# design 1

Figure 1. Placed cells, one colour a class (design 1).
Fill, decap, tap and diode cells in grey.
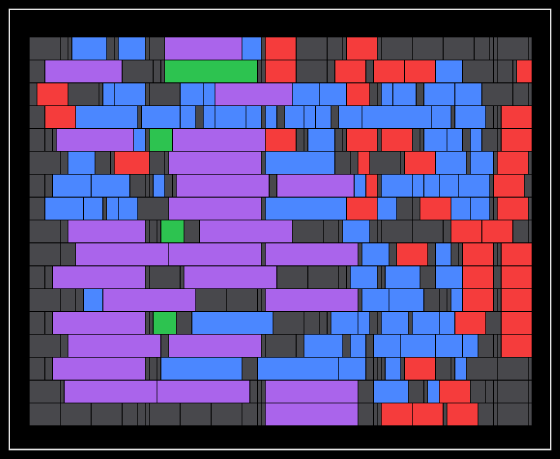

==> src/rtl/useq_next.sv <==
// Micro-sequencer next-address unit.
// Decodes the sequencing field of the current microword and tells the
// micro-PC register (upcreg) either to increment or to load an address.
// The load decision is combinational so upcreg acts on it at the same clock
// edge. The return stack, its occupancy and the sticky status flags are
// registered.
//
// Dispatch interface: disp_addr is sampled only when disp_valid is high
// during a DISP microword. There is no ready back to the opcode map. While
// disp_valid is low, DISP reloads the current upc, so the microword
// re-executes every cycle until a valid dispatch address arrives.
module useq_next #(
  parameter int AW    = 5,
  parameter int DEPTH = 4,
  parameter int NF    = 4
) (
  input  logic                       clk,
  input  logic                       reset,
  input  logic [AW-1:0]              upc,
  input  logic [2:0]                 uop,
  input  logic [AW-1:0]              target,
  input  logic [$clog2(NF)-1:0]      cond_sel,
  input  logic [NF-1:0]              flags,
  input  logic [AW-1:0]              disp_addr,
  input  logic                       disp_valid,
  output logic                       load_incr,
  output logic [AW-1:0]              upc_next,
  output logic [$clog2(DEPTH):0]     depth,
  output logic                       stk_ovf,
  output logic                       stk_unf,
  output logic                       halted
);

  localparam int PW = $clog2(DEPTH);
  localparam int DW = PW + 1;

  // Sequencing op encodings.
  localparam logic [2:0] UOP_NEXT = 3'd0;
  localparam logic [2:0] UOP_JUMP = 3'd1;
  localparam logic [2:0] UOP_BRT  = 3'd2;
  localparam logic [2:0] UOP_BRF  = 3'd3;
  localparam logic [2:0] UOP_CALL = 3'd4;
  localparam logic [2:0] UOP_RET  = 3'd5;
  localparam logic [2:0] UOP_DISP = 3'd6;
  localparam logic [2:0] UOP_HALT = 3'd7;

  logic [AW-1:0] stk [DEPTH];
  logic          full;
  logic          empty;
  logic [PW-1:0] wr_ptr;
  logic [PW-1:0] top_ptr;
  logic [AW-1:0] ret_addr;
  logic          push;
  logic          pop;
  logic          set_ovf;
  logic          set_unf;
  logic          set_halt;

  assign full     = (depth == DW'(DEPTH));
  assign empty    = (depth == '0);
  // The next free slot is depth itself. This stays in range because a push
  // is only issued while the stack is not full.
  assign wr_ptr   = depth[PW-1:0];
  assign top_ptr  = depth[PW-1:0] - PW'(1);
  // Return address wraps modulo 2^AW, so a CALL at the last address returns to 0.
  assign ret_addr = upc + AW'(1);

  // Combinational next-address decode and stack/flag update requests.
  // Each op reads only the inputs it needs, so unused fields cannot reach the outputs.
  always_comb begin
    load_incr = 1'b0;
    upc_next  = '0;
    push      = 1'b0;
    pop       = 1'b0;
    set_ovf   = 1'b0;
    set_unf   = 1'b0;
    set_halt  = 1'b0;
    if (reset) begin
      load_incr = 1'b1;
      upc_next  = '0;
    end else if (halted) begin
      // Park on the halting microword; uop is ignored until reset.
      load_incr = 1'b1;
      upc_next  = upc;
    end else begin
      case (uop)
        UOP_NEXT: begin
          load_incr = 1'b0;
        end
        UOP_JUMP: begin
          load_incr = 1'b1;
          upc_next  = target;
        end
        UOP_BRT: begin
          if (flags[cond_sel] == 1'b1) begin
            load_incr = 1'b1;
            upc_next  = target;
          end
        end
        UOP_BRF: begin
          if (flags[cond_sel] == 1'b0) begin
            load_incr = 1'b1;
            upc_next  = target;
          end
        end
        UOP_CALL: begin
          // The jump is taken even when the stack is full; only the push is dropped.
          load_incr = 1'b1;
          upc_next  = target;
          if (full) begin
            set_ovf = 1'b1;
          end else begin
            push = 1'b1;
          end
        end
        UOP_RET: begin
          load_incr = 1'b1;
          if (empty) begin
            upc_next = '0;
            set_unf  = 1'b1;
          end else begin
            upc_next = stk[top_ptr];
            pop      = 1'b1;
          end
        end
        UOP_DISP: begin
          load_incr = 1'b1;
          upc_next  = disp_valid ? disp_addr : upc;
        end
        UOP_HALT: begin
          load_incr = 1'b1;
          upc_next  = upc;
          set_halt  = 1'b1;
        end
        default: begin
          load_incr = 1'b0;
          upc_next  = '0;
        end
      endcase
    end
  end

  // Stack occupancy and sticky status flags; reset abandons the stack contents.
  always_ff @(posedge clk or posedge reset) begin
    if (reset) begin
      depth   <= '0;
      stk_ovf <= 1'b0;
      stk_unf <= 1'b0;
      halted  <= 1'b0;
    end else begin
      if (push) begin
        depth <= depth + DW'(1);
      end else if (pop) begin
        depth <= depth - DW'(1);
      end
      if (set_ovf) begin
        stk_ovf <= 1'b1;
      end
      if (set_unf) begin
        stk_unf <= 1'b1;
      end
      if (set_halt) begin
        halted <= 1'b1;
      end
    end
  end

  // Return-stack storage. Entries above depth are meaningless, so no reset is needed.
  always_ff @(posedge clk) begin
    if (push) begin
      stk[wr_ptr] <= ret_addr;
    end
  end

endmodule

==> config.mk <==
export PLATFORM = sky130hd
export DESIGN_NAME = useq_next
export DESIGN_NICKNAME = d
export VERILOG_FILES = /design/src/rtl/useq_next.sv
export SDC_FILE = /design/constraint.sdc
export NUM_CORES = 1
export LEC_CHECK = 0
export CAP_MARGIN = 20
export CORE_ASPECT_RATIO = 0.8
export CORE_MARGIN = 2
export CORE_UTILIZATION = 52
export DETAILED_ROUTE_END_ITERATION = 10
export GPL_TIMING_DRIVEN = 0
export PLACE_DENSITY_LB_ADDON = 0.1
export SYNTH_ARGS = -nofsm -noshare
export SYNTH_HDL_FRONTEND = slang
export SYNTH_SLANG_ARGS = --single-unit
==> constraint.sdc <==
create_clock -name clk -period 3.7 [get_ports clk]
set_clock_uncertainty 0.1 [all_clocks]
set_input_delay 0.37 -clock clk [delete_from_list [all_inputs] [get_ports clk]]
set_output_delay 0.37 -clock clk [all_outputs]
set_load 0.01 [all_outputs]
# design 2

**config.mk**
```make
export PLATFORM = sky130hd
export DESIGN_NAME = bit_serial_adder
export DESIGN_NICKNAME = d
export VERILOG_FILES = /design/src/rtl/bsa_defs.sv /design/src/rtl/full_adder_cell.sv /design/src/rtl/bit_serial_adder.sv
export SDC_FILE = /design/constraint.sdc
export NUM_CORES = 1
export LEC_CHECK = 0
export CORE_ASPECT_RATIO = 0.7
export CORE_MARGIN = 2
export CORE_UTILIZATION = 44
export CTS_CLUSTER_DIAMETER = 30
export DETAILED_ROUTE_END_ITERATION = 16
export GPL_TIMING_DRIVEN = 0
export HOLD_SLACK_MARGIN = 0.15
export PLACE_DENSITY = 0.77
export SLEW_MARGIN = 20
export SYNTH_ARGS = -nofsm -noshare
export SYNTH_HDL_FRONTEND = slang
export SYNTH_SLANG_ARGS = --single-unit
```
**constraint.sdc**
```tcl
create_clock -name clk -period 2.05 [get_ports clk]
set_clock_uncertainty 0.1 [all_clocks]
set_input_delay 0.3075 -clock clk [delete_from_list [all_inputs] [get_ports clk]]
set_output_delay 0.3075 -clock clk [all_outputs]
set_load 0.005 [all_outputs]
```
**src/rtl/bsa_defs.sv**
```systemverilog
`default_nettype none
// ============================================================================
//  Module      : bsa_defs (package)
//  Description : Shared definitions for the bit-serial adder: FSM state
//                encoding and the bit-counter width helper.
//  Contents    : state_t   - IDLE / SHIFT / DONE encoding (2 bits)
//                cnt_width - max(1, clog2(w)) bit-counter width
//  Revision    : 1.0 - initial release
// ============================================================================
package bsa_defs;

  typedef enum logic [1:0] {
    ST_IDLE  = 2'd0,
    ST_SHIFT = 2'd1,
    ST_DONE  = 2'd2
  } state_t;

  // A 1-bit adder still needs a 1-bit counter, so clamp clog2 at one.
  function automatic int cnt_width(input int w);
    return (w <= 1) ? 1 : $clog2(w);
  endfunction

endpackage
`default_nettype wire

```
**src/rtl/full_adder_cell.sv**
```systemverilog
`default_nettype none
// ============================================================================
//  Module      : full_adder_cell
//  Description : One-bit full adder built from two half-adder stages with an
//                OR merging the two stage carries.
//  Ports       : a, b, ci - addend bits and carry-in
//                s        - sum bit
//                co       - carry-out
//  Revision    : 1.0 - initial release
// ============================================================================
module full_adder_cell (
  input  logic a,
  input  logic b,
  input  logic ci,
  output logic s,
  output logic co
);

  logic w_p;   // first half adder: propagate
  logic w_g1;  // first half adder: generate
  logic w_g2;  // second half adder: carry

  assign w_p  = a ^ b;
  assign w_g1 = a & b;
  assign s    = w_p ^ ci;
  assign w_g2 = w_p & ci;
  assign co   = w_g1 | w_g2;

endmodule
`default_nettype wire

```
**src/rtl/bit_serial_adder.sv**
```systemverilog
`default_nettype none
// ============================================================================
//  Module      : bit_serial_adder
//  Description : LSB-first bit-serial adder. Operands and carry-in are taken
//                through a valid/ready handshake, shifted through a single
//                full-adder cell (one bit per clock, registered carry), and
//                the WIDTH-bit sum plus carry-out are offered through a
//                second valid/ready handshake.
//  Parameters  : WIDTH     - operand / sum width, 1..32
//  Ports       : clk       - rising-edge clock
//                rst       - asynchronous active-high reset
//                in_valid  / in_ready  - operand handshake (a, b, cin)
//                out_valid / out_ready - result handshake (sum, cout)
//                sum       - a + b + cin modulo 2^WIDTH
//                cout      - carry-out of the WIDTH-bit addition
//  Revision    : 1.0 - initial release
// ============================================================================
module bit_serial_adder
  import bsa_defs::*;
#(
  parameter int WIDTH = 8
) (
  input  logic             clk,
  input  logic             rst,
  input  logic             in_valid,
  output logic             in_ready,
  input  logic [WIDTH-1:0] a,
  input  logic [WIDTH-1:0] b,
  input  logic             cin,
  output logic             out_valid,
  input  logic             out_ready,
  output logic [WIDTH-1:0] sum,
  output logic             cout
);

  localparam int             c_cnt_w    = cnt_width(WIDTH);
  localparam logic [c_cnt_w-1:0] c_last_cnt = c_cnt_w'(WIDTH - 1);

  state_t               r_state;
  state_t               w_state_nxt;

  logic [WIDTH-1:0]     r_a_sh;
  logic [WIDTH-1:0]     r_b_sh;
  logic [WIDTH-1:0]     r_sum_sh;
  logic                 r_carry;
  logic [c_cnt_w-1:0]   r_cnt;
  logic [WIDTH-1:0]     r_sum;
  logic                 r_cout;

  logic                 w_s;
  logic                 w_co;
  logic                 w_accept;
  logic                 w_last;
  logic [WIDTH:0]       w_sum_full;
  logic [WIDTH-1:0]     w_sum_nxt;
  logic                 w_unused_lsb;

  full_adder_cell u_fa (
    .a  (r_a_sh[0]),
    .b  (r_b_sh[0]),
    .ci (r_carry),
    .s  (w_s),
    .co (w_co)
  );

  // New sum bit enters at the MSB; the old LSB falls off. After WIDTH shifts
  // the first (LSB) sum bit has walked all the way down to bit 0.
  assign w_sum_full   = {w_s, r_sum_sh};
  assign w_sum_nxt    = w_sum_full[WIDTH:1];
  assign w_unused_lsb = w_sum_full[0];

  assign w_accept = in_valid & in_ready;
  assign w_last   = (r_cnt == c_last_cnt);

  // --------------------------------------------------------------------------
  // FSM: state register
  // --------------------------------------------------------------------------
  always_ff @(posedge clk or posedge rst) begin
    if (rst) begin
      r_state <= ST_IDLE;
    end else begin
      r_state <= w_state_nxt;
    end
  end

  // --------------------------------------------------------------------------
  // FSM: next state and handshake outputs
  // --------------------------------------------------------------------------
  always_comb begin
    w_state_nxt = r_state;
    in_ready    = 1'b0;
    out_valid   = 1'b0;
    case (r_state)
      ST_IDLE: begin
        // Held low while rst is asserted so a handshake never wins over reset.
        in_ready = ~rst;
        if (in_valid && !rst) begin
          w_state_nxt = ST_SHIFT;
        end
      end
      ST_SHIFT: begin
        if (w_last) begin
          w_state_nxt = ST_DONE;
        end
      end
      ST_DONE: begin
        out_valid = 1'b1;
        if (out_ready) begin
          w_state_nxt = ST_IDLE;
        end
      end
      default: begin
        w_state_nxt = ST_IDLE;
      end
    endcase
  end

  // --------------------------------------------------------------------------
  // Datapath: shift registers, carry, bit counter and result registers
  // --------------------------------------------------------------------------
  always_ff @(posedge clk or posedge rst) begin
    if (rst) begin
      r_a_sh   <= '0;
      r_b_sh   <= '0;
      r_sum_sh <= '0;
      r_carry  <= 1'b0;
      r_cnt    <= '0;
      r_sum    <= '0;
      r_cout   <= 1'b0;
    end else if (w_accept) begin
      r_a_sh   <= a;
      r_b_sh   <= b;
      r_carry  <= cin;
      r_sum_sh <= '0;
      r_cnt    <= '0;
    end else if (r_state == ST_SHIFT) begin
      r_carry  <= w_co;
      r_sum_sh <= w_sum_nxt;
      r_a_sh   <= r_a_sh >> 1;
      r_b_sh   <= r_b_sh >> 1;
      if (w_last) begin
        // Result registers only change on DONE entry, so sum/cout keep the
        // previous result through IDLE and the next SHIFT phase.
        r_sum  <= w_sum_nxt;
        r_cout <= w_co;
      end else begin
        r_cnt  <= r_cnt + c_cnt_w'(1);
      end
    end
  end

  assign sum  = r_sum;
  assign cout = r_cout;

endmodule
`default_nettype wire

```
# design 3

## config.mk

```make
export PLATFORM = sky130hd
export DESIGN_NAME = lm_sm_sequencer_flat
export DESIGN_NICKNAME = d
export VERILOG_FILES = /design/src/rtl/lm_sm_sequencer_if.sv /design/src/rtl/lm_sm_sequencer.sv /design/src/flat_wrapper.sv
export SDC_FILE = /design/constraint.sdc
export NUM_CORES = 1
export LEC_CHECK = 0
export ABC_AREA = 1
export CAP_MARGIN = 20
export CORE_UTILIZATION = 25
export CTS_CLUSTER_SIZE = 30
export DETAILED_ROUTE_END_ITERATION = 6
export GPL_TIMING_DRIVEN = 0
export PLACE_DENSITY = 0.44
export REMOVE_ABC_BUFFERS = 1
export SKIP_CTS_REPAIR_TIMING = 1
export SLEW_MARGIN = 20
export SYNTH_ARGS = -nofsm -noshare
export SYNTH_HDL_FRONTEND = slang
export SYNTH_SLANG_ARGS = --single-unit
export TNS_END_PERCENT = 30
```

## constraint.sdc

```tcl
create_clock -name clk -period 15.5 [get_ports clk]
set_input_delay 3.1 -clock clk [delete_from_list [all_inputs] [get_ports clk]]
set_output_delay 3.1 -clock clk [all_outputs]
set_load 0.02 [all_outputs]
```

## src/rtl/lm_sm_sequencer_if.sv

```systemverilog
// Fetch-side bundle between the fetch stage (master) and the LM/SM sequencer (slave).
// The sequencer answers combinationally in the same cycle; stall and flush come from the pipeline.
interface lm_sm_sequencer_if;
  logic [15:0] fetch_IR;
  logic        stall;
  logic        flush;
  logic [15:0] new_IR_multi;
  logic        IR_load_mux;
  logic        pc_hold;
  logic        busy;
  logic [15:0] micro_op_count;

  modport master (
    output fetch_IR, stall, flush,
    input  new_IR_multi, IR_load_mux, pc_hold, busy, micro_op_count
  );

  modport slave (
    input  fetch_IR, stall, flush,
    output new_IR_multi, IR_load_mux, pc_hold, busy, micro_op_count
  );
endinterface

```

## src/rtl/lm_sm_sequencer.sv

```systemverilog
// Expands LM/SM into one LW/SW micro-op per issued cycle (same-cycle combinational outputs);
// stall freezes the sequence, flush abandons it. Define LMSM_PERF_CNT_EN for the micro-op counter.
module lm_sm_sequencer #(
  parameter logic [15:0] NOP_IR = 16'hF000,
  parameter logic [3:0]  LM_OP  = 4'b0110,
  parameter logic [3:0]  SM_OP  = 4'b0111,
  parameter logic [3:0]  LW_OP  = 4'b0100,
  parameter logic [3:0]  SW_OP  = 4'b0101
) (
  input  logic             clk,
  input  logic             reset,
  lm_sm_sequencer_if.slave bus
);
  typedef enum logic {IDLE, SEQ} state_t;

  state_t      state, state_nxt;
  logic        is_lm_q, is_lm_nxt;
  logic [2:0]  base_q, base_nxt;
  logic [7:0]  orig_q, orig_nxt;
  logic [7:0]  rem_q, rem_nxt;

  logic        src_vld, src_lm;
  logic [2:0]  src_base;
  logic [7:0]  src_orig, src_rem;
  logic [2:0]  sel;
  logic [3:0]  left;
  logic [15:0] uop;
  logic        issue;
  logic        ld_mux, hold;
  logic [15:0] ir_out;
  logic        unused_fetch_bit8;

  assign unused_fetch_bit8 = bus.fetch_IR[8];

  // Lowest pending register; for LM the base register is held back until nothing else remains.
  function automatic logic [2:0] pick_reg(input logic lm, input logic [2:0] base,
                                          input logic [7:0] m);
    logic [7:0] cand;
    logic [2:0] idx;
    cand = m;
    if (lm) cand[base] = 1'b0;
    idx = base;
    for (int i = 7; i >= 0; i--) begin
      if (cand[i]) idx = 3'(i);
    end
    return idx;
  endfunction

  function automatic logic [5:0] offset_of(input logic [7:0] m, input logic [2:0] idx);
    logic [7:0] below;
    below = m & ((8'd1 << idx) - 8'd1);
    return 6'($countones(below));
  endfunction

  always_comb begin
    if (state == SEQ) begin
      src_vld  = 1'b1;
      src_lm   = is_lm_q;
      src_base = base_q;
      src_orig = orig_q;
      src_rem  = rem_q;
    end else begin
      src_vld  = (bus.fetch_IR[15:12] == LM_OP) || (bus.fetch_IR[15:12] == SM_OP);
      src_lm   = (bus.fetch_IR[15:12] == LM_OP);
      src_base = bus.fetch_IR[11:9];
      src_orig = bus.fetch_IR[7:0];
      src_rem  = bus.fetch_IR[7:0];
    end
  end

  assign sel  = pick_reg(src_lm, src_base, src_rem);
  assign left = 4'($countones(src_rem));
  assign uop  = (left == 4'd0) ? NOP_IR
                               : {src_lm ? LW_OP : SW_OP, sel, src_base, offset_of(src_orig, sel)};

  always_comb begin
    state_nxt = state;
    is_lm_nxt = is_lm_q;
    base_nxt  = base_q;
    orig_nxt  = orig_q;
    rem_nxt   = rem_q;
    issue     = 1'b0;
    ld_mux    = 1'b0;
    hold      = 1'b0;
    ir_out    = '0;
    // Outputs stay quiet while reset is held so an aborted sequence emits nothing.
    if (reset && !bus.flush && src_vld) begin
      ld_mux = 1'b1;
      ir_out = uop;
      hold   = (left > 4'd1);
      if (!bus.stall) begin
        issue   = 1'b1;
        rem_nxt = src_rem & ~(8'd1 << sel);
        if (left > 4'd1) begin
          state_nxt = SEQ;
          is_lm_nxt = src_lm;
          base_nxt  = src_base;
          orig_nxt  = src_orig;
        end else begin
          state_nxt = IDLE;
        end
      end
    end else if (bus.flush) begin
      state_nxt = IDLE;
    end
  end

  always_ff @(posedge clk or negedge reset) begin
    if (!reset) begin
      state   <= IDLE;
      is_lm_q <= 1'b0;
      base_q  <= '0;
      orig_q  <= '0;
      rem_q   <= '0;
    end else begin
      state   <= state_nxt;
      is_lm_q <= is_lm_nxt;
      base_q  <= base_nxt;
      orig_q  <= orig_nxt;
      rem_q   <= rem_nxt;
    end
  end

  assign bus.new_IR_multi = ir_out;
  assign bus.IR_load_mux  = ld_mux;
  assign bus.pc_hold      = hold;
  assign bus.busy         = (state == SEQ);

`ifdef LMSM_PERF_CNT_EN
  logic [15:0] cnt_q;

  always_ff @(posedge clk or negedge reset) begin
    if (!reset)     cnt_q <= '0;
    else if (issue) cnt_q <= cnt_q + 16'd1;
  end

  assign bus.micro_op_count = cnt_q;
`else
  logic unused_issue;
  assign unused_issue       = issue;
  assign bus.micro_op_count = 16'h0000;
`endif
endmodule

```

## src/flat_wrapper.sv

```systemverilog
// flat-port wrapper written by rule: the top's interface ports become plain ports
module lm_sm_sequencer_flat 
#(
  parameter logic [15:0] NOP_IR = 16'hF000,
  parameter logic [3:0]  LM_OP  = 4'b0110,
  parameter logic [3:0]  SM_OP  = 4'b0111,
  parameter logic [3:0]  LW_OP  = 4'b0100,
  parameter logic [3:0]  SW_OP  = 4'b0101
)
  (clk, reset, bus_fetch_IR, bus_stall, bus_flush, bus_new_IR_multi, bus_IR_load_mux, bus_pc_hold, bus_busy, bus_micro_op_count);
  lm_sm_sequencer_if bus_i ();
  input  logic clk;
  input  logic reset;
  input wire logic [$bits(bus_i.fetch_IR)-1:0] bus_fetch_IR;
  input wire logic [$bits(bus_i.stall)-1:0] bus_stall;
  input wire logic [$bits(bus_i.flush)-1:0] bus_flush;
  output wire logic [$bits(bus_i.new_IR_multi)-1:0] bus_new_IR_multi;
  output wire logic [$bits(bus_i.IR_load_mux)-1:0] bus_IR_load_mux;
  output wire logic [$bits(bus_i.pc_hold)-1:0] bus_pc_hold;
  output wire logic [$bits(bus_i.busy)-1:0] bus_busy;
  output wire logic [$bits(bus_i.micro_op_count)-1:0] bus_micro_op_count;
  assign bus_i.fetch_IR = bus_fetch_IR;
  assign bus_i.stall = bus_stall;
  assign bus_i.flush = bus_flush;
  assign bus_new_IR_multi = bus_i.new_IR_multi;
  assign bus_IR_load_mux = bus_i.IR_load_mux;
  assign bus_pc_hold = bus_i.pc_hold;
  assign bus_busy = bus_i.busy;
  assign bus_micro_op_count = bus_i.micro_op_count;
  lm_sm_sequencer #(.NOP_IR(NOP_IR), .LM_OP(LM_OP), .SM_OP(SM_OP), .LW_OP(LW_OP), .SW_OP(SW_OP)) u_core (.clk(clk), .reset(reset), .bus(bus_i));
endmodule
```

# design 4

File: config.mk
export PLATFORM = sky130hd
export DESIGN_NAME = cpu_controller
export DESIGN_NICKNAME = d
export VERILOG_FILES = /design/src/rtl/cpu_controller.sv
export SDC_FILE = /design/constraint.sdc
export NUM_CORES = 1
export LEC_CHECK = 0
export ABC_AREA = 1
export CAP_MARGIN = 0
export CORE_MARGIN = 4
export CORE_UTILIZATION = 41
export DETAILED_ROUTE_END_ITERATION = 16
export GPL_TIMING_DRIVEN = 0
export MAX_ROUTING_LAYER = met4
export PLACE_DENSITY = 0.78
export SLEW_MARGIN = 20
export SYNTH_ARGS = -nofsm -noshare
export SYNTH_HDL_FRONTEND = slang
export SYNTH_SLANG_ARGS = --single-unit
File: constraint.sdc
create_clock -name clk -period 1.2 [get_ports clk]
set_input_delay 0.12 -clock clk [delete_from_list [all_inputs] [get_ports clk]]
set_output_delay 0.12 -clock clk [all_outputs]
set_load 0.05 [all_outputs]
File: src/rtl/cpu_controller.sv
`default_nettype none
// +--------------------------------------------------------------------------+
// | cpu_controller: instruction register, decoder and Moore sequencing FSM    |
// | Revision: 1.0                                                            |
// +--------------------------------------------------------------------------+
module cpu_controller (
    input  logic        clk,
    input  logic        reset,
    input  logic        s,
    input  logic        load,
    input  logic [15:0] in,
    output logic        w,
    output logic        write,
    output logic        vsel,
    output logic        loada,
    output logic        loadb,
    output logic        asel,
    output logic        bsel,
    output logic        loadc,
    output logic        loads,
    output logic [2:0]  readnum,
    output logic [2:0]  writenum,
    output logic [1:0]  shift,
    output logic [1:0]  ALUop,
    output logic [15:0] datapath_in
);

    typedef enum logic [2:0] {
        S_WAIT      = 3'd0,
        S_DECODE    = 3'd1,
        S_WRITE_IMM = 3'd2,
        S_GET_A     = 3'd3,
        S_GET_B     = 3'd4,
        S_ALU       = 3'd5,
        S_WRITE_REG = 3'd6
    } state_t;

    state_t      state_q, state_d;
    logic [15:0] ir_q, ir_d;

    logic [2:0] opcode, rn, rd, rm;
    logic [1:0] op, sh;
    logic       is_mov_imm, is_mov_reg, is_alu, is_cmp, is_mvn;

    assign opcode = ir_q[15:13];
    assign op     = ir_q[12:11];
    assign rn     = ir_q[10:8];
    assign rd     = ir_q[7:5];
    assign sh     = ir_q[4:3];
    assign rm     = ir_q[2:0];

    assign is_mov_imm = (opcode == 3'b110) && (op == 2'b10);
    assign is_mov_reg = (opcode == 3'b110) && (op == 2'b00);
    assign is_alu     = (opcode == 3'b101);
    assign is_cmp     = is_alu && (op == 2'b01);
    assign is_mvn     = is_alu && (op == 2'b11);

    assign datapath_in = {{8{ir_q[7]}}, ir_q[7:0]};

    always_ff @(posedge clk) begin
        if (reset) begin
            state_q <= S_WAIT;
            ir_q    <= 16'h0000;
        end else begin
            state_q <= state_d;
            ir_q    <= ir_d;
        end
    end

    // IR capture and the start decision share the WAIT edge, so DECODE sees the new word.
    always_comb begin
        ir_d    = ir_q;
        state_d = state_q;
        case (state_q)
            S_WAIT: begin
                if (load) ir_d = in;
                if (s) state_d = S_DECODE;
            end
            S_DECODE: begin
                if (is_mov_imm)                state_d = S_WRITE_IMM;
                else if (is_mov_reg || is_mvn) state_d = S_GET_B;
                else if (is_alu)               state_d = S_GET_A;
                else                           state_d = S_WAIT;
            end
            S_WRITE_IMM: state_d = S_WAIT;
            S_GET_A:     state_d = S_GET_B;
            S_GET_B:     state_d = S_ALU;
            S_ALU:       state_d = is_cmp ? S_WAIT : S_WRITE_REG;
            S_WRITE_REG: state_d = S_WAIT;
            default:     state_d = S_WAIT;
        endcase
    end

    // Controls are gated by reset so nothing can be written on the reset edge.
    always_comb begin
        w        = 1'b0;
        write    = 1'b0;
        vsel     = 1'b0;
        loada    = 1'b0;
        loadb    = 1'b0;
        asel     = 1'b0;
        bsel     = 1'b0;
        loadc    = 1'b0;
        loads    = 1'b0;
        readnum  = 3'd0;
        writenum = 3'd0;
        shift    = 2'b00;
        ALUop    = 2'b00;
        if (!reset) begin
            case (state_q)
                S_WAIT: w = 1'b1;
                S_WRITE_IMM: begin
                    vsel     = 1'b1;
                    write    = 1'b1;
                    writenum = rn;
                end
                S_GET_A: begin
                    readnum = rn;
                    loada   = 1'b1;
                end
                S_GET_B: begin
                    readnum = rm;
                    loadb   = 1'b1;
                end
                S_ALU: begin
                    shift = sh;
                    ALUop = is_alu ? op : 2'b00;
                    asel  = is_mov_reg || is_mvn;
                    loadc = !is_cmp;
                    loads = is_cmp;
                end
                S_WRITE_REG: begin
                    write    = 1'b1;
                    writenum = rd;
                end
                default: ;
            endcase
        end
    end

endmodule
`default_nettype wire
Figure 2. Sequential cells grouped by signal name (design 1).
The bar under the picture is 20 um long. Other sequential cells in the stronger grey, the rest of the logic in the fainter grey.
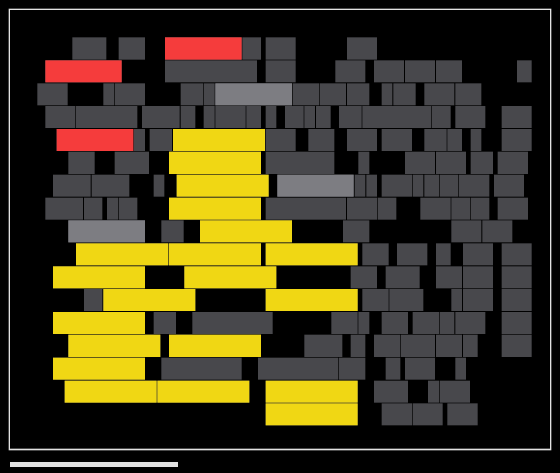
depth -> red  # sequential cells 3
stk -> yellow  # sequential cells 20
Final Util: 0.712
sequential share of cell area: 0.381

Figure 3. Wiring by layer (design 1).
The bar under the picture is 20 um long. Only two layers are drawn.
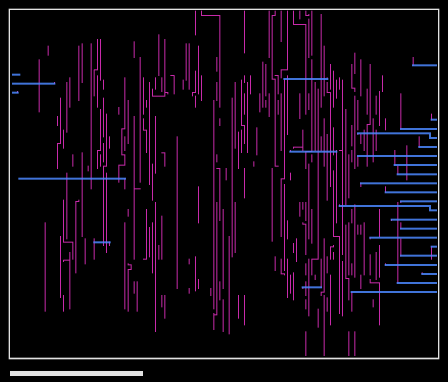
metal 2 -> magenta  # wire length 1460 um
metal 3 -> blue  # wire length 185 um

## Picture notes: Figure 1
clock drivers and dummy loads -> green  # cells 4
sequential cells -> purple  # cells 26
remaining buffers and delay cells -> red  # cells 41
combinational and other logic -> blue  # cells 83
number of placement rows: 17
placeable core region: 0.00277 sq mm
final std cell area, no fill: 0.00197 sq mm

==> results_slide.txt, design 1 <==
Run Summary

Logic synthesis
  – Largest type area fraction: 0.398
  – Synth unique cells: 37
  – Adder share: 0.0547
  – AND/OR/NAND/NOR Cells, Area Fraction: 0.100
  – Net count after synthesis: roughly 150
  – Average footprint of a synthesized cell: approximately 13 sq um
  – Mux cell area share: 0.157
  – Synthesized netlist cell count: 114
  – EDFF count, synth: 20
  – Yosys aoi share: 0.107

Timing
  – Hold Fails Final Rpt: 0
  – Slew at the pin with the worst max-slew slack: 0.495 ns
  – Worst hold slack after final layout: approximately 0.36 ns
  – Sum Neg Setup Slack: 0 ns
  – Final Max-Slew Violation Tally: 0

Outcome
  – Run status: complete, no violations

Floorplan
  – Chip area: approximately 0.0034 sq mm

Clock tree
  – Resized cells post-CTS: 0
  – Number of buffers created by CTS: 3
  – H-tree lvl count: 1
  – Buffer count from post-CTS setup fixing: 0
  – Clock sink count: 26

Worst hold path
  – Type of the worst min-delay path: in2async

Power and ir drop
  – Clock share of power: 0.207
  – Net switching fraction of the power: 0.290
  – Net Sw Power: roughly 260 uW
  – Group with the largest share of power: registers
  – Clock group power: about 190 uW
  – Design internal power: 647 uW

Cells and area
  – Fillers: around 190
  – Most instantiated logic cells after routing: sky130_fd_sc_hd__clkdlybuf4s50_1 (36), sky130_fd_sc_hd__edfxtp_1 (20), sky130_fd_sc_hd__inv_1 (9)
  – Nets: 188

Routing
  – Tally of nets with antenna violations remaining after routing: 0
  – Wirelength per Cell: around 17 um

Critical path
  – Kind of capture point of the worst setup path: primary output
  – Worst reg2reg setup slack: 1.36 ns
  – Depth of the most critical reg-to-reg path: 7
  – Maximum single-stage delay on the critical path: 0.49 ns

Global routing
  – First-pass GRT wire length: a little under 5000 um

Place
  – Inst Count DP: about 190
[design 1: critical path: cells and delay by family, from the launching register on]
| family | cells | cell delay, ns |
|---|---|---|
| adder cells (fa/ha/maj) | 1 | 0.42 |
| multiplexers | 1 | 0.34 |
| flip-flops | 1 | 0.49 |
| AND-OR/OR-AND | 2 | 0.65 |
| buffers and inverters | 3 | 0.74 |
[design 1: final cells by class]
cell class / instances / area [sq um] / area share
inverters: 9 / 33.8 / 0.0172
flip-flops and latches: 26 / 751 / 0.381
clock buffers: 3 / 22.5 / 0.0114
repair buffers: 36 / 360 / 0.183
well taps: 38 / 47.5 / 0.0241
multi-input cells: 74 / 693 / 0.352
plain buffers: 5 / 31.3 / 0.0159
clock inverters: 1 / 30.0 / 0.0152
[design 1: flip-flops by register name, indices dropped and copies added, names as in the netlist]
name,flops
depth,3
halted,1
stk,20
stk_ovf,1
stk_unf,1
[design 1: per-layer routing]
layer	global-route usage	part of all wire	wire (um)	vias to the layer above
met5	0	0	0	-
met4	0.0638	0.0047	15	0
met3	0.0258	0.058	185	2
met2	0.323	0.45	1460	32
met1	0.269	0.48	1550	531
li1	-	-	-	517
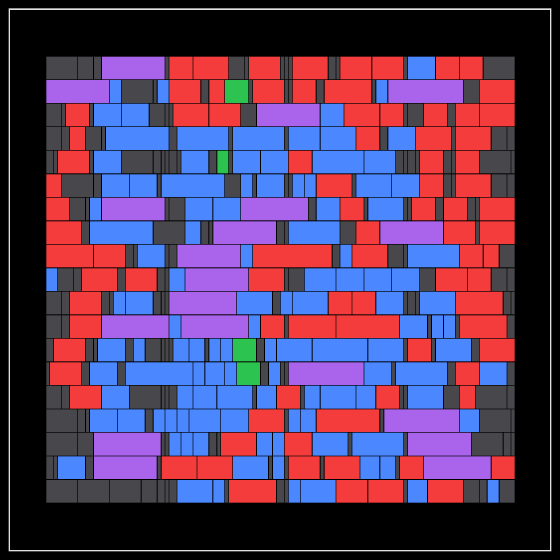
Figure 4: design 4, placed cells, one colour a class.
Fill, decap, tap and diode cells in grey.
remaining buffers and delay cells -> red  # cells 86
combinational and other logic -> blue  # cells 115
clock drivers and dummy loads -> green  # cells 4
sequential cells -> purple  # cells 19

Figure 5. Wiring by layer (design 4).
The bar under the picture is 20 um long. Only two layers are drawn.
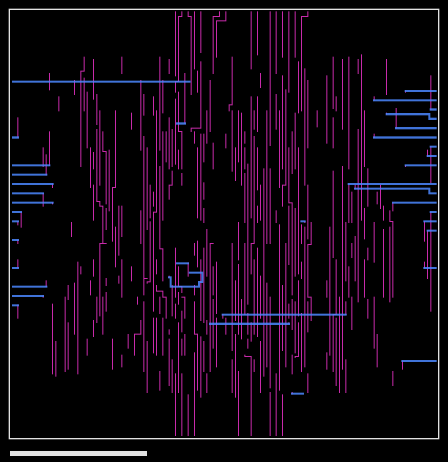
metal 2 -> magenta  # wire length 2040 um
metal 3 -> blue  # wire length 194 um
wire length after detailed routing: 3860 um
Wirelength per Cell: 15.1 um
GR Util All Layers: 0.189
vias post-DR: 1268

==> results_slide.txt, design 4 <==
Run Summary

Floorplan
  – Placeable core region: about 0.0028 sq mm
  – Chip area: roughly 0.0039 sq mm
  – Horizontal die dimension: around 62 um

Logic synthesis
  – Share of flip-flops with an asynchronous set or reset: 0
  – Most used DFF post-synth: sky130_fd_sc_hd__dfxtp_1
  – Largest type area fraction: 0.313

Timing
  – Setup ws final: -0.451 ns
  – Final tally of setup violations: 23
  – Unrepaired setup endpoints after global routing: yes
  – Max transition margin: 0.660
  – Hold Fails Final Rpt: 0

Critical path
  – Launching point of the worst reg2reg path: state_q[1]
  – Levels on crit path: 7
  – Kind of capture point of the worst setup path: primary output

Clock tree
  – Number of buffers created by CTS: 3
  – Total of hold buffers inserted after clock tree synthesis: 0

Power and ir drop
  – Leakage dissipation: between 0.9 and 1 nW
  – Flop+latch power: approximately 740 uW

Global routing
  – Vias in the first global route: roughly 1300

Cells and area
  – Nets: between 200 and 250
  – Top register by number of flip-flops: ir_q

Outcome
  – Run status: complete, but fails checks
  – Failing checks: setup timing

Job
  – Count of maximum capacitance violations: 0

Routing
  – Router iterations before antenna repair: 6

Worst hold path
  – Endpoint with the worst hold slack: state_q[1]
-- design 4: final cells by class --
class,count,area (sq um),share of cell area
Buffer,22,189,0.0838
Clock buffer,4,26.3,0.0117
Inverter,27,118,0.0522
Multi-Input combinational cell,88,816,0.362
Sequential cell,19,399,0.177
Tap cell,31,38.8,0.0172
Timing Repair Buffer,64,668,0.296
-- design 4: worst reg2reg max path: stages (launching register included) --
cell	delay (ns)
sky130_fd_sc_hd__dfxtp_4	0.39
sky130_fd_sc_hd__inv_4	0.08
sky130_fd_sc_hd__nand2_4	0.08
sky130_fd_sc_hd__inv_4	0.07
sky130_fd_sc_hd__nand3_4	0.12
sky130_fd_sc_hd__buf_8	0.19
sky130_fd_sc_hd__o21ai_2	0.17
sky130_fd_sc_hd__a21oi_2	0.06
-- design 4: metal layers --
layer | vias up | track usage
li1 | 628 | -
met1 | 594 | 0.215
met2 | 40 | 0.320
met3 | 6 | 0.0324
met4 | 0 | 0.0937
met5 | - | -
-- design 4: logic make-up after synthesis --
family                 share of synthesized area
other                                    0.00308
AOI/OAI and AO/OA                          0.283
and+or+nand+nor                            0.167
DFF                                        0.313
buffers and inverters                      0.235
Figure 6. Sequential cells grouped by signal name (design 2).
The bar under the picture is 20 um long. Other sequential cells in the stronger grey, the rest of the logic in the fainter grey.
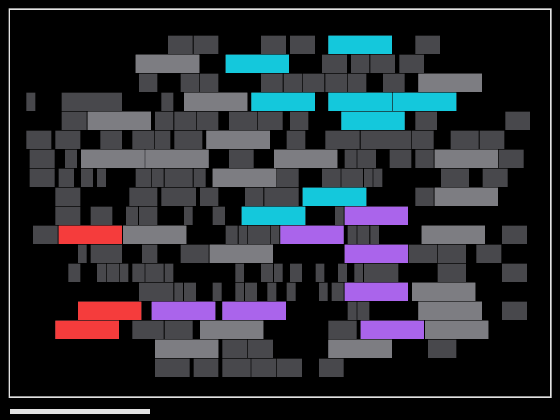
r_cnt -> red  # sequential cells 3
r_sum_sh -> purple  # sequential cells 7
r_b_sh -> cyan  # sequential cells 8
not coloured = 20
Final Util: 0.596
sequential share of cell area: 0.449
register area: 951 sq um
Flop+latch power: 1.25 mW

==> results_slide.txt, design 2 <==
Run Summary

Power and ir drop
  – Total power after layout: between 2 and 3 mW

Logic synthesis
  – Average footprint of a synthesized cell: around 12 sq um
  – Main kind of combinational logic by area: AND-OR/OR-AND gates
  – Biggest area consumer among synthesized cells: sky130_fd_sc_hd__dfrtp_1
  – Adder share: 0.0272
  – Net count after synthesis: ~160

Clock tree
  – Total of hold buffers inserted after clock tree synthesis: 0
  – Resized cells post-CTS: 0
  – CTS tree: done
  – Root buffer selected by CTS: sky130_fd_sc_hd__clkbuf_8

Floorplan
  – Die Span Y: around 55 um
  – Chip area: 0.00428 sq mm
  – Number of placement rows: 18
  – Horizontal die dimension: approximately 77 um

Critical path
  – Kind of cell adding the most delay to the critical path: buffers and inverters
  – List of cells traversed by the critical path: clkdlybuf4s50_1 -> nor3_1 -> clkdlybuf4s50_1
  – Count of buffering cells on the critical path with inverters included: 2

Routing
  – Router iterations before antenna repair: 4
  – Wire length after detailed routing: about 3100 um
  – Tally of nets with antenna violations remaining after routing: 0
  – Drc violations: 0

Worst hold path
  – Endpoint with the worst hold slack: r_b_sh[1]
  – Type of the worst min-delay path: reg2reg

Timing
  – Max transition margin: 0.494
  – Unrepaired setup endpoints after global routing: no

Outcome
  – Run status: complete, no violations

Place
  – Setup slack after placement: approximately 0.13 ns

Cells and area
  – Most instantiated logic cells after routing: sky130_fd_sc_hd__dfrtp_1 (38), sky130_fd_sc_hd__clkdlybuf4s50_1 (31), sky130_fd_sc_hd__nand2_1 (21)
  – Final std cell area, no fill: 0.00212 sq mm
  – Antenna diode count: 0

Job
  – Number of warning messages in the logs: 26

Global routing
  – Routing layer with the top usage in global route: met2
  – GR Util met3: 0.0654
  – GR Util met2: 0.260
## design 2: power by group
part	leakage (nW)	internal, mW	switching (mW)	total [mW]
clock network	0.0482	0.271	0.253	0.524
logic	0.522	0.625	0.496	1.12
registers	0.494	1.06	0.194	1.25
total	1.06	1.95	0.943	2.90
## design 2: layout make-up
cell class / instances / area [sq um] / area share
Buffer: 8 / 66.3 / 0.0313
Clock buffer: 7 / 86.3 / 0.0407
Clock inverter: 1 / 5.00 / 0.00236
Inverter: 2 / 7.51 / 0.00354
Multi-Input combinational cell: 88 / 631 / 0.298
Sequential cell: 38 / 951 / 0.449
Tap cell: 50 / 62.6 / 0.0295
Timing Repair Buffer: 31 / 310 / 0.146
## design 2: layer usage
layer  part of all wire  wire [um]  vias up
li1                   -          -      554
met1               0.46       1430      566
met3              0.052        164        4
met5                  0          0        -
met4             0.0079         25        0
met2               0.48       1530       33
## design 2: state kept, by name (all words and copies together), names as in the netlist
name,cells
r_sum_sh,7
r_carry,1
r_a_sh,8
r_cnt,3
sum,8
cout,1
r_state,2
r_b_sh,8
Figure 7. Placed cells, one colour a class (design 3).
Fill, decap, tap and diode cells in grey.
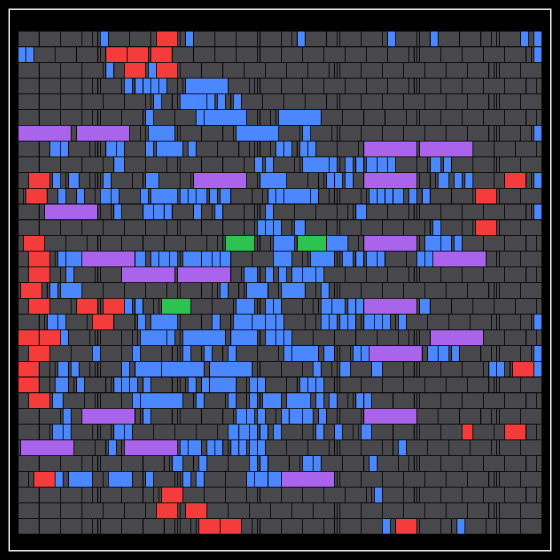
remaining buffers and delay cells -> red  # cells 35
clock drivers -> green  # cells 3
combinational and other logic -> blue  # cells 275
sequential cells -> purple  # cells 20
placeable core region: 0.00789 sq mm
sequential share of cell area: 0.203
number of placement rows: 32
final std cell area, no fill: 0.00247 sq mm

==> results_slide.txt, design 3 <==
Run Summary

Outcome
  – Run status: complete, no violations

Timing
  – Hold Fails Final Rpt: 0
  – Highest attainable clock frequency: between 80 and 90 MHz
  – Sum Neg Setup Slack: 0 ns
  – Cycle use final: 0.735

Routing
  – Vias post-DR: between 1500 and 2000
  – Met2 Routed Length: approximately 2300 um
  – Tally of nets with antenna violations remaining after routing: 0
  – Wire length after detailed routing: 5080 um
  – Drc violations: 0

Global routing
  – Routing layer with the top usage in global route: met2
  – GR Util All Layers: 0.134
  – GR Util met3: 0.0333

Cells and area
  – Proportion of layout cells with a drive suffix above 1: 0.0991
  – Synth-to-layout area growth: 18.2%
  – Combinational Area: around 0.0012 sq mm

Logic synthesis
  – Biggest area contributors in the synthesized netlist: sky130_fd_sc_hd__dfrtp_1 (24%), sky130_fd_sc_hd__nand2_1 (13%), sky130_fd_sc_hd__inv_1 (8.8%)
  – EDFF count, synth: 0
  – Share of flip-flops with an asynchronous set or reset: 1.00
  – Largest type area fraction: 0.240

Clock tree
  – Clock latency of the later-clocked register in the worst-skew pair: around 0.26 ns

Critical path
  – Kind of capture point of the worst setup path: primary output
  – Depth of the most critical reg-to-reg path: 15
  – Worst reg2reg setup slack: ~11 ns
  – Required time at the endpoint of the critical path: between 10 and 15 ns

Floorplan
  – Chip area: 0.00872 sq mm
  – Horizontal die dimension: slightly above 90 um

Place
  – Routability cong.: a little under 0.8
  – Half-perimeter wire length of the detailed placement result: slightly below 4000 um

Job
  – Count of maximum capacitance violations: 0
-- design 3: cell families after synthesis --
family | after synthesis | share of synthesized area
flops | 20 | 0.240
fa+ha+maj | 21 | 0.155
buf+inv | 83 | 0.197
other cells | 1 | 0.00180
compound gates | 40 | 0.108
simple gates | 139 | 0.299
-- design 3: layout make-up --
type | count | share of cell area
Multi-Input combinational cell | 219 | 0.504
Sequential cell | 20 | 0.203
Timing Repair Buffer | 35 | 0.140
Inverter | 56 | 0.0851
Tap cell | 102 | 0.0517
Clock buffer | 3 | 0.0167
-- design 3: state kept, by name, indices dropped and copies added (netlist names) --
register / flops
u_core.bus.busy: 1
u_core.base_q: 3
u_core.is_lm_q: 1
u_core.orig_q: 7
u_core.rem_q: 8
-- design 3: cell usage after synthesis (all sizes together) (2+ instances only) --
cell    count
nand3      16
o21ai      22
ha         13
fa          8
buf        25
inv        56
nor2       35
clkbuf      2
a21oi      15
nand2      85
dfrtp      20
nor3        2
-- design 3: power by group --
group | leakage, nW | switching [mW] | total [mW] | internal, mW
Clock | 0.0216 | 0.0178 | 0.0352 | 0.0173
Combinational | 1.00 | 0.0607 | 0.0978 | 0.0371
Sequential | 0.257 | 0.0102 | 0.0811 | 0.0709

==> layout pictures side by side <==
Clock nets.
shot_01.png
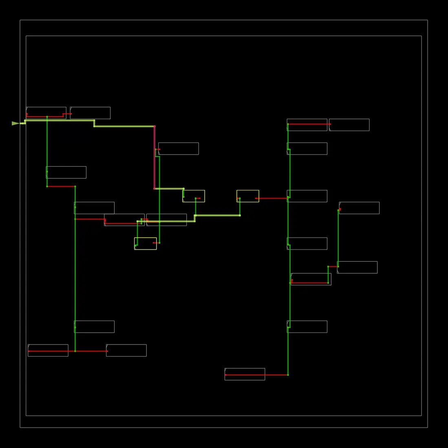
shot_02.png
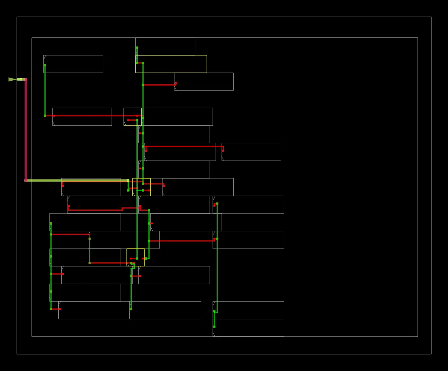
shot_03.png
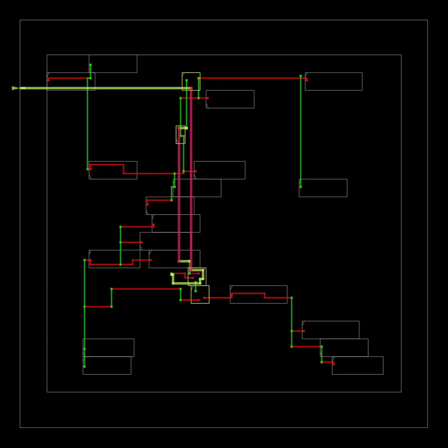
shot_04.png
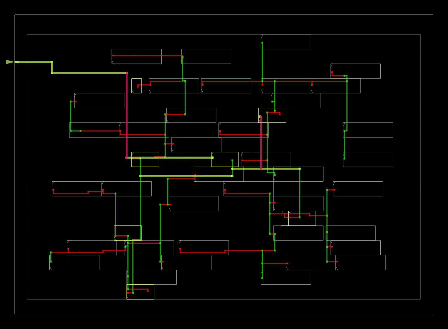
Of these, most clock buffers: shot_04.png
Design 3 is shot_01.png.
Design 4 is shot_03.png.
Design 2 is shot_04.png.
Design 1 is shot_02.png.


# design 5

Figure 8. Clock distribution (design 5).
The bar under the picture is 20 um long.
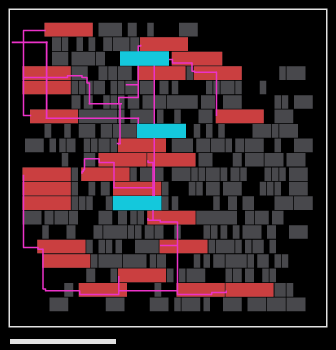

[src/rtl/access_sequencer_pkg.sv]
// Shared room-security types and defaults: sequencer state encoding, default code width and password.
// Pure declarations; no timing or flow-control behaviour of its own.
package room_security_pkg;

    localparam int                          DEFAULT_CODE_W       = 4;
    localparam logic [DEFAULT_CODE_W-1:0]   DEFAULT_CORRECT_CODE = 4'b1010;

    typedef enum logic [1:0] {
        IDLE     = 2'd0,
        CHECK    = 2'd1,
        UNLOCKED = 2'd2,
        LOCKOUT  = 2'd3
    } seq_state_t;

    function automatic int max_int(input int a, input int b);
        return (a > b) ? a : b;
    endfunction

endpackage

[src/rtl/access_sequencer_if.sv]
// Keypad-side request bus and door/alarm status outputs of the access sequencer.
// Keypads hold req with a stable code until they see their one-cycle ack.
interface access_sequencer_if #(
    parameter int NUM_KEYPADS = 4,
    parameter int CODE_W      = 4
);
    logic [NUM_KEYPADS-1:0]        req;
    logic [NUM_KEYPADS*CODE_W-1:0] code;
    logic [NUM_KEYPADS-1:0]        ack;
    logic                          pass;
    logic                          door_lock;
    logic                          alarm;
    logic                          locked_out;

    modport master (
        output req, code,
        input  ack, pass, door_lock, alarm, locked_out
    );

    modport slave (
        input  req, code,
        output ack, pass, door_lock, alarm, locked_out
    );
endinterface

[src/rtl/access_sequencer_rr_arbiter.sv]
// Combinational round-robin picker: first set request at or above the pointer, wrapping to bit 0.
// Zero latency; unserved requesters simply keep their request asserted.
module rr_arbiter #(
    parameter int NUM_KEYPADS = 4,
    parameter int IDW         = $clog2(NUM_KEYPADS)
) (
    input  logic [NUM_KEYPADS-1:0] i_req,
    input  logic [IDW-1:0]         i_ptr,
    output logic [NUM_KEYPADS-1:0] o_grant,
    output logic [IDW-1:0]         o_id,
    output logic                   o_any
);

    always_comb begin
        o_grant = '0;
        o_id    = '0;
        o_any   = 1'b0;
        // Upper segment first (pointer and above), then wrap to the lower segment.
        for (int i = 0; i < NUM_KEYPADS; i++) begin
            if (!o_any && i_req[i] && (i >= int'(i_ptr))) begin
                o_any      = 1'b1;
                o_grant[i] = 1'b1;
                o_id       = IDW'(i);
            end
        end
        for (int i = 0; i < NUM_KEYPADS; i++) begin
            if (!o_any && i_req[i]) begin
                o_any      = 1'b1;
                o_grant[i] = 1'b1;
                o_id       = IDW'(i);
            end
        end
    end

endmodule

[src/rtl/access_sequencer.sv]
// Room lock sequencer: round-robin keypad grant, code check, timed unlock, alarm lockout (ALARM_LATCH_EN holds alarm past lockout).
// Ack two clocks after an uncontended req; requests wait unserved while unlocked or locked out.
module access_sequencer
    import room_security_pkg::*;
#(
    parameter int                NUM_KEYPADS    = 4,
    parameter int                CODE_W         = DEFAULT_CODE_W,
    parameter logic [CODE_W-1:0] CORRECT_CODE   = DEFAULT_CORRECT_CODE,
    parameter int                MAX_FAILS      = 3,
    parameter int                UNLOCK_CYCLES  = 8,
    parameter int                LOCKOUT_CYCLES = 16
) (
    input  logic              clock,
    input  logic              clear_n,
    access_sequencer_if.slave bus
);

    localparam int IDW = $clog2(NUM_KEYPADS);
    localparam int FW  = $clog2(MAX_FAILS + 1);
    localparam int TW  = $clog2(max_int(UNLOCK_CYCLES, LOCKOUT_CYCLES) + 1);

    seq_state_t              r_state;
    logic [IDW-1:0]          r_ptr;
    logic [IDW-1:0]          r_id;
    logic [CODE_W-1:0]       r_code;
    logic [FW-1:0]           r_fails;
    logic [TW-1:0]           r_timer;
    logic [NUM_KEYPADS-1:0]  r_ack;
    logic                    r_pass;
    logic                    r_door_lock;
    logic                    r_alarm;
    logic                    r_locked_out;

    seq_state_t              w_state_nxt;
    logic [IDW-1:0]          w_ptr_nxt;
    logic [IDW-1:0]          w_id_nxt;
    logic [CODE_W-1:0]       w_code_nxt;
    logic [FW-1:0]           w_fails_nxt;
    logic [TW-1:0]           w_timer_nxt;
    logic [NUM_KEYPADS-1:0]  w_ack_nxt;
    logic                    w_pass_nxt;
    logic                    w_door_lock_nxt;
    logic                    w_alarm_nxt;
    logic                    w_locked_out_nxt;

    logic [NUM_KEYPADS-1:0]  w_req_open;
    logic [NUM_KEYPADS-1:0]  w_grant;
    logic [IDW-1:0]          w_grant_id;
    logic                    w_grant_any;
    logic [CODE_W-1:0]       w_sel_code;
    logic [FW-1:0]           w_fails_inc;

    // A requester may still hold req during its own ack cycle; that is not a new attempt.
    assign w_req_open = bus.req & ~r_ack;

    rr_arbiter #(
        .NUM_KEYPADS (NUM_KEYPADS),
        .IDW         (IDW)
    ) u_arb (
        .i_req   (w_req_open),
        .i_ptr   (r_ptr),
        .o_grant (w_grant),
        .o_id    (w_grant_id),
        .o_any   (w_grant_any)
    );

    always_comb begin
        w_sel_code = '0;
        for (int i = 0; i < NUM_KEYPADS; i++) begin
            if (w_grant[i]) begin
                w_sel_code = bus.code[i*CODE_W +: CODE_W];
            end
        end
    end

    assign w_fails_inc = (r_fails == FW'(MAX_FAILS)) ? r_fails : r_fails + 1'b1;

    always_ff @(posedge clock or negedge clear_n) begin
        if (!clear_n) begin
            r_state      <= IDLE;
            r_ptr        <= '0;
            r_id         <= '0;
            r_code       <= '0;
            r_fails      <= '0;
            r_timer      <= '0;
            r_ack        <= '0;
            r_pass       <= 1'b0;
            r_door_lock  <= 1'b1;
            r_alarm      <= 1'b0;
            r_locked_out <= 1'b0;
        end else begin
            r_state      <= w_state_nxt;
            r_ptr        <= w_ptr_nxt;
            r_id         <= w_id_nxt;
            r_code       <= w_code_nxt;
            r_fails      <= w_fails_nxt;
            r_timer      <= w_timer_nxt;
            r_ack        <= w_ack_nxt;
            r_pass       <= w_pass_nxt;
            r_door_lock  <= w_door_lock_nxt;
            r_alarm      <= w_alarm_nxt;
            r_locked_out <= w_locked_out_nxt;
        end
    end

    always_comb begin
        w_state_nxt      = r_state;
        w_ptr_nxt        = r_ptr;
        w_id_nxt         = r_id;
        w_code_nxt       = r_code;
        w_fails_nxt      = r_fails;
        w_timer_nxt      = r_timer;
        w_ack_nxt        = '0;
        w_pass_nxt       = 1'b0;
        w_door_lock_nxt  = r_door_lock;
        w_alarm_nxt      = r_alarm;
        w_locked_out_nxt = r_locked_out;

        case (r_state)
            IDLE: begin
                if (w_grant_any) begin
                    w_id_nxt    = w_grant_id;
                    w_code_nxt  = w_sel_code;
                    w_state_nxt = CHECK;
                end
            end

            CHECK: begin
                w_ack_nxt[r_id] = 1'b1;
                w_ptr_nxt       = (r_id == IDW'(NUM_KEYPADS - 1)) ? '0 : r_id + 1'b1;
                if (r_code == CORRECT_CODE) begin
                    w_pass_nxt      = 1'b1;
                    w_door_lock_nxt = 1'b0;
                    w_fails_nxt     = '0;
                    w_alarm_nxt     = 1'b0;
                    w_timer_nxt     = TW'(UNLOCK_CYCLES - 1);
                    w_state_nxt     = UNLOCKED;
                end else begin
                    w_fails_nxt = w_fails_inc;
                    if (w_fails_inc == FW'(MAX_FAILS)) begin
                        w_alarm_nxt      = 1'b1;
                        w_locked_out_nxt = 1'b1;
                        w_timer_nxt      = TW'(LOCKOUT_CYCLES - 1);
                        w_state_nxt      = LOCKOUT;
                    end else begin
                        w_state_nxt = IDLE;
                    end
                end
            end

            UNLOCKED: begin
                if (r_timer == '0) begin
                    w_door_lock_nxt = 1'b1;
                    w_state_nxt     = IDLE;
                end else begin
                    w_timer_nxt = r_timer - 1'b1;
                end
            end

            LOCKOUT: begin
                if (r_timer == '0) begin
                    w_locked_out_nxt = 1'b0;
                    w_fails_nxt      = '0;
`ifdef ALARM_LATCH_EN
                    w_alarm_nxt      = r_alarm;
`else
                    w_alarm_nxt      = 1'b0;
`endif
                    w_state_nxt      = IDLE;
                end else begin
                    w_timer_nxt = r_timer - 1'b1;
                end
            end

            default: begin
                w_state_nxt = IDLE;
            end
        endcase
    end

    assign bus.ack        = r_ack;
    assign bus.pass       = r_pass;
    assign bus.door_lock  = r_door_lock;
    assign bus.alarm      = r_alarm;
    assign bus.locked_out = r_locked_out;

endmodule

[src/flat_wrapper.sv]
// flat-port wrapper written by rule: the top's interface ports become plain ports
module access_sequencer_flat import room_security_pkg::*;
#(
    parameter int                NUM_KEYPADS    = 4,
    parameter int                CODE_W         = DEFAULT_CODE_W,
    parameter logic [CODE_W-1:0] CORRECT_CODE   = DEFAULT_CORRECT_CODE,
    parameter int                MAX_FAILS      = 3,
    parameter int                UNLOCK_CYCLES  = 8,
    parameter int                LOCKOUT_CYCLES = 16
)
  (clock, clear_n, bus_req, bus_code, bus_ack, bus_pass, bus_door_lock, bus_alarm, bus_locked_out);
  access_sequencer_if #(.NUM_KEYPADS(NUM_KEYPADS), .CODE_W(CODE_W)) bus_i ();
  input  logic clock;
  input  logic clear_n;
  input wire logic [$bits(bus_i.req)-1:0] bus_req;
  input wire logic [$bits(bus_i.code)-1:0] bus_code;
  output wire logic [$bits(bus_i.ack)-1:0] bus_ack;
  output wire logic [$bits(bus_i.pass)-1:0] bus_pass;
  output wire logic [$bits(bus_i.door_lock)-1:0] bus_door_lock;
  output wire logic [$bits(bus_i.alarm)-1:0] bus_alarm;
  output wire logic [$bits(bus_i.locked_out)-1:0] bus_locked_out;
  assign bus_i.req = bus_req;
  assign bus_i.code = bus_code;
  assign bus_ack = bus_i.ack;
  assign bus_pass = bus_i.pass;
  assign bus_door_lock = bus_i.door_lock;
  assign bus_alarm = bus_i.alarm;
  assign bus_locked_out = bus_i.locked_out;
  access_sequencer #(.NUM_KEYPADS(NUM_KEYPADS), .CODE_W(CODE_W), .CORRECT_CODE(CORRECT_CODE), .MAX_FAILS(MAX_FAILS), .UNLOCK_CYCLES(UNLOCK_CYCLES), .LOCKOUT_CYCLES(LOCKOUT_CYCLES)) u_core (.clock(clock), .clear_n(clear_n), .bus(bus_i));
endmodule
[config.mk]
export PLATFORM = sky130hd
export DESIGN_NAME = access_sequencer_flat
export DESIGN_NICKNAME = d
export VERILOG_FILES = /design/src/rtl/access_sequencer_pkg.sv /design/src/rtl/access_sequencer_if.sv /design/src/rtl/access_sequencer_rr_arbiter.sv /design/src/rtl/access_sequencer.sv /design/src/flat_wrapper.sv
export SDC_FILE = /design/constraint.sdc
export NUM_CORES = 1
export LEC_CHECK = 0
export ABC_AREA = 1
export CAP_MARGIN = 0
export CORE_MARGIN = 2
export CORE_UTILIZATION = 51
export CTS_BUF_LIST = sky130_fd_sc_hd__clkbuf_16
export CTS_CLUSTER_SIZE = 25
export DETAILED_ROUTE_END_ITERATION = 8
export PLACE_DENSITY = 0.79
export RECOVER_POWER = 25
export SKIP_LAST_GASP = 1
export SYNTH_ARGS = -nofsm -noshare
export SYNTH_HDL_FRONTEND = slang
export SYNTH_SLANG_ARGS = --single-unit
export TNS_END_PERCENT = 5
[constraint.sdc]
create_clock -name clock -period 2.1 [get_ports clock]
set_clock_uncertainty 0.05 [all_clocks]
set_input_delay 0.525 -clock clock [delete_from_list [all_inputs] [get_ports clock]]
set_output_delay 0.525 -clock clock [all_outputs]
set_load 0.005 [all_outputs]
# design 6

### src/rtl/regfile_write_arbiter.sv
// regfile_write_arbiter: round-robin merge of two writeback ports into one register-file write port.
// Registers the winning request for one cycle and flags read indices that match the write in flight.
module regfile_write_arbiter #(
  parameter int DATA_W     = 16,
  parameter int ADDR_W     = 4,
  parameter int PROTECT_R0 = 1
) (
  input  logic              clk,
  input  logic              rst_n,
  input  logic              a_valid,
  input  logic [ADDR_W-1:0] a_reg,
  input  logic [DATA_W-1:0] a_data,
  output logic              a_ready,
  input  logic              b_valid,
  input  logic [ADDR_W-1:0] b_reg,
  input  logic [DATA_W-1:0] b_data,
  output logic              b_ready,
  output logic [ADDR_W-1:0] WriteRegister,
  output logic [DATA_W-1:0] WriteData,
  output logic              RegWrite,
  input  logic [ADDR_W-1:0] ReadRegister1,
  input  logic [ADDR_W-1:0] ReadRegister2,
  output logic              Fwd1,
  output logic              Fwd2,
  output logic [7:0]        DropCount
);
  logic              ptr_q, ptr_d;
  logic              we_q, we_d;
  logic [ADDR_W-1:0] wreg_q, wreg_d;
  logic [DATA_W-1:0] wdata_q, wdata_d;
  logic [7:0]        drop_q, drop_d;
  logic              xfer, drop;
  logic [ADDR_W-1:0] sel_reg;
  // ptr_q=0 prefers A; after a grant it prefers the port that just lost
  assign a_ready = rst_n && a_valid && (!b_valid || !ptr_q);
  assign b_ready = rst_n && b_valid && (!a_valid || ptr_q);
  assign xfer    = a_ready || b_ready;
  assign sel_reg = a_ready ? a_reg : b_reg;
  assign drop    = (PROTECT_R0 != 0) && xfer && (sel_reg == '0);
  always_comb begin
    ptr_d   = a_ready ? 1'b1 : b_ready ? 1'b0 : ptr_q;
    we_d    = xfer && !drop;
    wreg_d  = xfer ? sel_reg : wreg_q;
    wdata_d = a_ready ? a_data : b_ready ? b_data : wdata_q;
    drop_d  = (drop && drop_q != 8'hff) ? drop_q + 8'd1 : drop_q;
  end
  always_ff @(posedge clk or negedge rst_n) begin
    if (!rst_n) begin
      ptr_q   <= 1'b0;
      we_q    <= 1'b0;
      wreg_q  <= '0;
      wdata_q <= '0;
      drop_q  <= '0;
    end else begin
      ptr_q   <= ptr_d;
      we_q    <= we_d;
      wreg_q  <= wreg_d;
      wdata_q <= wdata_d;
      drop_q  <= drop_d;
    end
  end
  assign RegWrite      = we_q;
  assign WriteRegister = wreg_q;
  assign WriteData     = wdata_q;
  assign DropCount     = drop_q;
  assign Fwd1          = we_q && (wreg_q == ReadRegister1);
  assign Fwd2          = we_q && (wreg_q == ReadRegister2);
endmodule

### config.mk
export PLATFORM = sky130hd
export DESIGN_NAME = regfile_write_arbiter
export DESIGN_NICKNAME = d
export VERILOG_FILES = /design/src/rtl/regfile_write_arbiter.sv
export SDC_FILE = /design/constraint.sdc
export NUM_CORES = 1
export LEC_CHECK = 0
export CAP_MARGIN = 20
export CORE_MARGIN = 2
export CORE_UTILIZATION = 38
export CTS_BUF_LIST = sky130_fd_sc_hd__clkbuf_16
export CTS_CLUSTER_SIZE = 30
export DETAILED_ROUTE_END_ITERATION = 6
export PLACE_DENSITY = 0.8
export SLEW_MARGIN = 20
export SYNTH_ARGS = -nofsm -noshare
export SYNTH_HDL_FRONTEND = slang
export SYNTH_SLANG_ARGS = --single-unit
export TNS_END_PERCENT = 20
### constraint.sdc
create_clock -name clk -period 1.7 [get_ports clk]
set_input_delay 0.425 -clock clk [delete_from_list [all_inputs] [get_ports clk]]
set_output_delay 0.425 -clock clk [all_outputs]
set_load 0.01 [all_outputs]
# design 7

**config.mk**
```make
export PLATFORM = sky130hd
export DESIGN_NAME = cu_power_sequencer
export DESIGN_NICKNAME = d
export VERILOG_FILES = /design/src/rtl/cu_power_sequencer.sv
export SDC_FILE = /design/constraint.sdc
export NUM_CORES = 1
export LEC_CHECK = 0
export ABC_AREA = 1
export CORE_UTILIZATION = 60
export DETAILED_ROUTE_END_ITERATION = 8
export PLACE_DENSITY = 0.88
export SKIP_LAST_GASP = 1
export SLEW_MARGIN = 20
export SYNTH_ARGS = -nofsm -noshare
export SYNTH_HDL_FRONTEND = slang
export SYNTH_SLANG_ARGS = --single-unit
export TNS_END_PERCENT = 1
```
**constraint.sdc**
```tcl
create_clock -name clk_i -period 3.28 [get_ports clk_i]
set_input_delay 0.656 -clock clk_i [delete_from_list [all_inputs] [get_ports clk_i]]
set_output_delay 0.656 -clock clk_i [all_outputs]
set_load 0.05 [all_outputs]
```
**src/rtl/cu_power_sequencer.sv**
```systemverilog
// Power sequencer for one kernel launch: brings up L2, releases the selected CUs,
// gates each CU once it asks to sleep and its L2 traffic has drained, then gates L2.
module cu_power_sequencer #(
    parameter int NUM_CUS      = 4,
    parameter int RST_CYCLES   = 4,
    parameter int DRAIN_CYCLES = 2
) (
    input  logic               clk_i,
    input  logic               rst_i,
    input  logic               start_i,
    input  logic [NUM_CUS-1:0] cu_mask_i,
    output logic               busy_o,
    output logic               done_o,
    input  logic [NUM_CUS-1:0] cu_sleep_req_i,
    input  logic [NUM_CUS-1:0] cu_delay_sleep_i,
    input  logic               l2_idle_i,
    output logic [NUM_CUS-1:0] cu_clk_en_o,
    output logic [NUM_CUS-1:0] cu_rst_n_o,
    output logic               l2_clk_en_o,
    output logic               l2_rst_n_o
);

    localparam int CNT_MAX = (RST_CYCLES > DRAIN_CYCLES) ? RST_CYCLES : DRAIN_CYCLES;
    localparam int CW      = $clog2(CNT_MAX + 1);
    localparam logic [CW-1:0] RST_LAST   = CW'(RST_CYCLES - 1);
    localparam logic [CW-1:0] DRAIN_LAST = CW'(DRAIN_CYCLES - 1);
    localparam logic [CW-1:0] CNT_SAT    = CW'(CNT_MAX);

    typedef enum logic [2:0] {G_IDLE, G_L2_RST, G_RUN, G_L2_DRAIN, G_FINISH} g_state_t;
    typedef enum logic [2:0] {C_OFF, C_RST, C_RUN, C_DRAIN, C_SLEEP} cu_state_t;

    g_state_t           g_state_q, g_state_d;
    logic [CW-1:0]      g_cnt_q, g_cnt_d;
    logic [NUM_CUS-1:0] mask_q, mask_d;
    logic               busy_q, busy_d;
    logic               done_q, done_d;
    logic               l2_clk_en_q, l2_clk_en_d;
    logic               l2_rst_n_q, l2_rst_n_d;
    logic               run_entry;
    logic               finish_now;
    logic [NUM_CUS-1:0] cu_asleep;

    always_comb begin
        g_state_d = g_state_q;
        g_cnt_d   = g_cnt_q;
        mask_d    = mask_q;
        done_d    = 1'b0;
        run_entry = 1'b0;
        case (g_state_q)
            G_IDLE: begin
                g_cnt_d = '0;
                if (start_i) begin
                    mask_d = cu_mask_i;
                    if (cu_mask_i == '0) done_d = 1'b1;
                    else                 g_state_d = G_L2_RST;
                end
            end
            G_L2_RST: begin
                if (g_cnt_q == RST_LAST) begin
                    g_state_d = G_RUN;
                    g_cnt_d   = '0;
                    run_entry = 1'b1;
                end else if (g_cnt_q != CNT_SAT) begin
                    g_cnt_d = g_cnt_q + 1'b1;
                end
            end
            G_RUN: begin
                // Unlaunched CUs never sleep, so they are masked out of the check
                if (&(cu_asleep | ~mask_q)) g_state_d = G_L2_DRAIN;
            end
            G_L2_DRAIN: begin
                if (l2_idle_i) begin
                    g_state_d = G_FINISH;
                    done_d    = 1'b1;
                end
            end
            G_FINISH: g_state_d = G_IDLE;
            default:  g_state_d = G_IDLE;
        endcase
        busy_d      = (g_state_d != G_IDLE);
        l2_clk_en_d = (g_state_d != G_IDLE);
        l2_rst_n_d  = (g_state_d inside {G_RUN, G_L2_DRAIN, G_FINISH});
    end

    assign finish_now = (g_state_q == G_FINISH);

    always_ff @(posedge clk_i) begin
        if (rst_i) begin
            g_state_q   <= G_IDLE;
            g_cnt_q     <= '0;
            mask_q      <= '0;
            busy_q      <= 1'b0;
            done_q      <= 1'b0;
            l2_clk_en_q <= 1'b0;
            l2_rst_n_q  <= 1'b0;
        end else begin
            g_state_q   <= g_state_d;
            g_cnt_q     <= g_cnt_d;
            mask_q      <= mask_d;
            busy_q      <= busy_d;
            done_q      <= done_d;
            l2_clk_en_q <= l2_clk_en_d;
            l2_rst_n_q  <= l2_rst_n_d;
        end
    end

    assign busy_o      = busy_q;
    assign done_o      = done_q;
    assign l2_clk_en_o = l2_clk_en_q;
    assign l2_rst_n_o  = l2_rst_n_q;

    genvar gi;
    generate
        for (gi = 0; gi < NUM_CUS; gi++) begin : g_cu
            cu_state_t     st_q, st_d;
            logic [CW-1:0] cnt_q, cnt_d;
            logic          clk_en_q, rst_n_q;

            always_comb begin
                st_d  = st_q;
                cnt_d = cnt_q;
                if (finish_now) begin
                    st_d  = C_OFF;
                    cnt_d = '0;
                end else begin
                    case (st_q)
                        C_OFF: begin
                            cnt_d = '0;
                            if (run_entry && mask_q[gi]) st_d = C_RST;
                        end
                        C_RST: begin
                            if (cnt_q == RST_LAST) begin
                                st_d  = C_RUN;
                                cnt_d = '0;
                            end else if (cnt_q != CNT_SAT) begin
                                cnt_d = cnt_q + 1'b1;
                            end
                        end
                        C_RUN: begin
                            cnt_d = '0;
                            if (cu_sleep_req_i[gi]) st_d = C_DRAIN;
                        end
                        C_DRAIN: begin
                            // Counter tracks consecutive quiet cycles; any traffic restarts it
                            if (!cu_sleep_req_i[gi]) begin
                                st_d  = C_RUN;
                                cnt_d = '0;
                            end else if (cu_delay_sleep_i[gi]) begin
                                cnt_d = '0;
                            end else if (cnt_q == DRAIN_LAST) begin
                                st_d  = C_SLEEP;
                                cnt_d = '0;
                            end else if (cnt_q != CNT_SAT) begin
                                cnt_d = cnt_q + 1'b1;
                            end
                        end
                        C_SLEEP: cnt_d = '0;
                        default: begin
                            st_d  = C_OFF;
                            cnt_d = '0;
                        end
                    endcase
                end
            end

            always_ff @(posedge clk_i) begin
                if (rst_i) begin
                    st_q     <= C_OFF;
                    cnt_q    <= '0;
                    clk_en_q <= 1'b0;
                    rst_n_q  <= 1'b0;
                end else begin
                    st_q     <= st_d;
                    cnt_q    <= cnt_d;
                    clk_en_q <= (st_d inside {C_RST, C_RUN, C_DRAIN});
                    rst_n_q  <= (st_d inside {C_RUN, C_DRAIN, C_SLEEP});
                end
            end

            assign cu_asleep[gi]   = (st_q == C_SLEEP);
            assign cu_clk_en_o[gi] = clk_en_q;
            assign cu_rst_n_o[gi]  = rst_n_q;
        end
    endgenerate

endmodule

```
# design 8

File: src/rtl/uart_rx_param.sv
// Parametrised UART receiver (5..9 data bits, optional parity, 1/2 stop bits, 8..32x oversampling).
// Latency: word valid on the last stop bit's decision tick, (frame_bits-1)*OVERSAMPLE + M + 1 ticks after start entry.
// Backpressure: single holding register; a frame completing while the held word is not accepted is dropped and sets overrun.
module uart_rx_param #(
  parameter int DATA_BITS  = 8,
  parameter int PARITY_EN  = 0,
  parameter int PARITY_ODD = 0,
  parameter int STOP_BITS  = 1,
  parameter int OVERSAMPLE = 16
) (
  input  logic                 clk,
  input  logic                 reset,
  input  logic                 i_clk_rx,
  input  logic                 i_rxd,
  output logic [DATA_BITS-1:0] o_rx_data,
  output logic                 o_rx_valid,
  input  logic                 i_rx_ready,
  output logic                 o_frame_err,
  output logic                 o_parity_err,
  output logic                 o_break,
  output logic                 o_overrun,
  output logic                 o_busy
);

  localparam int CW = $clog2(OVERSAMPLE);
  localparam int M  = OVERSAMPLE / 2;
  localparam int BW = $clog2(DATA_BITS + 1);
  localparam logic [CW-1:0] S_LO   = CW'(M - 1);
  localparam logic [CW-1:0] S_MID  = CW'(M);
  localparam logic [CW-1:0] S_HI   = CW'(M + 1);
  localparam logic [CW-1:0] S_LAST = CW'(OVERSAMPLE - 1);
  localparam logic [BW-1:0] B_LAST = BW'(DATA_BITS);

  typedef enum logic [2:0] {IDLE, START, DATA, PARITY, STOP, WAIT_HIGH} state_t;

  typedef struct packed {
    logic [DATA_BITS-1:0] data;
    logic                 frame_err;
    logic                 parity_err;
    logic                 brk;
  } word_t;

  state_t               state_q, state_d;
  logic                 rxd_m, rxd_s;
  logic                 armed_q;
  logic [CW-1:0]        scnt_q;
  logic [BW-1:0]        bcnt_q;
  logic                 v0_q, v1_q;
  logic [DATA_BITS-1:0] shreg_q;
  logic                 par_q, zero_q, ferr_q, perr_q, brk_q, stop2_q;
  logic                 at_dec, at_wrap, vote, last_stop, brk_now;
  logic                 start_go, done;
  word_t                hold_q, word_d;
  logic                 valid_q, overrun_q, busy_q;
  logic                 xfer;

  always_ff @(posedge clk or negedge reset) begin
    if (!reset) begin
      rxd_m <= 1'b1;
      rxd_s <= 1'b1;
    end else begin
      rxd_m <= i_rxd;
      rxd_s <= rxd_m;
    end
  end

  assign at_dec    = i_clk_rx && (scnt_q == S_HI);
  assign at_wrap   = i_clk_rx && (scnt_q == S_LAST);
  assign vote      = (v0_q & v1_q) | (v0_q & rxd_s) | (v1_q & rxd_s);
  assign last_stop = (STOP_BITS == 1) || stop2_q;
  // With two stop bits the break decision was already latched on the first one.
  assign brk_now   = stop2_q ? brk_q : (zero_q & ~vote);

  always_ff @(posedge clk or negedge reset) begin
    if (!reset) state_q <= IDLE;
    else        state_q <= state_d;
  end

  always_comb begin
    state_d  = state_q;
    start_go = 1'b0;
    done     = 1'b0;
    case (state_q)
      IDLE: begin
        if (i_clk_rx && armed_q && !rxd_s) begin
          state_d  = START;
          start_go = 1'b1;
        end
      end
      START: begin
        if (at_dec && vote)  state_d = IDLE;
        else if (at_wrap)    state_d = DATA;
      end
      DATA: begin
        if (at_wrap && (bcnt_q == B_LAST)) state_d = (PARITY_EN != 0) ? PARITY : STOP;
      end
      PARITY: begin
        if (at_wrap) state_d = STOP;
      end
      STOP: begin
        if (at_dec && last_stop) begin
          done    = 1'b1;
          state_d = brk_now ? WAIT_HIGH : IDLE;
        end
      end
      WAIT_HIGH: begin
        if (i_clk_rx && rxd_s) state_d = IDLE;
      end
      default: state_d = IDLE;
    endcase
  end

  always_ff @(posedge clk or negedge reset) begin
    if (!reset) begin
      armed_q <= 1'b0;
      scnt_q  <= '0;
      bcnt_q  <= '0;
      v0_q    <= 1'b1;
      v1_q    <= 1'b1;
      shreg_q <= '0;
      par_q   <= 1'b0;
      zero_q  <= 1'b1;
      ferr_q  <= 1'b0;
      perr_q  <= 1'b0;
      brk_q   <= 1'b0;
      stop2_q <= 1'b0;
    end else begin
      if (i_clk_rx && rxd_s) armed_q <= 1'b1;
      if (i_clk_rx) begin
        // The detecting tick itself counts as sample 0 of the start bit.
        if (start_go)                scnt_q <= CW'(1);
        else if (scnt_q == S_LAST)   scnt_q <= '0;
        else                         scnt_q <= scnt_q + CW'(1);
        if (scnt_q == S_LO)  v0_q <= rxd_s;
        if (scnt_q == S_MID) v1_q <= rxd_s;
      end
      if (start_go) begin
        bcnt_q  <= '0;
        par_q   <= 1'b0;
        zero_q  <= 1'b1;
        ferr_q  <= 1'b0;
        perr_q  <= 1'b0;
        brk_q   <= 1'b0;
        stop2_q <= 1'b0;
      end
      if (at_dec) begin
        case (state_q)
          DATA: begin
            shreg_q <= {vote, shreg_q[DATA_BITS-1:1]};
            par_q   <= par_q ^ vote;
            zero_q  <= zero_q & ~vote;
            bcnt_q  <= bcnt_q + BW'(1);
          end
          PARITY: begin
            perr_q <= vote ^ par_q ^ 1'(PARITY_ODD);
            zero_q <= zero_q & ~vote;
          end
          STOP: begin
            if (!vote)    ferr_q <= 1'b1;
            if (!stop2_q) brk_q  <= zero_q & ~vote;
          end
          default: ;
        endcase
      end
      if (at_wrap && (state_q == STOP) && !stop2_q) stop2_q <= 1'b1;
    end
  end

  always_comb begin
    word_d            = '0;
    word_d.data       = shreg_q;
    word_d.frame_err  = ferr_q | ~vote;
    word_d.parity_err = perr_q;
    word_d.brk        = brk_now;
  end

  assign xfer = valid_q & i_rx_ready;

  always_ff @(posedge clk or negedge reset) begin
    if (!reset) begin
      hold_q    <= '0;
      valid_q   <= 1'b0;
      overrun_q <= 1'b0;
      busy_q    <= 1'b0;
    end else begin
      busy_q <= (state_d != IDLE);
      if (done && (!valid_q || i_rx_ready)) begin
        hold_q  <= word_d;
        valid_q <= 1'b1;
      end else if (xfer) begin
        valid_q <= 1'b0;
      end
      if (done && valid_q && !i_rx_ready) overrun_q <= 1'b1;
      else if (xfer)                      overrun_q <= 1'b0;
    end
  end

  assign o_rx_data    = hold_q.data;
  assign o_frame_err  = hold_q.frame_err;
  assign o_parity_err = hold_q.parity_err;
  assign o_break      = hold_q.brk;
  assign o_rx_valid   = valid_q;
  assign o_overrun    = overrun_q;
  assign o_busy       = busy_q;

endmodule
File: config.mk
export PLATFORM = sky130hd
export DESIGN_NAME = uart_rx_param
export DESIGN_NICKNAME = d
export VERILOG_FILES = /design/src/rtl/uart_rx_param.sv
export SDC_FILE = /design/constraint.sdc
export NUM_CORES = 1
export LEC_CHECK = 0
export CAP_MARGIN = 20
export CORE_MARGIN = 2
export CORE_UTILIZATION = 60
export CTS_CLUSTER_SIZE = 28
export DETAILED_ROUTE_END_ITERATION = 12
export PLACE_DENSITY = 0.94
export SLEW_MARGIN = 5
export SYNTH_ARGS = -nofsm -noshare
export SYNTH_HDL_FRONTEND = slang
export SYNTH_SLANG_ARGS = --single-unit
File: constraint.sdc
create_clock -name clk -period 3.83 [get_ports clk]
set_clock_uncertainty 0.15 [all_clocks]
set_input_delay 0.766 -clock clk [delete_from_list [all_inputs] [get_ports clk]]
set_output_delay 0.766 -clock clk [all_outputs]
set_load 0.005 [all_outputs]

==> gallery <==
Clock nets.
panel A
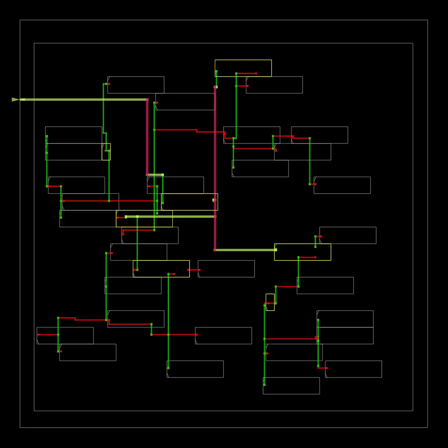
panel B
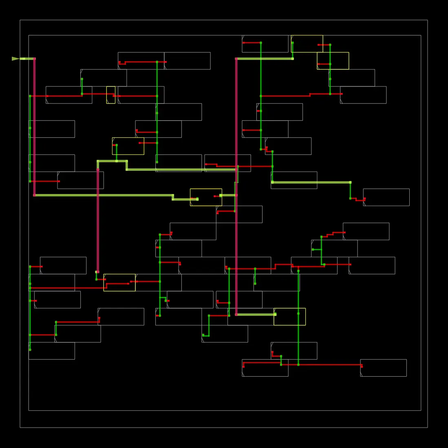
panel C
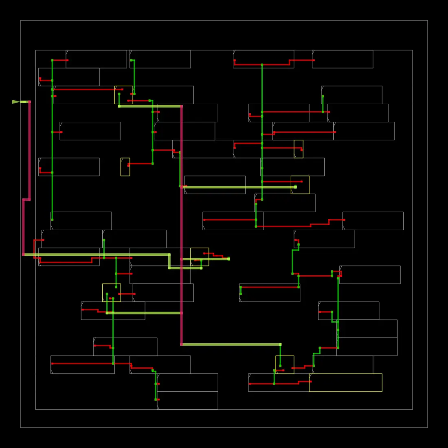
panel D
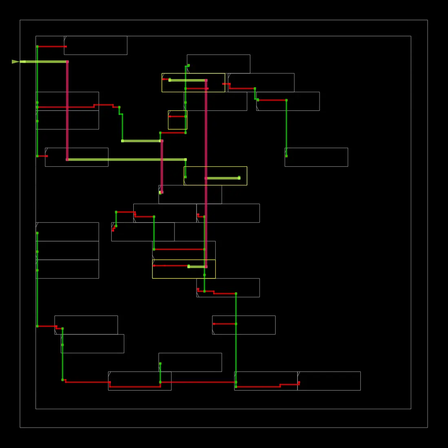
Design 7 is panel B.
Design 6 is panel A.
Design 8 is panel C.
Design 5 is panel D.

Figure 9. Sequential cells grouped by signal name (design 5).
The bar under the picture is 20 um long. Other sequential cells in the stronger grey, the rest of the logic in the fainter grey.
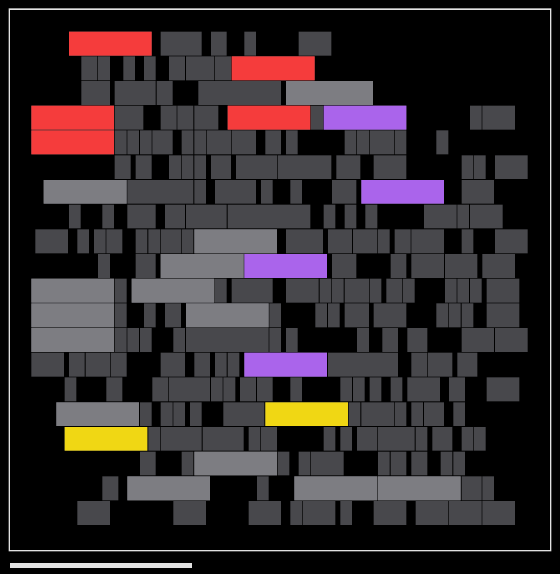
u_core.r_timer -> red  # sequential cells 5, where north-west
u_core.r_code -> purple  # sequential cells 4
u_core.r_ptr -> yellow  # sequential cells 2
not coloured = 14

## Picture notes: Figure 8
clock drivers -> cyan  # count 3
clock wires -> magenta  # length 302 um
flip-flops -> red  # count 25
routed clock nets = 4

==> results_slide.txt, design 5 <==
Run Summary

Cells and area
  – Register area: about 630 sq um
  – Synth-to-layout area growth: 27.0%
  – Post-route non-filler standard cell count: around 260
  – Antenna diode count: 0
  – Clock Network Area Fraction: 0.0415
  – Nets: about 260

Clock tree
  – Root buffer selected by CTS: sky130_fd_sc_hd__clkbuf_16
  – Number of buffers created by CTS: 3
  – Clock sink count: 25
  – Buffer count from post-CTS setup fixing: 0

Timing
  – Highest attainable clock frequency: 539 MHz
  – Unrepaired setup endpoints after global routing: no
  – Final tally of setup violations: 0

Power and ir drop
  – Group with the largest share of power: combinational cells
  – Peak supply drop: 0.000919 V

Routing
  – Tally of nets with antenna violations remaining after routing: 0
  – First DRT Iteration DRCs: 37

Logic synthesis
  – Synthesized netlist cell count: 197
  – Synth unique cells: 29
  – EDFF count, synth: 0
  – Seq/Total Area, Yosys: 0.400

Critical path
  – Startpoint type of the worst setup path: flop
  – Kind of capture point of the worst setup path: primary output

Floorplan
  – Placeable core region: just under 0.003 sq mm

Outcome
  – Run status: complete, no violations

Global routing
  – First-pass GRT wire length: ~5600 um
  – GR Util All Layers: 0.211

Place
  – Inst Count DP: about 260
-- design 5: per-layer routing --
metal / share of wire / track usage / up-vias
met5: 0 / 0 / -
met4: 0.015 / 0.0682 / 0
met3: 0.048 / 0.0371 / 7
met2: 0.47 / 0.375 / 26
met1: 0.47 / 0.256 / 604
li1: - / - / 695
-- design 5: final timing paths --
path | start | to | slack [ns] | cells past startpoint
max | u_core.bus.door_lock | bus_door_lock | 0.24 | 1
min | u_core.r_code[2] | u_core.r_code[2] | 0.44 | 2
max reg2reg | u_core.r_state[0] | u_core.r_timer[3] | 0.33 | 7
min reg2reg | u_core.r_code[2] | u_core.r_code[2] | 0.44 | 2
max in group asynchronous | clear_n | u_core.r_code[2] | 0.87 | 2
min in group asynchronous | clear_n | u_core.r_ptr[0] | 0.74 | 2
-- design 5: registers in the layout, summed over array words and instances (netlist names) --
name                   count
u_core.bus.ack             4
u_core.r_timer             5
u_core.r_state             2
u_core.r_id                2
u_core.bus.door_lock       1
u_core.bus.locked_out      1
u_core.r_fails             2
u_core.bus.pass            1
u_core.r_code              4
u_core.r_ptr               2
u_core.bus.alarm           1
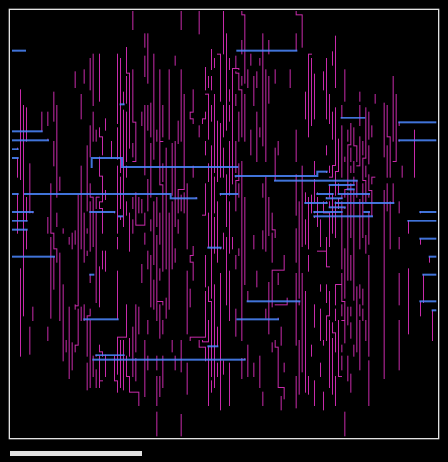
Figure 10: design 7, wiring by layer.
The bar under the picture is 20 um long. Only two layers are drawn.
metal 2 -> magenta  # wire length 2320 um
metal 3 -> blue  # wire length 241 um

==> results_slide.txt, design 7 <==
Run Summary

Routing
  – Router iterations before antenna repair: 5
  – Vias post-DR: around 2100
  – Drc violations: 0
  – Routed length on met1: 2040 um

Logic synthesis
  – Adder share: 0.0946
  – Top-count cell post-synth: sky130_fd_sc_hd__nand2_1
  – Largest type area fraction: 0.378
  – Register bit count reported by yosys: 45
  – Synthesized netlist cell count: between 300 and 400
  – Synth unique cells: 26
  – Mux cell area share: 0
  – Area figure in the yosys stat output: 0.00238 sq mm
  – Share of flip-flops with an asynchronous set or reset: 0

Cells and area
  – Nets: about 400
  – Clock Network Area Fraction: 0.0318
  – Non-clk invs: approximately 58
  – Most instantiated logic cells after routing: sky130_fd_sc_hd__nand2_1 (74), sky130_fd_sc_hd__inv_1 (54), sky130_fd_sc_hd__nor2_1 (46)
  – Layout clock buffers: 7
  – Sequential cells: 45
  – Final Util: 0.725
  – Combinational Area: ~0.0012 sq mm

Job
  – Number of warning messages in the logs: 35

Critical path
  – List of cells traversed by the critical path: clkdlybuf4s50_1
  – Endpoint of the most critical register-to-register path: g_cu[0].clk_en_q
  – Levels on crit path: 1
  – Count of buffering cells on the critical path with inverters included: 1
  – Depth of the most critical reg-to-reg path: 7

Timing
  – Final critical delay including setup and external delays: ~2.1 ns
  – Hold Fails Final Rpt: 0
  – Cycle use final: 0.645

Power and ir drop
  – Flop+latch power: about 570 uW
  – Clock share of power: 0.342
  – Combinational share of power: 0.094

Floorplan
  – Num ports: 28
  – FP Util: 0.636
  – Horizontal die dimension: 65.0 um

Outcome
  – Run status: complete, no violations

Clock tree
  – Root buffer selected by CTS: sky130_fd_sc_hd__clkbuf_8
  – Longest Clk Path Bufs: 2
  – Buffer count from post-CTS setup fixing: 0

Global routing
  – Maximum number of pins on one net before global-route repair: 15

Place
  – Port-buffer cells: 27
## design 7: through the flow
step / std cells / setup WS (ns) / power (mW) / hold WS (ns)
after floorplan: 338 / 1.73 / 0.633 / 0.430
after global placement: 402 / 1.30 / 0.667 / 0.447
after detailed placement: 402 / 1.23 / 0.671 / 0.452
after CTS: 409 / 1.17 / 1.01 / 0.464
after global routing: 409 / 1.15 / 1.03 / 0.495
final: 409 / 1.17 / 1.00 / 0.461
## design 7: state kept, by name (all words and copies together) (netlist names)
signal	count
g_cu.rst_n_q	4
l2_rst_n_o	1
mask_q	4
g_state_q	3
g_cu.st_q	12
l2_clk_en_o	1
g_cnt_q	3
g_cu.cnt_q	12
done_o	1
g_cu.clk_en_q	4
## design 7: how the worst max path moves through the flow
stage,from,endpoint,slack [ns]
after floorplan,l2_clk_en_o,l2_clk_en_o,1.73
after global placement,rst_i,g_cu[0].cnt_q[1],1.30
after detailed placement,rst_i,g_cu[0].cnt_q[0],1.23
after CTS,g_cu[2].rst_n_q,cu_rst_n_o[2],1.17
after global routing,l2_clk_en_o,l2_clk_en_o,1.15
final,g_cu[2].rst_n_q,cu_rst_n_o[2],1.17
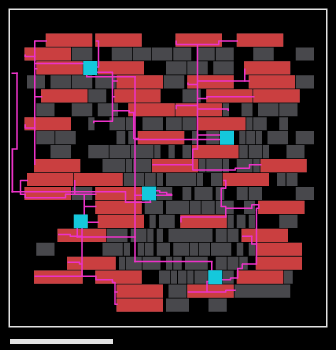
Figure 11: design 8, clock distribution.
The bar under the picture is 20 um long.
clock wires -> magenta  # length 485 um
clock drivers -> cyan  # count 5
flip-flops -> red  # count 44
flops lie = spread over the die

Figure 12. Sequential cells grouped by signal name (design 8).
The bar under the picture is 20 um long. Other sequential cells in the stronger grey, the rest of the logic in the fainter grey.
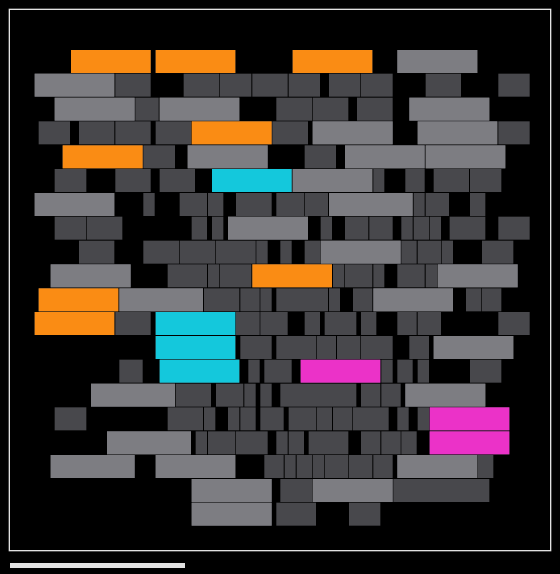
bcnt_q -> cyan  # sequential cells 4
shreg_q -> orange  # sequential cells 8
state_q -> magenta  # sequential cells 3
not coloured = 29

==> results_slide.txt, design 8 <==
Run Summary

Timing
  – Cycle use final: 0.691
  – Final critical delay including setup and external delays: roughly 2.6 ns
  – Slew at the pin with the worst max-slew slack: between 0.9 and 1 ns
  – Setup ws final: 1.18 ns

Logic synthesis
  – Synthesized netlist cell count: 161
  – Main kind of combinational logic by area: simple AND/OR/NAND/NOR gates
  – AND/OR/NAND/NOR Cells, Area Fraction: 0.142

Worst hold path
  – Hold Path Cell Cnt: 0
  – Type of the worst min-delay path: reg2reg

Critical path
  – Crit Path Max Fanout: 11
  – Depth of the most critical reg-to-reg path: 6

Job
  – Number of warning messages in the logs: 29

Floorplan
  – FP Util: 0.642

Cells and area
  – Nets: roughly 190
  – Register area: around 0.0011 sq mm

Clock tree
  – Reg clk slew, reported paths: ~0.12 ns
  – CTS tree: done

Global routing
  – Antenna violations before repair: 0

Outcome
  – Run status: complete, no violations
## design 8: layout make-up
type / count / area share
Clock buffer: 7 / 0.0198
Clock inverter: 1 / 0.0132
Inverter: 8 / 0.0132
Multi-Input combinational cell: 104 / 0.364
Sequential cell: 44 / 0.488
Tap cell: 44 / 0.0243
Timing Repair Buffer: 18 / 0.0772
## design 8: metrics by stage
stage          cells  hold WS (ns)  area (sq um)
3_5_place_dp     218         0.198          2190
5_1_grt          226         0.224          2270
6_report         226         0.212          2270
4_1_cts          226         0.214          2270
3_3_place_gp     218         0.196          2190
2_1_floorplan    161         0.195          1990
## design 8: per-layer routing
| layer | GRT usage | part of all wire | up-vias |
|---|---|---|---|
| met5 | 0 | 0 | - |
| met4 | 0.106 | 0.021 | 0 |
| met3 | 0.0714 | 0.051 | 9 |
| met2 | 0.334 | 0.49 | 41 |
| met1 | 0.276 | 0.44 | 633 |
| li1 | - | - | 616 |
## design 8: power breakdown
part	total [mW]	internal (mW)	switching, mW
Sequential	0.618	0.536	0.0817
Combinational	0.264	0.126	0.138
Clock	0.281	0.138	0.142
Figure 13. Clock distribution (design 6).
The bar under the picture is 20 um long.
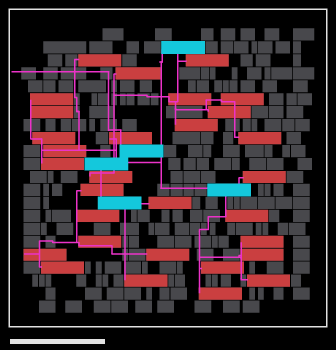
flip-flops -> red  # count 30
clock wires -> magenta  # length 365 um
clock drivers -> cyan  # count 5
routed clock nets = 6

==> results_slide.txt, design 6 <==
Run Summary

Logic synthesis
  – Synth unique cells: 32
  – Syn. warnings: 0
  – Netlist area before placement: roughly 0.0015 sq mm
  – Top-count cell post-synth: sky130_fd_sc_hd__nor2_1
  – Cell total in the yosys stat output: 150
  – Share of flip-flops with an asynchronous set or reset: 1.00
  – Seq/Total Area, Yosys: 0.508

Timing
  – Slew at the pin with the worst max-slew slack: approximately 0.50 ns
  – Final tally of setup violations: 1
  – Max transition margin: 0.664
  – Setup ws final: -0.0364 ns
  – Final critical delay including setup and external delays: 1.74 ns

Routing
  – First DRT Iteration DRCs: 24
  – Drc violations: 0

Floorplan
  – FP Util: 0.400
  – Num ports: 85
  – Chip area: 0.00440 sq mm

Place
  – Cell Area, Placed: 0.00248 sq mm
  – Port-buffer cells: between 80 and 90

Global routing
  – First-pass GRT wire length: about 7000 um
  – Antenna violations before repair: 0
  – Maximum number of pins on one net before global-route repair: 21

Power and ir drop
  – Net Sw Power: 650 uW
  – Clock share of power: 0.324
  – Sequential share of power: 0.379

Cells and area
  – Antenna diode count: 0
  – Final std cell area, no fill: 0.00265 sq mm
  – Nets: between 300 and 400
  – Most instantiated logic cells after routing: sky130_fd_sc_hd__clkdlybuf4s50_1 (54), sky130_fd_sc_hd__nor2_1 (35), sky130_fd_sc_hd__dfrtp_1 (29)
  – Proportion of layout cells with a drive suffix above 1: 0.187

Clock tree
  – Root buffer selected by CTS: sky130_fd_sc_hd__clkbuf_16
  – Resized cells post-CTS: 49
  – Clock sink count: 30

Critical path
  – Capture point of the worst path: Fwd1
  – Endpoint of the most critical register-to-register path: DropCount[7]
  – Depth of the most critical reg-to-reg path: 6
  – Worst setup path category: reg2out
  – Crit Path Max Fanout: 3

Outcome
  – Run status: complete, but fails checks
  – Failing checks: setup timing
-- design 6: flip-flops by register name, summed over array words and instances (netlist names) --
signal / cells
WriteRegister: 4
DropCount: 8
ptr_q: 1
WriteData: 16
RegWrite: 1
-- design 6: cell type report --
class | count | share of cell area
sequential | 30 | 0.284
clock inverter | 2 | 0.00284
clock buffer | 5 | 0.0473
tap | 48 | 0.0227
timing repair buffer | 106 | 0.367
multi-input combinational | 112 | 0.273
inverter | 2 | 0.00284
-- design 6: worst max-delay path: stages (launching register included) --
cell and delay, ns:
sky130_fd_sc_hd__dfrtp_1 0.42, sky130_fd_sc_hd__xor2_1 0.16, sky130_fd_sc_hd__nor4_1 0.29, sky130_fd_sc_hd__buf_2 0.18
-- design 6: routing by layer --
metal	part of all wire	GRT usage	vias up	wire length (um)
met2	0.51	0.385	60	2140
li1	-	-	735	-
met5	0	0	-	0
met1	0.39	0.227	702	1670
met3	0.093	0.0647	6	393
met4	0.0090	0.0689	0	38
-- design 6: kinds of logic after synthesis --
family                   Yosys count
buffers and inverters              8
multiplexers                       5
AND/OR/NAND/NOR                   64
AND-OR/OR-AND                     28
adder cells (fa/ha/maj)            1
flip-flops                        30
XOR/XNOR                          14

# design 9

Figure 14. Clock distribution (design 9).
The bar under the picture is 50 um long.
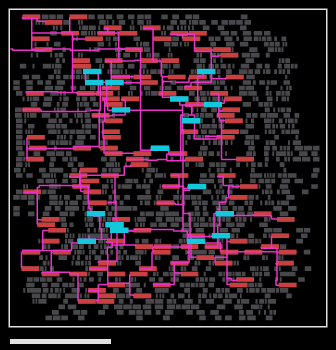

===== config.mk =====
export PLATFORM = sky130hd
export DESIGN_NAME = atm_keypad_frontend
export DESIGN_NICKNAME = d
export VERILOG_FILES = /design/src/rtl/atm_pkg.sv /design/src/rtl/atm_dec_accum.sv /design/src/rtl/atm_keypad_frontend.sv
export SDC_FILE = /design/constraint.sdc
export NUM_CORES = 1
export LEC_CHECK = 0
export CORE_UTILIZATION = 40
export DETAILED_ROUTE_END_ITERATION = 10
export REMOVE_ABC_BUFFERS = 1
export SYNTH_ARGS = -nofsm -noshare
export SYNTH_HDL_FRONTEND = slang
export SYNTH_SLANG_ARGS = --single-unit
export TNS_END_PERCENT = 1

===== constraint.sdc =====
create_clock -name clk -period 7.85 [get_ports clk]
set_input_delay 0.785 -clock clk [delete_from_list [all_inputs] [get_ports clk]]
set_output_delay 0.785 -clock clk [all_outputs]
set_load 0.01 [all_outputs]

===== src/rtl/atm_pkg.sv =====
// Shared op codes, keypad key codes and front-end FSM encoding for the ATM keypad front end.
package atm_pkg;

  localparam logic [2:0] OP_BAL   = 3'd3;
  localparam logic [2:0] OP_WDR   = 3'd4;
  localparam logic [2:0] OP_DEP   = 3'd5;
  localparam logic [2:0] OP_CHPIN = 3'd6;

  localparam logic [3:0] KEY_ENTER  = 4'd10;
  localparam logic [3:0] KEY_CLEAR  = 4'd11;
  localparam logic [3:0] KEY_CANCEL = 4'd12;
  localparam logic [3:0] KEY_LANG   = 4'd13;

  typedef enum logic [2:0] {
    ST_IDLE  = 3'd0,
    ST_ACC   = 3'd1,
    ST_PIN   = 3'd2,
    ST_OP    = 3'd3,
    ST_AMT   = 3'd4,
    ST_NPIN  = 3'd5,
    ST_ISSUE = 3'd6,
    ST_WAIT  = 3'd7
  } fe_state_e;

endpackage


===== src/rtl/atm_dec_accum.sv =====
// Decimal entry field: v = v*10 + d for up to MAXD digits. Priority is clear, then load, then append.
module atm_dec_accum #(
  parameter int W    = 16,
  parameter int MAXD = 4,
  localparam int CW  = $clog2(MAXD + 1)
) (
  input  logic          clk,
  input  logic          rst,
  input  logic          clr_i,
  input  logic          load_i,
  input  logic          dig_en_i,
  input  logic [3:0]    digit_i,
  output logic [W-1:0]  val_o,
  output logic [CW-1:0] cnt_o
);

  localparam logic [CW-1:0] MAXC = CW'(MAXD);

  logic [W-1:0]  val_q;
  logic [CW-1:0] cnt_q;

  always_ff @(posedge clk or negedge rst) begin
    if (!rst) begin
      val_q <= '0;
      cnt_q <= '0;
    end else if (clr_i) begin
      val_q <= '0;
      cnt_q <= '0;
    end else if (load_i) begin
      val_q <= W'(digit_i);
      cnt_q <= CW'(1);
    end else if (dig_en_i && (cnt_q < MAXC)) begin
      val_q <= val_q * W'(10) + W'(digit_i);
      cnt_q <= cnt_q + CW'(1);
    end
  end

  assign val_o = val_q;
  assign cnt_o = cnt_q;

endmodule


===== src/rtl/atm_keypad_frontend.sv =====
// Keypad-to-ATM transaction initiator: builds account/PIN/op/amount/new PIN and runs the req/ack handshake.
// Optional inactivity abort in the entry states is enabled by defining KEYPAD_TIMEOUT_EN.
module atm_keypad_frontend
  import atm_pkg::*;
#(
  parameter int PIN_DIGITS     = 4,
  parameter int AMT_DIGITS     = 9,
  parameter int ACC_MAX        = 10,
  parameter int TIMEOUT_CYCLES = 1_000_000
) (
  input  logic        clk,
  input  logic        rst,
  input  logic        key_valid,
  input  logic [3:0]  key_code,
  output logic        req_valid,
  output logic [2:0]  operation,
  output logic [3:0]  acc_num,
  output logic [15:0] pin,
  output logic [15:0] newPin,
  output logic [31:0] amount,
  output logic        language,
  input  logic        atm_ack,
  input  logic [31:0] atm_balance,
  input  logic        atm_success,
  output logic        res_valid,
  output logic [31:0] res_balance,
  output logic        res_success,
  output logic [2:0]  fe_state
);

  localparam int PW = $clog2(PIN_DIGITS + 1);
  localparam int AW = $clog2(AMT_DIGITS + 1);

  fe_state_e   state_q;
  logic [2:0]  op_q;
  logic        lang_q, req_q, resv_q, ress_q;
  logic [31:0] resb_q;

  logic [6:0]    acc_val;
  logic [1:0]    acc_cnt;
  logic [PW-1:0] pin_cnt, npin_cnt;
  logic [AW-1:0] amt_cnt;

  logic is_dig, k_ent, k_clr, k_can, k_lang, acc_ok, abort, ack_done, timeout;

  assign is_dig   = key_valid && (key_code <= 4'd9);
  assign k_ent    = key_valid && (key_code == KEY_ENTER);
  assign k_clr    = key_valid && (key_code == KEY_CLEAR);
  assign k_can    = key_valid && (key_code == KEY_CANCEL);
  assign k_lang   = key_valid && (key_code == KEY_LANG);
  assign acc_ok   = (acc_cnt != 2'd0) && (acc_val >= 7'd1) && (acc_val <= 7'(ACC_MAX));
  assign ack_done = (state_q == ST_WAIT) && atm_ack;
  // Once req_valid is up (ISSUE/WAIT) the request is committed until the ATM acks.
  assign abort    = timeout || (k_can && (state_q != ST_WAIT) && (state_q != ST_ISSUE));

`ifdef KEYPAD_TIMEOUT_EN
  localparam int TW = $clog2(TIMEOUT_CYCLES + 1);
  logic [TW-1:0] to_cnt_q;
  logic          in_entry;

  assign in_entry = (state_q == ST_ACC) || (state_q == ST_PIN) || (state_q == ST_OP) ||
                    (state_q == ST_AMT) || (state_q == ST_NPIN);
  assign timeout  = in_entry && !key_valid && (to_cnt_q == TW'(TIMEOUT_CYCLES - 1));

  always_ff @(posedge clk or negedge rst) begin
    if (!rst)                              to_cnt_q <= '0;
    else if (key_valid || !in_entry || timeout) to_cnt_q <= '0;
    else                                   to_cnt_q <= to_cnt_q + TW'(1);
  end
`else
  // Counter compiled out: never fires.
  assign timeout = (TIMEOUT_CYCLES < 0);
`endif

  atm_dec_accum #(.W(7), .MAXD(2)) u_acc (
    .clk(clk), .rst(rst),
    .clr_i(abort || ((state_q == ST_ACC) && (k_clr || (k_ent && !acc_ok)))),
    .load_i((state_q == ST_IDLE) && is_dig),
    .dig_en_i((state_q == ST_ACC) && is_dig),
    .digit_i(key_code), .val_o(acc_val), .cnt_o(acc_cnt)
  );

  atm_dec_accum #(.W(16), .MAXD(PIN_DIGITS)) u_pin (
    .clk(clk), .rst(rst),
    .clr_i(abort || ack_done || ((state_q == ST_PIN) && k_clr)),
    .load_i(1'b0),
    .dig_en_i((state_q == ST_PIN) && is_dig),
    .digit_i(key_code), .val_o(pin), .cnt_o(pin_cnt)
  );

  atm_dec_accum #(.W(16), .MAXD(PIN_DIGITS)) u_npin (
    .clk(clk), .rst(rst),
    .clr_i(abort || ack_done || ((state_q == ST_NPIN) && k_clr)),
    .load_i(1'b0),
    .dig_en_i((state_q == ST_NPIN) && is_dig),
    .digit_i(key_code), .val_o(newPin), .cnt_o(npin_cnt)
  );

  atm_dec_accum #(.W(32), .MAXD(AMT_DIGITS)) u_amt (
    .clk(clk), .rst(rst),
    .clr_i(abort || ack_done || ((state_q == ST_AMT) && k_clr)),
    .load_i(1'b0),
    .dig_en_i((state_q == ST_AMT) && is_dig),
    .digit_i(key_code), .val_o(amount), .cnt_o(amt_cnt)
  );

  always_ff @(posedge clk or negedge rst) begin
    if (!rst) begin
      state_q <= ST_IDLE;
      op_q    <= '0;
      lang_q  <= 1'b0;
      req_q   <= 1'b0;
      resv_q  <= 1'b0;
      resb_q  <= '0;
      ress_q  <= 1'b0;
    end else begin
      resv_q <= 1'b0;
      if (abort) begin
        state_q <= ST_IDLE;
        op_q    <= '0;
      end else begin
        case (state_q)
          ST_IDLE: begin
            if (is_dig) begin
              state_q <= ST_ACC;
              op_q    <= '0;
            end else if (k_lang) begin
              lang_q <= ~lang_q;
            end
          end
          ST_ACC:  if (k_ent && acc_ok) state_q <= ST_PIN;
          ST_PIN:  if (k_ent && (pin_cnt == PW'(PIN_DIGITS))) state_q <= ST_OP;
          ST_OP: begin
            if (is_dig && (key_code >= 4'd3) && (key_code <= 4'd6)) op_q <= key_code[2:0];
            else if (k_clr) op_q <= '0;
            else if (k_ent) begin
              case (op_q)
                OP_BAL:         begin state_q <= ST_ISSUE; req_q <= 1'b1; end
                OP_WDR, OP_DEP: state_q <= ST_AMT;
                OP_CHPIN:       state_q <= ST_NPIN;
                default:        ;
              endcase
            end
          end
          ST_AMT: if (k_ent && (amt_cnt != '0)) begin
            state_q <= ST_ISSUE;
            req_q   <= 1'b1;
          end
          ST_NPIN: if (k_ent && (npin_cnt == PW'(PIN_DIGITS))) begin
            state_q <= ST_ISSUE;
            req_q   <= 1'b1;
          end
          ST_ISSUE: state_q <= ST_WAIT;
          ST_WAIT: if (atm_ack) begin
            state_q <= ST_IDLE;
            req_q   <= 1'b0;
            resv_q  <= 1'b1;
            resb_q  <= atm_balance;
            ress_q  <= atm_success;
          end
          default: state_q <= ST_IDLE;
        endcase
      end
    end
  end

  assign req_valid   = req_q;
  assign operation   = op_q;
  assign acc_num     = acc_val[3:0];
  assign language    = lang_q;
  assign res_valid   = resv_q;
  assign res_balance = resb_q;
  assign res_success = ress_q;
  assign fe_state    = state_q;

endmodule


# design 10

==> src/rtl/tdm_demux8_pkg.sv <==
// Shared constants and state encoding for the 8-lane TDM demultiplexer.
package tdm_demux8_pkg;

    localparam int unsigned LANES  = 8;
    localparam int unsigned SLOT_W = 3;

    typedef enum logic {
        IDLE = 1'b0,
        RUN  = 1'b1
    } state_e;

endpackage

==> src/rtl/tdm_out_buf.sv <==
// Valid/ready holding register for completed frames; drops a new frame when occupied.
module tdm_out_buf #(
    parameter int unsigned WIDTH = 64
) (
    input  logic             clk,
    input  logic             rst_n,
    input  logic             load,
    input  logic [WIDTH-1:0] load_data,
    input  logic             out_ready,
    output logic [WIDTH-1:0] out_data,
    output logic             out_valid,
    output logic             overflow
);

    logic [WIDTH-1:0] data_q, data_d;
    logic             valid_q, valid_d;
    logic             overflow_q, overflow_d;
    logic             free;

    always_comb begin
        free       = !valid_q || out_ready;
        data_d     = data_q;
        valid_d    = valid_q && !out_ready;
        overflow_d = 1'b0;
        if (load) begin
            if (free) begin
                data_d  = load_data;
                valid_d = 1'b1;
            end else begin
                overflow_d = 1'b1;
            end
        end
    end

    always_ff @(posedge clk or negedge rst_n) begin
        if (!rst_n) begin
            data_q     <= '0;
            valid_q    <= 1'b0;
            overflow_q <= 1'b0;
        end else begin
            data_q     <= data_d;
            valid_q    <= valid_d;
            overflow_q <= overflow_d;
        end
    end

    assign out_data  = data_q;
    assign out_valid = valid_q;
    assign overflow  = overflow_q;

endmodule

==> src/rtl/tdm_demux8.sv <==
// Time-division demultiplexer: writes slot k of the sample stream to lane k and emits whole frames.
module tdm_demux8
    import tdm_demux8_pkg::*;
#(
    parameter int unsigned W = 8
) (
    input  logic                clk,
    input  logic                rst_n,
    input  logic [W-1:0]        in_data,
    input  logic                in_valid,
    input  logic                in_sync,
    output logic [LANES*W-1:0]  out_data,
    output logic                out_valid,
    input  logic                out_ready,
    output logic [SLOT_W-1:0]   slot,
    output logic                overflow,
    output logic                sync_err
);

    localparam logic [SLOT_W-1:0] LAST_SLOT = SLOT_W'(LANES - 1);

    state_e              state_q, state_d;
    logic [SLOT_W-1:0]   slot_q, slot_d;
    logic [W-1:0]        lanes_q [LANES];
    logic [W-1:0]        lanes_d [LANES];
    logic                sync_err_q, sync_err_d;
    logic                frame_done;
    logic [LANES*W-1:0]  frame_data;

    always_comb begin
        state_d    = state_q;
        slot_d     = slot_q;
        lanes_d    = lanes_q;
        sync_err_d = 1'b0;
        frame_done = 1'b0;
        if (in_valid) begin
            unique case (state_q)
                IDLE: begin
                    if (in_sync) begin
                        lanes_d[0] = in_data;
                        slot_d     = SLOT_W'(1);
                        state_d    = RUN;
                    end
                end
                RUN: begin
                    if (slot_q == '0) begin
                        // Slot 0 must carry a sync marker; anything else means framing was lost.
                        if (in_sync) begin
                            lanes_d[0] = in_data;
                            slot_d     = SLOT_W'(1);
                        end else begin
                            sync_err_d = 1'b1;
                            state_d    = IDLE;
                        end
                    end else if (in_sync) begin
                        sync_err_d = 1'b1;
                        for (int unsigned k = 1; k < LANES; k++) begin
                            lanes_d[k] = '0;
                        end
                        lanes_d[0] = in_data;
                        slot_d     = SLOT_W'(1);
                    end else begin
                        lanes_d[slot_q] = in_data;
                        slot_d          = slot_q + SLOT_W'(1);
                        frame_done      = (slot_q == LAST_SLOT);
                    end
                end
                default: state_d = IDLE;
            endcase
        end
    end

    // The last lane is taken straight from the incoming sample so the frame loads in the same cycle.
    always_comb begin
        frame_data = '0;
        for (int unsigned k = 0; k < LANES; k++) begin
            frame_data[k*W +: W] = (k == LANES - 1) ? in_data : lanes_q[k];
        end
    end

    always_ff @(posedge clk or negedge rst_n) begin
        if (!rst_n) begin
            state_q    <= IDLE;
            slot_q     <= '0;
            sync_err_q <= 1'b0;
            for (int unsigned k = 0; k < LANES; k++) begin
                lanes_q[k] <= '0;
            end
        end else begin
            state_q    <= state_d;
            slot_q     <= slot_d;
            sync_err_q <= sync_err_d;
            lanes_q    <= lanes_d;
        end
    end

    tdm_out_buf #(
        .WIDTH (LANES * W)
    ) u_out_buf (
        .clk       (clk),
        .rst_n     (rst_n),
        .load      (frame_done),
        .load_data (frame_data),
        .out_ready (out_ready),
        .out_data  (out_data),
        .out_valid (out_valid),
        .overflow  (overflow)
    );

    assign slot     = slot_q;
    assign sync_err = sync_err_q;

endmodule

==> config.mk <==
export PLATFORM = sky130hd
export DESIGN_NAME = tdm_demux8
export DESIGN_NICKNAME = d
export VERILOG_FILES = /design/src/rtl/tdm_demux8_pkg.sv /design/src/rtl/tdm_out_buf.sv /design/src/rtl/tdm_demux8.sv
export SDC_FILE = /design/constraint.sdc
export NUM_CORES = 1
export LEC_CHECK = 0
export CELL_PAD_IN_SITES_DETAIL_PLACEMENT = 0
export CELL_PAD_IN_SITES_GLOBAL_PLACEMENT = 2
export CORE_MARGIN = 5
export CORE_UTILIZATION = 28
export DETAILED_ROUTE_END_ITERATION = 10
export PLACE_DENSITY_LB_ADDON = 0.1
export SLEW_MARGIN = 10
export SYNTH_ARGS = -nofsm -noshare
export SYNTH_HDL_FRONTEND = slang
export SYNTH_SLANG_ARGS = --single-unit
export TNS_END_PERCENT = 100
==> constraint.sdc <==
create_clock -name clk -period 2.4 [get_ports clk]
set_input_delay 0.6 -clock clk [delete_from_list [all_inputs] [get_ports clk]]
set_output_delay 0.6 -clock clk [all_outputs]
set_load 0.02 [all_outputs]
# design 11

[src/rtl/isa_pkg.sv]
// rtl/isa_pkg.sv - shared types and defaults for the ISA register-port arbiter
package isa_pkg;

  localparam int DEF_N_REQ    = 4;
  localparam int DEF_REG_W    = 64;
  localparam int DEF_ID_W     = 4;
  localparam int DEF_MAX_HOLD = 16;

  typedef enum logic {
    ST_IDLE = 1'b0,
    ST_OWN  = 1'b1
  } arb_state_t;

  // Next round-robin position after idx, wrapping n-1 -> 0
  function automatic int rr_next(input int idx, input int n);
    return (idx + 1 >= n) ? 0 : idx + 1;
  endfunction

endpackage

[src/rtl/isa_reg_arbiter_if.sv]
// rtl/isa_reg_arbiter_if.sv - unit-bank side bundle of the register-port arbiter
interface isa_reg_arbiter_if #(
  parameter int N_REQ = 4,
  parameter int REG_W = 64,
  parameter int ID_W  = 4
);

  logic [N_REQ-1:0]       req;
  logic [N_REQ-1:0]       lock;
  logic [N_REQ*ID_W-1:0]  u_id;
  logic [N_REQ-1:0]       u_re;
  logic [N_REQ-1:0]       u_we;
  logic [N_REQ*REG_W-1:0] u_wd;
  logic [N_REQ-1:0]       gnt;
  logic [REG_W-1:0]       rd_data;
  logic [N_REQ-1:0]       rd_valid;
  logic                   timeout;

  // Execution-unit bank side
  modport master (
    output req, lock, u_id, u_re, u_we, u_wd,
    input  gnt, rd_data, rd_valid, timeout
  );

  // Arbiter side
  modport slave (
    input  req, lock, u_id, u_re, u_we, u_wd,
    output gnt, rd_data, rd_valid, timeout
  );

endinterface

[src/rtl/isa_rr_pick.sv]
// rtl/isa_rr_pick.sv - combinational round-robin picker starting at a pointer
module isa_rr_pick #(
  parameter int N_REQ = 4,
  parameter int IDX_W = (N_REQ > 1) ? $clog2(N_REQ) : 1
) (
  input  logic [N_REQ-1:0] req,
  input  logic [IDX_W-1:0] ptr,
  output logic [N_REQ-1:0] pick,
  output logic [IDX_W-1:0] pick_idx
);

  logic [IDX_W-1:0] cand;
  logic             found;

  // Scan from ptr upward with wrap and take the first asserted request
  always_comb begin
    pick     = '0;
    pick_idx = '0;
    cand     = '0;
    found    = 1'b0;
    for (int i = 0; i < N_REQ; i++) begin
      cand = IDX_W'((int'(ptr) + i) % N_REQ);
      if (!found && req[cand]) begin
        found    = 1'b1;
        pick_idx = cand;
      end
    end
    if (found) begin
      pick[pick_idx] = 1'b1;
    end
  end

endmodule

[src/rtl/isa_reg_arbiter.sv]
// rtl/isa_reg_arbiter.sv - round-robin arbiter sharing the register-file port among ISA units
module isa_reg_arbiter
  import isa_pkg::*;
#(
  parameter int N_REQ    = DEF_N_REQ,
  parameter int REG_W    = DEF_REG_W,
  parameter int ID_W     = DEF_ID_W,
  parameter int MAX_HOLD = DEF_MAX_HOLD
) (
  input  logic             clk,
  input  logic             rst,
  isa_reg_arbiter_if.slave bus,
  output logic [ID_W-1:0]  reg_id,
  output logic             reg_re,
  output logic             reg_we,
  output logic [REG_W-1:0] reg_wd,
  input  logic [REG_W-1:0] reg_out
);

  localparam int IDX_W  = (N_REQ > 1) ? $clog2(N_REQ) : 1;
  localparam int HOLD_W = $clog2(MAX_HOLD);

  arb_state_t        state_q, state_d;
  logic [IDX_W-1:0]  owner_q, owner_d;
  logic [IDX_W-1:0]  rr_ptr_q, rr_ptr_d;
  logic [HOLD_W-1:0] hold_cnt_q, hold_cnt_d;
  logic              timeout_q, timeout_d;
  // One-hot of the unit whose read is returning; latched at issue so the
  // pulse reaches the issuer even if its grant has already dropped.
  logic [N_REQ-1:0]  rd_valid_q, rd_valid_d;

  logic [N_REQ-1:0]  pick;
  logic [IDX_W-1:0]  pick_idx;

  logic              granted;
  logic              own_re, own_we;
  logic [ID_W-1:0]   own_id;
  logic [REG_W-1:0]  own_wd;
  logic              access;
  logic              rel_req, rel_lock, rel_hold, release_now;

  isa_rr_pick #(
    .N_REQ (N_REQ),
    .IDX_W (IDX_W)
  ) u_pick (
    .req      (bus.req),
    .ptr      (rr_ptr_q),
    .pick     (pick),
    .pick_idx (pick_idx)
  );

  // Owner's strobes onto the register-file port, gated to zero without a grant
  always_comb begin
    granted = (state_q == ST_OWN);
    own_re  = bus.u_re[owner_q];
    own_we  = bus.u_we[owner_q];
    own_id  = bus.u_id[int'(owner_q)*ID_W +: ID_W];
    own_wd  = bus.u_wd[int'(owner_q)*REG_W +: REG_W];
    reg_re  = granted & own_re;
    reg_we  = granted & own_we;
    reg_id  = granted ? own_id : '0;
    reg_wd  = granted ? own_wd : '0;
    access  = reg_re | reg_we;
  end

  // One-hot grant decoded from the FSM
  always_comb begin
    bus.gnt = '0;
    if (granted) begin
      bus.gnt[owner_q] = 1'b1;
    end
  end

  assign bus.rd_valid = rd_valid_q;
  assign bus.rd_data  = (|rd_valid_q) ? reg_out : '0;
  assign bus.timeout  = timeout_q;

  // Release conditions for the current owner
  always_comb begin
    rel_req     = ~bus.req[owner_q];
    rel_lock    = ~bus.lock[owner_q] & access;
    rel_hold    = (hold_cnt_q == HOLD_W'(MAX_HOLD - 1));
    release_now = rel_req | rel_lock | rel_hold;
  end

  // Next-state, owner, pointer, hold counter and read-return decode
  always_comb begin
    state_d    = state_q;
    owner_d    = owner_q;
    rr_ptr_d   = rr_ptr_q;
    hold_cnt_d = hold_cnt_q;
    timeout_d  = 1'b0;
    rd_valid_d = '0;
    if (reg_re) begin
      rd_valid_d[owner_q] = 1'b1;
    end
    case (state_q)
      ST_IDLE: begin
        if (|pick) begin
          state_d    = ST_OWN;
          owner_d    = pick_idx;
          hold_cnt_d = '0;
        end
      end
      ST_OWN: begin
        hold_cnt_d = hold_cnt_q + 1'b1;
        if (release_now) begin
          state_d    = ST_IDLE;
          hold_cnt_d = '0;
          rr_ptr_d   = IDX_W'(rr_next(int'(owner_q), N_REQ));
          timeout_d  = rel_hold & ~rel_req & ~rel_lock;
        end
      end
      default: begin
        state_d = ST_IDLE;
      end
    endcase
  end

  // State registers; reset also drops any read still in flight
  always_ff @(posedge clk) begin
    if (rst) begin
      state_q    <= ST_IDLE;
      owner_q    <= '0;
      rr_ptr_q   <= '0;
      hold_cnt_q <= '0;
      timeout_q  <= 1'b0;
      rd_valid_q <= '0;
    end else begin
      state_q    <= state_d;
      owner_q    <= owner_d;
      rr_ptr_q   <= rr_ptr_d;
      hold_cnt_q <= hold_cnt_d;
      timeout_q  <= timeout_d;
      rd_valid_q <= rd_valid_d;
    end
  end

endmodule
[src/flat_wrapper.sv]
// flat-port wrapper written by rule: the top's interface ports become plain ports
module isa_reg_arbiter_flat import isa_pkg::*;
#(
  parameter int N_REQ    = DEF_N_REQ,
  parameter int REG_W    = DEF_REG_W,
  parameter int ID_W     = DEF_ID_W,
  parameter int MAX_HOLD = DEF_MAX_HOLD
)
  (clk, rst, reg_id, reg_re, reg_we, reg_wd, reg_out, bus_req, bus_lock, bus_u_id, bus_u_re, bus_u_we, bus_u_wd, bus_gnt, bus_rd_data, bus_rd_valid, bus_timeout);
  isa_reg_arbiter_if #(.N_REQ(N_REQ), .REG_W(REG_W), .ID_W(ID_W)) bus_i ();
  input  logic clk;
  input  logic rst;
  output logic [ID_W-1:0] reg_id;
  output logic reg_re;
  output logic reg_we;
  output logic [REG_W-1:0] reg_wd;
  input  logic [REG_W-1:0] reg_out;
  input wire logic [$bits(bus_i.req)-1:0] bus_req;
  input wire logic [$bits(bus_i.lock)-1:0] bus_lock;
  input wire logic [$bits(bus_i.u_id)-1:0] bus_u_id;
  input wire logic [$bits(bus_i.u_re)-1:0] bus_u_re;
  input wire logic [$bits(bus_i.u_we)-1:0] bus_u_we;
  input wire logic [$bits(bus_i.u_wd)-1:0] bus_u_wd;
  output wire logic [$bits(bus_i.gnt)-1:0] bus_gnt;
  output wire logic [$bits(bus_i.rd_data)-1:0] bus_rd_data;
  output wire logic [$bits(bus_i.rd_valid)-1:0] bus_rd_valid;
  output wire logic [$bits(bus_i.timeout)-1:0] bus_timeout;
  assign bus_i.req = bus_req;
  assign bus_i.lock = bus_lock;
  assign bus_i.u_id = bus_u_id;
  assign bus_i.u_re = bus_u_re;
  assign bus_i.u_we = bus_u_we;
  assign bus_i.u_wd = bus_u_wd;
  assign bus_gnt = bus_i.gnt;
  assign bus_rd_data = bus_i.rd_data;
  assign bus_rd_valid = bus_i.rd_valid;
  assign bus_timeout = bus_i.timeout;
  isa_reg_arbiter #(.N_REQ(N_REQ), .REG_W(REG_W), .ID_W(ID_W), .MAX_HOLD(MAX_HOLD)) u_core (.clk(clk), .rst(rst), .bus(bus_i), .reg_id(reg_id), .reg_re(reg_re), .reg_we(reg_we), .reg_wd(reg_wd), .reg_out(reg_out));
endmodule
[config.mk]
export PLATFORM = sky130hd
export DESIGN_NAME = isa_reg_arbiter_flat
export DESIGN_NICKNAME = d
export VERILOG_FILES = /design/src/rtl/isa_pkg.sv /design/src/rtl/isa_reg_arbiter_if.sv /design/src/rtl/isa_rr_pick.sv /design/src/rtl/isa_reg_arbiter.sv /design/src/flat_wrapper.sv
export SDC_FILE = /design/constraint.sdc
export NUM_CORES = 1
export LEC_CHECK = 0
export ABC_AREA = 1
export CAP_MARGIN = 20
export CORE_AREA = 2 2 192 194
export DETAILED_ROUTE_END_ITERATION = 10
export DIE_AREA = 0 0 194 196
export PLACE_DENSITY = 0.39
export SLEW_MARGIN = 10
export SYNTH_ARGS = -nofsm -noshare
export SYNTH_HDL_FRONTEND = slang
export SYNTH_HIERARCHICAL = 1
export SYNTH_SLANG_ARGS = --single-unit
[constraint.sdc]
create_clock -name clk -period 2.9 [get_ports clk]
set_input_delay 0.725 -clock clk [delete_from_list [all_inputs] [get_ports clk]]
set_output_delay 0.725 -clock clk [all_outputs]
set_load 0.03 [all_outputs]

==> gallery <==
Placed cells, one colour a class.
Fill, decap, tap and diode cells in grey.
picture 1
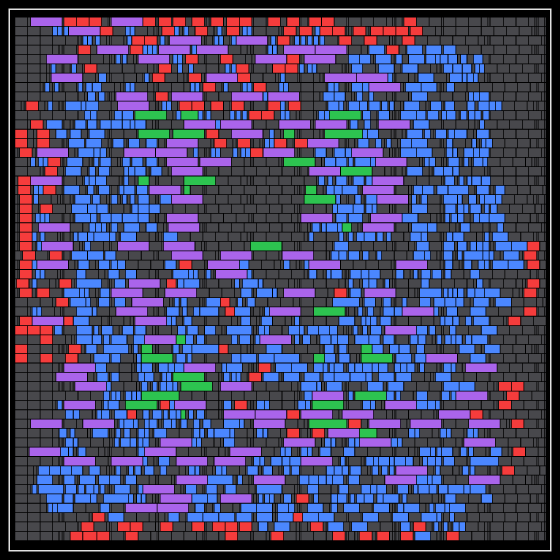
picture 2
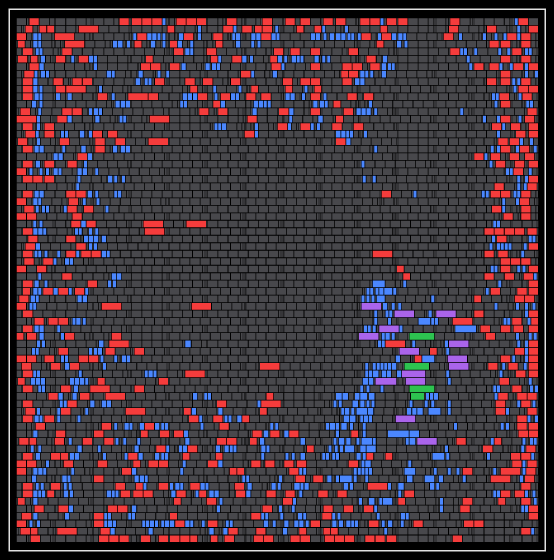
picture 3
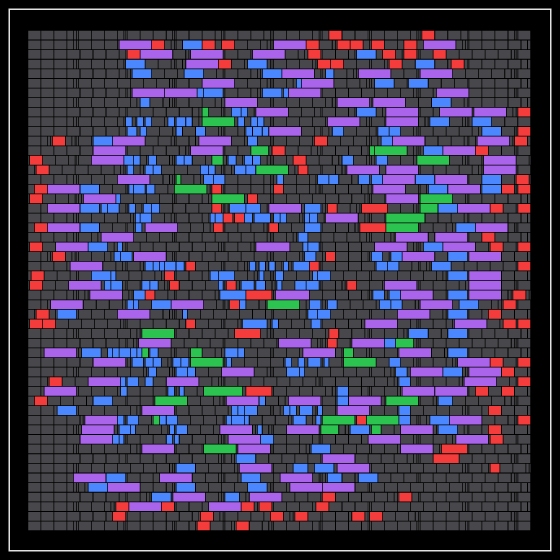
Of these, lowest utilization: picture 2
Of these, highest utilization: picture 1
| picture | from |
|---|---|
| picture 2 | design 11 |
| picture 3 | design 10 |
| picture 1 | design 9 |

Key to picture 1:
remaining buffers and delay cells -> red  # cells 158
clock drivers and dummy loads -> green  # cells 32
sequential cells -> purple  # cells 125
combinational and other logic -> blue  # cells 915

Figure 15. Clock nets (design 9).
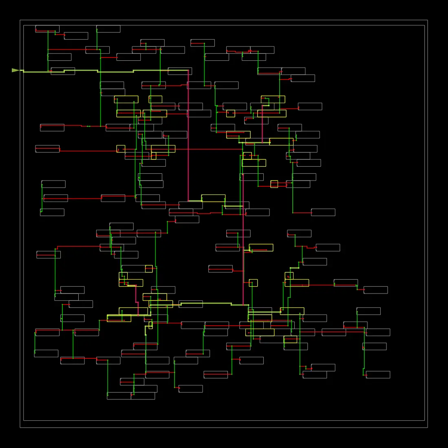
clock sink count: 125
sequential cells: 125
clock latency of the later-clocked register in the worst-skew pair: 0.42 ns
Layout clock buffers: 20
clock group power: 829 uW

Notes on Figure 14 above:
clock wires -> magenta  # length 1950 um
clock drivers -> cyan  # count 17
flip-flops -> red  # count 125
routed clock nets = 18
Clock Skew: 0.00997 ns
clock share of power: 0.226

==> results_slide.txt, design 9 <==
Run Summary

Cells and area
  – Synth-to-layout area growth: 25.4%
  – Most instantiated logic cells after routing: sky130_fd_sc_hd__nand2_1 (217), sky130_fd_sc_hd__clkdlybuf4s50_1 (149), sky130_fd_sc_hd__dfrtp_1 (125)
  – Antenna diode count: 0
  – Proportion of layout cells with a drive suffix above 1: 0.0504

Critical path
  – Crit Path Max Fanout: 5
  – Crit path max-delay cell type: sky130_fd_sc_hd__nor4_2
  – Startpoint type of the worst setup path: flop

Logic synthesis
  – Top-count cell post-synth: sky130_fd_sc_hd__nand2_1
  – EDFF count, synth: 0
  – Mux cell area share: 0.00325
  – Biggest area consumer among synthesized cells: sky130_fd_sc_hd__dfrtp_1
  – Synthesized netlist cell count: ~1100
  – Biggest area contributors in the synthesized netlist: sky130_fd_sc_hd__dfrtp_1 (33%), sky130_fd_sc_hd__ha_1 (16%), sky130_fd_sc_hd__nand2_1 (8.5%)

Power and ir drop
  – Sequential share of power: 0.296
  – Net switching fraction of the power: 0.393
  – Combinational share of power: 0.478

Global routing
  – Vias in the first global route: 7889
  – GR Util met3: 0.0344

Clock tree
  – H-tree lvl count: 4
  – Resized cells post-CTS: 0

Routing
  – Tally of nets with antenna violations remaining after routing: 0
  – Wirelength per Cell: roughly 16 um
  – Router iterations before antenna repair: 5
  – First DRT Iteration DRCs: roughly 480

Timing
  – Slew at the pin with the worst max-slew slack: between 1 and 1.5 ns
  – Final tally of setup violations: 0
  – Highest attainable clock frequency: 232 MHz
  – Unrepaired setup endpoints after global routing: no
  – Sum Neg Setup Slack: 0 ns

Outcome
  – Run status: complete, no violations

Place
  – Inst Count DP: between 1500 and 2000
  – Cell Area, Placed: between 0.01 and 0.015 sq mm
design 9: flip-flops by register name (all words and copies together) (netlist names), 2 cells and up:
name          cells
res_balance      32
u_amt.val_o      32
u_npin.val_o     16
u_pin.val_o      16
u_acc.val_o       7
u_amt.cnt_o       4
fe_state          3
operation         3
u_npin.cnt_o      3
u_pin.cnt_o       3
u_acc.cnt_o       2
design 9: layer usage:
layer	wire length, um	up-vias
li1	-	4148
met1	12200	3839
met2	11500	146
met3	857	16
met4	164	0
met5	0	-
design 9: path summary, 6_finish.rpt:
kind,endpoint,depth (start not counted),from,slack [ns]
setup / recovery,u_amt.val_o[30],13,u_amt.val_o[1],3.54
hold / removal,u_acc.val_o[5],1,rst,0.34
setup reg to reg,u_amt.val_o[30],13,u_amt.val_o[1],3.54
hold reg to reg,res_balance[0],2,res_balance[0],0.47
max in group asynchronous,res_balance[1],2,rst,6.20
min in group clk,res_balance[0],2,res_balance[0],0.47
design 9: area by class of cell:
type | instances | area (sq um)
inverters | 32 | 120
clock buffers | 20 | 457
clock inverters | 12 | 163
multi-input cells | 883 | 6230
repair buffers | 158 | 1560
flip-flops and latches | 125 | 3130
fillers | 2282 | 11500
well taps | 319 | 399
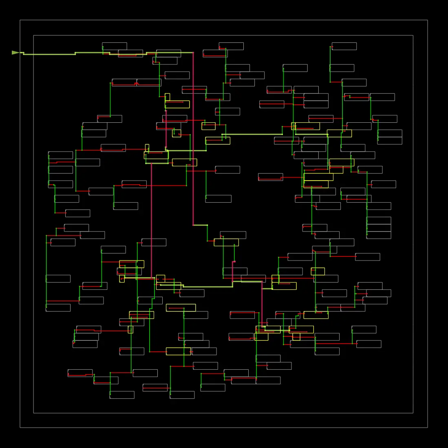
Figure 16: design 10, clock nets.
Layout clock buffers: 23
Clock Skew: 0.0122 ns
sequential cells: 127
clock latency of the later-clocked register in the worst-skew pair: 0.42 ns
clock sink count: 127

==> results_slide.txt, design 10 <==
Run Summary

Outcome
  – Run status: complete, no violations

Clock tree
  – Buffer count from post-CTS setup fixing: 0
  – Reg clk slew, reported paths: 0.05 ns
  – H-tree lvl count: 4
  – Number of buffers created by CTS: 17
  – Root buffer selected by CTS: sky130_fd_sc_hd__clkbuf_16

Place
  – Port-buffer cells: 82
  – Half-perimeter wire length of the detailed placement result: between 9000 and 10000 um

Routing
  – Met2 Routed Length: around 7000 um
  – First DRT Iteration DRCs: between 150 and 200
  – Routed length on met1: about 7300 um

Floorplan
  – Die Span Y: between 150 and 200 um
  – Number of placement rows: 52
  – Placeable core region: ~0.02 sq mm
  – Tap cells: 270

Critical path
  – List of cells traversed by the critical path: buf_4 -> clkdlybuf4s50_1
  – Required time at the endpoint of the critical path: about 1.8 ns
  – Launching point of the worst reg2reg path: slot[0]
  – Critical Path Source: slot[1]
  – Capture point of the worst path: slot[1]

Logic synthesis
  – Yosys aoi share: 0.117
  – Main kind of combinational logic by area: multiplexers

Cells and area
  – Area-dominant cell class after layout: sequential cells
  – Number of flip-flops under the largest register name: around 64
  – Non-clk bufs: between 100 and 150
  – Sequential share of cell area: 0.423
  – Relative area of non-clock buffer cells in the final design: 0.151
  – Multi-input combinational cell count: approximately 250

Power and ir drop
  – Power Density: between 1000 and 1500 mW/mm^2

Global routing
  – Remaining global-route overflow: 0

Timing
  – Cycle use final: 0.957
## design 10: stage by stage
stage	TNS, ns	power (mW)
floorplan	0	4.49
global placement	0	5.39
detailed placement	-0.00437	5.42
CTS	0	8.05
global route	0	8.43
finish	0	7.95
## design 10: cells in the mapped netlist, types with 3 or more instances
cell type,count,share of area
sky130_fd_sc_hd__a22o_1,24,0.037
sky130_fd_sc_hd__and3b_1,3,0.0046
sky130_fd_sc_hd__buf_12,7,0.025
sky130_fd_sc_hd__buf_2,8,0.0070
sky130_fd_sc_hd__clkbuf_1,11,0.0072
sky130_fd_sc_hd__dfrtp_1,127,0.56
sky130_fd_sc_hd__ha_1,5,0.011
sky130_fd_sc_hd__inv_1,12,0.0079
sky130_fd_sc_hd__mux2_2,4,0.0079
sky130_fd_sc_hd__mux2_4,60,0.16
sky130_fd_sc_hd__mux2i_1,8,0.014
sky130_fd_sc_hd__nand2_1,19,0.013
sky130_fd_sc_hd__nand3_1,11,0.0097
sky130_fd_sc_hd__nand4_1,25,0.027
sky130_fd_sc_hd__nor3_2,3,0.0053
sky130_fd_sc_hd__o211ai_1,13,0.017
sky130_fd_sc_hd__o21ai_0,34,0.030
sky130_fd_sc_hd__o221ai_1,15,0.023
Figure 17. Clock distribution (design 11).
The bar under the picture is 50 um long.
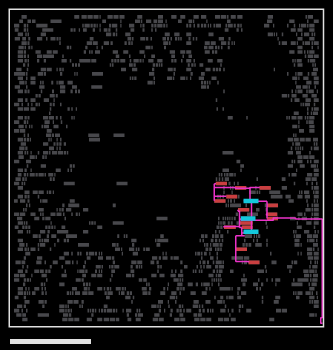
clock drivers -> cyan  # count 3
clock wires -> magenta  # length 288 um
flip-flops -> red  # count 14
routed clock nets = 4

Figure 18. Wiring by layer (design 11).
The bar under the picture is 50 um long. Only two layers are drawn.
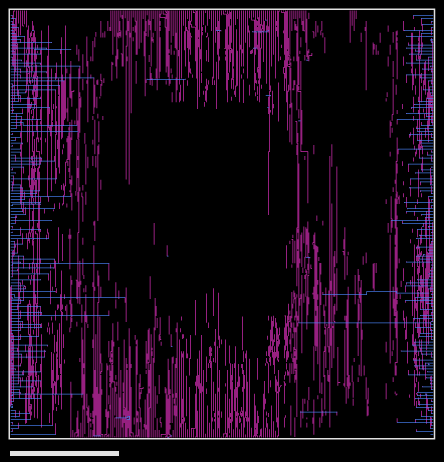
metal 2 -> magenta  # wire length 14100 um
metal 3 -> blue  # wire length 2300 um
Wirelength per Cell: 15.5 um
vias post-DR: 6892

==> results_slide.txt, design 11 <==
Run Summary

Outcome
  – Run status: complete, no violations

Timing
  – Slew at the pin with the worst max-slew slack: 0.509 ns
  – Final critical delay including setup and external delays: 2.77 ns
  – Unrepaired setup endpoints after global routing: no
  – Final Max-Slew Violation Tally: 0
  – Highest attainable clock frequency: about 360 MHz
  – Max transition margin: 0.661

Logic synthesis
  – Synthesized netlist cell count: ~860
  – Seq/Total Area, Yosys: 0.0703
  – Cell total in the yosys stat output: 855
  – Average footprint of a synthesized cell: about 4.7 sq um

Routing
  – Avg Vias per Cell: a little under 4
  – First DRT Iteration DRCs: around 180
  – Wire length after detailed routing: roughly 28000 um
  – Drc violations: 0

Worst hold path
  – Startpoint of the tightest hold check path: u_core/hold_cnt_q[0]

Job
  – Number of warning messages in the logs: 29

Power and ir drop
  – Power Density: between 600 and 700 mW/mm^2
  – Power consumed by combinational cells: ~5.3 mW
  – Total power after layout: between 5 and 6 mW

Clock tree
  – Clock latency of the later-clocked register in the worst-skew pair: about 0.24 ns
  – Buffer count from post-CTS setup fixing: 0

Critical path
  – Most common cell type on the critical path: sky130_fd_sc_hd__clkdlybuf4s50_1
  – Worst setup path category: in2out
  – Levels on crit path: 4

Cells and area
  – Combinational Area: around 0.0030 sq mm
design 11: layout make-up:
cell class,instances,area share
clock buffer,4,0.00923
timing repair buffer,514,0.545
tap,468,0.0608
sequential,14,0.0296
multi-input combinational,678,0.315
antenna,2,0.000520
inverter,100,0.0393
design 11: cell families (layout without fill, tap and decap cells):
kind of cell | Yosys count | count (layout) | share of synthesized area
XOR/XNOR | 2 | 2 | 0.00439
buffers and inverters | 163 | 618 | 0.168
flip-flops | 14 | 14 | 0.0703
adder cells (fa/ha/maj) | 5 | 5 | 0.0157
other | 0 | 2 | 0
AND-OR/OR-AND | 219 | 219 | 0.277
AND/OR/NAND/NOR | 452 | 452 | 0.464
design 11: layout by cell type, fill, tap and decap left out, drive strengths merged:
cell type      synthesis  routed
xnor2                  1       1
diode                  0       2
nor2                 361     361
nor4                   3       3
ha                     5       5
inv                  100     100
nand3b                 1       1
nand2                 68      68
o21ai                141     141
xor2                   1       1
nand4                  2       2
clkbuf                34       4
nand3                 17      17
a21oi                 76      76
o22ai                  1       1
a31oi                  1       1
dfxtp                 14      14
clkdlybuf4s50          0     420
buf                   29      94

# design 12

==> config.mk <==
export PLATFORM = sky130hd
export DESIGN_NAME = prf_wb_arbiter
export DESIGN_NICKNAME = d
export VERILOG_FILES = /design/src/rtl/pkg_ooo.sv /design/src/rtl/rr_arbiter.sv /design/src/rtl/prf_wb_arbiter.sv
export SDC_FILE = /design/constraint.sdc
export NUM_CORES = 1
export LEC_CHECK = 0
export CAP_MARGIN = 20
export CORE_AREA = 2 2 118 85
export DETAILED_ROUTE_END_ITERATION = 6
export DIE_AREA = 0 0 120 87
export PLACE_DENSITY = 0.77
export SLEW_MARGIN = 20
export SYNTH_ARGS = -nofsm -noshare
export SYNTH_HDL_FRONTEND = slang
export SYNTH_HIERARCHICAL = 1
export SYNTH_SLANG_ARGS = --single-unit
==> constraint.sdc <==
create_clock -name clk -period 10.9 [get_ports clk]
set_input_delay 3.27 -clock clk [delete_from_list [all_inputs] [get_ports clk]]
set_output_delay 3.27 -clock clk [all_outputs]
set_load 0.05 [all_outputs]
==> src/rtl/pkg_ooo.sv <==
// ----------------------------------------------------------------------------
// pkg_ooo
// Shared constants for the out-of-order core's physical register file and
// its writeback path, plus a helper for addressing one requester's field
// inside a flat packed port.
// ----------------------------------------------------------------------------
package pkg_ooo;

    localparam int PRF_TAG_W  = 6;
    localparam int PRF_DATA_W = 32;
    localparam int PRF_DEPTH  = 64;

    // Width of the encoded requester index (supports up to 8 requesters).
    localparam int GRANT_ID_W = 3;

    // LSB position of requester idx's field in a port packed as
    // {req[N-1], ..., req[1], req[0]} with each field width bits wide.
    function automatic int unsigned req_lsb(input int unsigned idx, input int unsigned width);
        return idx * width;
    endfunction

endpackage

==> src/rtl/rr_arbiter.sv <==
// ----------------------------------------------------------------------------
// rr_arbiter
// Combinational round-robin priority selector. Starting at ptr and moving
// upward with wrap-around, the first asserted valid bit wins.
//
// Ports:
//   valid     [NUM_REQ-1:0]  request lines
//   ptr       [IDX_W-1:0]    highest-priority requester this cycle (< NUM_REQ)
//   grant     [NUM_REQ-1:0]  one-hot grant, zero when nothing is valid
//   grant_idx [IDX_W-1:0]    encoded index of the granted requester
//   grant_any                some requester is granted
// ----------------------------------------------------------------------------
module rr_arbiter #(
    parameter int NUM_REQ = 3,
    parameter int IDX_W   = 3
) (
    input  logic [NUM_REQ-1:0] valid,
    input  logic [IDX_W-1:0]   ptr,
    output logic [NUM_REQ-1:0] grant,
    output logic [IDX_W-1:0]   grant_idx,
    output logic               grant_any
);

    int cand_s;

    // Walk the requesters in priority order from ptr; first valid one wins.
    always_comb begin
        grant     = {NUM_REQ{1'b0}};
        grant_idx = {IDX_W{1'b0}};
        grant_any = 1'b0;
        cand_s    = 0;
        for (int off = 0; off < NUM_REQ; off++) begin
            cand_s = int'(ptr) + off;
            if (cand_s >= NUM_REQ) begin
                cand_s = cand_s - NUM_REQ;
            end else begin
                cand_s = cand_s;
            end
            // Compare against the loop index so every select stays constant.
            for (int j = 0; j < NUM_REQ; j++) begin
                if ((j == cand_s) && !grant_any && valid[j]) begin
                    grant[j]  = 1'b1;
                    grant_idx = IDX_W'(j);
                    grant_any = 1'b1;
                end else begin
                    grant_any = grant_any;
                end
            end
        end
    end

endmodule

==> src/rtl/prf_wb_arbiter.sv <==
// ----------------------------------------------------------------------------
// prf_wb_arbiter
// Shares the single write port of the physical register file between
// NUM_REQ writeback requesters. The round-robin winner is registered and
// driven onto the PRF write port and the wakeup tag broadcast together.
//
// Ports:
//   clk, rst_n     clock, synchronous active-low reset
//   flush          pipeline flush: blocks grants, kills the next writeback
//   req_valid      per-requester writeback valid
//   req_waddr      per-requester destination tag, requester i at [i*TAG_W +: TAG_W]
//   req_data       per-requester result, packed like req_waddr
//   req_ready      one-hot grant (combinational)
//   prf_we/prf_waddr/prf_din   registered PRF write port
//   wb_tag_valid/wb_tag        wakeup broadcast, mirrors prf_we/prf_waddr
//   grant_id       requester index behind the current prf_we
// ----------------------------------------------------------------------------
module prf_wb_arbiter
    import pkg_ooo::*;
#(
    parameter int NUM_REQ = 3,
    parameter int DATA_W  = PRF_DATA_W,
    parameter int TAG_W   = PRF_TAG_W
) (
    input  logic                      clk,
    input  logic                      rst_n,
    input  logic                      flush,
    input  logic [NUM_REQ-1:0]        req_valid,
    input  logic [NUM_REQ*TAG_W-1:0]  req_waddr,
    input  logic [NUM_REQ*DATA_W-1:0] req_data,
    output logic [NUM_REQ-1:0]        req_ready,
    output logic                      prf_we,
    output logic [TAG_W-1:0]          prf_waddr,
    output logic [DATA_W-1:0]         prf_din,
    output logic                      wb_tag_valid,
    output logic [TAG_W-1:0]          wb_tag,
    output logic [GRANT_ID_W-1:0]     grant_id
);

    logic [GRANT_ID_W-1:0] rr_ptr_r;
    logic                  prf_we_r;
    logic [TAG_W-1:0]      prf_waddr_r;
    logic [DATA_W-1:0]     prf_din_r;
    logic [GRANT_ID_W-1:0] grant_id_r;

    logic [NUM_REQ-1:0]    grant_s;
    logic [GRANT_ID_W-1:0] grant_idx_s;
    logic                  grant_any_s;
    logic [TAG_W-1:0]      sel_waddr_s;
    logic [DATA_W-1:0]     sel_data_s;
    logic [GRANT_ID_W-1:0] rr_ptr_next_s;

    rr_arbiter #(
        .NUM_REQ (NUM_REQ),
        .IDX_W   (GRANT_ID_W)
    ) u_rr_arbiter (
        .valid     (req_valid),
        .ptr       (rr_ptr_r),
        .grant     (grant_s),
        .grant_idx (grant_idx_s),
        .grant_any (grant_any_s)
    );

    // Grants are withheld during reset and flush so no handshake can complete.
    always_comb begin
        req_ready = {NUM_REQ{1'b0}};
        if (rst_n && !flush) begin
            req_ready = grant_s;
        end else begin
            req_ready = {NUM_REQ{1'b0}};
        end
    end

    // One-hot mux of the granted requester's address and data.
    always_comb begin
        sel_waddr_s = {TAG_W{1'b0}};
        sel_data_s  = {DATA_W{1'b0}};
        for (int j = 0; j < NUM_REQ; j++) begin
            if (grant_s[j]) begin
                sel_waddr_s = req_waddr[req_lsb(j, TAG_W) +: TAG_W];
                sel_data_s  = req_data[req_lsb(j, DATA_W) +: DATA_W];
            end else begin
                sel_waddr_s = sel_waddr_s;
            end
        end
    end

    // Pointer moves to just past the winner, wrapping at NUM_REQ-1.
    always_comb begin
        rr_ptr_next_s = {GRANT_ID_W{1'b0}};
        if (grant_idx_s == GRANT_ID_W'(NUM_REQ - 1)) begin
            rr_ptr_next_s = {GRANT_ID_W{1'b0}};
        end else begin
            rr_ptr_next_s = grant_idx_s + GRANT_ID_W'(1);
        end
    end

    // Output register and round-robin pointer; reset beats flush beats grant.
    always_ff @(posedge clk) begin
        if (!rst_n) begin
            prf_we_r    <= 1'b0;
            prf_waddr_r <= {TAG_W{1'b0}};
            prf_din_r   <= {DATA_W{1'b0}};
            grant_id_r  <= {GRANT_ID_W{1'b0}};
            rr_ptr_r    <= {GRANT_ID_W{1'b0}};
        end else if (flush) begin
            prf_we_r    <= 1'b0;
        end else if (grant_any_s) begin
            prf_we_r    <= 1'b1;
            prf_waddr_r <= sel_waddr_s;
            prf_din_r   <= sel_data_s;
            grant_id_r  <= grant_idx_s;
            rr_ptr_r    <= rr_ptr_next_s;
        end else begin
            // Address/data hold so the write port does not toggle when idle.
            prf_we_r    <= 1'b0;
        end
    end

    assign prf_we       = prf_we_r;
    assign prf_waddr    = prf_waddr_r;
    assign prf_din      = prf_din_r;
    assign wb_tag_valid = prf_we_r;
    assign wb_tag       = prf_waddr_r;
    assign grant_id     = grant_id_r;

endmodule

# design 13

`src/rtl/seven_seg_shifter.sv`:
```
// Serialises DIGITS segment bytes (digit DIGITS-1 first, MSB first) into a
// 74HC595-style chain. Each frame ends with a storage latch pulse.
module seven_seg_shifter #(
    parameter int DIGITS  = 6,
    parameter int CLK_DIV = 4
) (
    input  logic                  clk_i,
    input  logic                  rst_i,
    input  logic [DIGITS*7-1:0]   seven_seg_i,
    input  logic [DIGITS-1:0]     dp_i,
    input  logic                  update_i,
    output logic                  busy_o,
    output logic                  ser_data_o,
    output logic                  ser_clk_o,
    output logic                  ser_latch_o
);

    localparam int N  = DIGITS * 8;
    localparam int DW = (CLK_DIV > 1) ? $clog2(CLK_DIV) : 1;
    localparam int IW = $clog2(N);
    localparam logic [DW-1:0] DIV_LAST = DW'(CLK_DIV - 1);
    localparam logic [IW-1:0] IDX_LAST = IW'(N - 1);

    typedef enum logic [1:0] {
        IDLE,
        LOW,
        HIGH,
        LATCH
    } state_t;

    state_t          state_reg, state_next;
    logic [DW-1:0]   div_reg, div_next;
    logic [IW-1:0]   idx_reg, idx_next;
    logic [N-1:0]    shift_reg, shift_next;
    logic            pending_reg, pending_next;
    logic            busy_reg, data_reg, sclk_reg, latch_reg;
    logic [N-1:0]    frame_capture;
    logic            div_done;

    // Digit DIGITS-1 sits in the top byte so it leaves the shift register first.
    generate
        for (genvar gi = 0; gi < DIGITS; gi++) begin : g_frame
            assign frame_capture[gi*8 +: 8] = {dp_i[gi], seven_seg_i[gi*7 +: 7]};
        end
    endgenerate

    assign div_done = (div_reg == DIV_LAST);

    always_comb begin
        state_next   = state_reg;
        div_next     = div_reg;
        idx_next     = idx_reg;
        shift_next   = shift_reg;
        pending_next = pending_reg | (update_i && (state_reg != IDLE));
        case (state_reg)
            IDLE: begin
                if (update_i) begin
                    shift_next = frame_capture;
                    idx_next   = '0;
                    div_next   = '0;
                    state_next = LOW;
                end
            end
            LOW: begin
                if (div_done) begin
                    div_next   = '0;
                    state_next = HIGH;
                end else begin
                    div_next = div_reg + 1'b1;
                end
            end
            HIGH: begin
                if (div_done) begin
                    div_next = '0;
                    if (idx_reg != IDX_LAST) begin
                        shift_next = {shift_reg[N-2:0], 1'b0};
                        idx_next   = idx_reg + 1'b1;
                        state_next = LOW;
                    end else begin
                        state_next = LATCH;
                    end
                end else begin
                    div_next = div_reg + 1'b1;
                end
            end
            LATCH: begin
                if (div_done) begin
                    div_next = '0;
                    // A request on this very edge is folded in with any pending one.
                    if (pending_reg || update_i) begin
                        pending_next = 1'b0;
                        shift_next   = frame_capture;
                        idx_next     = '0;
                        state_next   = LOW;
                    end else begin
                        state_next = IDLE;
                    end
                end else begin
                    div_next = div_reg + 1'b1;
                end
            end
            default: begin
                state_next = IDLE;
            end
        endcase
    end

    // Outputs are registered from the next-state values so they align with state_reg.
    always_ff @(posedge clk_i) begin
        if (rst_i) begin
            state_reg   <= IDLE;
            div_reg     <= '0;
            idx_reg     <= '0;
            shift_reg   <= '0;
            pending_reg <= 1'b0;
            busy_reg    <= 1'b0;
            data_reg    <= 1'b0;
            sclk_reg    <= 1'b0;
            latch_reg   <= 1'b0;
        end else begin
            state_reg   <= state_next;
            div_reg     <= div_next;
            idx_reg     <= idx_next;
            shift_reg   <= shift_next;
            pending_reg <= pending_next;
            busy_reg    <= (state_next != IDLE);
            data_reg    <= ((state_next == LOW) || (state_next == HIGH)) ? shift_next[N-1] : 1'b0;
            sclk_reg    <= (state_next == HIGH);
            latch_reg   <= (state_next == LATCH);
        end
    end

    assign busy_o      = busy_reg;
    assign ser_data_o  = data_reg;
    assign ser_clk_o   = sclk_reg;
    assign ser_latch_o = latch_reg;

endmodule

```
`config.mk`:
```
export PLATFORM = sky130hd
export DESIGN_NAME = seven_seg_shifter
export DESIGN_NICKNAME = d
export VERILOG_FILES = /design/src/rtl/seven_seg_shifter.sv
export SDC_FILE = /design/constraint.sdc
export NUM_CORES = 1
export LEC_CHECK = 0
export CORE_MARGIN = 2
export CORE_UTILIZATION = 29
export DETAILED_ROUTE_END_ITERATION = 7
export PLACE_DENSITY = 0.46
export SLEW_MARGIN = 20
export SYNTH_ARGS = -nofsm -noshare
export SYNTH_HDL_FRONTEND = slang
export SYNTH_SLANG_ARGS = --single-unit
```
`constraint.sdc`:
```
create_clock -name clk_i -period 3.7 [get_ports clk_i]
set_clock_uncertainty 0.05 [all_clocks]
set_input_delay 0.74 -clock clk_i [delete_from_list [all_inputs] [get_ports clk_i]]
set_output_delay 0.74 -clock clk_i [all_outputs]
set_load 0.005 [all_outputs]
```
Figure 19. Placed cells, one colour a class (design 13).
Fill, decap, tap and diode cells in grey.
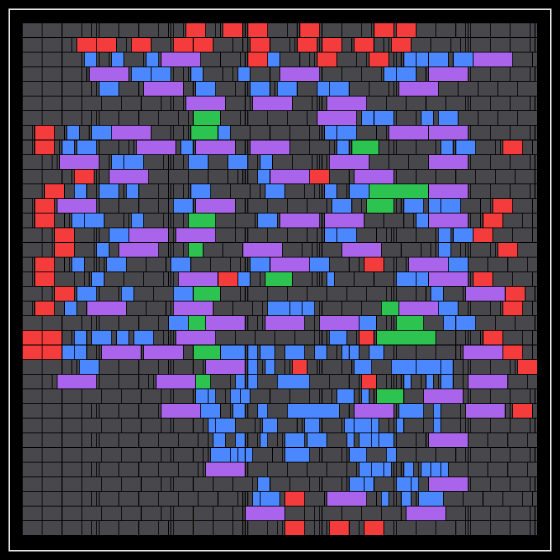
sequential cells -> purple  # cells 63
combinational and other logic -> blue  # cells 171
remaining buffers and delay cells -> red  # cells 57
clock drivers and dummy loads -> green  # cells 16

==> results_slide.txt, design 13 <==
Run Summary

Floorplan
  – Die Span Y: 100 um
  – Placeable core region: 0.00911 sq mm

Timing
  – Sum Neg Setup Slack: 0 ns
  – Slew at the pin with the worst max-slew slack: 1.05 ns

Place
  – Cell Area, Placed: approximately 0.0033 sq mm
  – Routability cong.: approximately 0.73

Critical path
  – Kind of capture point of the worst setup path: flop
  – Crit path max-delay cell type: sky130_fd_sc_hd__clkdlybuf4s50_1

Power and ir drop
  – Power Density: about 450 mW/mm^2
  – Total power after layout: 1.57 mW

Logic synthesis
  – EDFF count, synth: 0
  – Seq/Total Area, Yosys: 0.469
  – Main kind of combinational logic by area: AND-OR/OR-AND gates
  – Biggest area consumer among synthesized cells: sky130_fd_sc_hd__dfxtp_1
  – Biggest area contributors in the synthesized netlist: sky130_fd_sc_hd__dfxtp_1 (47%), sky130_fd_sc_hd__a221o_1 (17%), sky130_fd_sc_hd__and2_1 (11%)
  – AND/OR/NAND/NOR Cells, Area Fraction: 0.189

Global routing
  – First-pass GRT wire length: ~9100 um

Cells and area
  – Post-route non-filler standard cell count: roughly 420
  – Final std cell area, no fill: around 0.0035 sq mm

Outcome
  – Run status: complete, no violations

Job
  – Count of maximum capacitance violations: 0
design 13: routing by layer:
layer | track usage | up-vias
met3 | 0.0327 | 10
met1 | 0.161 | 947
met4 | 0.0569 | 0
met5 | 0 | -
met2 | 0.162 | 38
li1 | - | 1039
design 13: cell families after synthesis:
kind of cell	Yosys count
AND-OR/OR-AND	70
flip-flops	63
buffers and inverters	24
adder cells (fa/ha/maj)	5
AND/OR/NAND/NOR	87
multiplexers	4
design 13: layout make-up:
type | count | area [sq um]
fill | 948 | 5630
multi-input combinational | 166 | 1270
sequential | 63 | 1260
timing repair buffer | 57 | 563
tap | 111 | 139
clock buffer | 10 | 138
clock inverter | 6 | 92.6
inverter | 5 | 18.8
design 13: where the power goes:
| group | switching (mW) | internal [mW] | leakage, nW |
|---|---|---|---|
| logic | 0.0558 | 0.0936 | 0.724 |
| registers | 0.0244 | 0.717 | 0.516 |
| clock network | 0.280 | 0.401 | 0.109 |
design 13: worst paths after layout:
path	start	to	cells past startpoint
worst max-delay path	update_i	shift_reg[9]	6
worst min-delay path	shift_reg[47]	shift_reg[47]	1
worst max register to register	idx_reg[0]	shift_reg[42]	5
worst min register to register	shift_reg[47]	shift_reg[47]	1
Figure 20. Placed cells, one colour a class (design 12).
Fill, decap, tap and diode cells in grey.
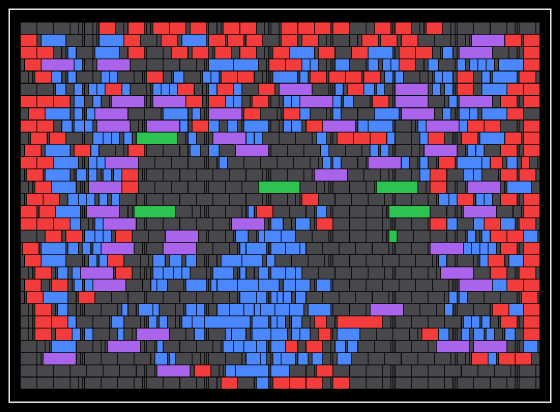
sequential cells -> purple  # cells 45
remaining buffers and delay cells -> red  # cells 176
combinational and other logic -> blue  # cells 287
clock drivers and dummy loads -> green  # cells 6

==> results_slide.txt, design 12 <==
Run Summary

Critical path
  – Worst setup path category: in2out
  – Crit path max-delay cell type: sky130_fd_sc_hd__clkdlybuf4s50_1
  – Capture point of the worst path: req_ready[0]
  – Levels on crit path: 8
  – Worst reg2reg setup slack: around 7 ns

Worst hold path
  – Type of the worst min-delay path: reg2reg

Logic synthesis
  – Syn. warnings: 6
  – Seq/Total Area, Yosys: 0.283
  – Largest type area fraction: 0.283
  – Area figure in the yosys stat output: around 0.0032 sq mm

Routing
  – First DRT Iteration DRCs: between 100 and 150

Timing
  – Sum Neg Setup Slack: 0 ns
  – Final Max-Slew Violation Tally: 0
  – Setup ws final: around 1.6 ns
  – Hold Fails Final Rpt: 0

Floorplan
  – FP Util: 0.338

Power and ir drop
  – Clock share of power: 0.110
  – Peak supply drop: about 0.00023 V
  – Clock group power: approximately 140 uW

Outcome
  – Run status: complete, no violations

Place
  – Routability cong.: around 1.0
-- design 12: state kept, by name, summed over array words and instances, names as in the netlist --
name and cells:
prf_din 32, prf_waddr 6, grant_id 3, rr_ptr_r 3, prf_we 1
-- design 12: Yosys cell counts, types with 5 or more instances --
| library cell | n |
|---|---|
| sky130_fd_sc_hd__ha_1 | 8 |
| sky130_fd_sc_hd__nand2b_1 | 45 |
| sky130_fd_sc_hd__nand3_1 | 78 |
| sky130_fd_sc_hd__o21ai_1 | 40 |
| sky130_fd_sc_hd__buf_2 | 18 |
| sky130_fd_sc_hd__dfxtp_1 | 45 |
| sky130_fd_sc_hd__nor2b_1 | 7 |
| sky130_fd_sc_hd__a221oi_2 | 30 |
| sky130_fd_sc_hd__a221oi_1 | 8 |
| sky130_fd_sc_hd__nand2_1 | 10 |
| sky130_fd_sc_hd__clkbuf_1 | 9 |
| sky130_fd_sc_hd__buf_4 | 14 |
| sky130_fd_sc_hd__inv_1 | 5 |
| sky130_fd_sc_hd__and2_1 | 5 |
-- design 12: cells by family after synthesis --
kind of cell | synth area share
compound gates | 0.297
simple gates | 0.290
xor+xnor | 0.00824
flops | 0.283
fa+ha+maj | 0.0314
other cells | 0.00118
buf+inv | 0.0895

# design 14

<file path="config.mk">
export PLATFORM = sky130hd
export DESIGN_NAME = spi_slave_rx
export DESIGN_NICKNAME = d
export VERILOG_FILES = /design/src/rtl/spi_pkg.sv /design/src/rtl/spi_sync_edge.sv /design/src/rtl/spi_slave_rx.sv
export SDC_FILE = /design/constraint.sdc
export NUM_CORES = 1
export LEC_CHECK = 0
export CORE_MARGIN = 5
export CORE_UTILIZATION = 53
export DETAILED_ROUTE_END_ITERATION = 10
export GPL_ROUTABILITY_DRIVEN = 0
export GPL_TIMING_DRIVEN = 0
export PLACE_DENSITY = 0.79
export SLEW_MARGIN = 5
export SYNTH_ARGS = -nofsm -noshare
export SYNTH_HDL_FRONTEND = slang
export SYNTH_SLANG_ARGS = --single-unit
</file>
<file path="constraint.sdc">
create_clock -name clk -period 2.4 [get_ports clk]
set_clock_uncertainty 0.05 [all_clocks]
set_input_delay 0.72 -clock clk [delete_from_list [all_inputs] [get_ports clk]]
set_output_delay 0.72 -clock clk [all_outputs]
set_load 0.1 [all_outputs]
</file>
<file path="src/rtl/spi_pkg.sv">
// Shared definitions for the 9-bit SPI link: frame geometry, receiver states
// and link timing common to master and slave.
`timescale 1ns/1ps
package spi_pkg;

   localparam int unsigned SPI_M    = 9;
   localparam int unsigned SPI_CBW  = 4;
   localparam int unsigned SPI_SYNC = 2;

   localparam int unsigned TBIT_NS = 2000;
   localparam int unsigned TCE_NS  = 1000;
   localparam int unsigned TCLK_NS = 20;

   typedef enum logic [1:0] {
      WAIT,
      IDLE,
      SHIFT,
      DONE
   } state_t;

endpackage

</file>
<file path="src/rtl/spi_sync_edge.sv">
// N-flop synchroniser for one asynchronous input, with a history flop
// providing single-cycle rise/fall pulses in the clk domain.
`timescale 1ns/1ps
module spi_sync_edge #(
   parameter int unsigned N       = 2,
   parameter logic        RST_VAL = 1'b0
) (
   input  logic clk,
   input  logic i_rst,
   input  logic i_d,
   output logic o_sync,
   output logic o_rise,
   output logic o_fall
);

   logic [N-1:0] r_sync;
   logic         r_hist;

   always_ff @(posedge clk or posedge i_rst) begin
      if (i_rst) begin
         r_sync <= {N{RST_VAL}};
         r_hist <= RST_VAL;
      end else begin
         r_sync <= {r_sync[N-2:0], i_d};
         r_hist <= r_sync[N-1];
      end
   end

   assign o_sync = r_sync[N-1];
   assign o_rise = r_sync[N-1] & ~r_hist;
   assign o_fall = ~r_sync[N-1] & r_hist;

endmodule

</file>
<file path="src/rtl/spi_slave_rx.sv">
// SPI frame receiver: oversamples LOAD/SCLK/MOSI in the clk domain, shifts MOSI
// in on SCLK rise, returns DI on MISO, and reports each frame on LOAD rise.
`timescale 1ns/1ps
module spi_slave_rx
   import spi_pkg::*;
#(
   parameter int unsigned M    = SPI_M,
   parameter int unsigned SYNC = SPI_SYNC,
   parameter int unsigned CBW  = SPI_CBW
) (
   input  logic           clk,
   input  logic           clr,
   input  logic           LOAD,
   input  logic           SCLK,
   input  logic           MOSI,
   output logic           MISO,
   input  logic [M-1:0]   DI,
   output logic [M-1:0]   DO,
   output logic           DO_VALID,
   output logic           ERR,
   output logic [CBW-1:0] cb_bit,
   output logic           busy
);

   localparam int unsigned SW = $clog2(SYNC + 2);

   state_t r_state, w_state_nxt;

   logic            w_load_sync, w_load_rise, w_load_fall;
   logic            w_unused_sclk_sync, w_sclk_rise, w_sclk_fall;
   logic [SYNC-1:0] r_mosi_sync;
   logic            w_mosi;
   logic [SW-1:0]   r_settle;
   logic            w_settled;

   logic [M-1:0]    r_rx;
   logic [M-2:0]    r_tx;
   logic            r_miso;
   logic [M-1:0]    r_do;
   logic            r_err;
   logic [CBW-1:0]  r_cb;

   spi_sync_edge #(.N(SYNC), .RST_VAL(1'b1)) u_load_sync (
      .clk    (clk),
      .i_rst  (clr),
      .i_d    (LOAD),
      .o_sync (w_load_sync),
      .o_rise (w_load_rise),
      .o_fall (w_load_fall)
   );

   spi_sync_edge #(.N(SYNC), .RST_VAL(1'b0)) u_sclk_sync (
      .clk    (clk),
      .i_rst  (clr),
      .i_d    (SCLK),
      .o_sync (w_unused_sclk_sync),
      .o_rise (w_sclk_rise),
      .o_fall (w_sclk_fall)
   );

   always_ff @(posedge clk or posedge clr) begin
      if (clr) r_mosi_sync <= '0;
      else     r_mosi_sync <= {r_mosi_sync[SYNC-2:0], MOSI};
   end
   assign w_mosi = r_mosi_sync[SYNC-1];

   // LOAD resets to 1 in the synchroniser, so WAIT only trusts it once real
   // samples have flushed through the pipeline and history flop.
   assign w_settled = (r_settle == SW'(SYNC + 1));

   always_ff @(posedge clk or posedge clr) begin
      if (clr) r_state <= WAIT;
      else     r_state <= w_state_nxt;
   end

   always_comb begin
      w_state_nxt = r_state;
      busy        = 1'b0;
      DO_VALID    = 1'b0;
      case (r_state)
         WAIT:  if (w_settled && w_load_sync) w_state_nxt = IDLE;
         IDLE:  if (w_load_fall) w_state_nxt = SHIFT;
         SHIFT: begin
            busy = 1'b1;
            if (w_load_rise) w_state_nxt = DONE;
         end
         DONE: begin
            DO_VALID    = 1'b1;
            w_state_nxt = IDLE;
         end
         default: w_state_nxt = WAIT;
      endcase
   end

   // DO/ERR load on the edge into DONE so they line up with the DO_VALID pulse.
   // The transmit MSB goes straight to MISO; r_tx holds the remaining bits.
   always_ff @(posedge clk or posedge clr) begin
      if (clr) begin
         r_settle <= '0;
         r_rx     <= '0;
         r_tx     <= '0;
         r_miso   <= 1'b0;
         r_do     <= '0;
         r_err    <= 1'b0;
         r_cb     <= '0;
      end else begin
         if (r_state == WAIT && !w_settled) r_settle <= r_settle + 1'b1;
         case (r_state)
            IDLE: begin
               if (w_load_fall) begin
                  r_tx   <= DI[M-2:0];
                  r_miso <= DI[M-1];
                  r_cb   <= '0;
                  r_rx   <= '0;
               end
            end
            SHIFT: begin
               if (w_load_rise) begin
                  r_do  <= r_rx;
                  r_err <= (r_cb != CBW'(M));
               end else if (w_sclk_rise) begin
                  r_rx <= {r_rx[M-2:0], w_mosi};
                  if (r_cb != '1) r_cb <= r_cb + 1'b1;
               end else if (w_sclk_fall) begin
                  r_tx   <= {r_tx[M-3:0], 1'b0};
                  r_miso <= r_tx[M-2];
               end
            end
            DONE:    r_miso <= 1'b0;
            default: ;
         endcase
      end
   end

   assign MISO   = r_miso;
   assign DO     = r_do;
   assign ERR    = r_err;
   assign cb_bit = r_cb;

endmodule

</file>
# design 15

--- src/rtl/mp3_pkg.sv ---
// Shared MP3 Layer III framing constants, field structs and bit-packing helpers.
// Used by side_info_framer and crc16_mp3.
package mp3_pkg;

    localparam logic [11:0] MP3_SYNC   = 12'hFFF;
    localparam int          HDR_BYTES  = 4;
    localparam int          SIDE_BYTES = 32;
    localparam int          SIDE_BITS  = SIDE_BYTES * 8;
    localparam int          FRAME_BITS = (HDR_BYTES + SIDE_BYTES) * 8;
    // Protected span: header bytes 2-3 followed by the whole side info
    localparam int          CRC_BITS   = 16 + SIDE_BITS;
    localparam logic [15:0] CRC_POLY   = 16'h8005;
    localparam logic [15:0] CRC_INIT   = 16'hFFFF;

    typedef enum logic [2:0] {
        IDLE,
        CRC_CALC,
        HDR,
        CRC_OUT,
        SIDE,
        DONE
    } state_t;

    typedef struct packed {
        logic [3:0] bitrate_index;
        logic [1:0] sample_rate_index;
        logic       padding;
        logic       prot;
        logic [1:0] mode;
        logic [1:0] mode_ext;
        logic [1:0] emphasis;
    } hdr_t;

    typedef struct packed {
        logic [11:0]     part2_3_length;
        logic [8:0]      big_values;
        logic [7:0]      global_gain;
        logic [3:0]      scalefac_compress;
        logic            window_switching_flag;
        logic [1:0]      block_type;
        logic            mixed_block_flag;
        logic [2:0][4:0] table_select;
        logic [2:0][2:0] subblock_gain;
        logic [3:0]      region0_count;
        logic [3:0]      region1_count;
        logic            preflag;
        logic            scalefac_scale;
        logic            count1table_select;
    } gc_t;

    // gc is indexed [granule][channel]
    typedef struct packed {
        logic [8:0]      main_data_begin;
        logic [2:0]      private_bits;
        logic [1:0][3:0] scfsi;
        gc_t [1:0][1:0]  gc;
    } side_t;

    function automatic logic [58:0] pack_gc(input gc_t g);
        logic [21:0] br;
        if (g.window_switching_flag)
            br = {g.block_type, g.mixed_block_flag, g.table_select[0], g.table_select[1],
                  g.subblock_gain[0], g.subblock_gain[1], g.subblock_gain[2]};
        else
            br = {g.table_select[0], g.table_select[1], g.table_select[2],
                  g.region0_count, g.region1_count[2:0]};
        return {g.part2_3_length, g.big_values, g.global_gain, g.scalefac_compress,
                g.window_switching_flag, br, g.preflag, g.scalefac_scale, g.count1table_select};
    endfunction

    function automatic logic [SIDE_BITS-1:0] pack_side(input side_t s);
        return {s.main_data_begin, s.private_bits, s.scfsi[0], s.scfsi[1],
                pack_gc(s.gc[0][0]), pack_gc(s.gc[0][1]),
                pack_gc(s.gc[1][0]), pack_gc(s.gc[1][1])};
    endfunction

    function automatic logic [31:0] pack_hdr(input hdr_t h, input logic prot_bit);
        return {MP3_SYNC, 1'b1, 2'b01, prot_bit,
                h.bitrate_index, h.sample_rate_index, h.padding, 1'b0,
                h.mode, h.mode_ext, 1'b0, 1'b0, h.emphasis};
    endfunction

endpackage

--- src/rtl/side_info_framer_if.sv ---
// Request fields plus byte-stream handshake between a producer and side_info_framer.
interface side_info_framer_if;
    import mp3_pkg::*;

    logic       start;
    hdr_t       hdr;
    side_t      side;
    logic [7:0] axiod;
    logic       axiov;
    logic       axior;
    logic       busy;
    logic       done;

    modport master (
        input  start, hdr, side, axior,
        output axiod, axiov, busy, done
    );

    modport slave (
        output start, hdr, side, axior,
        input  axiod, axiov, busy, done
    );
endinterface

--- src/rtl/crc16_mp3.sv ---
// Bit-serial CRC-16 (poly 0x8005, MSB first, no reflection, no final xor).
module crc16_mp3
    import mp3_pkg::*;
(
    input  logic        clk,
    input  logic        rst,
    input  logic        init,
    input  logic        en,
    input  logic        din,
    output logic [15:0] crc
);

    logic fb;
    assign fb = crc[15] ^ din;

    always_ff @(posedge clk or posedge rst) begin
        if (rst)
            crc <= CRC_INIT;
        else if (init)
            crc <= CRC_INIT;
        else if (en)
            crc <= {crc[14:0], 1'b0} ^ (fb ? CRC_POLY : 16'h0000);
    end

endmodule

--- src/rtl/side_info_framer.sv ---
// Emits a 4-byte MP3 header plus 32 bytes of Layer III side info as a ready/valid byte stream.
// Optional CRC_EN: CRC-16 over header bytes 2-3 and side info, inserted after the header.
module side_info_framer
    import mp3_pkg::*;
(
    input  logic                      clk,
    input  logic                      rst,
    side_info_framer_if.master        bus
);

    state_t                  state;
    logic [FRAME_BITS-1:0]   rest;      // bytes still to send, current byte already in axiod
    logic [FRAME_BITS-1:0]   frame_in;
    logic [8:0]              cnt;
    logic                    xfer;
    logic                    prot_bit;

`ifdef CRC_EN
    logic        crc_on;
    logic        crc_init;
    logic        crc_en;
    logic        crc_din;
    logic [8:0]  crc_idx;
    logic [15:0] crc;

    assign prot_bit = bus.hdr.prot;
    assign crc_init = (state == IDLE) && bus.start;
    assign crc_en   = (state == CRC_CALC);
    // rest holds the frame minus its first byte, so the protected span starts at bit FRAME_BITS-9
    assign crc_idx  = 9'(FRAME_BITS - 9) - cnt;
    assign crc_din  = rest[crc_idx];

    crc16_mp3 u_crc (
        .clk  (clk),
        .rst  (rst),
        .init (crc_init),
        .en   (crc_en),
        .din  (crc_din),
        .crc  (crc)
    );
`else
    // No CRC support in this build: frame always advertises "not protected"
    assign prot_bit = 1'b1 | bus.hdr.prot;
`endif

    assign frame_in = {pack_hdr(bus.hdr, prot_bit), pack_side(bus.side)};
    assign xfer     = bus.axiov && bus.axior;

    always_ff @(posedge clk or posedge rst) begin
        if (rst) begin
            state     <= IDLE;
            rest      <= '0;
            cnt       <= '0;
            bus.axiod <= '0;
            bus.axiov <= 1'b0;
            bus.busy  <= 1'b0;
            bus.done  <= 1'b0;
`ifdef CRC_EN
            crc_on    <= 1'b0;
`endif
        end else begin
            bus.done <= 1'b0;
            case (state)
                IDLE: begin
                    if (bus.start) begin
                        rest      <= {frame_in[FRAME_BITS-9:0], 8'h00};
                        bus.axiod <= frame_in[FRAME_BITS-1 -: 8];
                        bus.busy  <= 1'b1;
                        cnt       <= '0;
`ifdef CRC_EN
                        crc_on    <= ~bus.hdr.prot;
                        if (!bus.hdr.prot) begin
                            state <= CRC_CALC;
                        end else begin
                            state     <= HDR;
                            bus.axiov <= 1'b1;
                        end
`else
                        state     <= HDR;
                        bus.axiov <= 1'b1;
`endif
                    end
                end

`ifdef CRC_EN
                CRC_CALC: begin
                    if (cnt == 9'(CRC_BITS - 1)) begin
                        cnt       <= '0;
                        state     <= HDR;
                        bus.axiov <= 1'b1;
                    end else begin
                        cnt <= cnt + 9'd1;
                    end
                end
`endif

                HDR: begin
                    if (xfer) begin
                        if (cnt == 9'(HDR_BYTES - 1)) begin
                            cnt <= '0;
`ifdef CRC_EN
                            if (crc_on) begin
                                state     <= CRC_OUT;
                                bus.axiod <= crc[15:8];
                            end else begin
                                state     <= SIDE;
                                bus.axiod <= rest[FRAME_BITS-1 -: 8];
                                rest      <= rest << 8;
                            end
`else
                            state     <= SIDE;
                            bus.axiod <= rest[FRAME_BITS-1 -: 8];
                            rest      <= rest << 8;
`endif
                        end else begin
                            cnt       <= cnt + 9'd1;
                            bus.axiod <= rest[FRAME_BITS-1 -: 8];
                            rest      <= rest << 8;
                        end
                    end
                end

`ifdef CRC_EN
                CRC_OUT: begin
                    if (xfer) begin
                        if (cnt == 9'd0) begin
                            cnt       <= 9'd1;
                            bus.axiod <= crc[7:0];
                        end else begin
                            cnt       <= '0;
                            state     <= SIDE;
                            bus.axiod <= rest[FRAME_BITS-1 -: 8];
                            rest      <= rest << 8;
                        end
                    end
                end
`endif

                SIDE: begin
                    if (xfer) begin
                        if (cnt == 9'(SIDE_BYTES - 1)) begin
                            cnt       <= '0;
                            state     <= DONE;
                            bus.axiov <= 1'b0;
                            bus.axiod <= '0;
                            bus.busy  <= 1'b0;
                            bus.done  <= 1'b1;
                        end else begin
                            cnt       <= cnt + 9'd1;
                            bus.axiod <= rest[FRAME_BITS-1 -: 8];
                            rest      <= rest << 8;
                        end
                    end
                end

                DONE:    state <= IDLE;
                default: state <= IDLE;
            endcase
        end
    end

endmodule

--- src/flat_wrapper.sv ---
// flat-port wrapper written by rule: the top's interface ports become plain ports
module side_info_framer_flat import mp3_pkg::*;
  (clk, rst, bus_start, bus_hdr, bus_side, bus_axior, bus_axiod, bus_axiov, bus_busy, bus_done);
  side_info_framer_if bus_i ();
  input  logic clk;
  input  logic rst;
  input wire logic [$bits(bus_i.start)-1:0] bus_start;
  input wire logic [$bits(bus_i.hdr)-1:0] bus_hdr;
  input wire logic [$bits(bus_i.side)-1:0] bus_side;
  input wire logic [$bits(bus_i.axior)-1:0] bus_axior;
  output wire logic [$bits(bus_i.axiod)-1:0] bus_axiod;
  output wire logic [$bits(bus_i.axiov)-1:0] bus_axiov;
  output wire logic [$bits(bus_i.busy)-1:0] bus_busy;
  output wire logic [$bits(bus_i.done)-1:0] bus_done;
  assign bus_i.start = bus_start;
  assign bus_i.hdr = bus_hdr;
  assign bus_i.side = bus_side;
  assign bus_i.axior = bus_axior;
  assign bus_axiod = bus_i.axiod;
  assign bus_axiov = bus_i.axiov;
  assign bus_busy = bus_i.busy;
  assign bus_done = bus_i.done;
  side_info_framer u_core (.clk(clk), .rst(rst), .bus(bus_i));
endmodule
--- config.mk ---
export PLATFORM = sky130hd
export DESIGN_NAME = side_info_framer_flat
export DESIGN_NICKNAME = d
export VERILOG_FILES = /design/src/rtl/mp3_pkg.sv /design/src/rtl/side_info_framer_if.sv /design/src/rtl/crc16_mp3.sv /design/src/rtl/side_info_framer.sv /design/src/flat_wrapper.sv
export SDC_FILE = /design/constraint.sdc
export NUM_CORES = 1
export LEC_CHECK = 0
export CORE_UTILIZATION = 50
export CTS_BUF_LIST = sky130_fd_sc_hd__clkbuf_2
export DETAILED_ROUTE_END_ITERATION = 12
export MAX_ROUTING_LAYER = met4
export PLACE_DENSITY = 0.86
export SLEW_MARGIN = 10
export SYNTH_ARGS = -nofsm -noshare
export SYNTH_HDL_FRONTEND = slang
export SYNTH_SLANG_ARGS = --single-unit
--- constraint.sdc ---
create_clock -name clk -period 13.65 [get_ports clk]
set_input_delay 4.095 -clock clk [delete_from_list [all_inputs] [get_ports clk]]
set_output_delay 4.095 -clock clk [all_outputs]
set_load 0.02 [all_outputs]
Figure 21. Wiring by layer (design 14).
The bar under the picture is 20 um long. Only two layers are drawn.
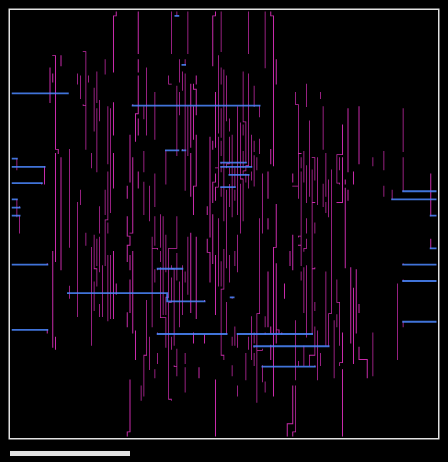
metal 2 -> magenta  # wire length 1830 um
metal 3 -> blue  # wire length 177 um

==> results_slide.txt, design 14 <==
Run Summary

Outcome
  – Run status: complete, no violations

Timing
  – Highest attainable clock frequency: approximately 430 MHz
  – Slew at the pin with the worst max-slew slack: 0.970 ns
  – Sum Neg Setup Slack: 0 ns

Logic synthesis
  – Most frequent cells after synthesis: sky130_fd_sc_hd__dfrtp_1 (41), sky130_fd_sc_hd__nand2_1 (34), sky130_fd_sc_hd__mux2_2 (19)
  – Netlist area before placement: between 0.0015 and 0.002 sq mm
  – Average footprint of a synthesized cell: 12.1 sq um
  – Syn. warnings: 0
  – Area figure in the yosys stat output: 0.00200 sq mm
  – Register bit count reported by yosys: between 40 and 50

Global routing
  – GR Util met2: 0.268

Power and ir drop
  – Peak supply drop: 0.000888 V
  – Clock share of power: 0.155
  – Sequential share of power: 0.348
  – Combinational share of power: 0.497
  – Total power after layout: between 2 and 3 mW

Critical path
  – Worst reg2reg setup slack: around 0.27 ns
  – Worst setup path category: reg2out
  – Critical Path Source: cb_bit[1]

Cells and area
  – Most instantiated logic cells after routing: sky130_fd_sc_hd__dfrtp_1 (41), sky130_fd_sc_hd__nand2_1 (34), sky130_fd_sc_hd__mux2_2 (19)
  – Register area: about 0.0011 sq mm

Worst hold path
  – Endpoint with the worst hold slack: u_sclk_sync.r_sync[1]
  – Startpoint of the tightest hold check path: u_sclk_sync.r_sync[0]

Routing
  – First DRT Iteration DRCs: 121
  – Vias post-DR: 1313
  – Tally of nets with antenna violations remaining after routing: 0
  – Routed length on met1: approximately 1500 um

Place
  – Setup slack after placement: -0.271 ns

Clock tree
  – Clock latency of the later-clocked register in the worst-skew pair: 0.29 ns

Floorplan
  – Chip area: between 0.005 and 0.006 sq mm
  – Placeable core region: 0.00366 sq mm
## design 14: registers in the layout (all words and copies together) (netlist names), 2 cells and up
| signal | cells |
|---|---|
| DO | 9 |
| cb_bit | 4 |
| r_mosi_sync | 2 |
| r_rx | 9 |
| r_settle | 2 |
| r_state | 2 |
| r_tx | 8 |
| u_load_sync.r_sync | 2 |
| u_sclk_sync.r_sync | 2 |
## design 14: final cells by class
class,instances,share of cell area
clock buffers,6,0.0339
clock inverters,2,0.00411
flip-flops and latches,44,0.453
multi-input cells,111,0.345
repair buffers,31,0.118
plain buffers,5,0.0133
well taps,48,0.0246
inverters,5,0.00770
## design 14: cell families (layout without fill, tap and decap cells)
logic type / count (synthesis) / after routing / synth area share
AND/OR/NAND/NOR: 58 / 58 / 0.149
flip-flops: 44 / 44 / 0.554
AND-OR/OR-AND: 21 / 21 / 0.0878
multiplexers: 21 / 21 / 0.117
adder cells (fa/ha/maj): 10 / 10 / 0.0627
buffers and inverters: 10 / 49 / 0.0257
XOR/XNOR: 1 / 1 / 0.00439
Figure 22. Clock nets (design 15).
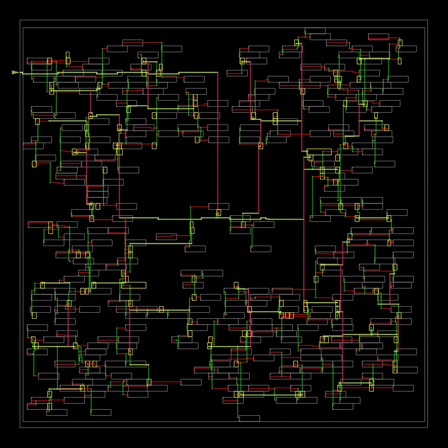
sequential cells: 302
number of buffers created by CTS: 81

Figure 23. Sequential cells grouped by signal name (design 15).
The bar under the picture is 50 um long. Other sequential cells in the stronger grey, the rest of the logic in the fainter grey.
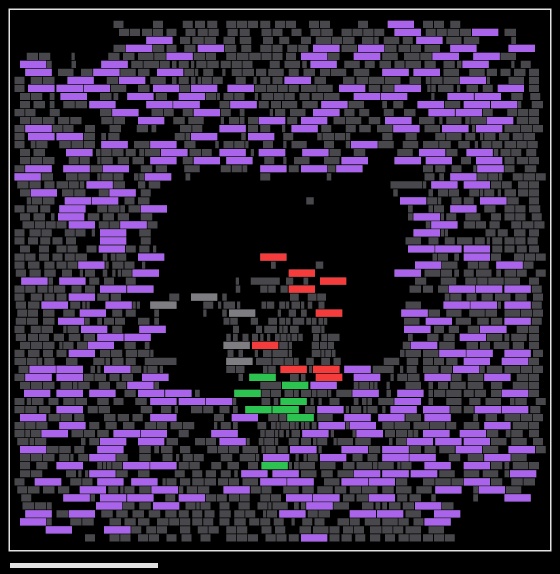
u_core.bus.axiod -> green  # sequential cells 8, where south
u_core.rest -> purple  # sequential cells 280, where spread over the die
u_core.cnt -> red  # sequential cells 9, where centre
not coloured = 5
sequential share of cell area: 0.367
Final Util: 0.646
register area: 0.00756 sq mm
Flop+latch power: 916 uW

==> results_slide.txt, design 15 <==
Run Summary

Logic synthesis
  – Seq/Total Area, Yosys: 0.461
  – Biggest area consumer among synthesized cells: sky130_fd_sc_hd__dfrtp_1
  – Most frequent cells after synthesis: sky130_fd_sc_hd__mux2_2 (309), sky130_fd_sc_hd__dfrtp_1 (302), sky130_fd_sc_hd__mux2i_1 (184)

Routing
  – Met2 Routed Length: between 15000 and 20000 um
  – Vias post-DR: around 11000
  – Wire length after detailed routing: 35800 um
  – Wirelength per Cell: about 18 um

Critical path
  – Count of buffering cells on the critical path with inverters included: 3
  – Launching point of the worst reg2reg path: u_core.cnt[0]
  – Kind of cell adding the most delay to the critical path: buffers and inverters
  – Kind of capture point of the worst setup path: flop
  – Endpoint of the most critical register-to-register path: u_core.rest[113]

Power and ir drop
  – Net switching fraction of the power: 0.253
  – Leakage dissipation: around 9.2 nW
  – Net Sw Power: around 440 uW
  – Design internal power: roughly 1.3 mW
  – Clock share of power: 0.367

Worst hold path
  – Endpoint with the worst hold slack: u_core.rest[27]
  – Startpoint of the tightest hold check path: u_core.rest[27]

Timing
  – Highest attainable clock frequency: 151 MHz
  – Hold Fails Final Rpt: 0

Cells and area
  – Number of flip-flops under the largest register name: 280

Global routing
  – GR Util met2: 0.353
  – Routing layer with the top usage in global route: met2
  – M1 GR Usage: 0.283

Place
  – Routability cong.: 0.798

Clock tree
  – Total of hold buffers inserted after clock tree synthesis: 0
  – Reg clk slew, reported paths: 0.08 ns

Floorplan
  – Placeable core region: roughly 0.032 sq mm
  – Num ports: ~340

Outcome
  – Run status: complete, no violations
-- design 15: layout make-up --
| type | count | area (sq um) |
|---|---|---|
| diodes | 2 | 5.00 |
| clock buffers | 117 | 586 |
| clock inverters | 18 | 124 |
| fillers | 2442 | 11300 |
| inverters | 75 | 289 |
| multi-input cells | 738 | 8070 |
| flip-flops and latches | 302 | 7560 |
| well taps | 435 | 544 |
| repair buffers | 341 | 3410 |
-- design 15: per-stage QoR --
stage | instances | hold WS [ns] | setup slack (ns) | cell area (sq um)
6_report | 2028 | 0.507 | 7.04 | 20600
5_1_grt | 2028 | 0.526 | 6.97 | 20600
4_1_cts | 2026 | 0.513 | 7.18 | 20600
3_5_place_dp | 1891 | 0.490 | 6.21 | 19900
3_3_place_gp | 1891 | 0.486 | 6.22 | 19900
2_1_floorplan | 1194 | 0.477 | 1.21 | 16400
-- design 15: cells by family after synthesis --
| family | Yosys count | synth area share |
|---|---|---|
| AOI/OAI and AO/OA | 47 | 0.0221 |
| DFF | 302 | 0.461 |
| and+or+nand+nor | 61 | 0.0191 |
| adders and majority gates | 1 | 0.000764 |
| buffers and inverters | 154 | 0.0471 |
| muxes | 629 | 0.450 |

==> screenshots <==
Placed cells, one colour a class.
Fill, decap, tap and diode cells in grey.
image #1
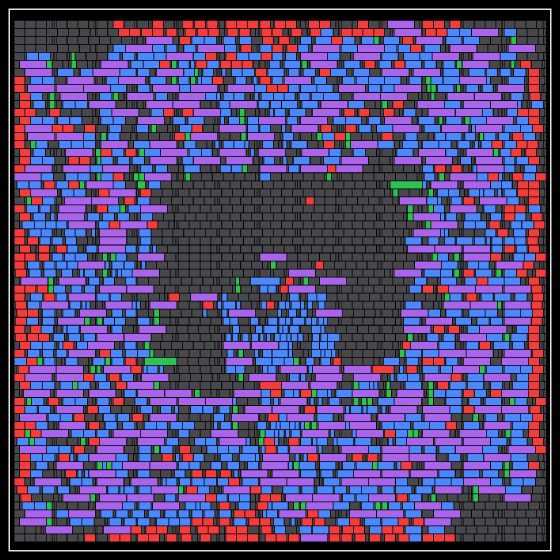
image #2
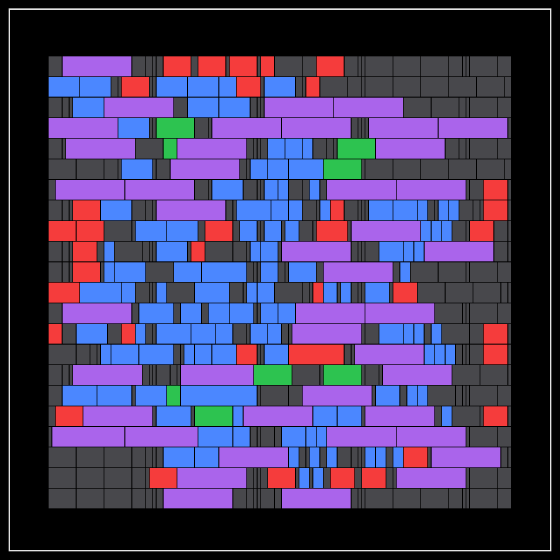
- image #1 = design 15
- image #2 = design 14

Key to image #1:
combinational and other logic -> blue  # cells 813
clock drivers and dummy loads -> green  # cells 135
remaining buffers and delay cells -> red  # cells 341
sequential cells -> purple  # cells 302


# design 16

Figure 24. Sequential cells grouped by signal name (design 16).
The bar under the picture is 20 um long. Other sequential cells in the stronger grey, the rest of the logic in the fainter grey.
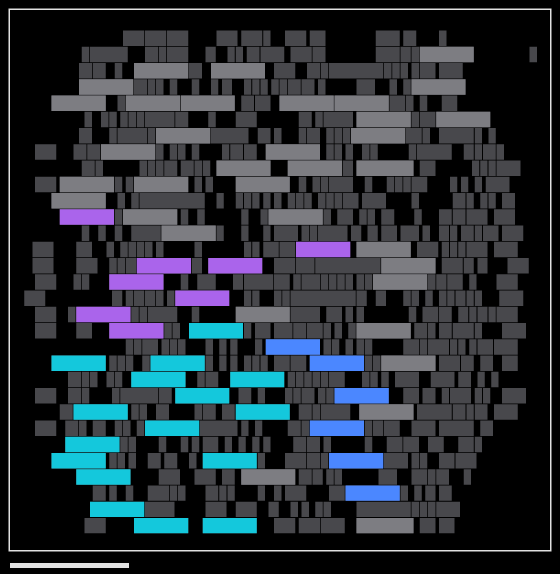

File: config.mk
export PLATFORM = sky130hd
export DESIGN_NAME = regfile_wb_arbiter
export DESIGN_NICKNAME = d
export VERILOG_FILES = /design/src/rtl/regfile_wb_pkg.sv /design/src/rtl/regfile_wb_arbiter_fifo.sv /design/src/rtl/regfile_wb_arbiter.sv
export SDC_FILE = /design/constraint.sdc
export NUM_CORES = 1
export LEC_CHECK = 0
export ABC_AREA = 1
export CAP_MARGIN = 20
export CORE_MARGIN = 2
export CORE_UTILIZATION = 50
export DETAILED_ROUTE_END_ITERATION = 8
export PLACE_DENSITY_LB_ADDON = 0.25
export SETUP_SLACK_MARGIN = 0.02
export SYNTH_ARGS = -nofsm -noshare
export SYNTH_HDL_FRONTEND = slang
export SYNTH_HIERARCHICAL = 1
export SYNTH_SLANG_ARGS = --single-unit
File: constraint.sdc
create_clock -name clk -period 1.7 [get_ports clk]
set_input_delay 0.17 -clock clk [delete_from_list [all_inputs] [get_ports clk]]
set_output_delay 0.17 -clock clk [all_outputs]
set_load 0.02 [all_outputs]
File: src/rtl/regfile_wb_pkg.sv
// Shared types and constants for the register-file write-back arbiter.
package regfile_wb_pkg;

    localparam int unsigned WB_DATA_W = 8;
    localparam int unsigned WB_ADDR_W = 3;

    localparam int unsigned REQ_ALU  = 0;
    localparam int unsigned REQ_LOAD = 1;

    typedef struct packed {
        logic [WB_ADDR_W-1:0] dest;
        logic [WB_DATA_W-1:0] data;
    } wb_entry_t;

endpackage

File: src/rtl/regfile_wb_arbiter_fifo.sv
// Per-requester write-back FIFO; exposes every slot's dest and valid bit
// so the top can build the register pending mask.
module wb_fifo
    import regfile_wb_pkg::*;
#(
    parameter int unsigned DEPTH = 2
) (
    input  logic                       clk,
    input  logic                       rst,
    input  logic                       push,
    input  wb_entry_t                  push_entry,
    input  logic                       pop,
    output logic                       full,
    output logic                       empty,
    output wb_entry_t                  head,
    output logic [DEPTH*WB_ADDR_W-1:0] dests,
    output logic [DEPTH-1:0]           valids
);

    localparam int unsigned PTR_W = (DEPTH > 1) ? $clog2(DEPTH) : 1;
    localparam int unsigned CNT_W = $clog2(DEPTH + 1);

    wb_entry_t        r_mem [DEPTH];
    logic [PTR_W-1:0] r_wr_ptr;
    logic [PTR_W-1:0] r_rd_ptr;
    logic [CNT_W-1:0] r_count;

    logic             w_do_push;
    logic             w_do_pop;
    logic [PTR_W-1:0] w_offs;

    assign full      = (r_count == CNT_W'(DEPTH));
    assign empty     = (r_count == '0);
    assign w_do_push = push & ~full;
    assign w_do_pop  = pop & ~empty;
    assign head      = r_mem[r_rd_ptr];

    always_ff @(posedge clk or posedge rst) begin
        if (rst) begin
            r_mem    <= '{default: '0};
            r_wr_ptr <= '0;
            r_rd_ptr <= '0;
            r_count  <= '0;
        end else begin
            if (w_do_push) begin
                r_mem[r_wr_ptr] <= push_entry;
                r_wr_ptr        <= r_wr_ptr + PTR_W'(1);
            end
            if (w_do_pop) begin
                r_rd_ptr <= r_rd_ptr + PTR_W'(1);
            end
            case ({w_do_push, w_do_pop})
                2'b10:   r_count <= r_count + CNT_W'(1);
                2'b01:   r_count <= r_count - CNT_W'(1);
                default: r_count <= r_count;
            endcase
        end
    end

    // A slot is live when its distance from the read pointer is below the count.
    always_comb begin
        w_offs = '0;
        valids = '0;
        dests  = '0;
        for (int unsigned i = 0; i < DEPTH; i++) begin
            w_offs    = PTR_W'(i) - r_rd_ptr;
            valids[i] = (CNT_W'(w_offs) < r_count);
            dests[i*WB_ADDR_W +: WB_ADDR_W] = r_mem[i].dest;
        end
    end

endmodule

File: src/rtl/regfile_wb_arbiter.sv
// Arbitrates ALU and load write-backs onto the single register-file write port.
// Optional build macro WB_FIXED_PRIO_EN: load return always wins on contention.
module regfile_wb_arbiter
    import regfile_wb_pkg::*;
#(
    parameter int unsigned DATA_W     = WB_DATA_W,
    parameter int unsigned ADDR_W     = WB_ADDR_W,
    parameter int unsigned FIFO_DEPTH = 2
) (
    input  logic                 clk,
    input  logic                 rst,
    input  logic                 req0_valid,
    output logic                 req0_ready,
    input  logic [ADDR_W-1:0]    req0_dest,
    input  logic [DATA_W-1:0]    req0_data,
    input  logic                 req1_valid,
    output logic                 req1_ready,
    input  logic [ADDR_W-1:0]    req1_dest,
    input  logic [DATA_W-1:0]    req1_data,
    output logic                 reg_write_en,
    output logic [ADDR_W-1:0]    reg_write_dest,
    output logic [DATA_W-1:0]    reg_write_data,
    output logic [2**ADDR_W-1:0] pending_mask,
    output logic                 busy
);

    wb_entry_t                    w_in0, w_in1, w_head0, w_head1, w_sel;
    logic                         w_full0, w_full1, w_empty0, w_empty1;
    logic                         w_push0, w_push1, w_pop0, w_pop1;
    logic [FIFO_DEPTH*ADDR_W-1:0] w_dests0, w_dests1;
    logic [FIFO_DEPTH-1:0]        w_valids0, w_valids1;
    logic [2**ADDR_W-1:0]         w_mask;

    logic                         r_wr_en;
    logic [ADDR_W-1:0]            r_wr_dest;
    logic [DATA_W-1:0]            r_wr_data;

    assign w_in0      = '{dest: req0_dest, data: req0_data};
    assign w_in1      = '{dest: req1_dest, data: req1_data};
    assign req0_ready = ~w_full0;
    assign req1_ready = ~w_full1;
    assign w_push0    = req0_valid & ~w_full0;
    assign w_push1    = req1_valid & ~w_full1;

    wb_fifo #(.DEPTH(FIFO_DEPTH)) u_fifo_alu (
        .clk(clk), .rst(rst), .push(w_push0), .push_entry(w_in0), .pop(w_pop0),
        .full(w_full0), .empty(w_empty0), .head(w_head0),
        .dests(w_dests0), .valids(w_valids0)
    );

    wb_fifo #(.DEPTH(FIFO_DEPTH)) u_fifo_load (
        .clk(clk), .rst(rst), .push(w_push1), .push_entry(w_in1), .pop(w_pop1),
        .full(w_full1), .empty(w_empty1), .head(w_head1),
        .dests(w_dests1), .valids(w_valids1)
    );

`ifdef WB_FIXED_PRIO_EN
    always_comb begin
        w_pop1 = ~w_empty1;
        w_pop0 = ~w_empty0 & w_empty1;
        w_sel  = w_pop1 ? w_head1 : w_head0;
    end
`else
    logic r_rr;

    always_comb begin
        w_pop0 = 1'b0;
        w_pop1 = 1'b0;
        if (!w_empty0 && !w_empty1) begin
            w_pop0 = (r_rr == 1'(REQ_ALU));
            w_pop1 = ~w_pop0;
        end else begin
            w_pop0 = ~w_empty0;
            w_pop1 = ~w_empty1;
        end
        w_sel = w_pop1 ? w_head1 : w_head0;
    end

    // Pointer only moves on contention; one-sided pops leave it alone.
    always_ff @(posedge clk or posedge rst) begin
        if (rst) begin
            r_rr <= 1'(REQ_ALU);
        end else if (!w_empty0 && !w_empty1) begin
            r_rr <= ~r_rr;
        end
    end
`endif

    always_ff @(posedge clk or posedge rst) begin
        if (rst) begin
            r_wr_en   <= 1'b0;
            r_wr_dest <= '0;
            r_wr_data <= '0;
        end else begin
            r_wr_en <= (w_pop0 | w_pop1) && (w_sel.dest != '0);
            if (w_pop0 | w_pop1) begin
                r_wr_dest <= w_sel.dest;
                r_wr_data <= w_sel.data;
            end
        end
    end

    always_comb begin
        w_mask = '0;
        for (int unsigned i = 0; i < FIFO_DEPTH; i++) begin
            if (w_valids0[i]) w_mask[w_dests0[i*ADDR_W +: ADDR_W]] = 1'b1;
            if (w_valids1[i]) w_mask[w_dests1[i*ADDR_W +: ADDR_W]] = 1'b1;
        end
        if (r_wr_en) w_mask[r_wr_dest] = 1'b1;
        w_mask[0] = 1'b0;
    end

    assign pending_mask   = w_mask;
    assign busy           = ~w_empty0 | ~w_empty1 | r_wr_en;
    assign reg_write_en   = r_wr_en;
    assign reg_write_dest = r_wr_dest;
    assign reg_write_data = r_wr_data;

endmodule

# design 17

`config.mk`:
```
export PLATFORM = sky130hd
export DESIGN_NAME = pow_n_multi_cycle_flat
export DESIGN_NICKNAME = d
export VERILOG_FILES = /design/src/rtl/pow_n_multi_cycle_if.sv /design/src/rtl/pow_n_multi_cycle.sv /design/src/flat_wrapper.sv
export SDC_FILE = /design/constraint.sdc
export NUM_CORES = 1
export LEC_CHECK = 0
export ABC_AREA = 1
export CAP_MARGIN = 20
export CORE_UTILIZATION = 52
export CTS_CLUSTER_DIAMETER = 120
export DETAILED_ROUTE_END_ITERATION = 8
export PLACE_DENSITY_LB_ADDON = 0.25
export RECOVER_POWER = 25
export SYNTH_ARGS = -nofsm -noshare
export SYNTH_HDL_FRONTEND = slang
export SYNTH_SLANG_ARGS = --single-unit
```
`constraint.sdc`:
```
create_clock -name clk -period 9.82 [get_ports clk]
set_input_delay 1.964 -clock clk [delete_from_list [all_inputs] [get_ports clk]]
set_output_delay 1.964 -clock clk [all_outputs]
set_load 0.1 [all_outputs]
```
`src/rtl/pow_n_multi_cycle_if.sv`:
```
// Operand/result bundle for pow_n_multi_cycle.
//   n_vld   : operand valid (source -> unit)
//   n_rdy   : unit idle and able to accept (unit -> source)
//   n, e    : base (W bits) and exponent (EW bits)
//   res_vld : one enabled-cycle pulse marking a new result
//   res     : result, held until the next completion
//   ovf     : overflow flag for res, present only when POW_N_OVF_EN is defined
// The master modport is the operand source / result consumer; the slave is the unit.
interface pow_n_multi_cycle_if #(
  parameter int unsigned W  = 8,
  parameter int unsigned EW = 4
);
  logic          n_vld;
  logic          n_rdy;
  logic [W-1:0]  n;
  logic [EW-1:0] e;
  logic          res_vld;
  logic [W-1:0]  res;
`ifdef POW_N_OVF_EN
  logic          ovf;
`endif

  modport master (
    output n_vld, n, e,
`ifdef POW_N_OVF_EN
    input  ovf,
`endif
    input  n_rdy, res_vld, res
  );

  modport slave (
    input  n_vld, n, e,
`ifdef POW_N_OVF_EN
    output ovf,
`endif
    output n_rdy, res_vld, res
  );
endinterface

```
`src/rtl/pow_n_multi_cycle.sv`:
```
// Multi-cycle integer power unit: res = n ** e mod 2**W.
// Square-and-multiply, one exponent bit per enabled clock; latency is bit-length(e)+1
// enabled cycles from the accepting edge.
// Ports:
//   clk    : rising-edge clock
//   rst    : asynchronous active-high reset
//   clk_en : global enable, every register holds while low (including res_vld)
//   bus    : pow_n_multi_cycle_if slave (n_vld/n_rdy/n/e in, res_vld/res[/ovf] out)
// Build option: define POW_N_OVF_EN to add the ovf output, which is 1 exactly when the
// true n**e does not fit in W bits.
module pow_n_multi_cycle #(
  parameter int unsigned W  = 8,
  parameter int unsigned EW = 4
) (
  input logic               clk,
  input logic               rst,
  input logic               clk_en,
  pow_n_multi_cycle_if.slave bus
);

  typedef enum logic [0:0] {StIdle, StCalc} state_e;

  state_e        state_q;
  logic [W-1:0]  acc_q;
  logic [W-1:0]  base_q;
  logic [EW-1:0] exp_q;
  logic [W-1:0]  res_q;
  logic          res_vld_q;

`ifdef POW_N_OVF_EN
  logic [2*W-1:0] acc_prod;
  logic [2*W-1:0] base_sq;
  logic           ovf_flag_q;
  logic           ovf_q;
  logic           acc_ovf;
  logic           sq_ovf;

  always_comb begin
    acc_prod = {{W{1'b0}}, acc_q} * {{W{1'b0}}, base_q};
    base_sq  = {{W{1'b0}}, base_q} * {{W{1'b0}}, base_q};
    acc_ovf  = exp_q[0] && (|acc_prod[2*W-1:W]);
    // A square that overflows only matters if that base is multiplied in later.
    sq_ovf   = (|base_sq[2*W-1:W]) && ((exp_q >> 1) != '0);
  end
`else
  // Only the low half of each product is ever used without overflow tracking.
  logic [W-1:0] acc_prod;
  logic [W-1:0] base_sq;

  always_comb begin
    acc_prod = acc_q * base_q;
    base_sq  = base_q * base_q;
  end
`endif

  always_ff @(posedge clk or posedge rst) begin
    if (rst) begin
      state_q    <= StIdle;
      acc_q      <= '0;
      base_q     <= '0;
      exp_q      <= '0;
      res_q      <= '0;
      res_vld_q  <= 1'b0;
`ifdef POW_N_OVF_EN
      ovf_flag_q <= 1'b0;
      ovf_q      <= 1'b0;
`endif
    end else if (clk_en) begin
      res_vld_q <= 1'b0;
      case (state_q)
        StIdle: begin
          if (bus.n_vld) begin
            base_q     <= bus.n;
            acc_q      <= {{(W-1){1'b0}}, 1'b1};
            exp_q      <= bus.e;
            state_q    <= StCalc;
`ifdef POW_N_OVF_EN
            ovf_flag_q <= 1'b0;
`endif
          end
        end
        StCalc: begin
          if (exp_q != '0) begin
            if (exp_q[0]) begin
              acc_q <= acc_prod[W-1:0];
            end
            base_q <= base_sq[W-1:0];
            exp_q  <= exp_q >> 1;
`ifdef POW_N_OVF_EN
            ovf_flag_q <= ovf_flag_q | acc_ovf | sq_ovf;
`endif
          end else begin
            res_q     <= acc_q;
            res_vld_q <= 1'b1;
            state_q   <= StIdle;
`ifdef POW_N_OVF_EN
            ovf_q     <= ovf_flag_q;
`endif
          end
        end
        default: state_q <= StIdle;
      endcase
    end
  end

  assign bus.n_rdy   = (state_q == StIdle);
  assign bus.res_vld = res_vld_q;
  assign bus.res     = res_q;
`ifdef POW_N_OVF_EN
  assign bus.ovf     = ovf_q;
`endif

endmodule

```
`src/flat_wrapper.sv`:
```
// flat-port wrapper written by rule: the top's interface ports become plain ports
module pow_n_multi_cycle_flat 
#(
  parameter int unsigned W  = 8,
  parameter int unsigned EW = 4
)
  (clk, rst, clk_en, bus_n_vld, bus_n, bus_e, bus_n_rdy, bus_res_vld, bus_res);
  pow_n_multi_cycle_if #(.W(W), .EW(EW)) bus_i ();
  input logic clk;
  input logic rst;
  input logic clk_en;
  input wire logic [$bits(bus_i.n_vld)-1:0] bus_n_vld;
  input wire logic [$bits(bus_i.n)-1:0] bus_n;
  input wire logic [$bits(bus_i.e)-1:0] bus_e;
  output wire logic [$bits(bus_i.n_rdy)-1:0] bus_n_rdy;
  output wire logic [$bits(bus_i.res_vld)-1:0] bus_res_vld;
  output wire logic [$bits(bus_i.res)-1:0] bus_res;
  assign bus_i.n_vld = bus_n_vld;
  assign bus_i.n = bus_n;
  assign bus_i.e = bus_e;
  assign bus_n_rdy = bus_i.n_rdy;
  assign bus_res_vld = bus_i.res_vld;
  assign bus_res = bus_i.res;
  pow_n_multi_cycle #(.W(W), .EW(EW)) u_core (.clk(clk), .rst(rst), .clk_en(clk_en), .bus(bus_i));
endmodule
```
Figure 25. Placed cells, one colour a class (design 17).
Fill, decap, tap and diode cells in grey.
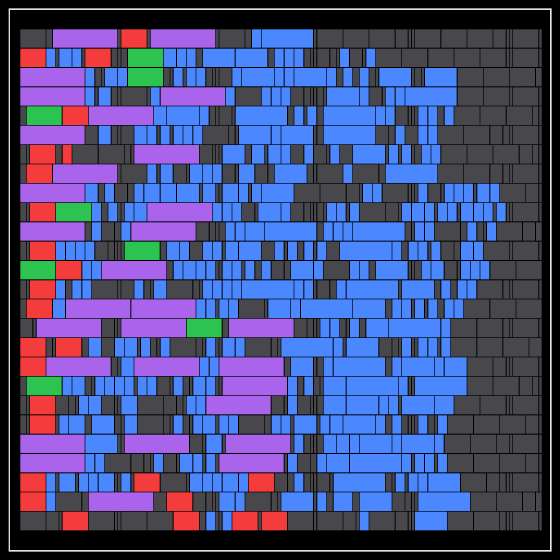
clock drivers and dummy loads -> green  # cells 8
remaining buffers and delay cells -> red  # cells 26
combinational and other logic -> blue  # cells 349
sequential cells -> purple  # cells 30
Final Util: 0.622
placeable core region: 0.00520 sq mm
number of placement rows: 26

==> results_slide.txt, design 17 <==
Run Summary

Outcome
  – Run status: complete, no violations

Critical path
  – Launching point of the worst reg2reg path: u_core.base_q[0]
  – Startpoint type of the worst setup path: flop
  – Worst setup path category: reg2out
  – Capture point of the worst path: bus_n_rdy
  – Endpoint of the most critical register-to-register path: u_core.base_q[7]

Clock tree
  – Total of hold buffers inserted after clock tree synthesis: 0
  – Resized cells post-CTS: 0

Timing
  – Slew at the pin with the worst max-slew slack: between 1 and 1.5 ns
  – Unrepaired setup endpoints after global routing: no
  – Worst hold slack after final layout: between 0.4 and 0.5 ns
  – Hold Fails Final Rpt: 0

Routing
  – Tally of nets with antenna violations remaining after routing: 0
  – Uppermost signal routing layer after detailed routing: met4
  – Drc violations: 0

Global routing
  – Antenna violations before repair: 0
  – GR Util met3: 0.0287
  – Maximum number of pins on one net before global-route repair: 25

Logic synthesis
  – Adder share: 0.259
  – AND/OR/NAND/NOR Cells, Area Fraction: 0.223
  – XOR Share, Synth: 0.0399
  – Syn. warnings: 0
  – Average footprint of a synthesized cell: 7.32 sq um
  – Biggest area consumer among synthesized cells: sky130_fd_sc_hd__dfrtp_1
  – Synthesized netlist cell count: between 300 and 400
  – Register bit count reported by yosys: 30

Worst hold path
  – Startpoint of the tightest hold check path: u_core.bus.res[7]

Cells and area
  – Sequential cells: 30
  – Non-clk bufs: 26
  – Clock Network Area Fraction: 0.0340

Place
  – Setup slack after placement: between 5 and 6 ns
  – Cell Area, Placed: about 0.0032 sq mm
[design 17: cells in the final DEF (no fill, tap or decap), types with 2 or more instances in the layout]
cell type                         synthesis  routed
sky130_fd_sc_hd__clkbuf_8                 0       8
sky130_fd_sc_hd__nor2_1                  10      10
sky130_fd_sc_hd__inv_1                   89      89
sky130_fd_sc_hd__o21bai_1                 2       2
sky130_fd_sc_hd__fa_1                    20      20
sky130_fd_sc_hd__xnor2_1                  8       8
sky130_fd_sc_hd__dfrtp_1                 30      30
sky130_fd_sc_hd__xor2_1                   5       5
sky130_fd_sc_hd__a31oi_1                  7       7
sky130_fd_sc_hd__inv_2                    5       5
sky130_fd_sc_hd__nand2_1                129     129
sky130_fd_sc_hd__ha_1                    27      27
sky130_fd_sc_hd__clkdlybuf4s50_1          0      24
sky130_fd_sc_hd__o21ai_0                 12      12
sky130_fd_sc_hd__nand2_2                  3       3
sky130_fd_sc_hd__o21ai_1                  6       6
sky130_fd_sc_hd__conb_1                   1       2
sky130_fd_sc_hd__nand3_1                 17      17
sky130_fd_sc_hd__a21oi_1                  3       3
Figure 26. Clock nets (design 16).
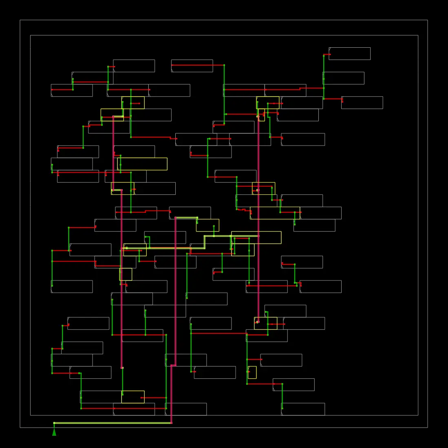
clock latency of the later-clocked register in the worst-skew pair: 0.34 ns
number of buffers created by CTS: 9

Notes on Figure 24 above:
u_fifo_load/r_mem -> cyan  # sequential cells 16
u_fifo_load/dests -> blue  # sequential cells 6
reg_write_data -> purple  # sequential cells 8

==> results_slide.txt, design 16 <==
Run Summary

Critical path
  – Maximum single-stage delay on the critical path: 0.40 ns
  – Most common cell type on the critical path: sky130_fd_sc_hd__buf_6
  – Depth of the most critical reg-to-reg path: 13
  – Arrival time of data at the critical path endpoint: ~1.6 ns

Clock tree
  – Longest Clk Path Bufs: 2

Logic synthesis
  – Register bit count reported by yosys: about 65
  – Area figure in the yosys stat output: approximately 0.0037 sq mm
  – Adder share: 0.00670

Timing
  – Slew at the pin with the worst max-slew slack: slightly above 0.5 ns
  – Final tally of setup violations: 6
  – Max transition margin: 0.660
  – Setup ws final: -0.0508 ns
  – Final critical delay including setup and external delays: 1.75 ns

Global routing
  – GR Util met2: 0.387
  – GR Util met3: 0.0301
  – GR Util All Layers: 0.235

Cells and area
  – Relative area of non-clock buffer cells in the final design: 0.168
  – Non-clk invs: around 50
  – Multi-input combinational cell count: ~360
  – Most frequent logic cell in the layout: sky130_fd_sc_hd__nand2_1
  – Sequential cells: between 60 and 70

Outcome
  – Run status: complete, but fails checks
  – Failing checks: setup timing
design 16: synthesized netlist by cell type (all sizes together):
master,n,area (sq um)
or2,1,6.26
conb,1,3.75
nor2,30,113
nand3,17,113
nand4,58,363
nand2,224,866
nor3,10,50.1
inv,50,188
nand3b,1,7.51
buf,35,246
o21a,2,15.0
o21ai,15,86.3
xnor2,2,17.5
dfrtp,65,1630
xor2,1,8.76
ha,2,25.0
design 16: through the flow:
| step | instances | setup TNS (ns) | area, sq um | hold slack (ns) |
|---|---|---|---|---|
| after floorplan | 514 | 0 | 3770 | 0.0470 |
| final | 685 | -0.212 | 4870 | 0.214 |
| after detailed placement | 660 | -1.33 | 4370 | 0.458 |
| after CTS | 680 | -0.128 | 4770 | 0.222 |
| after global routing | 685 | -0.982 | 4870 | 0.268 |
| after global placement | 660 | -0.975 | 4370 | 0.454 |

# design 18

Figure 27. Clock nets (design 18).
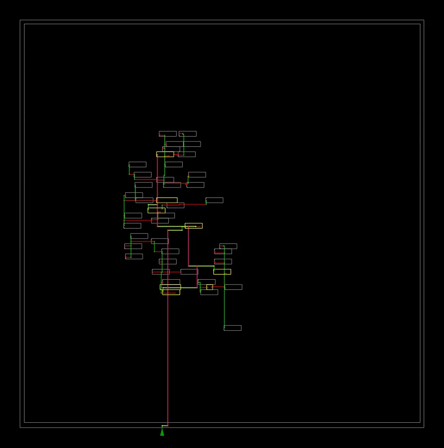

File: src/rtl/avst_pkt_pkg.sv
// Shared types and helpers for the Avalon-ST packet receiver.
//   state_e     : receiver FSM states (IDLE, IN_PKT, DROP)
//   LEN_W       : reported packet length width (saturating)
//   BEAT_W      : width of a per-beat byte count
//   PKT_CNT_W   : good-packet counter width (statistics build)
//   BYTE_CNT_W  : good-byte counter width (statistics build)
//   beat_bytes(): bytes carried by one beat given bus width, eop and empty
package avst_pkt_pkg;

  typedef enum logic [1:0] {
    IDLE,
    IN_PKT,
    DROP
  } state_e;

  localparam int unsigned LEN_W      = 16;
  localparam int unsigned BEAT_W     = 17;
  localparam int unsigned PKT_CNT_W  = 32;
  localparam int unsigned BYTE_CNT_W = 48;

  function automatic logic [BEAT_W-1:0] beat_bytes(input int unsigned width,
                                                   input logic        eop,
                                                   input logic [BEAT_W-1:0] empty);
    logic [BEAT_W-1:0] full;
    full = BEAT_W'(width / 8);
    return eop ? (full - empty) : full;
  endfunction

endpackage

File: src/rtl/avst_pkt_if.sv
// Avalon-ST bus bundle.
//   valid, sop, eop, error, empty, data : source -> sink
//   ready                               : sink -> source (ready latency 0)
interface avalonST #(
  parameter int unsigned WIDTH = 512
);
  localparam int unsigned EMPTY_W = (WIDTH > 8) ? $clog2(WIDTH / 8) : 1;

  logic               valid;
  logic               sop;
  logic               eop;
  logic               error;
  logic [EMPTY_W-1:0] empty;
  logic [WIDTH-1:0]   data;
  logic               ready;

  modport sink   (input valid, sop, eop, error, empty, data, output ready);
  modport source (output valid, sop, eop, error, empty, data, input ready);
endinterface

File: src/rtl/avst_pkt_len_acc.sv
// Saturating packet length accumulator with sticky error and MAX_LEN check.
//   clk, rst   : clock, asynchronous active-high reset
//   beat_i     : commit this beat into the accumulator
//   restart_i  : this beat starts a new packet (base length/error = 0)
//   err_i      : error flag carried by this beat
//   bytes_i    : byte count of this beat
//   len_o      : accumulated length of the open packet (before this beat)
//   sum_len_o  : saturated length including this beat
//   sum_err_o  : sticky error including this beat and the oversize check
module avst_pkt_len_acc
  import avst_pkt_pkg::*;
#(
  parameter int unsigned MAX_LEN = 9600
) (
  input  logic              clk,
  input  logic              rst,
  input  logic              beat_i,
  input  logic              restart_i,
  input  logic              err_i,
  input  logic [BEAT_W-1:0] bytes_i,
  output logic [LEN_W-1:0]  len_o,
  output logic [LEN_W-1:0]  sum_len_o,
  output logic              sum_err_o
);

  logic [LEN_W-1:0] len_q;
  logic             err_q;
  logic [17:0]      sum;

  // Two spare bits hold a saturated 16-bit base plus a full 17-bit beat, so
  // the oversize compare still sees the true length beyond 16'hFFFF.
  always_comb begin
    sum       = (restart_i ? 18'd0 : {2'b00, len_q}) + {1'b0, bytes_i};
    sum_len_o = (sum > 18'h0FFFF) ? '1 : sum[LEN_W-1:0];
    sum_err_o = (restart_i ? 1'b0 : err_q) | err_i | (sum > 18'(MAX_LEN));
  end

  always_ff @(posedge clk or posedge rst) begin
    if (rst) begin
      len_q <= '0;
      err_q <= 1'b0;
    end else if (beat_i) begin
      len_q <= sum_len_o;
      err_q <= sum_err_o;
    end
  end

  assign len_o = len_q;

endmodule

File: src/rtl/avst_pkt_rx.sv
// Avalon-ST packet receiver: measures packets, flags bad and mis-framed ones.
//   clk, rst    : clock, asynchronous active-high reset
//   snk         : Avalon-ST sink (ready = rx_en while out of reset)
//   rx_en       : acceptance enable / backpressure
//   pkt_done    : one-cycle strobe per completed or aborted packet
//   pkt_len     : byte length of the reported packet (saturating)
//   pkt_err     : reported packet is bad (error, oversize, truncated)
//   framing_err : one-cycle strobe on a sop/eop violation
//   pkt_count   : good packets       (only with AVST_PKT_RX_STATS_EN)
//   byte_count  : bytes in good pkts (only with AVST_PKT_RX_STATS_EN)
module avst_pkt_rx
  import avst_pkt_pkg::*;
#(
  parameter int unsigned WIDTH   = 512,
  parameter int unsigned MAX_LEN = 9600
) (
  input  logic             clk,
  input  logic             rst,
  avalonST.sink            snk,
  input  logic             rx_en,
  output logic             pkt_done,
  output logic [LEN_W-1:0] pkt_len,
  output logic             pkt_err,
  output logic             framing_err
`ifdef AVST_PKT_RX_STATS_EN
  ,
  output logic [PKT_CNT_W-1:0]  pkt_count,
  output logic [BYTE_CNT_W-1:0] byte_count
`endif
);

  state_e           state_q, state_d;
  logic             done_q, done_d;
  logic [LEN_W-1:0] len_q, len_d;
  logic             perr_q, perr_d;
  logic             ferr_q, ferr_d;

  logic              accept;
  logic              acc_beat, acc_restart;
  logic [BEAT_W-1:0] bytes;
  logic [LEN_W-1:0]  acc_len, sum_len;
  logic              sum_err;

  assign snk.ready = rx_en & ~rst;
  assign accept    = snk.valid & snk.ready;
  assign bytes     = beat_bytes(WIDTH, snk.eop, BEAT_W'(snk.empty));

  avst_pkt_len_acc #(
    .MAX_LEN(MAX_LEN)
  ) u_acc (
    .clk      (clk),
    .rst      (rst),
    .beat_i   (acc_beat),
    .restart_i(acc_restart),
    .err_i    (snk.error),
    .bytes_i  (bytes),
    .len_o    (acc_len),
    .sum_len_o(sum_len),
    .sum_err_o(sum_err)
  );

  always_comb begin
    state_d     = state_q;
    done_d      = 1'b0;
    len_d       = len_q;
    perr_d      = perr_q;
    ferr_d      = 1'b0;
    acc_beat    = 1'b0;
    acc_restart = 1'b0;
    if (accept) begin
      unique case (state_q)
        IDLE, DROP: begin
          // A sop while dropping opens a fresh packet just as it would in IDLE;
          // the framing error was already flagged when the drop began.
          if (snk.sop) begin
            acc_beat    = 1'b1;
            acc_restart = 1'b1;
            if (snk.eop) begin
              done_d  = 1'b1;
              len_d   = sum_len;
              perr_d  = sum_err;
              state_d = IDLE;
            end else begin
              state_d = IN_PKT;
            end
          end else if (state_q == IDLE) begin
            ferr_d  = 1'b1;
            state_d = snk.eop ? IDLE : DROP;
          end else if (snk.eop) begin
            state_d = IDLE;
          end
        end
        IN_PKT: begin
          acc_beat = 1'b1;
          if (snk.sop) begin
            // Truncated packet: report what was collected, restart on this beat.
            ferr_d      = 1'b1;
            done_d      = 1'b1;
            len_d       = acc_len;
            perr_d      = 1'b1;
            acc_restart = 1'b1;
            state_d     = snk.eop ? IDLE : IN_PKT;
          end else if (snk.eop) begin
            done_d  = 1'b1;
            len_d   = sum_len;
            perr_d  = sum_err;
            state_d = IDLE;
          end
        end
        default: state_d = IDLE;
      endcase
    end
  end

  always_ff @(posedge clk or posedge rst) begin
    if (rst) begin
      state_q <= IDLE;
      done_q  <= 1'b0;
      len_q   <= '0;
      perr_q  <= 1'b0;
      ferr_q  <= 1'b0;
    end else begin
      state_q <= state_d;
      done_q  <= done_d;
      len_q   <= len_d;
      perr_q  <= perr_d;
      ferr_q  <= ferr_d;
    end
  end

  assign pkt_done    = done_q;
  assign pkt_len     = len_q;
  assign pkt_err     = perr_q;
  assign framing_err = ferr_q;

`ifdef AVST_PKT_RX_STATS_EN
  logic [PKT_CNT_W-1:0]  pkt_cnt_q;
  logic [BYTE_CNT_W-1:0] byte_cnt_q;

  // Counters step together with the report they describe.
  always_ff @(posedge clk or posedge rst) begin
    if (rst) begin
      pkt_cnt_q  <= '0;
      byte_cnt_q <= '0;
    end else if (done_d && !perr_d) begin
      pkt_cnt_q  <= pkt_cnt_q + 1'b1;
      byte_cnt_q <= byte_cnt_q + BYTE_CNT_W'(len_d);
    end
  end

  assign pkt_count  = pkt_cnt_q;
  assign byte_count = byte_cnt_q;
`endif

endmodule

File: src/flat_wrapper.sv
// flat-port wrapper written by rule: the top's interface ports become plain ports
module avst_pkt_rx_flat import avst_pkt_pkg::*;
#(
  parameter int unsigned WIDTH   = 512,
  parameter int unsigned MAX_LEN = 9600
)
  (clk, rst, rx_en, pkt_done, pkt_len, pkt_err, framing_err, snk_valid, snk_sop, snk_eop, snk_error, snk_empty, snk_data, snk_ready);
  avalonST #(.WIDTH(WIDTH)) snk_i ();
  input  logic clk;
  input  logic rst;
  input  logic rx_en;
  output logic pkt_done;
  output logic [LEN_W-1:0] pkt_len;
  output logic pkt_err;
  output logic framing_err;
  input wire logic [$bits(snk_i.valid)-1:0] snk_valid;
  input wire logic [$bits(snk_i.sop)-1:0] snk_sop;
  input wire logic [$bits(snk_i.eop)-1:0] snk_eop;
  input wire logic [$bits(snk_i.error)-1:0] snk_error;
  input wire logic [$bits(snk_i.empty)-1:0] snk_empty;
  input wire logic [$bits(snk_i.data)-1:0] snk_data;
  output wire logic [$bits(snk_i.ready)-1:0] snk_ready;
  assign snk_i.valid = snk_valid;
  assign snk_i.sop = snk_sop;
  assign snk_i.eop = snk_eop;
  assign snk_i.error = snk_error;
  assign snk_i.empty = snk_empty;
  assign snk_i.data = snk_data;
  assign snk_ready = snk_i.ready;
  avst_pkt_rx #(.WIDTH(WIDTH), .MAX_LEN(MAX_LEN)) u_core (.clk(clk), .rst(rst), .snk(snk_i), .rx_en(rx_en), .pkt_done(pkt_done), .pkt_len(pkt_len), .pkt_err(pkt_err), .framing_err(framing_err));
endmodule
File: config.mk
export PLATFORM = sky130hd
export DESIGN_NAME = avst_pkt_rx_flat
export DESIGN_NICKNAME = d
export VERILOG_FILES = /design/src/rtl/avst_pkt_pkg.sv /design/src/rtl/avst_pkt_if.sv /design/src/rtl/avst_pkt_len_acc.sv /design/src/rtl/avst_pkt_rx.sv /design/src/flat_wrapper.sv
export SDC_FILE = /design/constraint.sdc
export NUM_CORES = 1
export LEC_CHECK = 0
export CAP_MARGIN = 20
export CORE_AREA = 2 2 213 215
export CTS_CLUSTER_SIZE = 8
export DETAILED_ROUTE_END_ITERATION = 7
export DIE_AREA = 0 0 215 217
export RECOVER_POWER = 100
export SYNTH_ARGS = -nofsm -noshare
export SYNTH_HDL_FRONTEND = slang
export SYNTH_SLANG_ARGS = --single-unit
File: constraint.sdc
create_clock -name clk -period 4.44 [get_ports clk]
set_input_delay 0.666 -clock clk [delete_from_list [all_inputs] [get_ports clk]]
set_output_delay 0.666 -clock clk [all_outputs]
set_load 0.01 [all_outputs]
# design 19

**src/rtl/rr_handshake_arbiter.sv**
```systemverilog
// Round-robin arbiter with fixed request-to-grant latency and a post-grant hold.
// Define RRA_SVA_EN to compile the embedded protocol assertions.
module rr_handshake_arbiter #(
  parameter int N        = 4,
  parameter int GNT_DLY  = 2,
  parameter int BUSY_CYC = 1,
  localparam int IDW     = $clog2(N)
) (
  input  logic           clk,
  input  logic           rst,
  input  logic [N-1:0]   req,
  output logic [N-1:0]   gnt,
  output logic [IDW-1:0] gnt_id,
  output logic           busy,
  output logic [N-1:0]   pend
);

  localparam int WCW = (GNT_DLY > 1) ? $clog2(GNT_DLY) : 1;
  localparam int BCW = (BUSY_CYC > 1) ? $clog2(BUSY_CYC) : 1;
  localparam logic [WCW-1:0] WCNT_INIT = WCW'(GNT_DLY - 1);
  localparam logic [BCW-1:0] BCNT_INIT = BCW'((BUSY_CYC > 0) ? BUSY_CYC - 1 : 0);

  typedef enum logic [1:0] {
    IDLE  = 2'd0,
    WAIT  = 2'd1,
    GRANT = 2'd2,
    BUSY  = 2'd3
  } state_t;

  state_t           state;
  logic [IDW-1:0]   last;
  logic [WCW-1:0]   wcnt;
  logic [BCW-1:0]   bcnt;
  logic [N-1:0]     cand;
  logic [N-1:0]     acc_mask;
  logic [N-1:0]     win_hot;
  logic [N-1:0]     gnt_hot;
  logic [IDW-1:0]   win_id;
  logic [IDW-1:0]   scan_idx;
  logic             accept;

  // Handshake: every high req sample is one request; the winner is accepted
  // on an IDLE edge and sees a single-cycle gnt pulse GNT_DLY+1 edges later.
  assign cand     = pend | req;
  assign accept   = (state == IDLE) && (cand != '0);
  assign win_hot  = {{(N-1){1'b0}}, 1'b1} << win_id;
  assign gnt_hot  = {{(N-1){1'b0}}, 1'b1} << gnt_id;
  assign acc_mask = accept ? win_hot : '0;
  assign busy     = (state != IDLE);

  // Scan from the far end so the position closest to last+1 is written last.
  always_comb begin
    win_id   = '0;
    scan_idx = '0;
    for (int i = N; i >= 1; i--) begin
      scan_idx = IDW'((int'(last) + i) % N);
      if (cand[scan_idx]) win_id = scan_idx;
    end
  end

  always_ff @(posedge clk or posedge rst) begin
    if (rst) begin
      pend <= '0;
    end else begin
      pend <= (pend | req) & ~acc_mask;
    end
  end

  always_ff @(posedge clk or posedge rst) begin
    if (rst) begin
      state  <= IDLE;
      gnt    <= '0;
      gnt_id <= '0;
      last   <= IDW'(N - 1);
      wcnt   <= '0;
      bcnt   <= '0;
    end else begin
      case (state)
        IDLE: begin
          if (accept) begin
            state  <= WAIT;
            gnt_id <= win_id;
            last   <= win_id;
            wcnt   <= WCNT_INIT;
          end
        end
        WAIT: begin
          if (wcnt == '0) begin
            state <= GRANT;
            gnt   <= gnt_hot;
          end else begin
            wcnt <= wcnt - 1'b1;
          end
        end
        GRANT: begin
          gnt <= '0;
          if (BUSY_CYC == 0) begin
            state <= IDLE;
          end else begin
            state <= BUSY;
            bcnt  <= BCNT_INIT;
          end
        end
        BUSY: begin
          if (bcnt == '0) state <= IDLE;
          else            bcnt  <= bcnt - 1'b1;
        end
        default: state <= IDLE;
      endcase
    end
  end

`ifdef RRA_SVA_EN
  // acc_pipe[GNT_DLY] lines up with the cycle in which gnt must be high.
  logic [GNT_DLY:0] acc_pipe;

  always_ff @(posedge clk or posedge rst) begin
    if (rst) acc_pipe <= '0;
    else     acc_pipe <= {acc_pipe[GNT_DLY-1:0], accept};
  end

  a_gnt_onehot: assert property (@(posedge clk) disable iff (rst) $onehot0(gnt))
    else $error("gnt not onehot0: %b", gnt);

  a_gnt_latency: assert property (@(posedge clk) disable iff (rst)
    gnt == (acc_pipe[GNT_DLY] ? gnt_hot : {N{1'b0}}))
    else $error("gnt timing wrong: gnt=%b id=%0d", gnt, gnt_id);

  a_gnt_busy: assert property (@(posedge clk) disable iff (rst) (gnt != '0) |-> busy)
    else $error("gnt without busy");

  a_no_accept_busy: assert property (@(posedge clk) disable iff (rst) busy |-> !accept)
    else $error("accept while busy");
`endif

endmodule

```
**config.mk**
```make
export PLATFORM = sky130hd
export DESIGN_NAME = rr_handshake_arbiter
export DESIGN_NICKNAME = d
export VERILOG_FILES = /design/src/rtl/rr_handshake_arbiter.sv
export SDC_FILE = /design/constraint.sdc
export NUM_CORES = 1
export LEC_CHECK = 0
export CAP_MARGIN = 30
export CORE_MARGIN = 5
export CORE_UTILIZATION = 40
export DETAILED_ROUTE_END_ITERATION = 16
export GPL_TIMING_DRIVEN = 0
export PLACE_DENSITY_LB_ADDON = 0.1
export RECOVER_POWER = 50
export SYNTH_ARGS = -nofsm -noshare
export SYNTH_HDL_FRONTEND = slang
export SYNTH_SLANG_ARGS = --single-unit
```
**constraint.sdc**
```tcl
create_clock -name clk -period 1.74 [get_ports clk]
set_input_delay 0.522 -clock clk [delete_from_list [all_inputs] [get_ports clk]]
set_output_delay 0.522 -clock clk [all_outputs]
set_load 0.02 [all_outputs]
```
# design 20

<file path="config.mk">
export PLATFORM = sky130hd
export DESIGN_NAME = lite_16_mem_arbiter
export DESIGN_NICKNAME = d
export VERILOG_FILES = /design/src/rtl/lite_16_mem_arbiter.sv
export SDC_FILE = /design/constraint.sdc
export NUM_CORES = 1
export LEC_CHECK = 0
export CORE_MARGIN = 2
export CORE_UTILIZATION = 23
export DETAILED_ROUTE_END_ITERATION = 8
export PLACE_DENSITY = 0.78
export SYNTH_ARGS = -nofsm -noshare
export SYNTH_HDL_FRONTEND = slang
export SYNTH_SLANG_ARGS = --single-unit
</file>
<file path="constraint.sdc">
create_clock -name clk -period 2.2 [get_ports clk]
set_input_delay 0.55 -clock clk [delete_from_list [all_inputs] [get_ports clk]]
set_output_delay 0.55 -clock clk [all_outputs]
set_load 0.01 [all_outputs]
</file>
<file path="src/rtl/lite_16_mem_arbiter.sv">
// lite_16_mem_arbiter
// Three-port round-robin arbiter in front of a single synchronous-read memory
// (port 0 = instruction fetch, port 1 = data load/store, port 2 = ROM loader/debug).
// At most one access per cycle; read data returns one cycle after the grant.
// A port may hold the bus for a short locked burst of up to MAX_LOCK grants.
//
// Ports:
//   clk, rst        system clock, synchronous active-high reset
//   req/we/lock     per-port request, write enable, keep-bus request (bit i = port i)
//   addr/wdata      per-port address / write data, port i at [i*W +: W]
//   gnt             one-hot (or zero) grant, combinational
//   rvalid/rdata    one-hot read-return strobe and shared read data
//   mem_*           memory strobe/address/write data, mem_rdata from memory
//
// state  | meaning
// -------+--------------------------------------------------------------
// OPEN   | normal round robin, search order last+1, last+2, last
// LOCKED | only port `own` may be granted; others wait
module lite_16_mem_arbiter #(
  parameter int ADDR_W   = 16,
  parameter int DATA_W   = 16,
  parameter int MAX_LOCK = 4
) (
  input  logic                clk,
  input  logic                rst,
  input  logic [2:0]          req,
  input  logic [2:0]          we,
  input  logic [2:0]          lock,
  input  logic [3*ADDR_W-1:0] addr,
  input  logic [3*DATA_W-1:0] wdata,
  output logic [2:0]          gnt,
  output logic [2:0]          rvalid,
  output logic [DATA_W-1:0]   rdata,
  output logic                mem_en,
  output logic                mem_we,
  output logic [ADDR_W-1:0]   mem_addr,
  output logic [DATA_W-1:0]   mem_wdata,
  input  logic [DATA_W-1:0]   mem_rdata
);

  localparam int LCNT_W = (MAX_LOCK > 1) ? $clog2(MAX_LOCK + 1) : 1;

  typedef enum logic {OPEN, LOCKED} state_t;

  state_t            state;
  logic [1:0]        last;
  logic [1:0]        own;
  logic [LCNT_W-1:0] lcnt;
  logic [2:0]        rpend;

  logic [1:0]        cand1;
  logic [1:0]        cand2;
  logic [1:0]        gidx;
  logic              gany;

  function automatic logic [1:0] nxt(input logic [1:0] p);
    return (p == 2'd2) ? 2'd0 : p + 2'd1;
  endfunction

  always_comb begin
    gnt   = '0;
    cand1 = nxt(last);
    cand2 = nxt(cand1);
    if (!rst) begin
      if (state == LOCKED) begin
        if (req[own]) gnt[own] = 1'b1;
      end else if (req[cand1]) begin
        gnt[cand1] = 1'b1;
      end else if (req[cand2]) begin
        gnt[cand2] = 1'b1;
      end else if (req[last]) begin
        gnt[last] = 1'b1;
      end
    end
  end

  always_comb begin
    gany = |gnt;
    gidx = gnt[1] ? 2'd1 : (gnt[2] ? 2'd2 : 2'd0);
  end

  // Memory side is forced to all-zero whenever nothing is granted.
  always_comb begin
    mem_en    = gany;
    mem_we    = 1'b0;
    mem_addr  = '0;
    mem_wdata = '0;
    if (gany) begin
      mem_we = we[gidx];
      case (gidx)
        2'd1: begin
          mem_addr  = addr[ADDR_W +: ADDR_W];
          mem_wdata = wdata[DATA_W +: DATA_W];
        end
        2'd2: begin
          mem_addr  = addr[2*ADDR_W +: ADDR_W];
          mem_wdata = wdata[2*DATA_W +: DATA_W];
        end
        default: begin
          mem_addr  = addr[ADDR_W-1:0];
          mem_wdata = wdata[DATA_W-1:0];
        end
      endcase
    end
  end

  always_ff @(posedge clk) begin
    if (rst) begin
      state <= OPEN;
      last  <= 2'd2;
      own   <= 2'd0;
      lcnt  <= '0;
      rpend <= '0;
    end else begin
      rpend <= gnt & ~we;
      if (gany) begin
        // A forced release leaves last == own, so the other ports go first.
        last <= gidx;
        if (state == OPEN) begin
          if (lock[gidx] && (MAX_LOCK > 1)) begin
            state <= LOCKED;
            own   <= gidx;
            lcnt  <= LCNT_W'(1);
          end
        end else if (!lock[own] || (lcnt == LCNT_W'(MAX_LOCK - 1))) begin
          state <= OPEN;
          lcnt  <= '0;
        end else begin
          lcnt <= lcnt + LCNT_W'(1);
        end
      end else if ((state == LOCKED) && !req[own] && !lock[own]) begin
        // Owner went idle and gave up the lock: reopen next cycle.
        state <= OPEN;
        lcnt  <= '0;
      end
    end
  end

  // Gated so that a read in flight when reset arrives never shows up.
  assign rvalid = rpend & {3{~rst}};
  assign rdata  = mem_rdata;

endmodule
</file>
# design 21

<file path="src/rtl/hazard_pkg.sv">
// Shared opcode table and instruction classification for the ID-stage hazard unit.
package hazard_pkg;

    localparam int SHD_RD_W = 5;

    localparam logic [6:0] OPC_NOP    = 7'b0000000;
    localparam logic [6:0] OPC_LOAD   = 7'b0000011;
    localparam logic [6:0] OPC_STORE  = 7'b0100011;
    localparam logic [6:0] OPC_BRANCH = 7'b1100011;
    localparam logic [6:0] OPC_JAL    = 7'b1101111;
    localparam logic [6:0] OPC_JALR   = 7'b1100111;
    localparam logic [6:0] OPC_LUI    = 7'b0110111;
    localparam logic [6:0] OPC_AUIPC  = 7'b0010111;
    localparam logic [6:0] OPC_OP     = 7'b0110011;
    localparam logic [6:0] OPC_OP_IMM = 7'b0010011;
    localparam logic [6:0] OPC_AMO    = 7'b0101111;

    typedef struct packed {
        logic [SHD_RD_W-1:0] rd;
        logic                wr;
        logic                ld;
    } shadow_t;

    function automatic logic uses_rs1(input logic [6:0] opc);
        return !(opc == OPC_LUI || opc == OPC_AUIPC || opc == OPC_JAL || opc == OPC_NOP);
    endfunction

    function automatic logic uses_rs2(input logic [6:0] opc);
        return (opc == OPC_OP || opc == OPC_STORE || opc == OPC_BRANCH || opc == OPC_AMO);
    endfunction

    function automatic logic writes_rd(input logic [6:0] opc);
        return (opc == OPC_LUI  || opc == OPC_AUIPC  || opc == OPC_JAL || opc == OPC_JALR ||
                opc == OPC_LOAD || opc == OPC_OP_IMM || opc == OPC_OP  || opc == OPC_AMO);
    endfunction

endpackage

</file>
<file path="src/rtl/hazard_detection_unit_shadow.sv">
// One shadow pipeline slot (EX or MEM): holds {rd, writes-rd, is-load} with freeze and bubble.
module hazard_shadow_stage #(
    parameter int REG_W = 5
) (
    input  logic             clk_i,
    input  logic             reset_i,
    input  logic             hold_i,
    input  logic             bubble_i,
    input  logic [REG_W-1:0] rd_i,
    input  logic             wr_i,
    input  logic             ld_i,
    output logic [REG_W-1:0] rd_o,
    output logic             wr_o,
    output logic             ld_o
);

    logic [REG_W-1:0] rd_q, rd_d;
    logic             wr_q, wr_d;
    logic             ld_q, ld_d;

    always_comb begin
        rd_d = rd_i;
        wr_d = wr_i;
        ld_d = ld_i;
        if (bubble_i) begin
            rd_d = '0;
            wr_d = 1'b0;
            ld_d = 1'b0;
        end
    end

    // Reset clears the slot even while the pipeline is frozen.
    always_ff @(posedge clk_i) begin
        if (reset_i) begin
            rd_q <= '0;
            wr_q <= 1'b0;
            ld_q <= 1'b0;
        end else if (!hold_i) begin
            rd_q <= rd_d;
            wr_q <= wr_d;
            ld_q <= ld_d;
        end
    end

    assign rd_o = rd_q;
    assign wr_o = wr_q;
    assign ld_o = ld_q;

endmodule

</file>
<file path="src/rtl/hazard_detection_unit.sv">
// Load-use and branch-operand hazard detection beside ID; produces stall and bubble controls
// from the ID fields and private shadow copies of the EX and MEM destinations.
module hazard_detection_unit
    import hazard_pkg::*;
#(
    parameter int REG_W     = 5,
    parameter int OPC_W     = 7,
    parameter bit X0_HAZARD = 1'b1
) (
    input  logic             clk,
    input  logic             reset,
    input  logic [OPC_W-1:0] opcode,
    input  logic [REG_W-1:0] rs1_id,
    input  logic [REG_W-1:0] rs2_id,
    input  logic [REG_W-1:0] rd_id,
    input  logic             flush_id,
    input  logic             hold,
    output logic             stall,
    output logic             pc_en,
    output logic             if_id_en,
    output logic             id_ex_bubble,
    output logic [REG_W-1:0] rd_ex_s,
    output logic [REG_W-1:0] rd_mem_s
);

    logic [REG_W-1:0] ex_rd, mem_rd;
    logic             ex_wr, ex_ld, mem_wr, mem_ld;
    logic             use1, use2, is_branch, wr_id, ld_id;
    logic             match_ex, match_mem;
    logic             hz_load_use, hz_br_alu, hz_br_load;

    function automatic logic reg_match(input logic             use_r,
                                       input logic [REG_W-1:0] src,
                                       input logic [REG_W-1:0] dst);
        return use_r && (src == dst) && (X0_HAZARD || (dst != '0));
    endfunction

    assign use1      = uses_rs1(opcode);
    assign use2      = uses_rs2(opcode);
    assign wr_id     = writes_rd(opcode);
    assign ld_id     = (opcode == OPC_LOAD);
    assign is_branch = (opcode == OPC_BRANCH);

    assign match_ex  = reg_match(use1, rs1_id, ex_rd)  | reg_match(use2, rs2_id, ex_rd);
    assign match_mem = reg_match(use1, rs1_id, mem_rd) | reg_match(use2, rs2_id, mem_rd);

    // Branches resolve in ID, so they also wait on an ALU result in EX and on load data in MEM.
    assign hz_load_use = ex_ld & match_ex;
    assign hz_br_alu   = is_branch & ex_wr & !ex_ld & match_ex;
    assign hz_br_load  = is_branch & mem_wr & mem_ld & match_mem;

    assign stall        = !flush_id & !reset & (hz_load_use | hz_br_alu | hz_br_load);
    assign pc_en        = !(stall | hold);
    assign if_id_en     = !(stall | hold);
    assign id_ex_bubble = stall & !hold;

    hazard_shadow_stage #(.REG_W(REG_W)) u_ex_shadow (
        .clk_i    (clk),
        .reset_i  (reset),
        .hold_i   (hold),
        .bubble_i (stall | flush_id),
        .rd_i     (rd_id),
        .wr_i     (wr_id),
        .ld_i     (ld_id),
        .rd_o     (ex_rd),
        .wr_o     (ex_wr),
        .ld_o     (ex_ld)
    );

    hazard_shadow_stage #(.REG_W(REG_W)) u_mem_shadow (
        .clk_i    (clk),
        .reset_i  (reset),
        .hold_i   (hold),
        .bubble_i (1'b0),
        .rd_i     (ex_rd),
        .wr_i     (ex_wr),
        .ld_i     (ex_ld),
        .rd_o     (mem_rd),
        .wr_o     (mem_wr),
        .ld_o     (mem_ld)
    );

    assign rd_ex_s  = ex_rd;
    assign rd_mem_s = mem_rd;

endmodule

</file>
<file path="config.mk">
export PLATFORM = sky130hd
export DESIGN_NAME = hazard_detection_unit
export DESIGN_NICKNAME = d
export VERILOG_FILES = /design/src/rtl/hazard_pkg.sv /design/src/rtl/hazard_detection_unit_shadow.sv /design/src/rtl/hazard_detection_unit.sv
export SDC_FILE = /design/constraint.sdc
export NUM_CORES = 1
export LEC_CHECK = 0
export CAP_MARGIN = 20
export CELL_PAD_IN_SITES_DETAIL_PLACEMENT = 0
export CELL_PAD_IN_SITES_GLOBAL_PLACEMENT = 2
export CORE_MARGIN = 1.5
export CORE_UTILIZATION = 23
export DETAILED_ROUTE_END_ITERATION = 16
export GPL_TIMING_DRIVEN = 0
export HOLD_SLACK_MARGIN = 0.12
export PLACE_DENSITY_LB_ADDON = 0.1
export SYNTH_ARGS = -nofsm -noshare
export SYNTH_HDL_FRONTEND = slang
export SYNTH_HIERARCHICAL = 1
export SYNTH_SLANG_ARGS = --single-unit
</file>
<file path="constraint.sdc">
create_clock -name clk -period 2.4 [get_ports clk]
set_input_delay 0.36 -clock clk [delete_from_list [all_inputs] [get_ports clk]]
set_output_delay 0.36 -clock clk [all_outputs]
set_load 0.02 [all_outputs]
</file>
Figure 28. Clock nets (design 20).
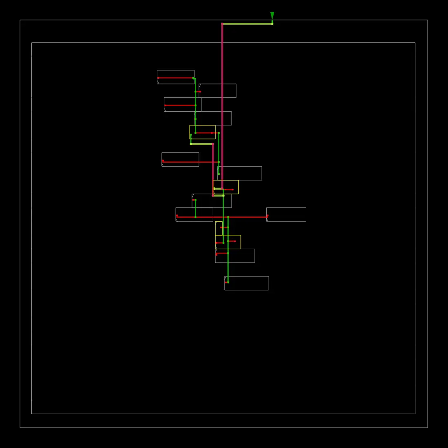
Layout clock buffers: 4
Clock Skew: 0.00191 ns

==> results_slide.txt, design 20 <==
Run Summary

Routing
  – First DRT Iteration DRCs: 156
  – Drc violations: 0
  – Wire length after detailed routing: roughly 7200 um
  – Routed length on met1: between 2000 and 3000 um

Cells and area
  – Fillers: around 520
  – Area-dominant cell class after layout: non-clock buffers
  – Combinational Area: approximately 840 sq um
  – Proportion of layout cells with a drive suffix above 1: 0.330
  – Most instantiated logic cells after routing: sky130_fd_sc_hd__clkdlybuf4s50_1 (105), sky130_fd_sc_hd__inv_1 (39), sky130_fd_sc_hd__buf_2 (34), sky130_fd_sc_hd__buf_4 (34), sky130_fd_sc_hd__a222oi_1 (32)
  – Sequential cells: 11
  – Sequential share of cell area: 0.0742

Outcome
  – Failing checks: setup timing
  – Run status: complete, but fails checks

Global routing
  – Vias in the first global route: ~2200
  – First-pass GRT wire length: around 11000 um
  – M1 GR Usage: 0.258

Critical path
  – Crit path max-delay cell type: sky130_fd_sc_hd__a222oi_1
  – Kind of capture point of the worst setup path: primary output
  – Worst setup path category: in2out
  – Endpoint of the most critical register-to-register path: lcnt[0]
  – Required time at the endpoint of the critical path: 1.65 ns

Floorplan
  – FP Util: 0.242
  – Num ports: 179
  – Number of placement rows: 27
  – Tap cells: between 70 and 80

Power and ir drop
  – Clock group power: slightly below 200 uW
  – Clock share of power: 0.106
  – Flop+latch power: slightly below 300 uW
  – Design internal power: between 1 and 1.5 mW

Timing
  – Setup ws final: -0.271 ns
  – Final critical delay including setup and external delays: about 2.5 ns
  – Final tally of setup violations: 36

Logic synthesis
  – Biggest area consumer among synthesized cells: sky130_fd_sc_hd__a222oi_1
  – Synthesized netlist cell count: 175
  – Netlist area before placement: around 0.0014 sq mm
  – Most used DFF post-synth: sky130_fd_sc_hd__dfxtp_1
  – EDFF count, synth: 0

Clock tree
  – Clock sink count: 11

Worst hold path
  – Type of the worst min-delay path: reg2reg
[design 20: kinds of logic (layout without fill, tap and decap cells)]
family | count (synthesis) | after routing | share of synthesized area
multiplexers | 4 | 4 | 0.0296
adder cells (fa/ha/maj) | 2 | 2 | 0.0185
AND-OR/OR-AND | 55 | 55 | 0.388
AND/OR/NAND/NOR | 32 | 32 | 0.138
buffers and inverters | 71 | 235 | 0.263
flip-flops | 11 | 11 | 0.163
[design 20: metrics by stage]
| stage | hold slack [ns] | setup WS, ns | area [sq um] | cells |
|---|---|---|---|---|
| 2_1_floorplan | 0.463 | 0.00594 | 1380 | 175 |
| 3_3_place_gp | 0.486 | -0.993 | 2960 | 391 |
| 3_5_place_dp | 0.494 | -1.01 | 2960 | 391 |
| 4_1_cts | 0.508 | -0.278 | 3130 | 412 |
| 5_1_grt | 0.523 | -0.383 | 3120 | 411 |
| 6_report | 0.488 | -0.271 | 3120 | 411 |
[design 20: sequential cells by signal, summed over array words and instances (netlist names)]
signal / cells
state: 1
lcnt: 3
last: 2
rpend: 3
own: 2
Figure 29. Signal wires on met1 (design 21).
The bar under the picture is 20 um long.
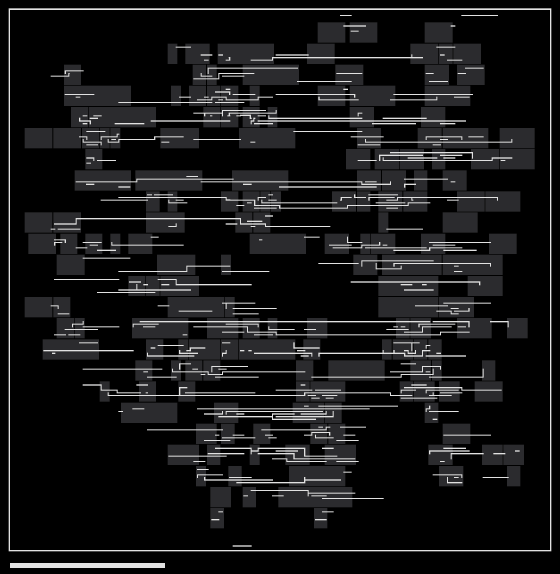
main direction = horizontal
wire length on this layer = 1510 um
share of all routed wire = 47%
longest straight run = 37.3 um

==> results_slide.txt, design 21 <==
Run Summary

Logic synthesis
  – Area figure in the yosys stat output: a little over 0.001 sq mm
  – Adder share: 0
  – Top-count cell post-synth: sky130_fd_sc_hd__nand2_1
  – Average footprint of a synthesized cell: 7.90 sq um
  – Share of flip-flops with an asynchronous set or reset: 0
  – Synth unique cells: 33
  – Biggest area contributors in the synthesized netlist: sky130_fd_sc_hd__dfxtp_1 (28%), sky130_fd_sc_hd__xnor2_1 (14%), sky130_fd_sc_hd__o22ai_1 (8.0%)
  – Synthesized netlist cell count: ~130
  – Yosys aoi share: 0.173
  – Mux cell area share: 0

Place
  – Inst Count DP: about 220
  – Setup slack after placement: -1.00 ns

Global routing
  – First-pass GRT wire length: about 5100 um
  – GR Util All Layers: 0.131

Routing
  – Wire length after detailed routing: between 3000 and 4000 um

Timing
  – Clock Skew: roughly 0.00052 ns
  – Final critical delay including setup and external delays: 2.31 ns
  – Setup ws final: around 0.087 ns
  – Final tally of setup violations: 0
  – Worst hold slack after final layout: between 0.4 and 0.5 ns

Worst hold path
  – Type of the worst min-delay path: reg2reg

Cells and area
  – Final std cell area, no fill: 0.00167 sq mm
  – Antenna diode count: 0
  – Fillers: 453
  – Proportion of layout cells with a drive suffix above 1: 0.246
  – Register area: 292 sq um

Power and ir drop
  – Power Density: roughly 370 mW/mm^2
  – Group with the largest share of power: registers

Job
  – Number of warning messages in the logs: 26

Floorplan
  – FP Util: 0.237

Outcome
  – Run status: complete, no violations

Clock tree
  – Clock sink count: 14
  – Buffer count from post-CTS setup fixing: 1
  – Longest Clk Path Bufs: 2

Critical path
  – Startpoint type of the worst setup path: input port
-- design 21: layer usage --
layer | up-vias | global-route usage | part of all wire
li1 | 557 | - | -
met1 | 499 | 0.181 | 0.47
met2 | 28 | 0.212 | 0.47
met3 | 2 | 0.0247 | 0.051
met4 | 0 | 0.0327 | 0.0053
met5 | - | 0 | 0
-- design 21: cells in the final DEF, fill, tap and decap left out, types with 4 or more instances in the layout --
cell	instances
sky130_fd_sc_hd__nor4_4	4
sky130_fd_sc_hd__clkbuf_8	4
sky130_fd_sc_hd__nand2b_1	12
sky130_fd_sc_hd__o22ai_1	12
sky130_fd_sc_hd__xnor2_1	13
sky130_fd_sc_hd__buf_4	6
sky130_fd_sc_hd__xor2_1	4
sky130_fd_sc_hd__buf_2	9
sky130_fd_sc_hd__clkdlybuf4s50_1	19
sky130_fd_sc_hd__dfxtp_1	11
sky130_fd_sc_hd__dlymetal6s2s_1	6
sky130_fd_sc_hd__nand2_1	17
-- design 21: final cells by class --
type	instances	share of cell area
buffer	7	0.0284
multi-input combinational	109	0.502
sequential	14	0.174
timing repair buffer	41	0.223
clock buffer	4	0.0329
tap	52	0.0389
Figure 30. Wiring by layer (design 19).
The bar under the picture is 20 um long. Only two layers are drawn.
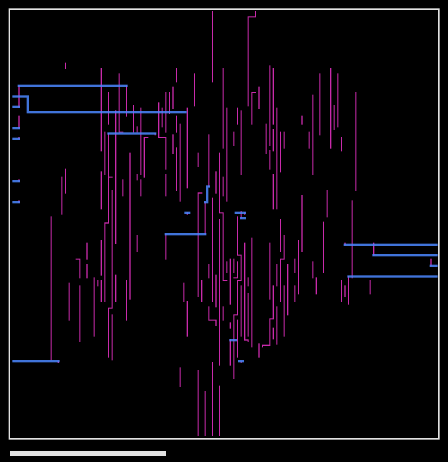
metal 3 -> blue  # wire length 94.9 um
metal 2 -> magenta  # wire length 777 um
Wirelength per Cell: 14.4 um
wire length after detailed routing: 1840 um
vias post-DR: 685
GR Util All Layers: 0.145

Figure 31. Sequential cells grouped by signal name (design 19).
The bar under the picture is 20 um long. Other sequential cells in the stronger grey, the rest of the logic in the fainter grey.
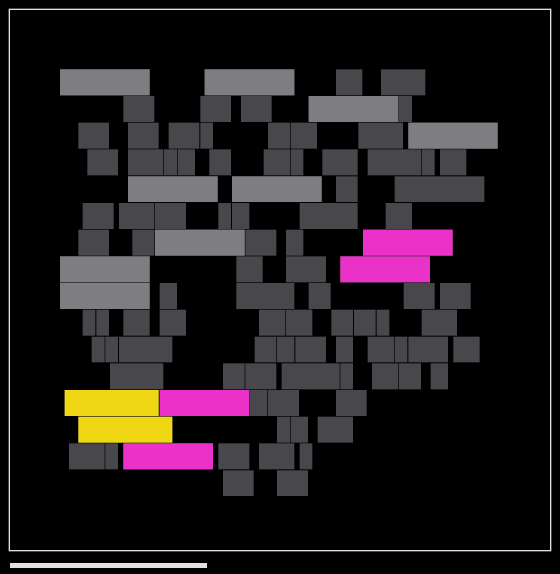
last -> yellow  # sequential cells 2
pend -> magenta  # sequential cells 4
not coloured = 9

==> results_slide.txt, design 19 <==
Run Summary

Timing
  – Clock Skew: about 0.017 ns
  – Max transition margin: 0.621

Logic synthesis
  – Synthesized netlist cell count: around 75
  – Mux cell area share: 0.0464
  – Register bit count reported by yosys: 15
  – Top-count cell post-synth: sky130_fd_sc_hd__dfrtp_1
  – Net count after synthesis: between 80 and 90
  – AND/OR/NAND/NOR Cells, Area Fraction: 0.187
  – Biggest area consumer among synthesized cells: sky130_fd_sc_hd__dfrtp_1
  – Adder share: 0.0464
  – Area figure in the yosys stat output: roughly 810 sq um
  – Largest type area fraction: 0.402

Global routing
  – Vias in the first global route: 683
  – Maximum number of pins on one net before global-route repair: 16
  – GR Util met3: 0.0375

Outcome
  – Run status: complete, no violations

Clock tree
  – Clock sink count: 15
  – Total of hold buffers inserted after clock tree synthesis: 0
  – Longest Clk Path Bufs: 2
  – Reg clk slew, reported paths: ~0.1 ns

Floorplan
  – FP Util: 0.416
  – Placeable core region: between 0.0015 and 0.002 sq mm
  – Die Span Y: about 55 um

Critical path
  – Crit Path Max Fanout: 3
  – Crit path max-delay cell type: sky130_fd_sc_hd__dfrtp_1
  – Count of buffering cells on the critical path with inverters included: 3
  – Arrival time of data at the critical path endpoint: about 1.2 ns
  – List of cells traversed by the critical path: inv_1 -> ha_4 -> inv_2 -> buf_4

Place
  – Half-perimeter wire length of the detailed placement result: around 1300 um
  – Routability cong.: approximately 0.8
  – Port-buffer cells: 16

Cells and area
  – Nets: 111
  – Antenna diode count: 0

Worst hold path
  – Endpoint with the worst hold slack: gnt[1]

Routing
  – Routed met3 length: 94 um
design 19: state kept, by name, summed over array words and instances (netlist names):
| signal | count |
|---|---|
| gnt | 4 |
| gnt_id | 2 |
| last | 2 |
| pend | 4 |
| state | 2 |
| wcnt | 1 |
design 19: kinds of logic after synthesis:
kind of cell,Yosys count
buf+inv,6
mux,3
simple gates,25
flops,15
fa+ha+maj,3
compound gates,23
design 19: layout make-up:
cell class / instances / area (sq um)
repair buffers: 23 / 191
multi-input cells: 54 / 439
clock inverters: 1 / 5.00
fillers: 191 / 853
inverters: 5 / 18.8
clock buffers: 3 / 22.5
flip-flops and latches: 15 / 378
well taps: 27 / 33.8
design 19: metrics by stage:
step / setup TNS (ns) / total power, mW / cells / hold WS, ns
2_1_floorplan: -0.0596 / 1.43 / 75 / 0.422
3_3_place_gp: -5.73 / 1.80 / 118 / 0.487
3_5_place_dp: -5.71 / 1.81 / 118 / 0.488
4_1_cts: 0 / 2.05 / 125 / 0.515
5_1_grt: -0.00762 / 2.27 / 128 / 0.529
6_report: 0 / 2.10 / 128 / 0.514
Figure 32. Sequential cells grouped by signal name (design 18).
The bar under the picture is 50 um long. Other sequential cells in the stronger grey, the rest of the logic in the fainter grey.
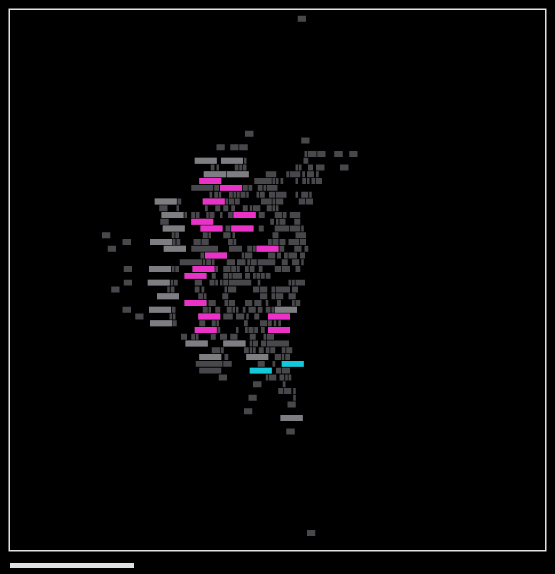
u_core.u_acc.len_o -> magenta  # sequential cells 16
u_core.state_q -> cyan  # sequential cells 2

Figure 33. Clock distribution (design 18).
The bar under the picture is 50 um long.
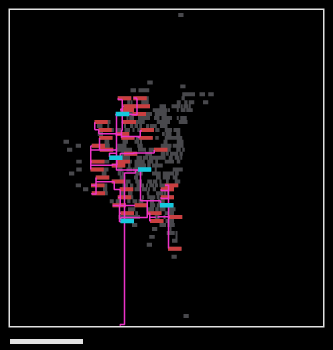
flip-flops -> red  # count 38
clock drivers -> cyan  # count 5
clock wires -> magenta  # length 616 um
routed clock nets = 6

## Picture notes: Figure 27
clock latency of the later-clocked register in the worst-skew pair: 0.29 ns
clock sink count: 38
clock group power: 466 uW
sequential cells: 38
number of buffers created by CTS: 5

==> results_slide.txt, design 18 <==
Run Summary

Outcome
  – Run status: complete, but fails checks
  – Failing checks: capacitance limit, slew limit

Floorplan
  – Number of placement rows: approximately 78

Clock tree
  – Buffer count from post-CTS setup fixing: 0
  – H-tree lvl count: 2

Power and ir drop
  – Power consumed by combinational cells: 956 uW
  – Net switching fraction of the power: 0.398

Global routing
  – GR Util met3: 0.0171

Routing
  – First DRT Iteration DRCs: about 190

Critical path
  – Worst reg2reg setup slack: 1.07 ns
  – Endpoint of the most critical register-to-register path: u_core.u_acc.err_q
  – Required time at the endpoint of the critical path: around 4.6 ns
  – Kind of cell adding the most delay to the critical path: simple AND/OR/NAND/NOR gates
  – Worst setup path category: in2reg

Job
  – Number of warning messages in the logs: 538
  – Count of maximum capacitance violations: 1

Logic synthesis
  – Main kind of combinational logic by area: AND-OR/OR-AND gates
  – Share of flip-flops with an asynchronous set or reset: 1.00
  – Synth unique cells: about 57
  – Most frequent cells after synthesis: sky130_fd_sc_hd__nor2_1 (54), sky130_fd_sc_hd__dfrtp_1 (38), sky130_fd_sc_hd__a21oi_1 (21)

Timing
  – Final Max-Slew Violation Tally: 39

Cells and area
  – Nets: 871
-- design 18: stage by stage --
stage	power, mW	worst slack, ns	cell area (sq um)	util	cells
global placement	1.62	0.220	3640	0.0815	930
CTS	2.10	0.462	3840	0.0858	938
floorplan	1.23	0.883	2530	-	298
finish	2.04	0.359	3810	0.0853	940
detailed placement	1.62	0.179	3640	0.0815	930
global route	2.21	0.116	3810	0.0852	938
-- design 18: cell type report --
cell class	count	area (sq um)	area share
repair buffers	43	388	0.102
multi-input cells	235	1470	0.386
clock buffers	5	125	0.0328
inverters	14	52.6	0.0138
clock inverters	3	68.8	0.0180
diodes	2	5.00	0.00131
flip-flops and latches	38	951	0.249
well taps	600	751	0.197
-- design 18: how the worst max path moves through the flow --
stage / endpoint / slack (ns) / cells past startpoint
after floorplan: u_core.u_acc.err_q / 0.88 / 14
after global placement: u_core.u_acc.err_q / 0.22 / 14
after detailed placement: u_core.u_acc.err_q / 0.18 / 14
after CTS: u_core.u_acc.err_q / 0.46 / 14
after global routing: u_core.u_acc.err_q / 0.12 / 14
final: u_core.u_acc.err_q / 0.36 / 14


==> notes/layouts.md <==
Pictures saved along the way, in no particular order.

Wiring by layer.
(a)
The bar under the picture is 50 um long. Only two layers are drawn.
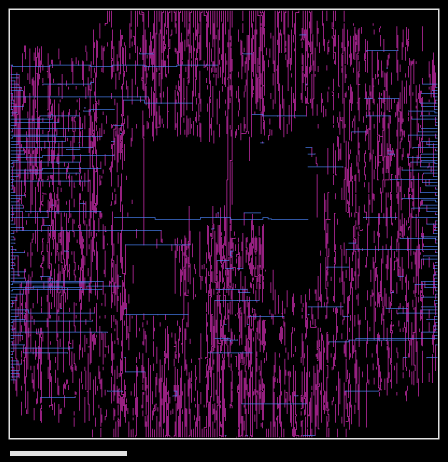
(b)
The bar under the picture is 20 um long. Only two layers are drawn.
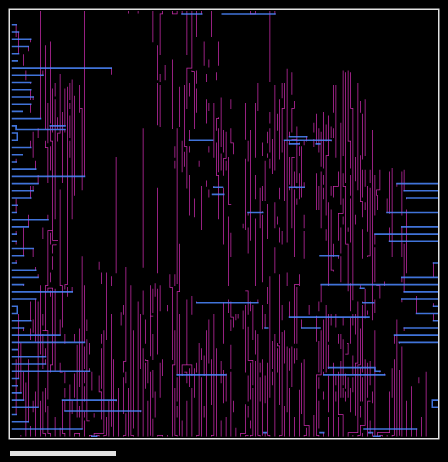
(c)
The bar under the picture is 20 um long. Only two layers are drawn.
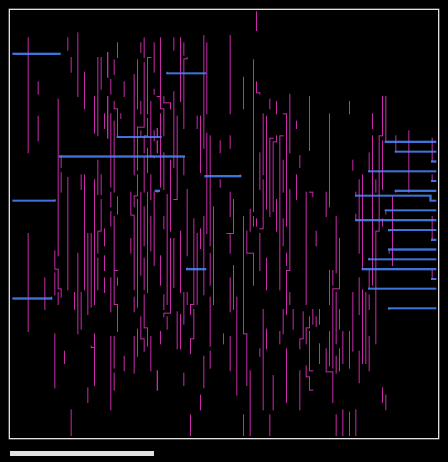
(d)
The bar under the picture is 20 um long. Only two layers are drawn.
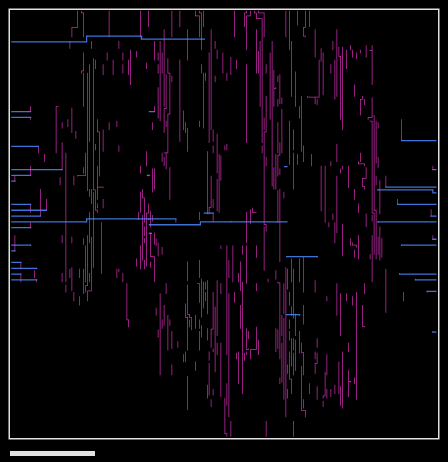
(e)
The bar under the picture is 50 um long. Only two layers are drawn.
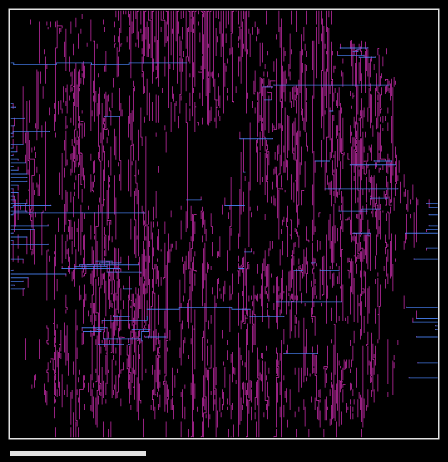
(f)
The bar under the picture is 20 um long. Only two layers are drawn.
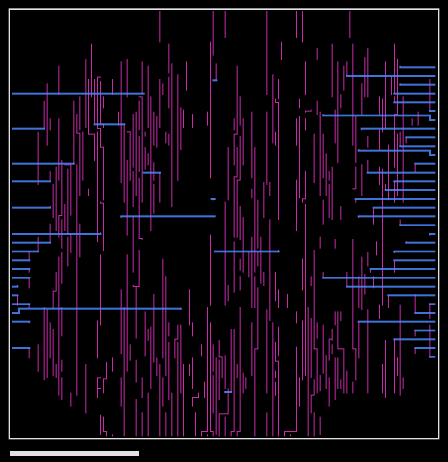
(b) comes from design 20.
(a) comes from design 15.
(c) comes from design 5.
(e) comes from design 9.
(f) comes from design 6.
(d) comes from design 13.
Of these, least wire: (c)
Of these, largest die: (a)

Key to (e):
metal 2 -> magenta  # wire length 11500 um
metal 3 -> blue  # wire length 858 um


==> layout pictures side by side <==
Sequential cells grouped by signal name.
Plate I
The bar under the picture is 50 um long. Other sequential cells in the stronger grey, the rest of the logic in the fainter grey.
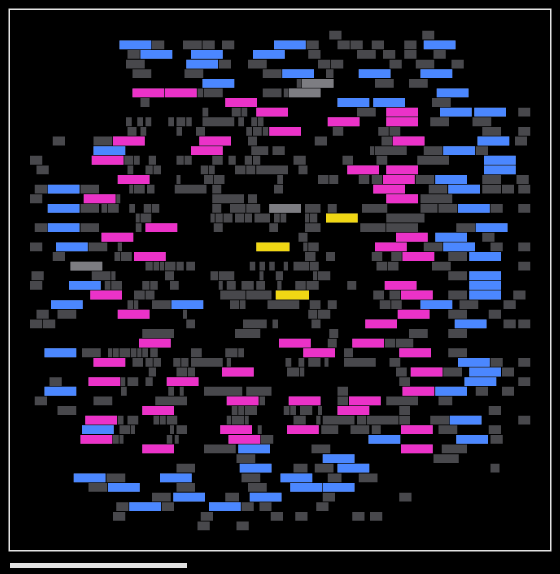
Plate II
The bar under the picture is 20 um long. Other sequential cells in the stronger grey, the rest of the logic in the fainter grey.
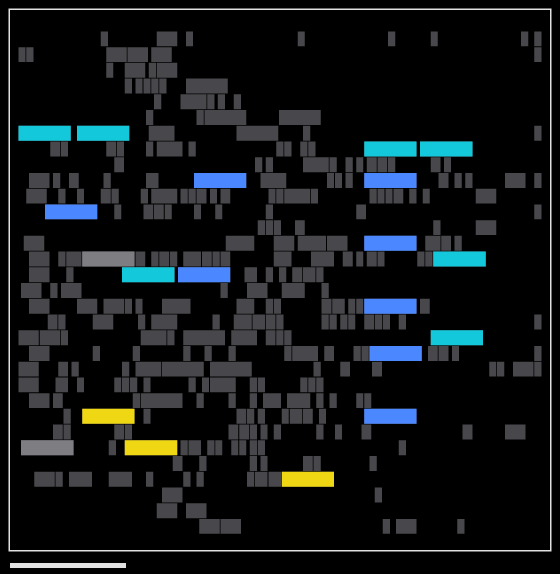
Plate III
The bar under the picture is 20 um long. Other sequential cells in the stronger grey, the rest of the logic in the fainter grey.
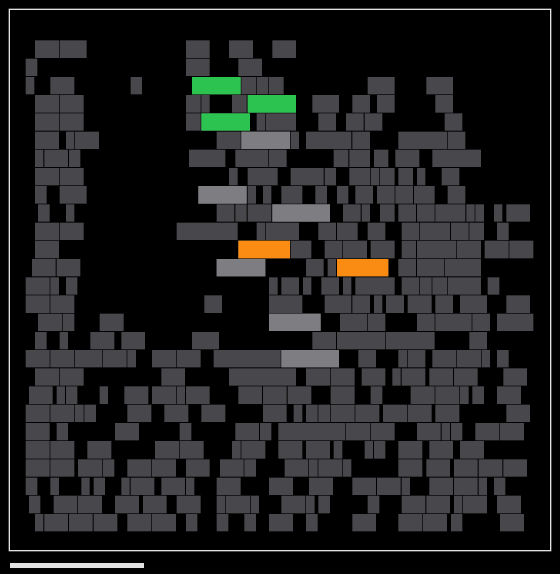
Plate IV
The bar under the picture is 20 um long. Other sequential cells in the stronger grey, the rest of the logic in the fainter grey.
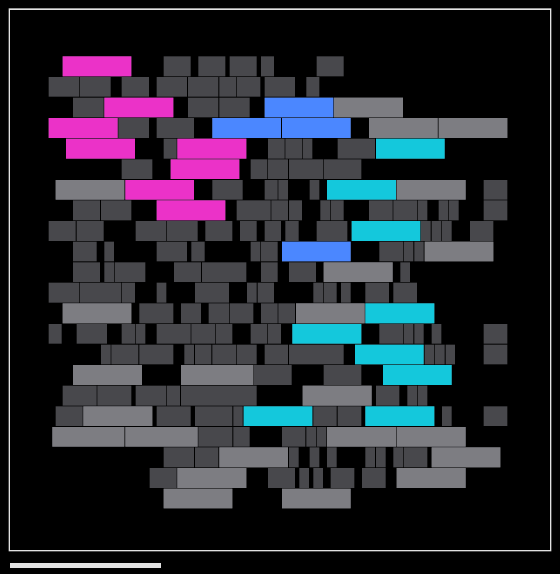
Plate V
The bar under the picture is 20 um long. Other sequential cells in the stronger grey, the rest of the logic in the fainter grey.
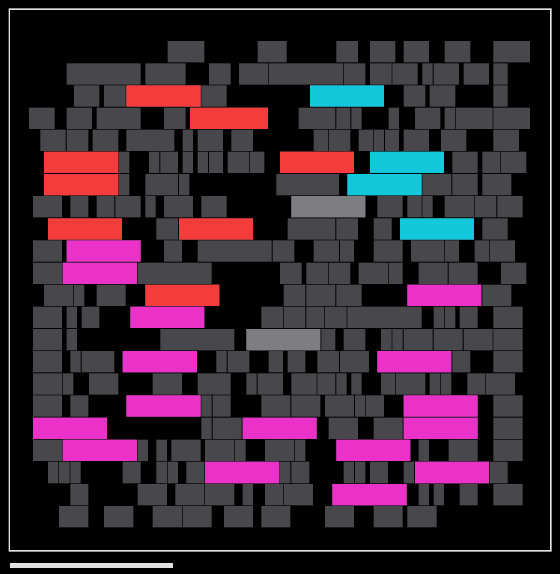
Plate VI
The bar under the picture is 20 um long. Other sequential cells in the stronger grey, the rest of the logic in the fainter grey.
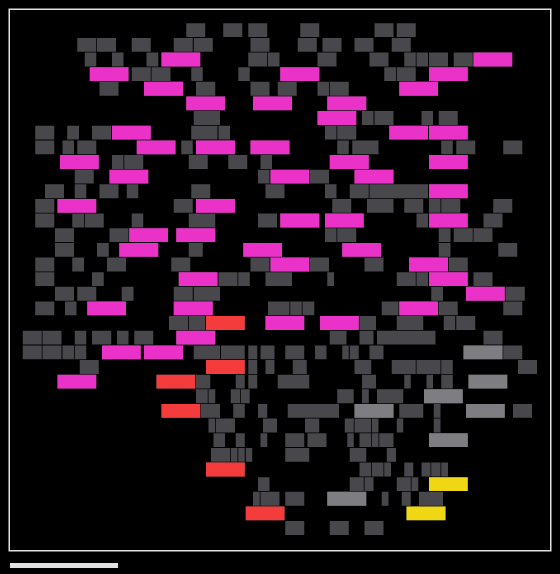
Plate IV -> design 14
Plate II -> design 3
Plate V -> design 6
Plate VI -> design 13
Plate III -> design 20
Plate I -> design 10
- largest die: Plate I
- fewest sequential cells: Plate III

No activity file was given, so power comes from the tool's default toggle rates.
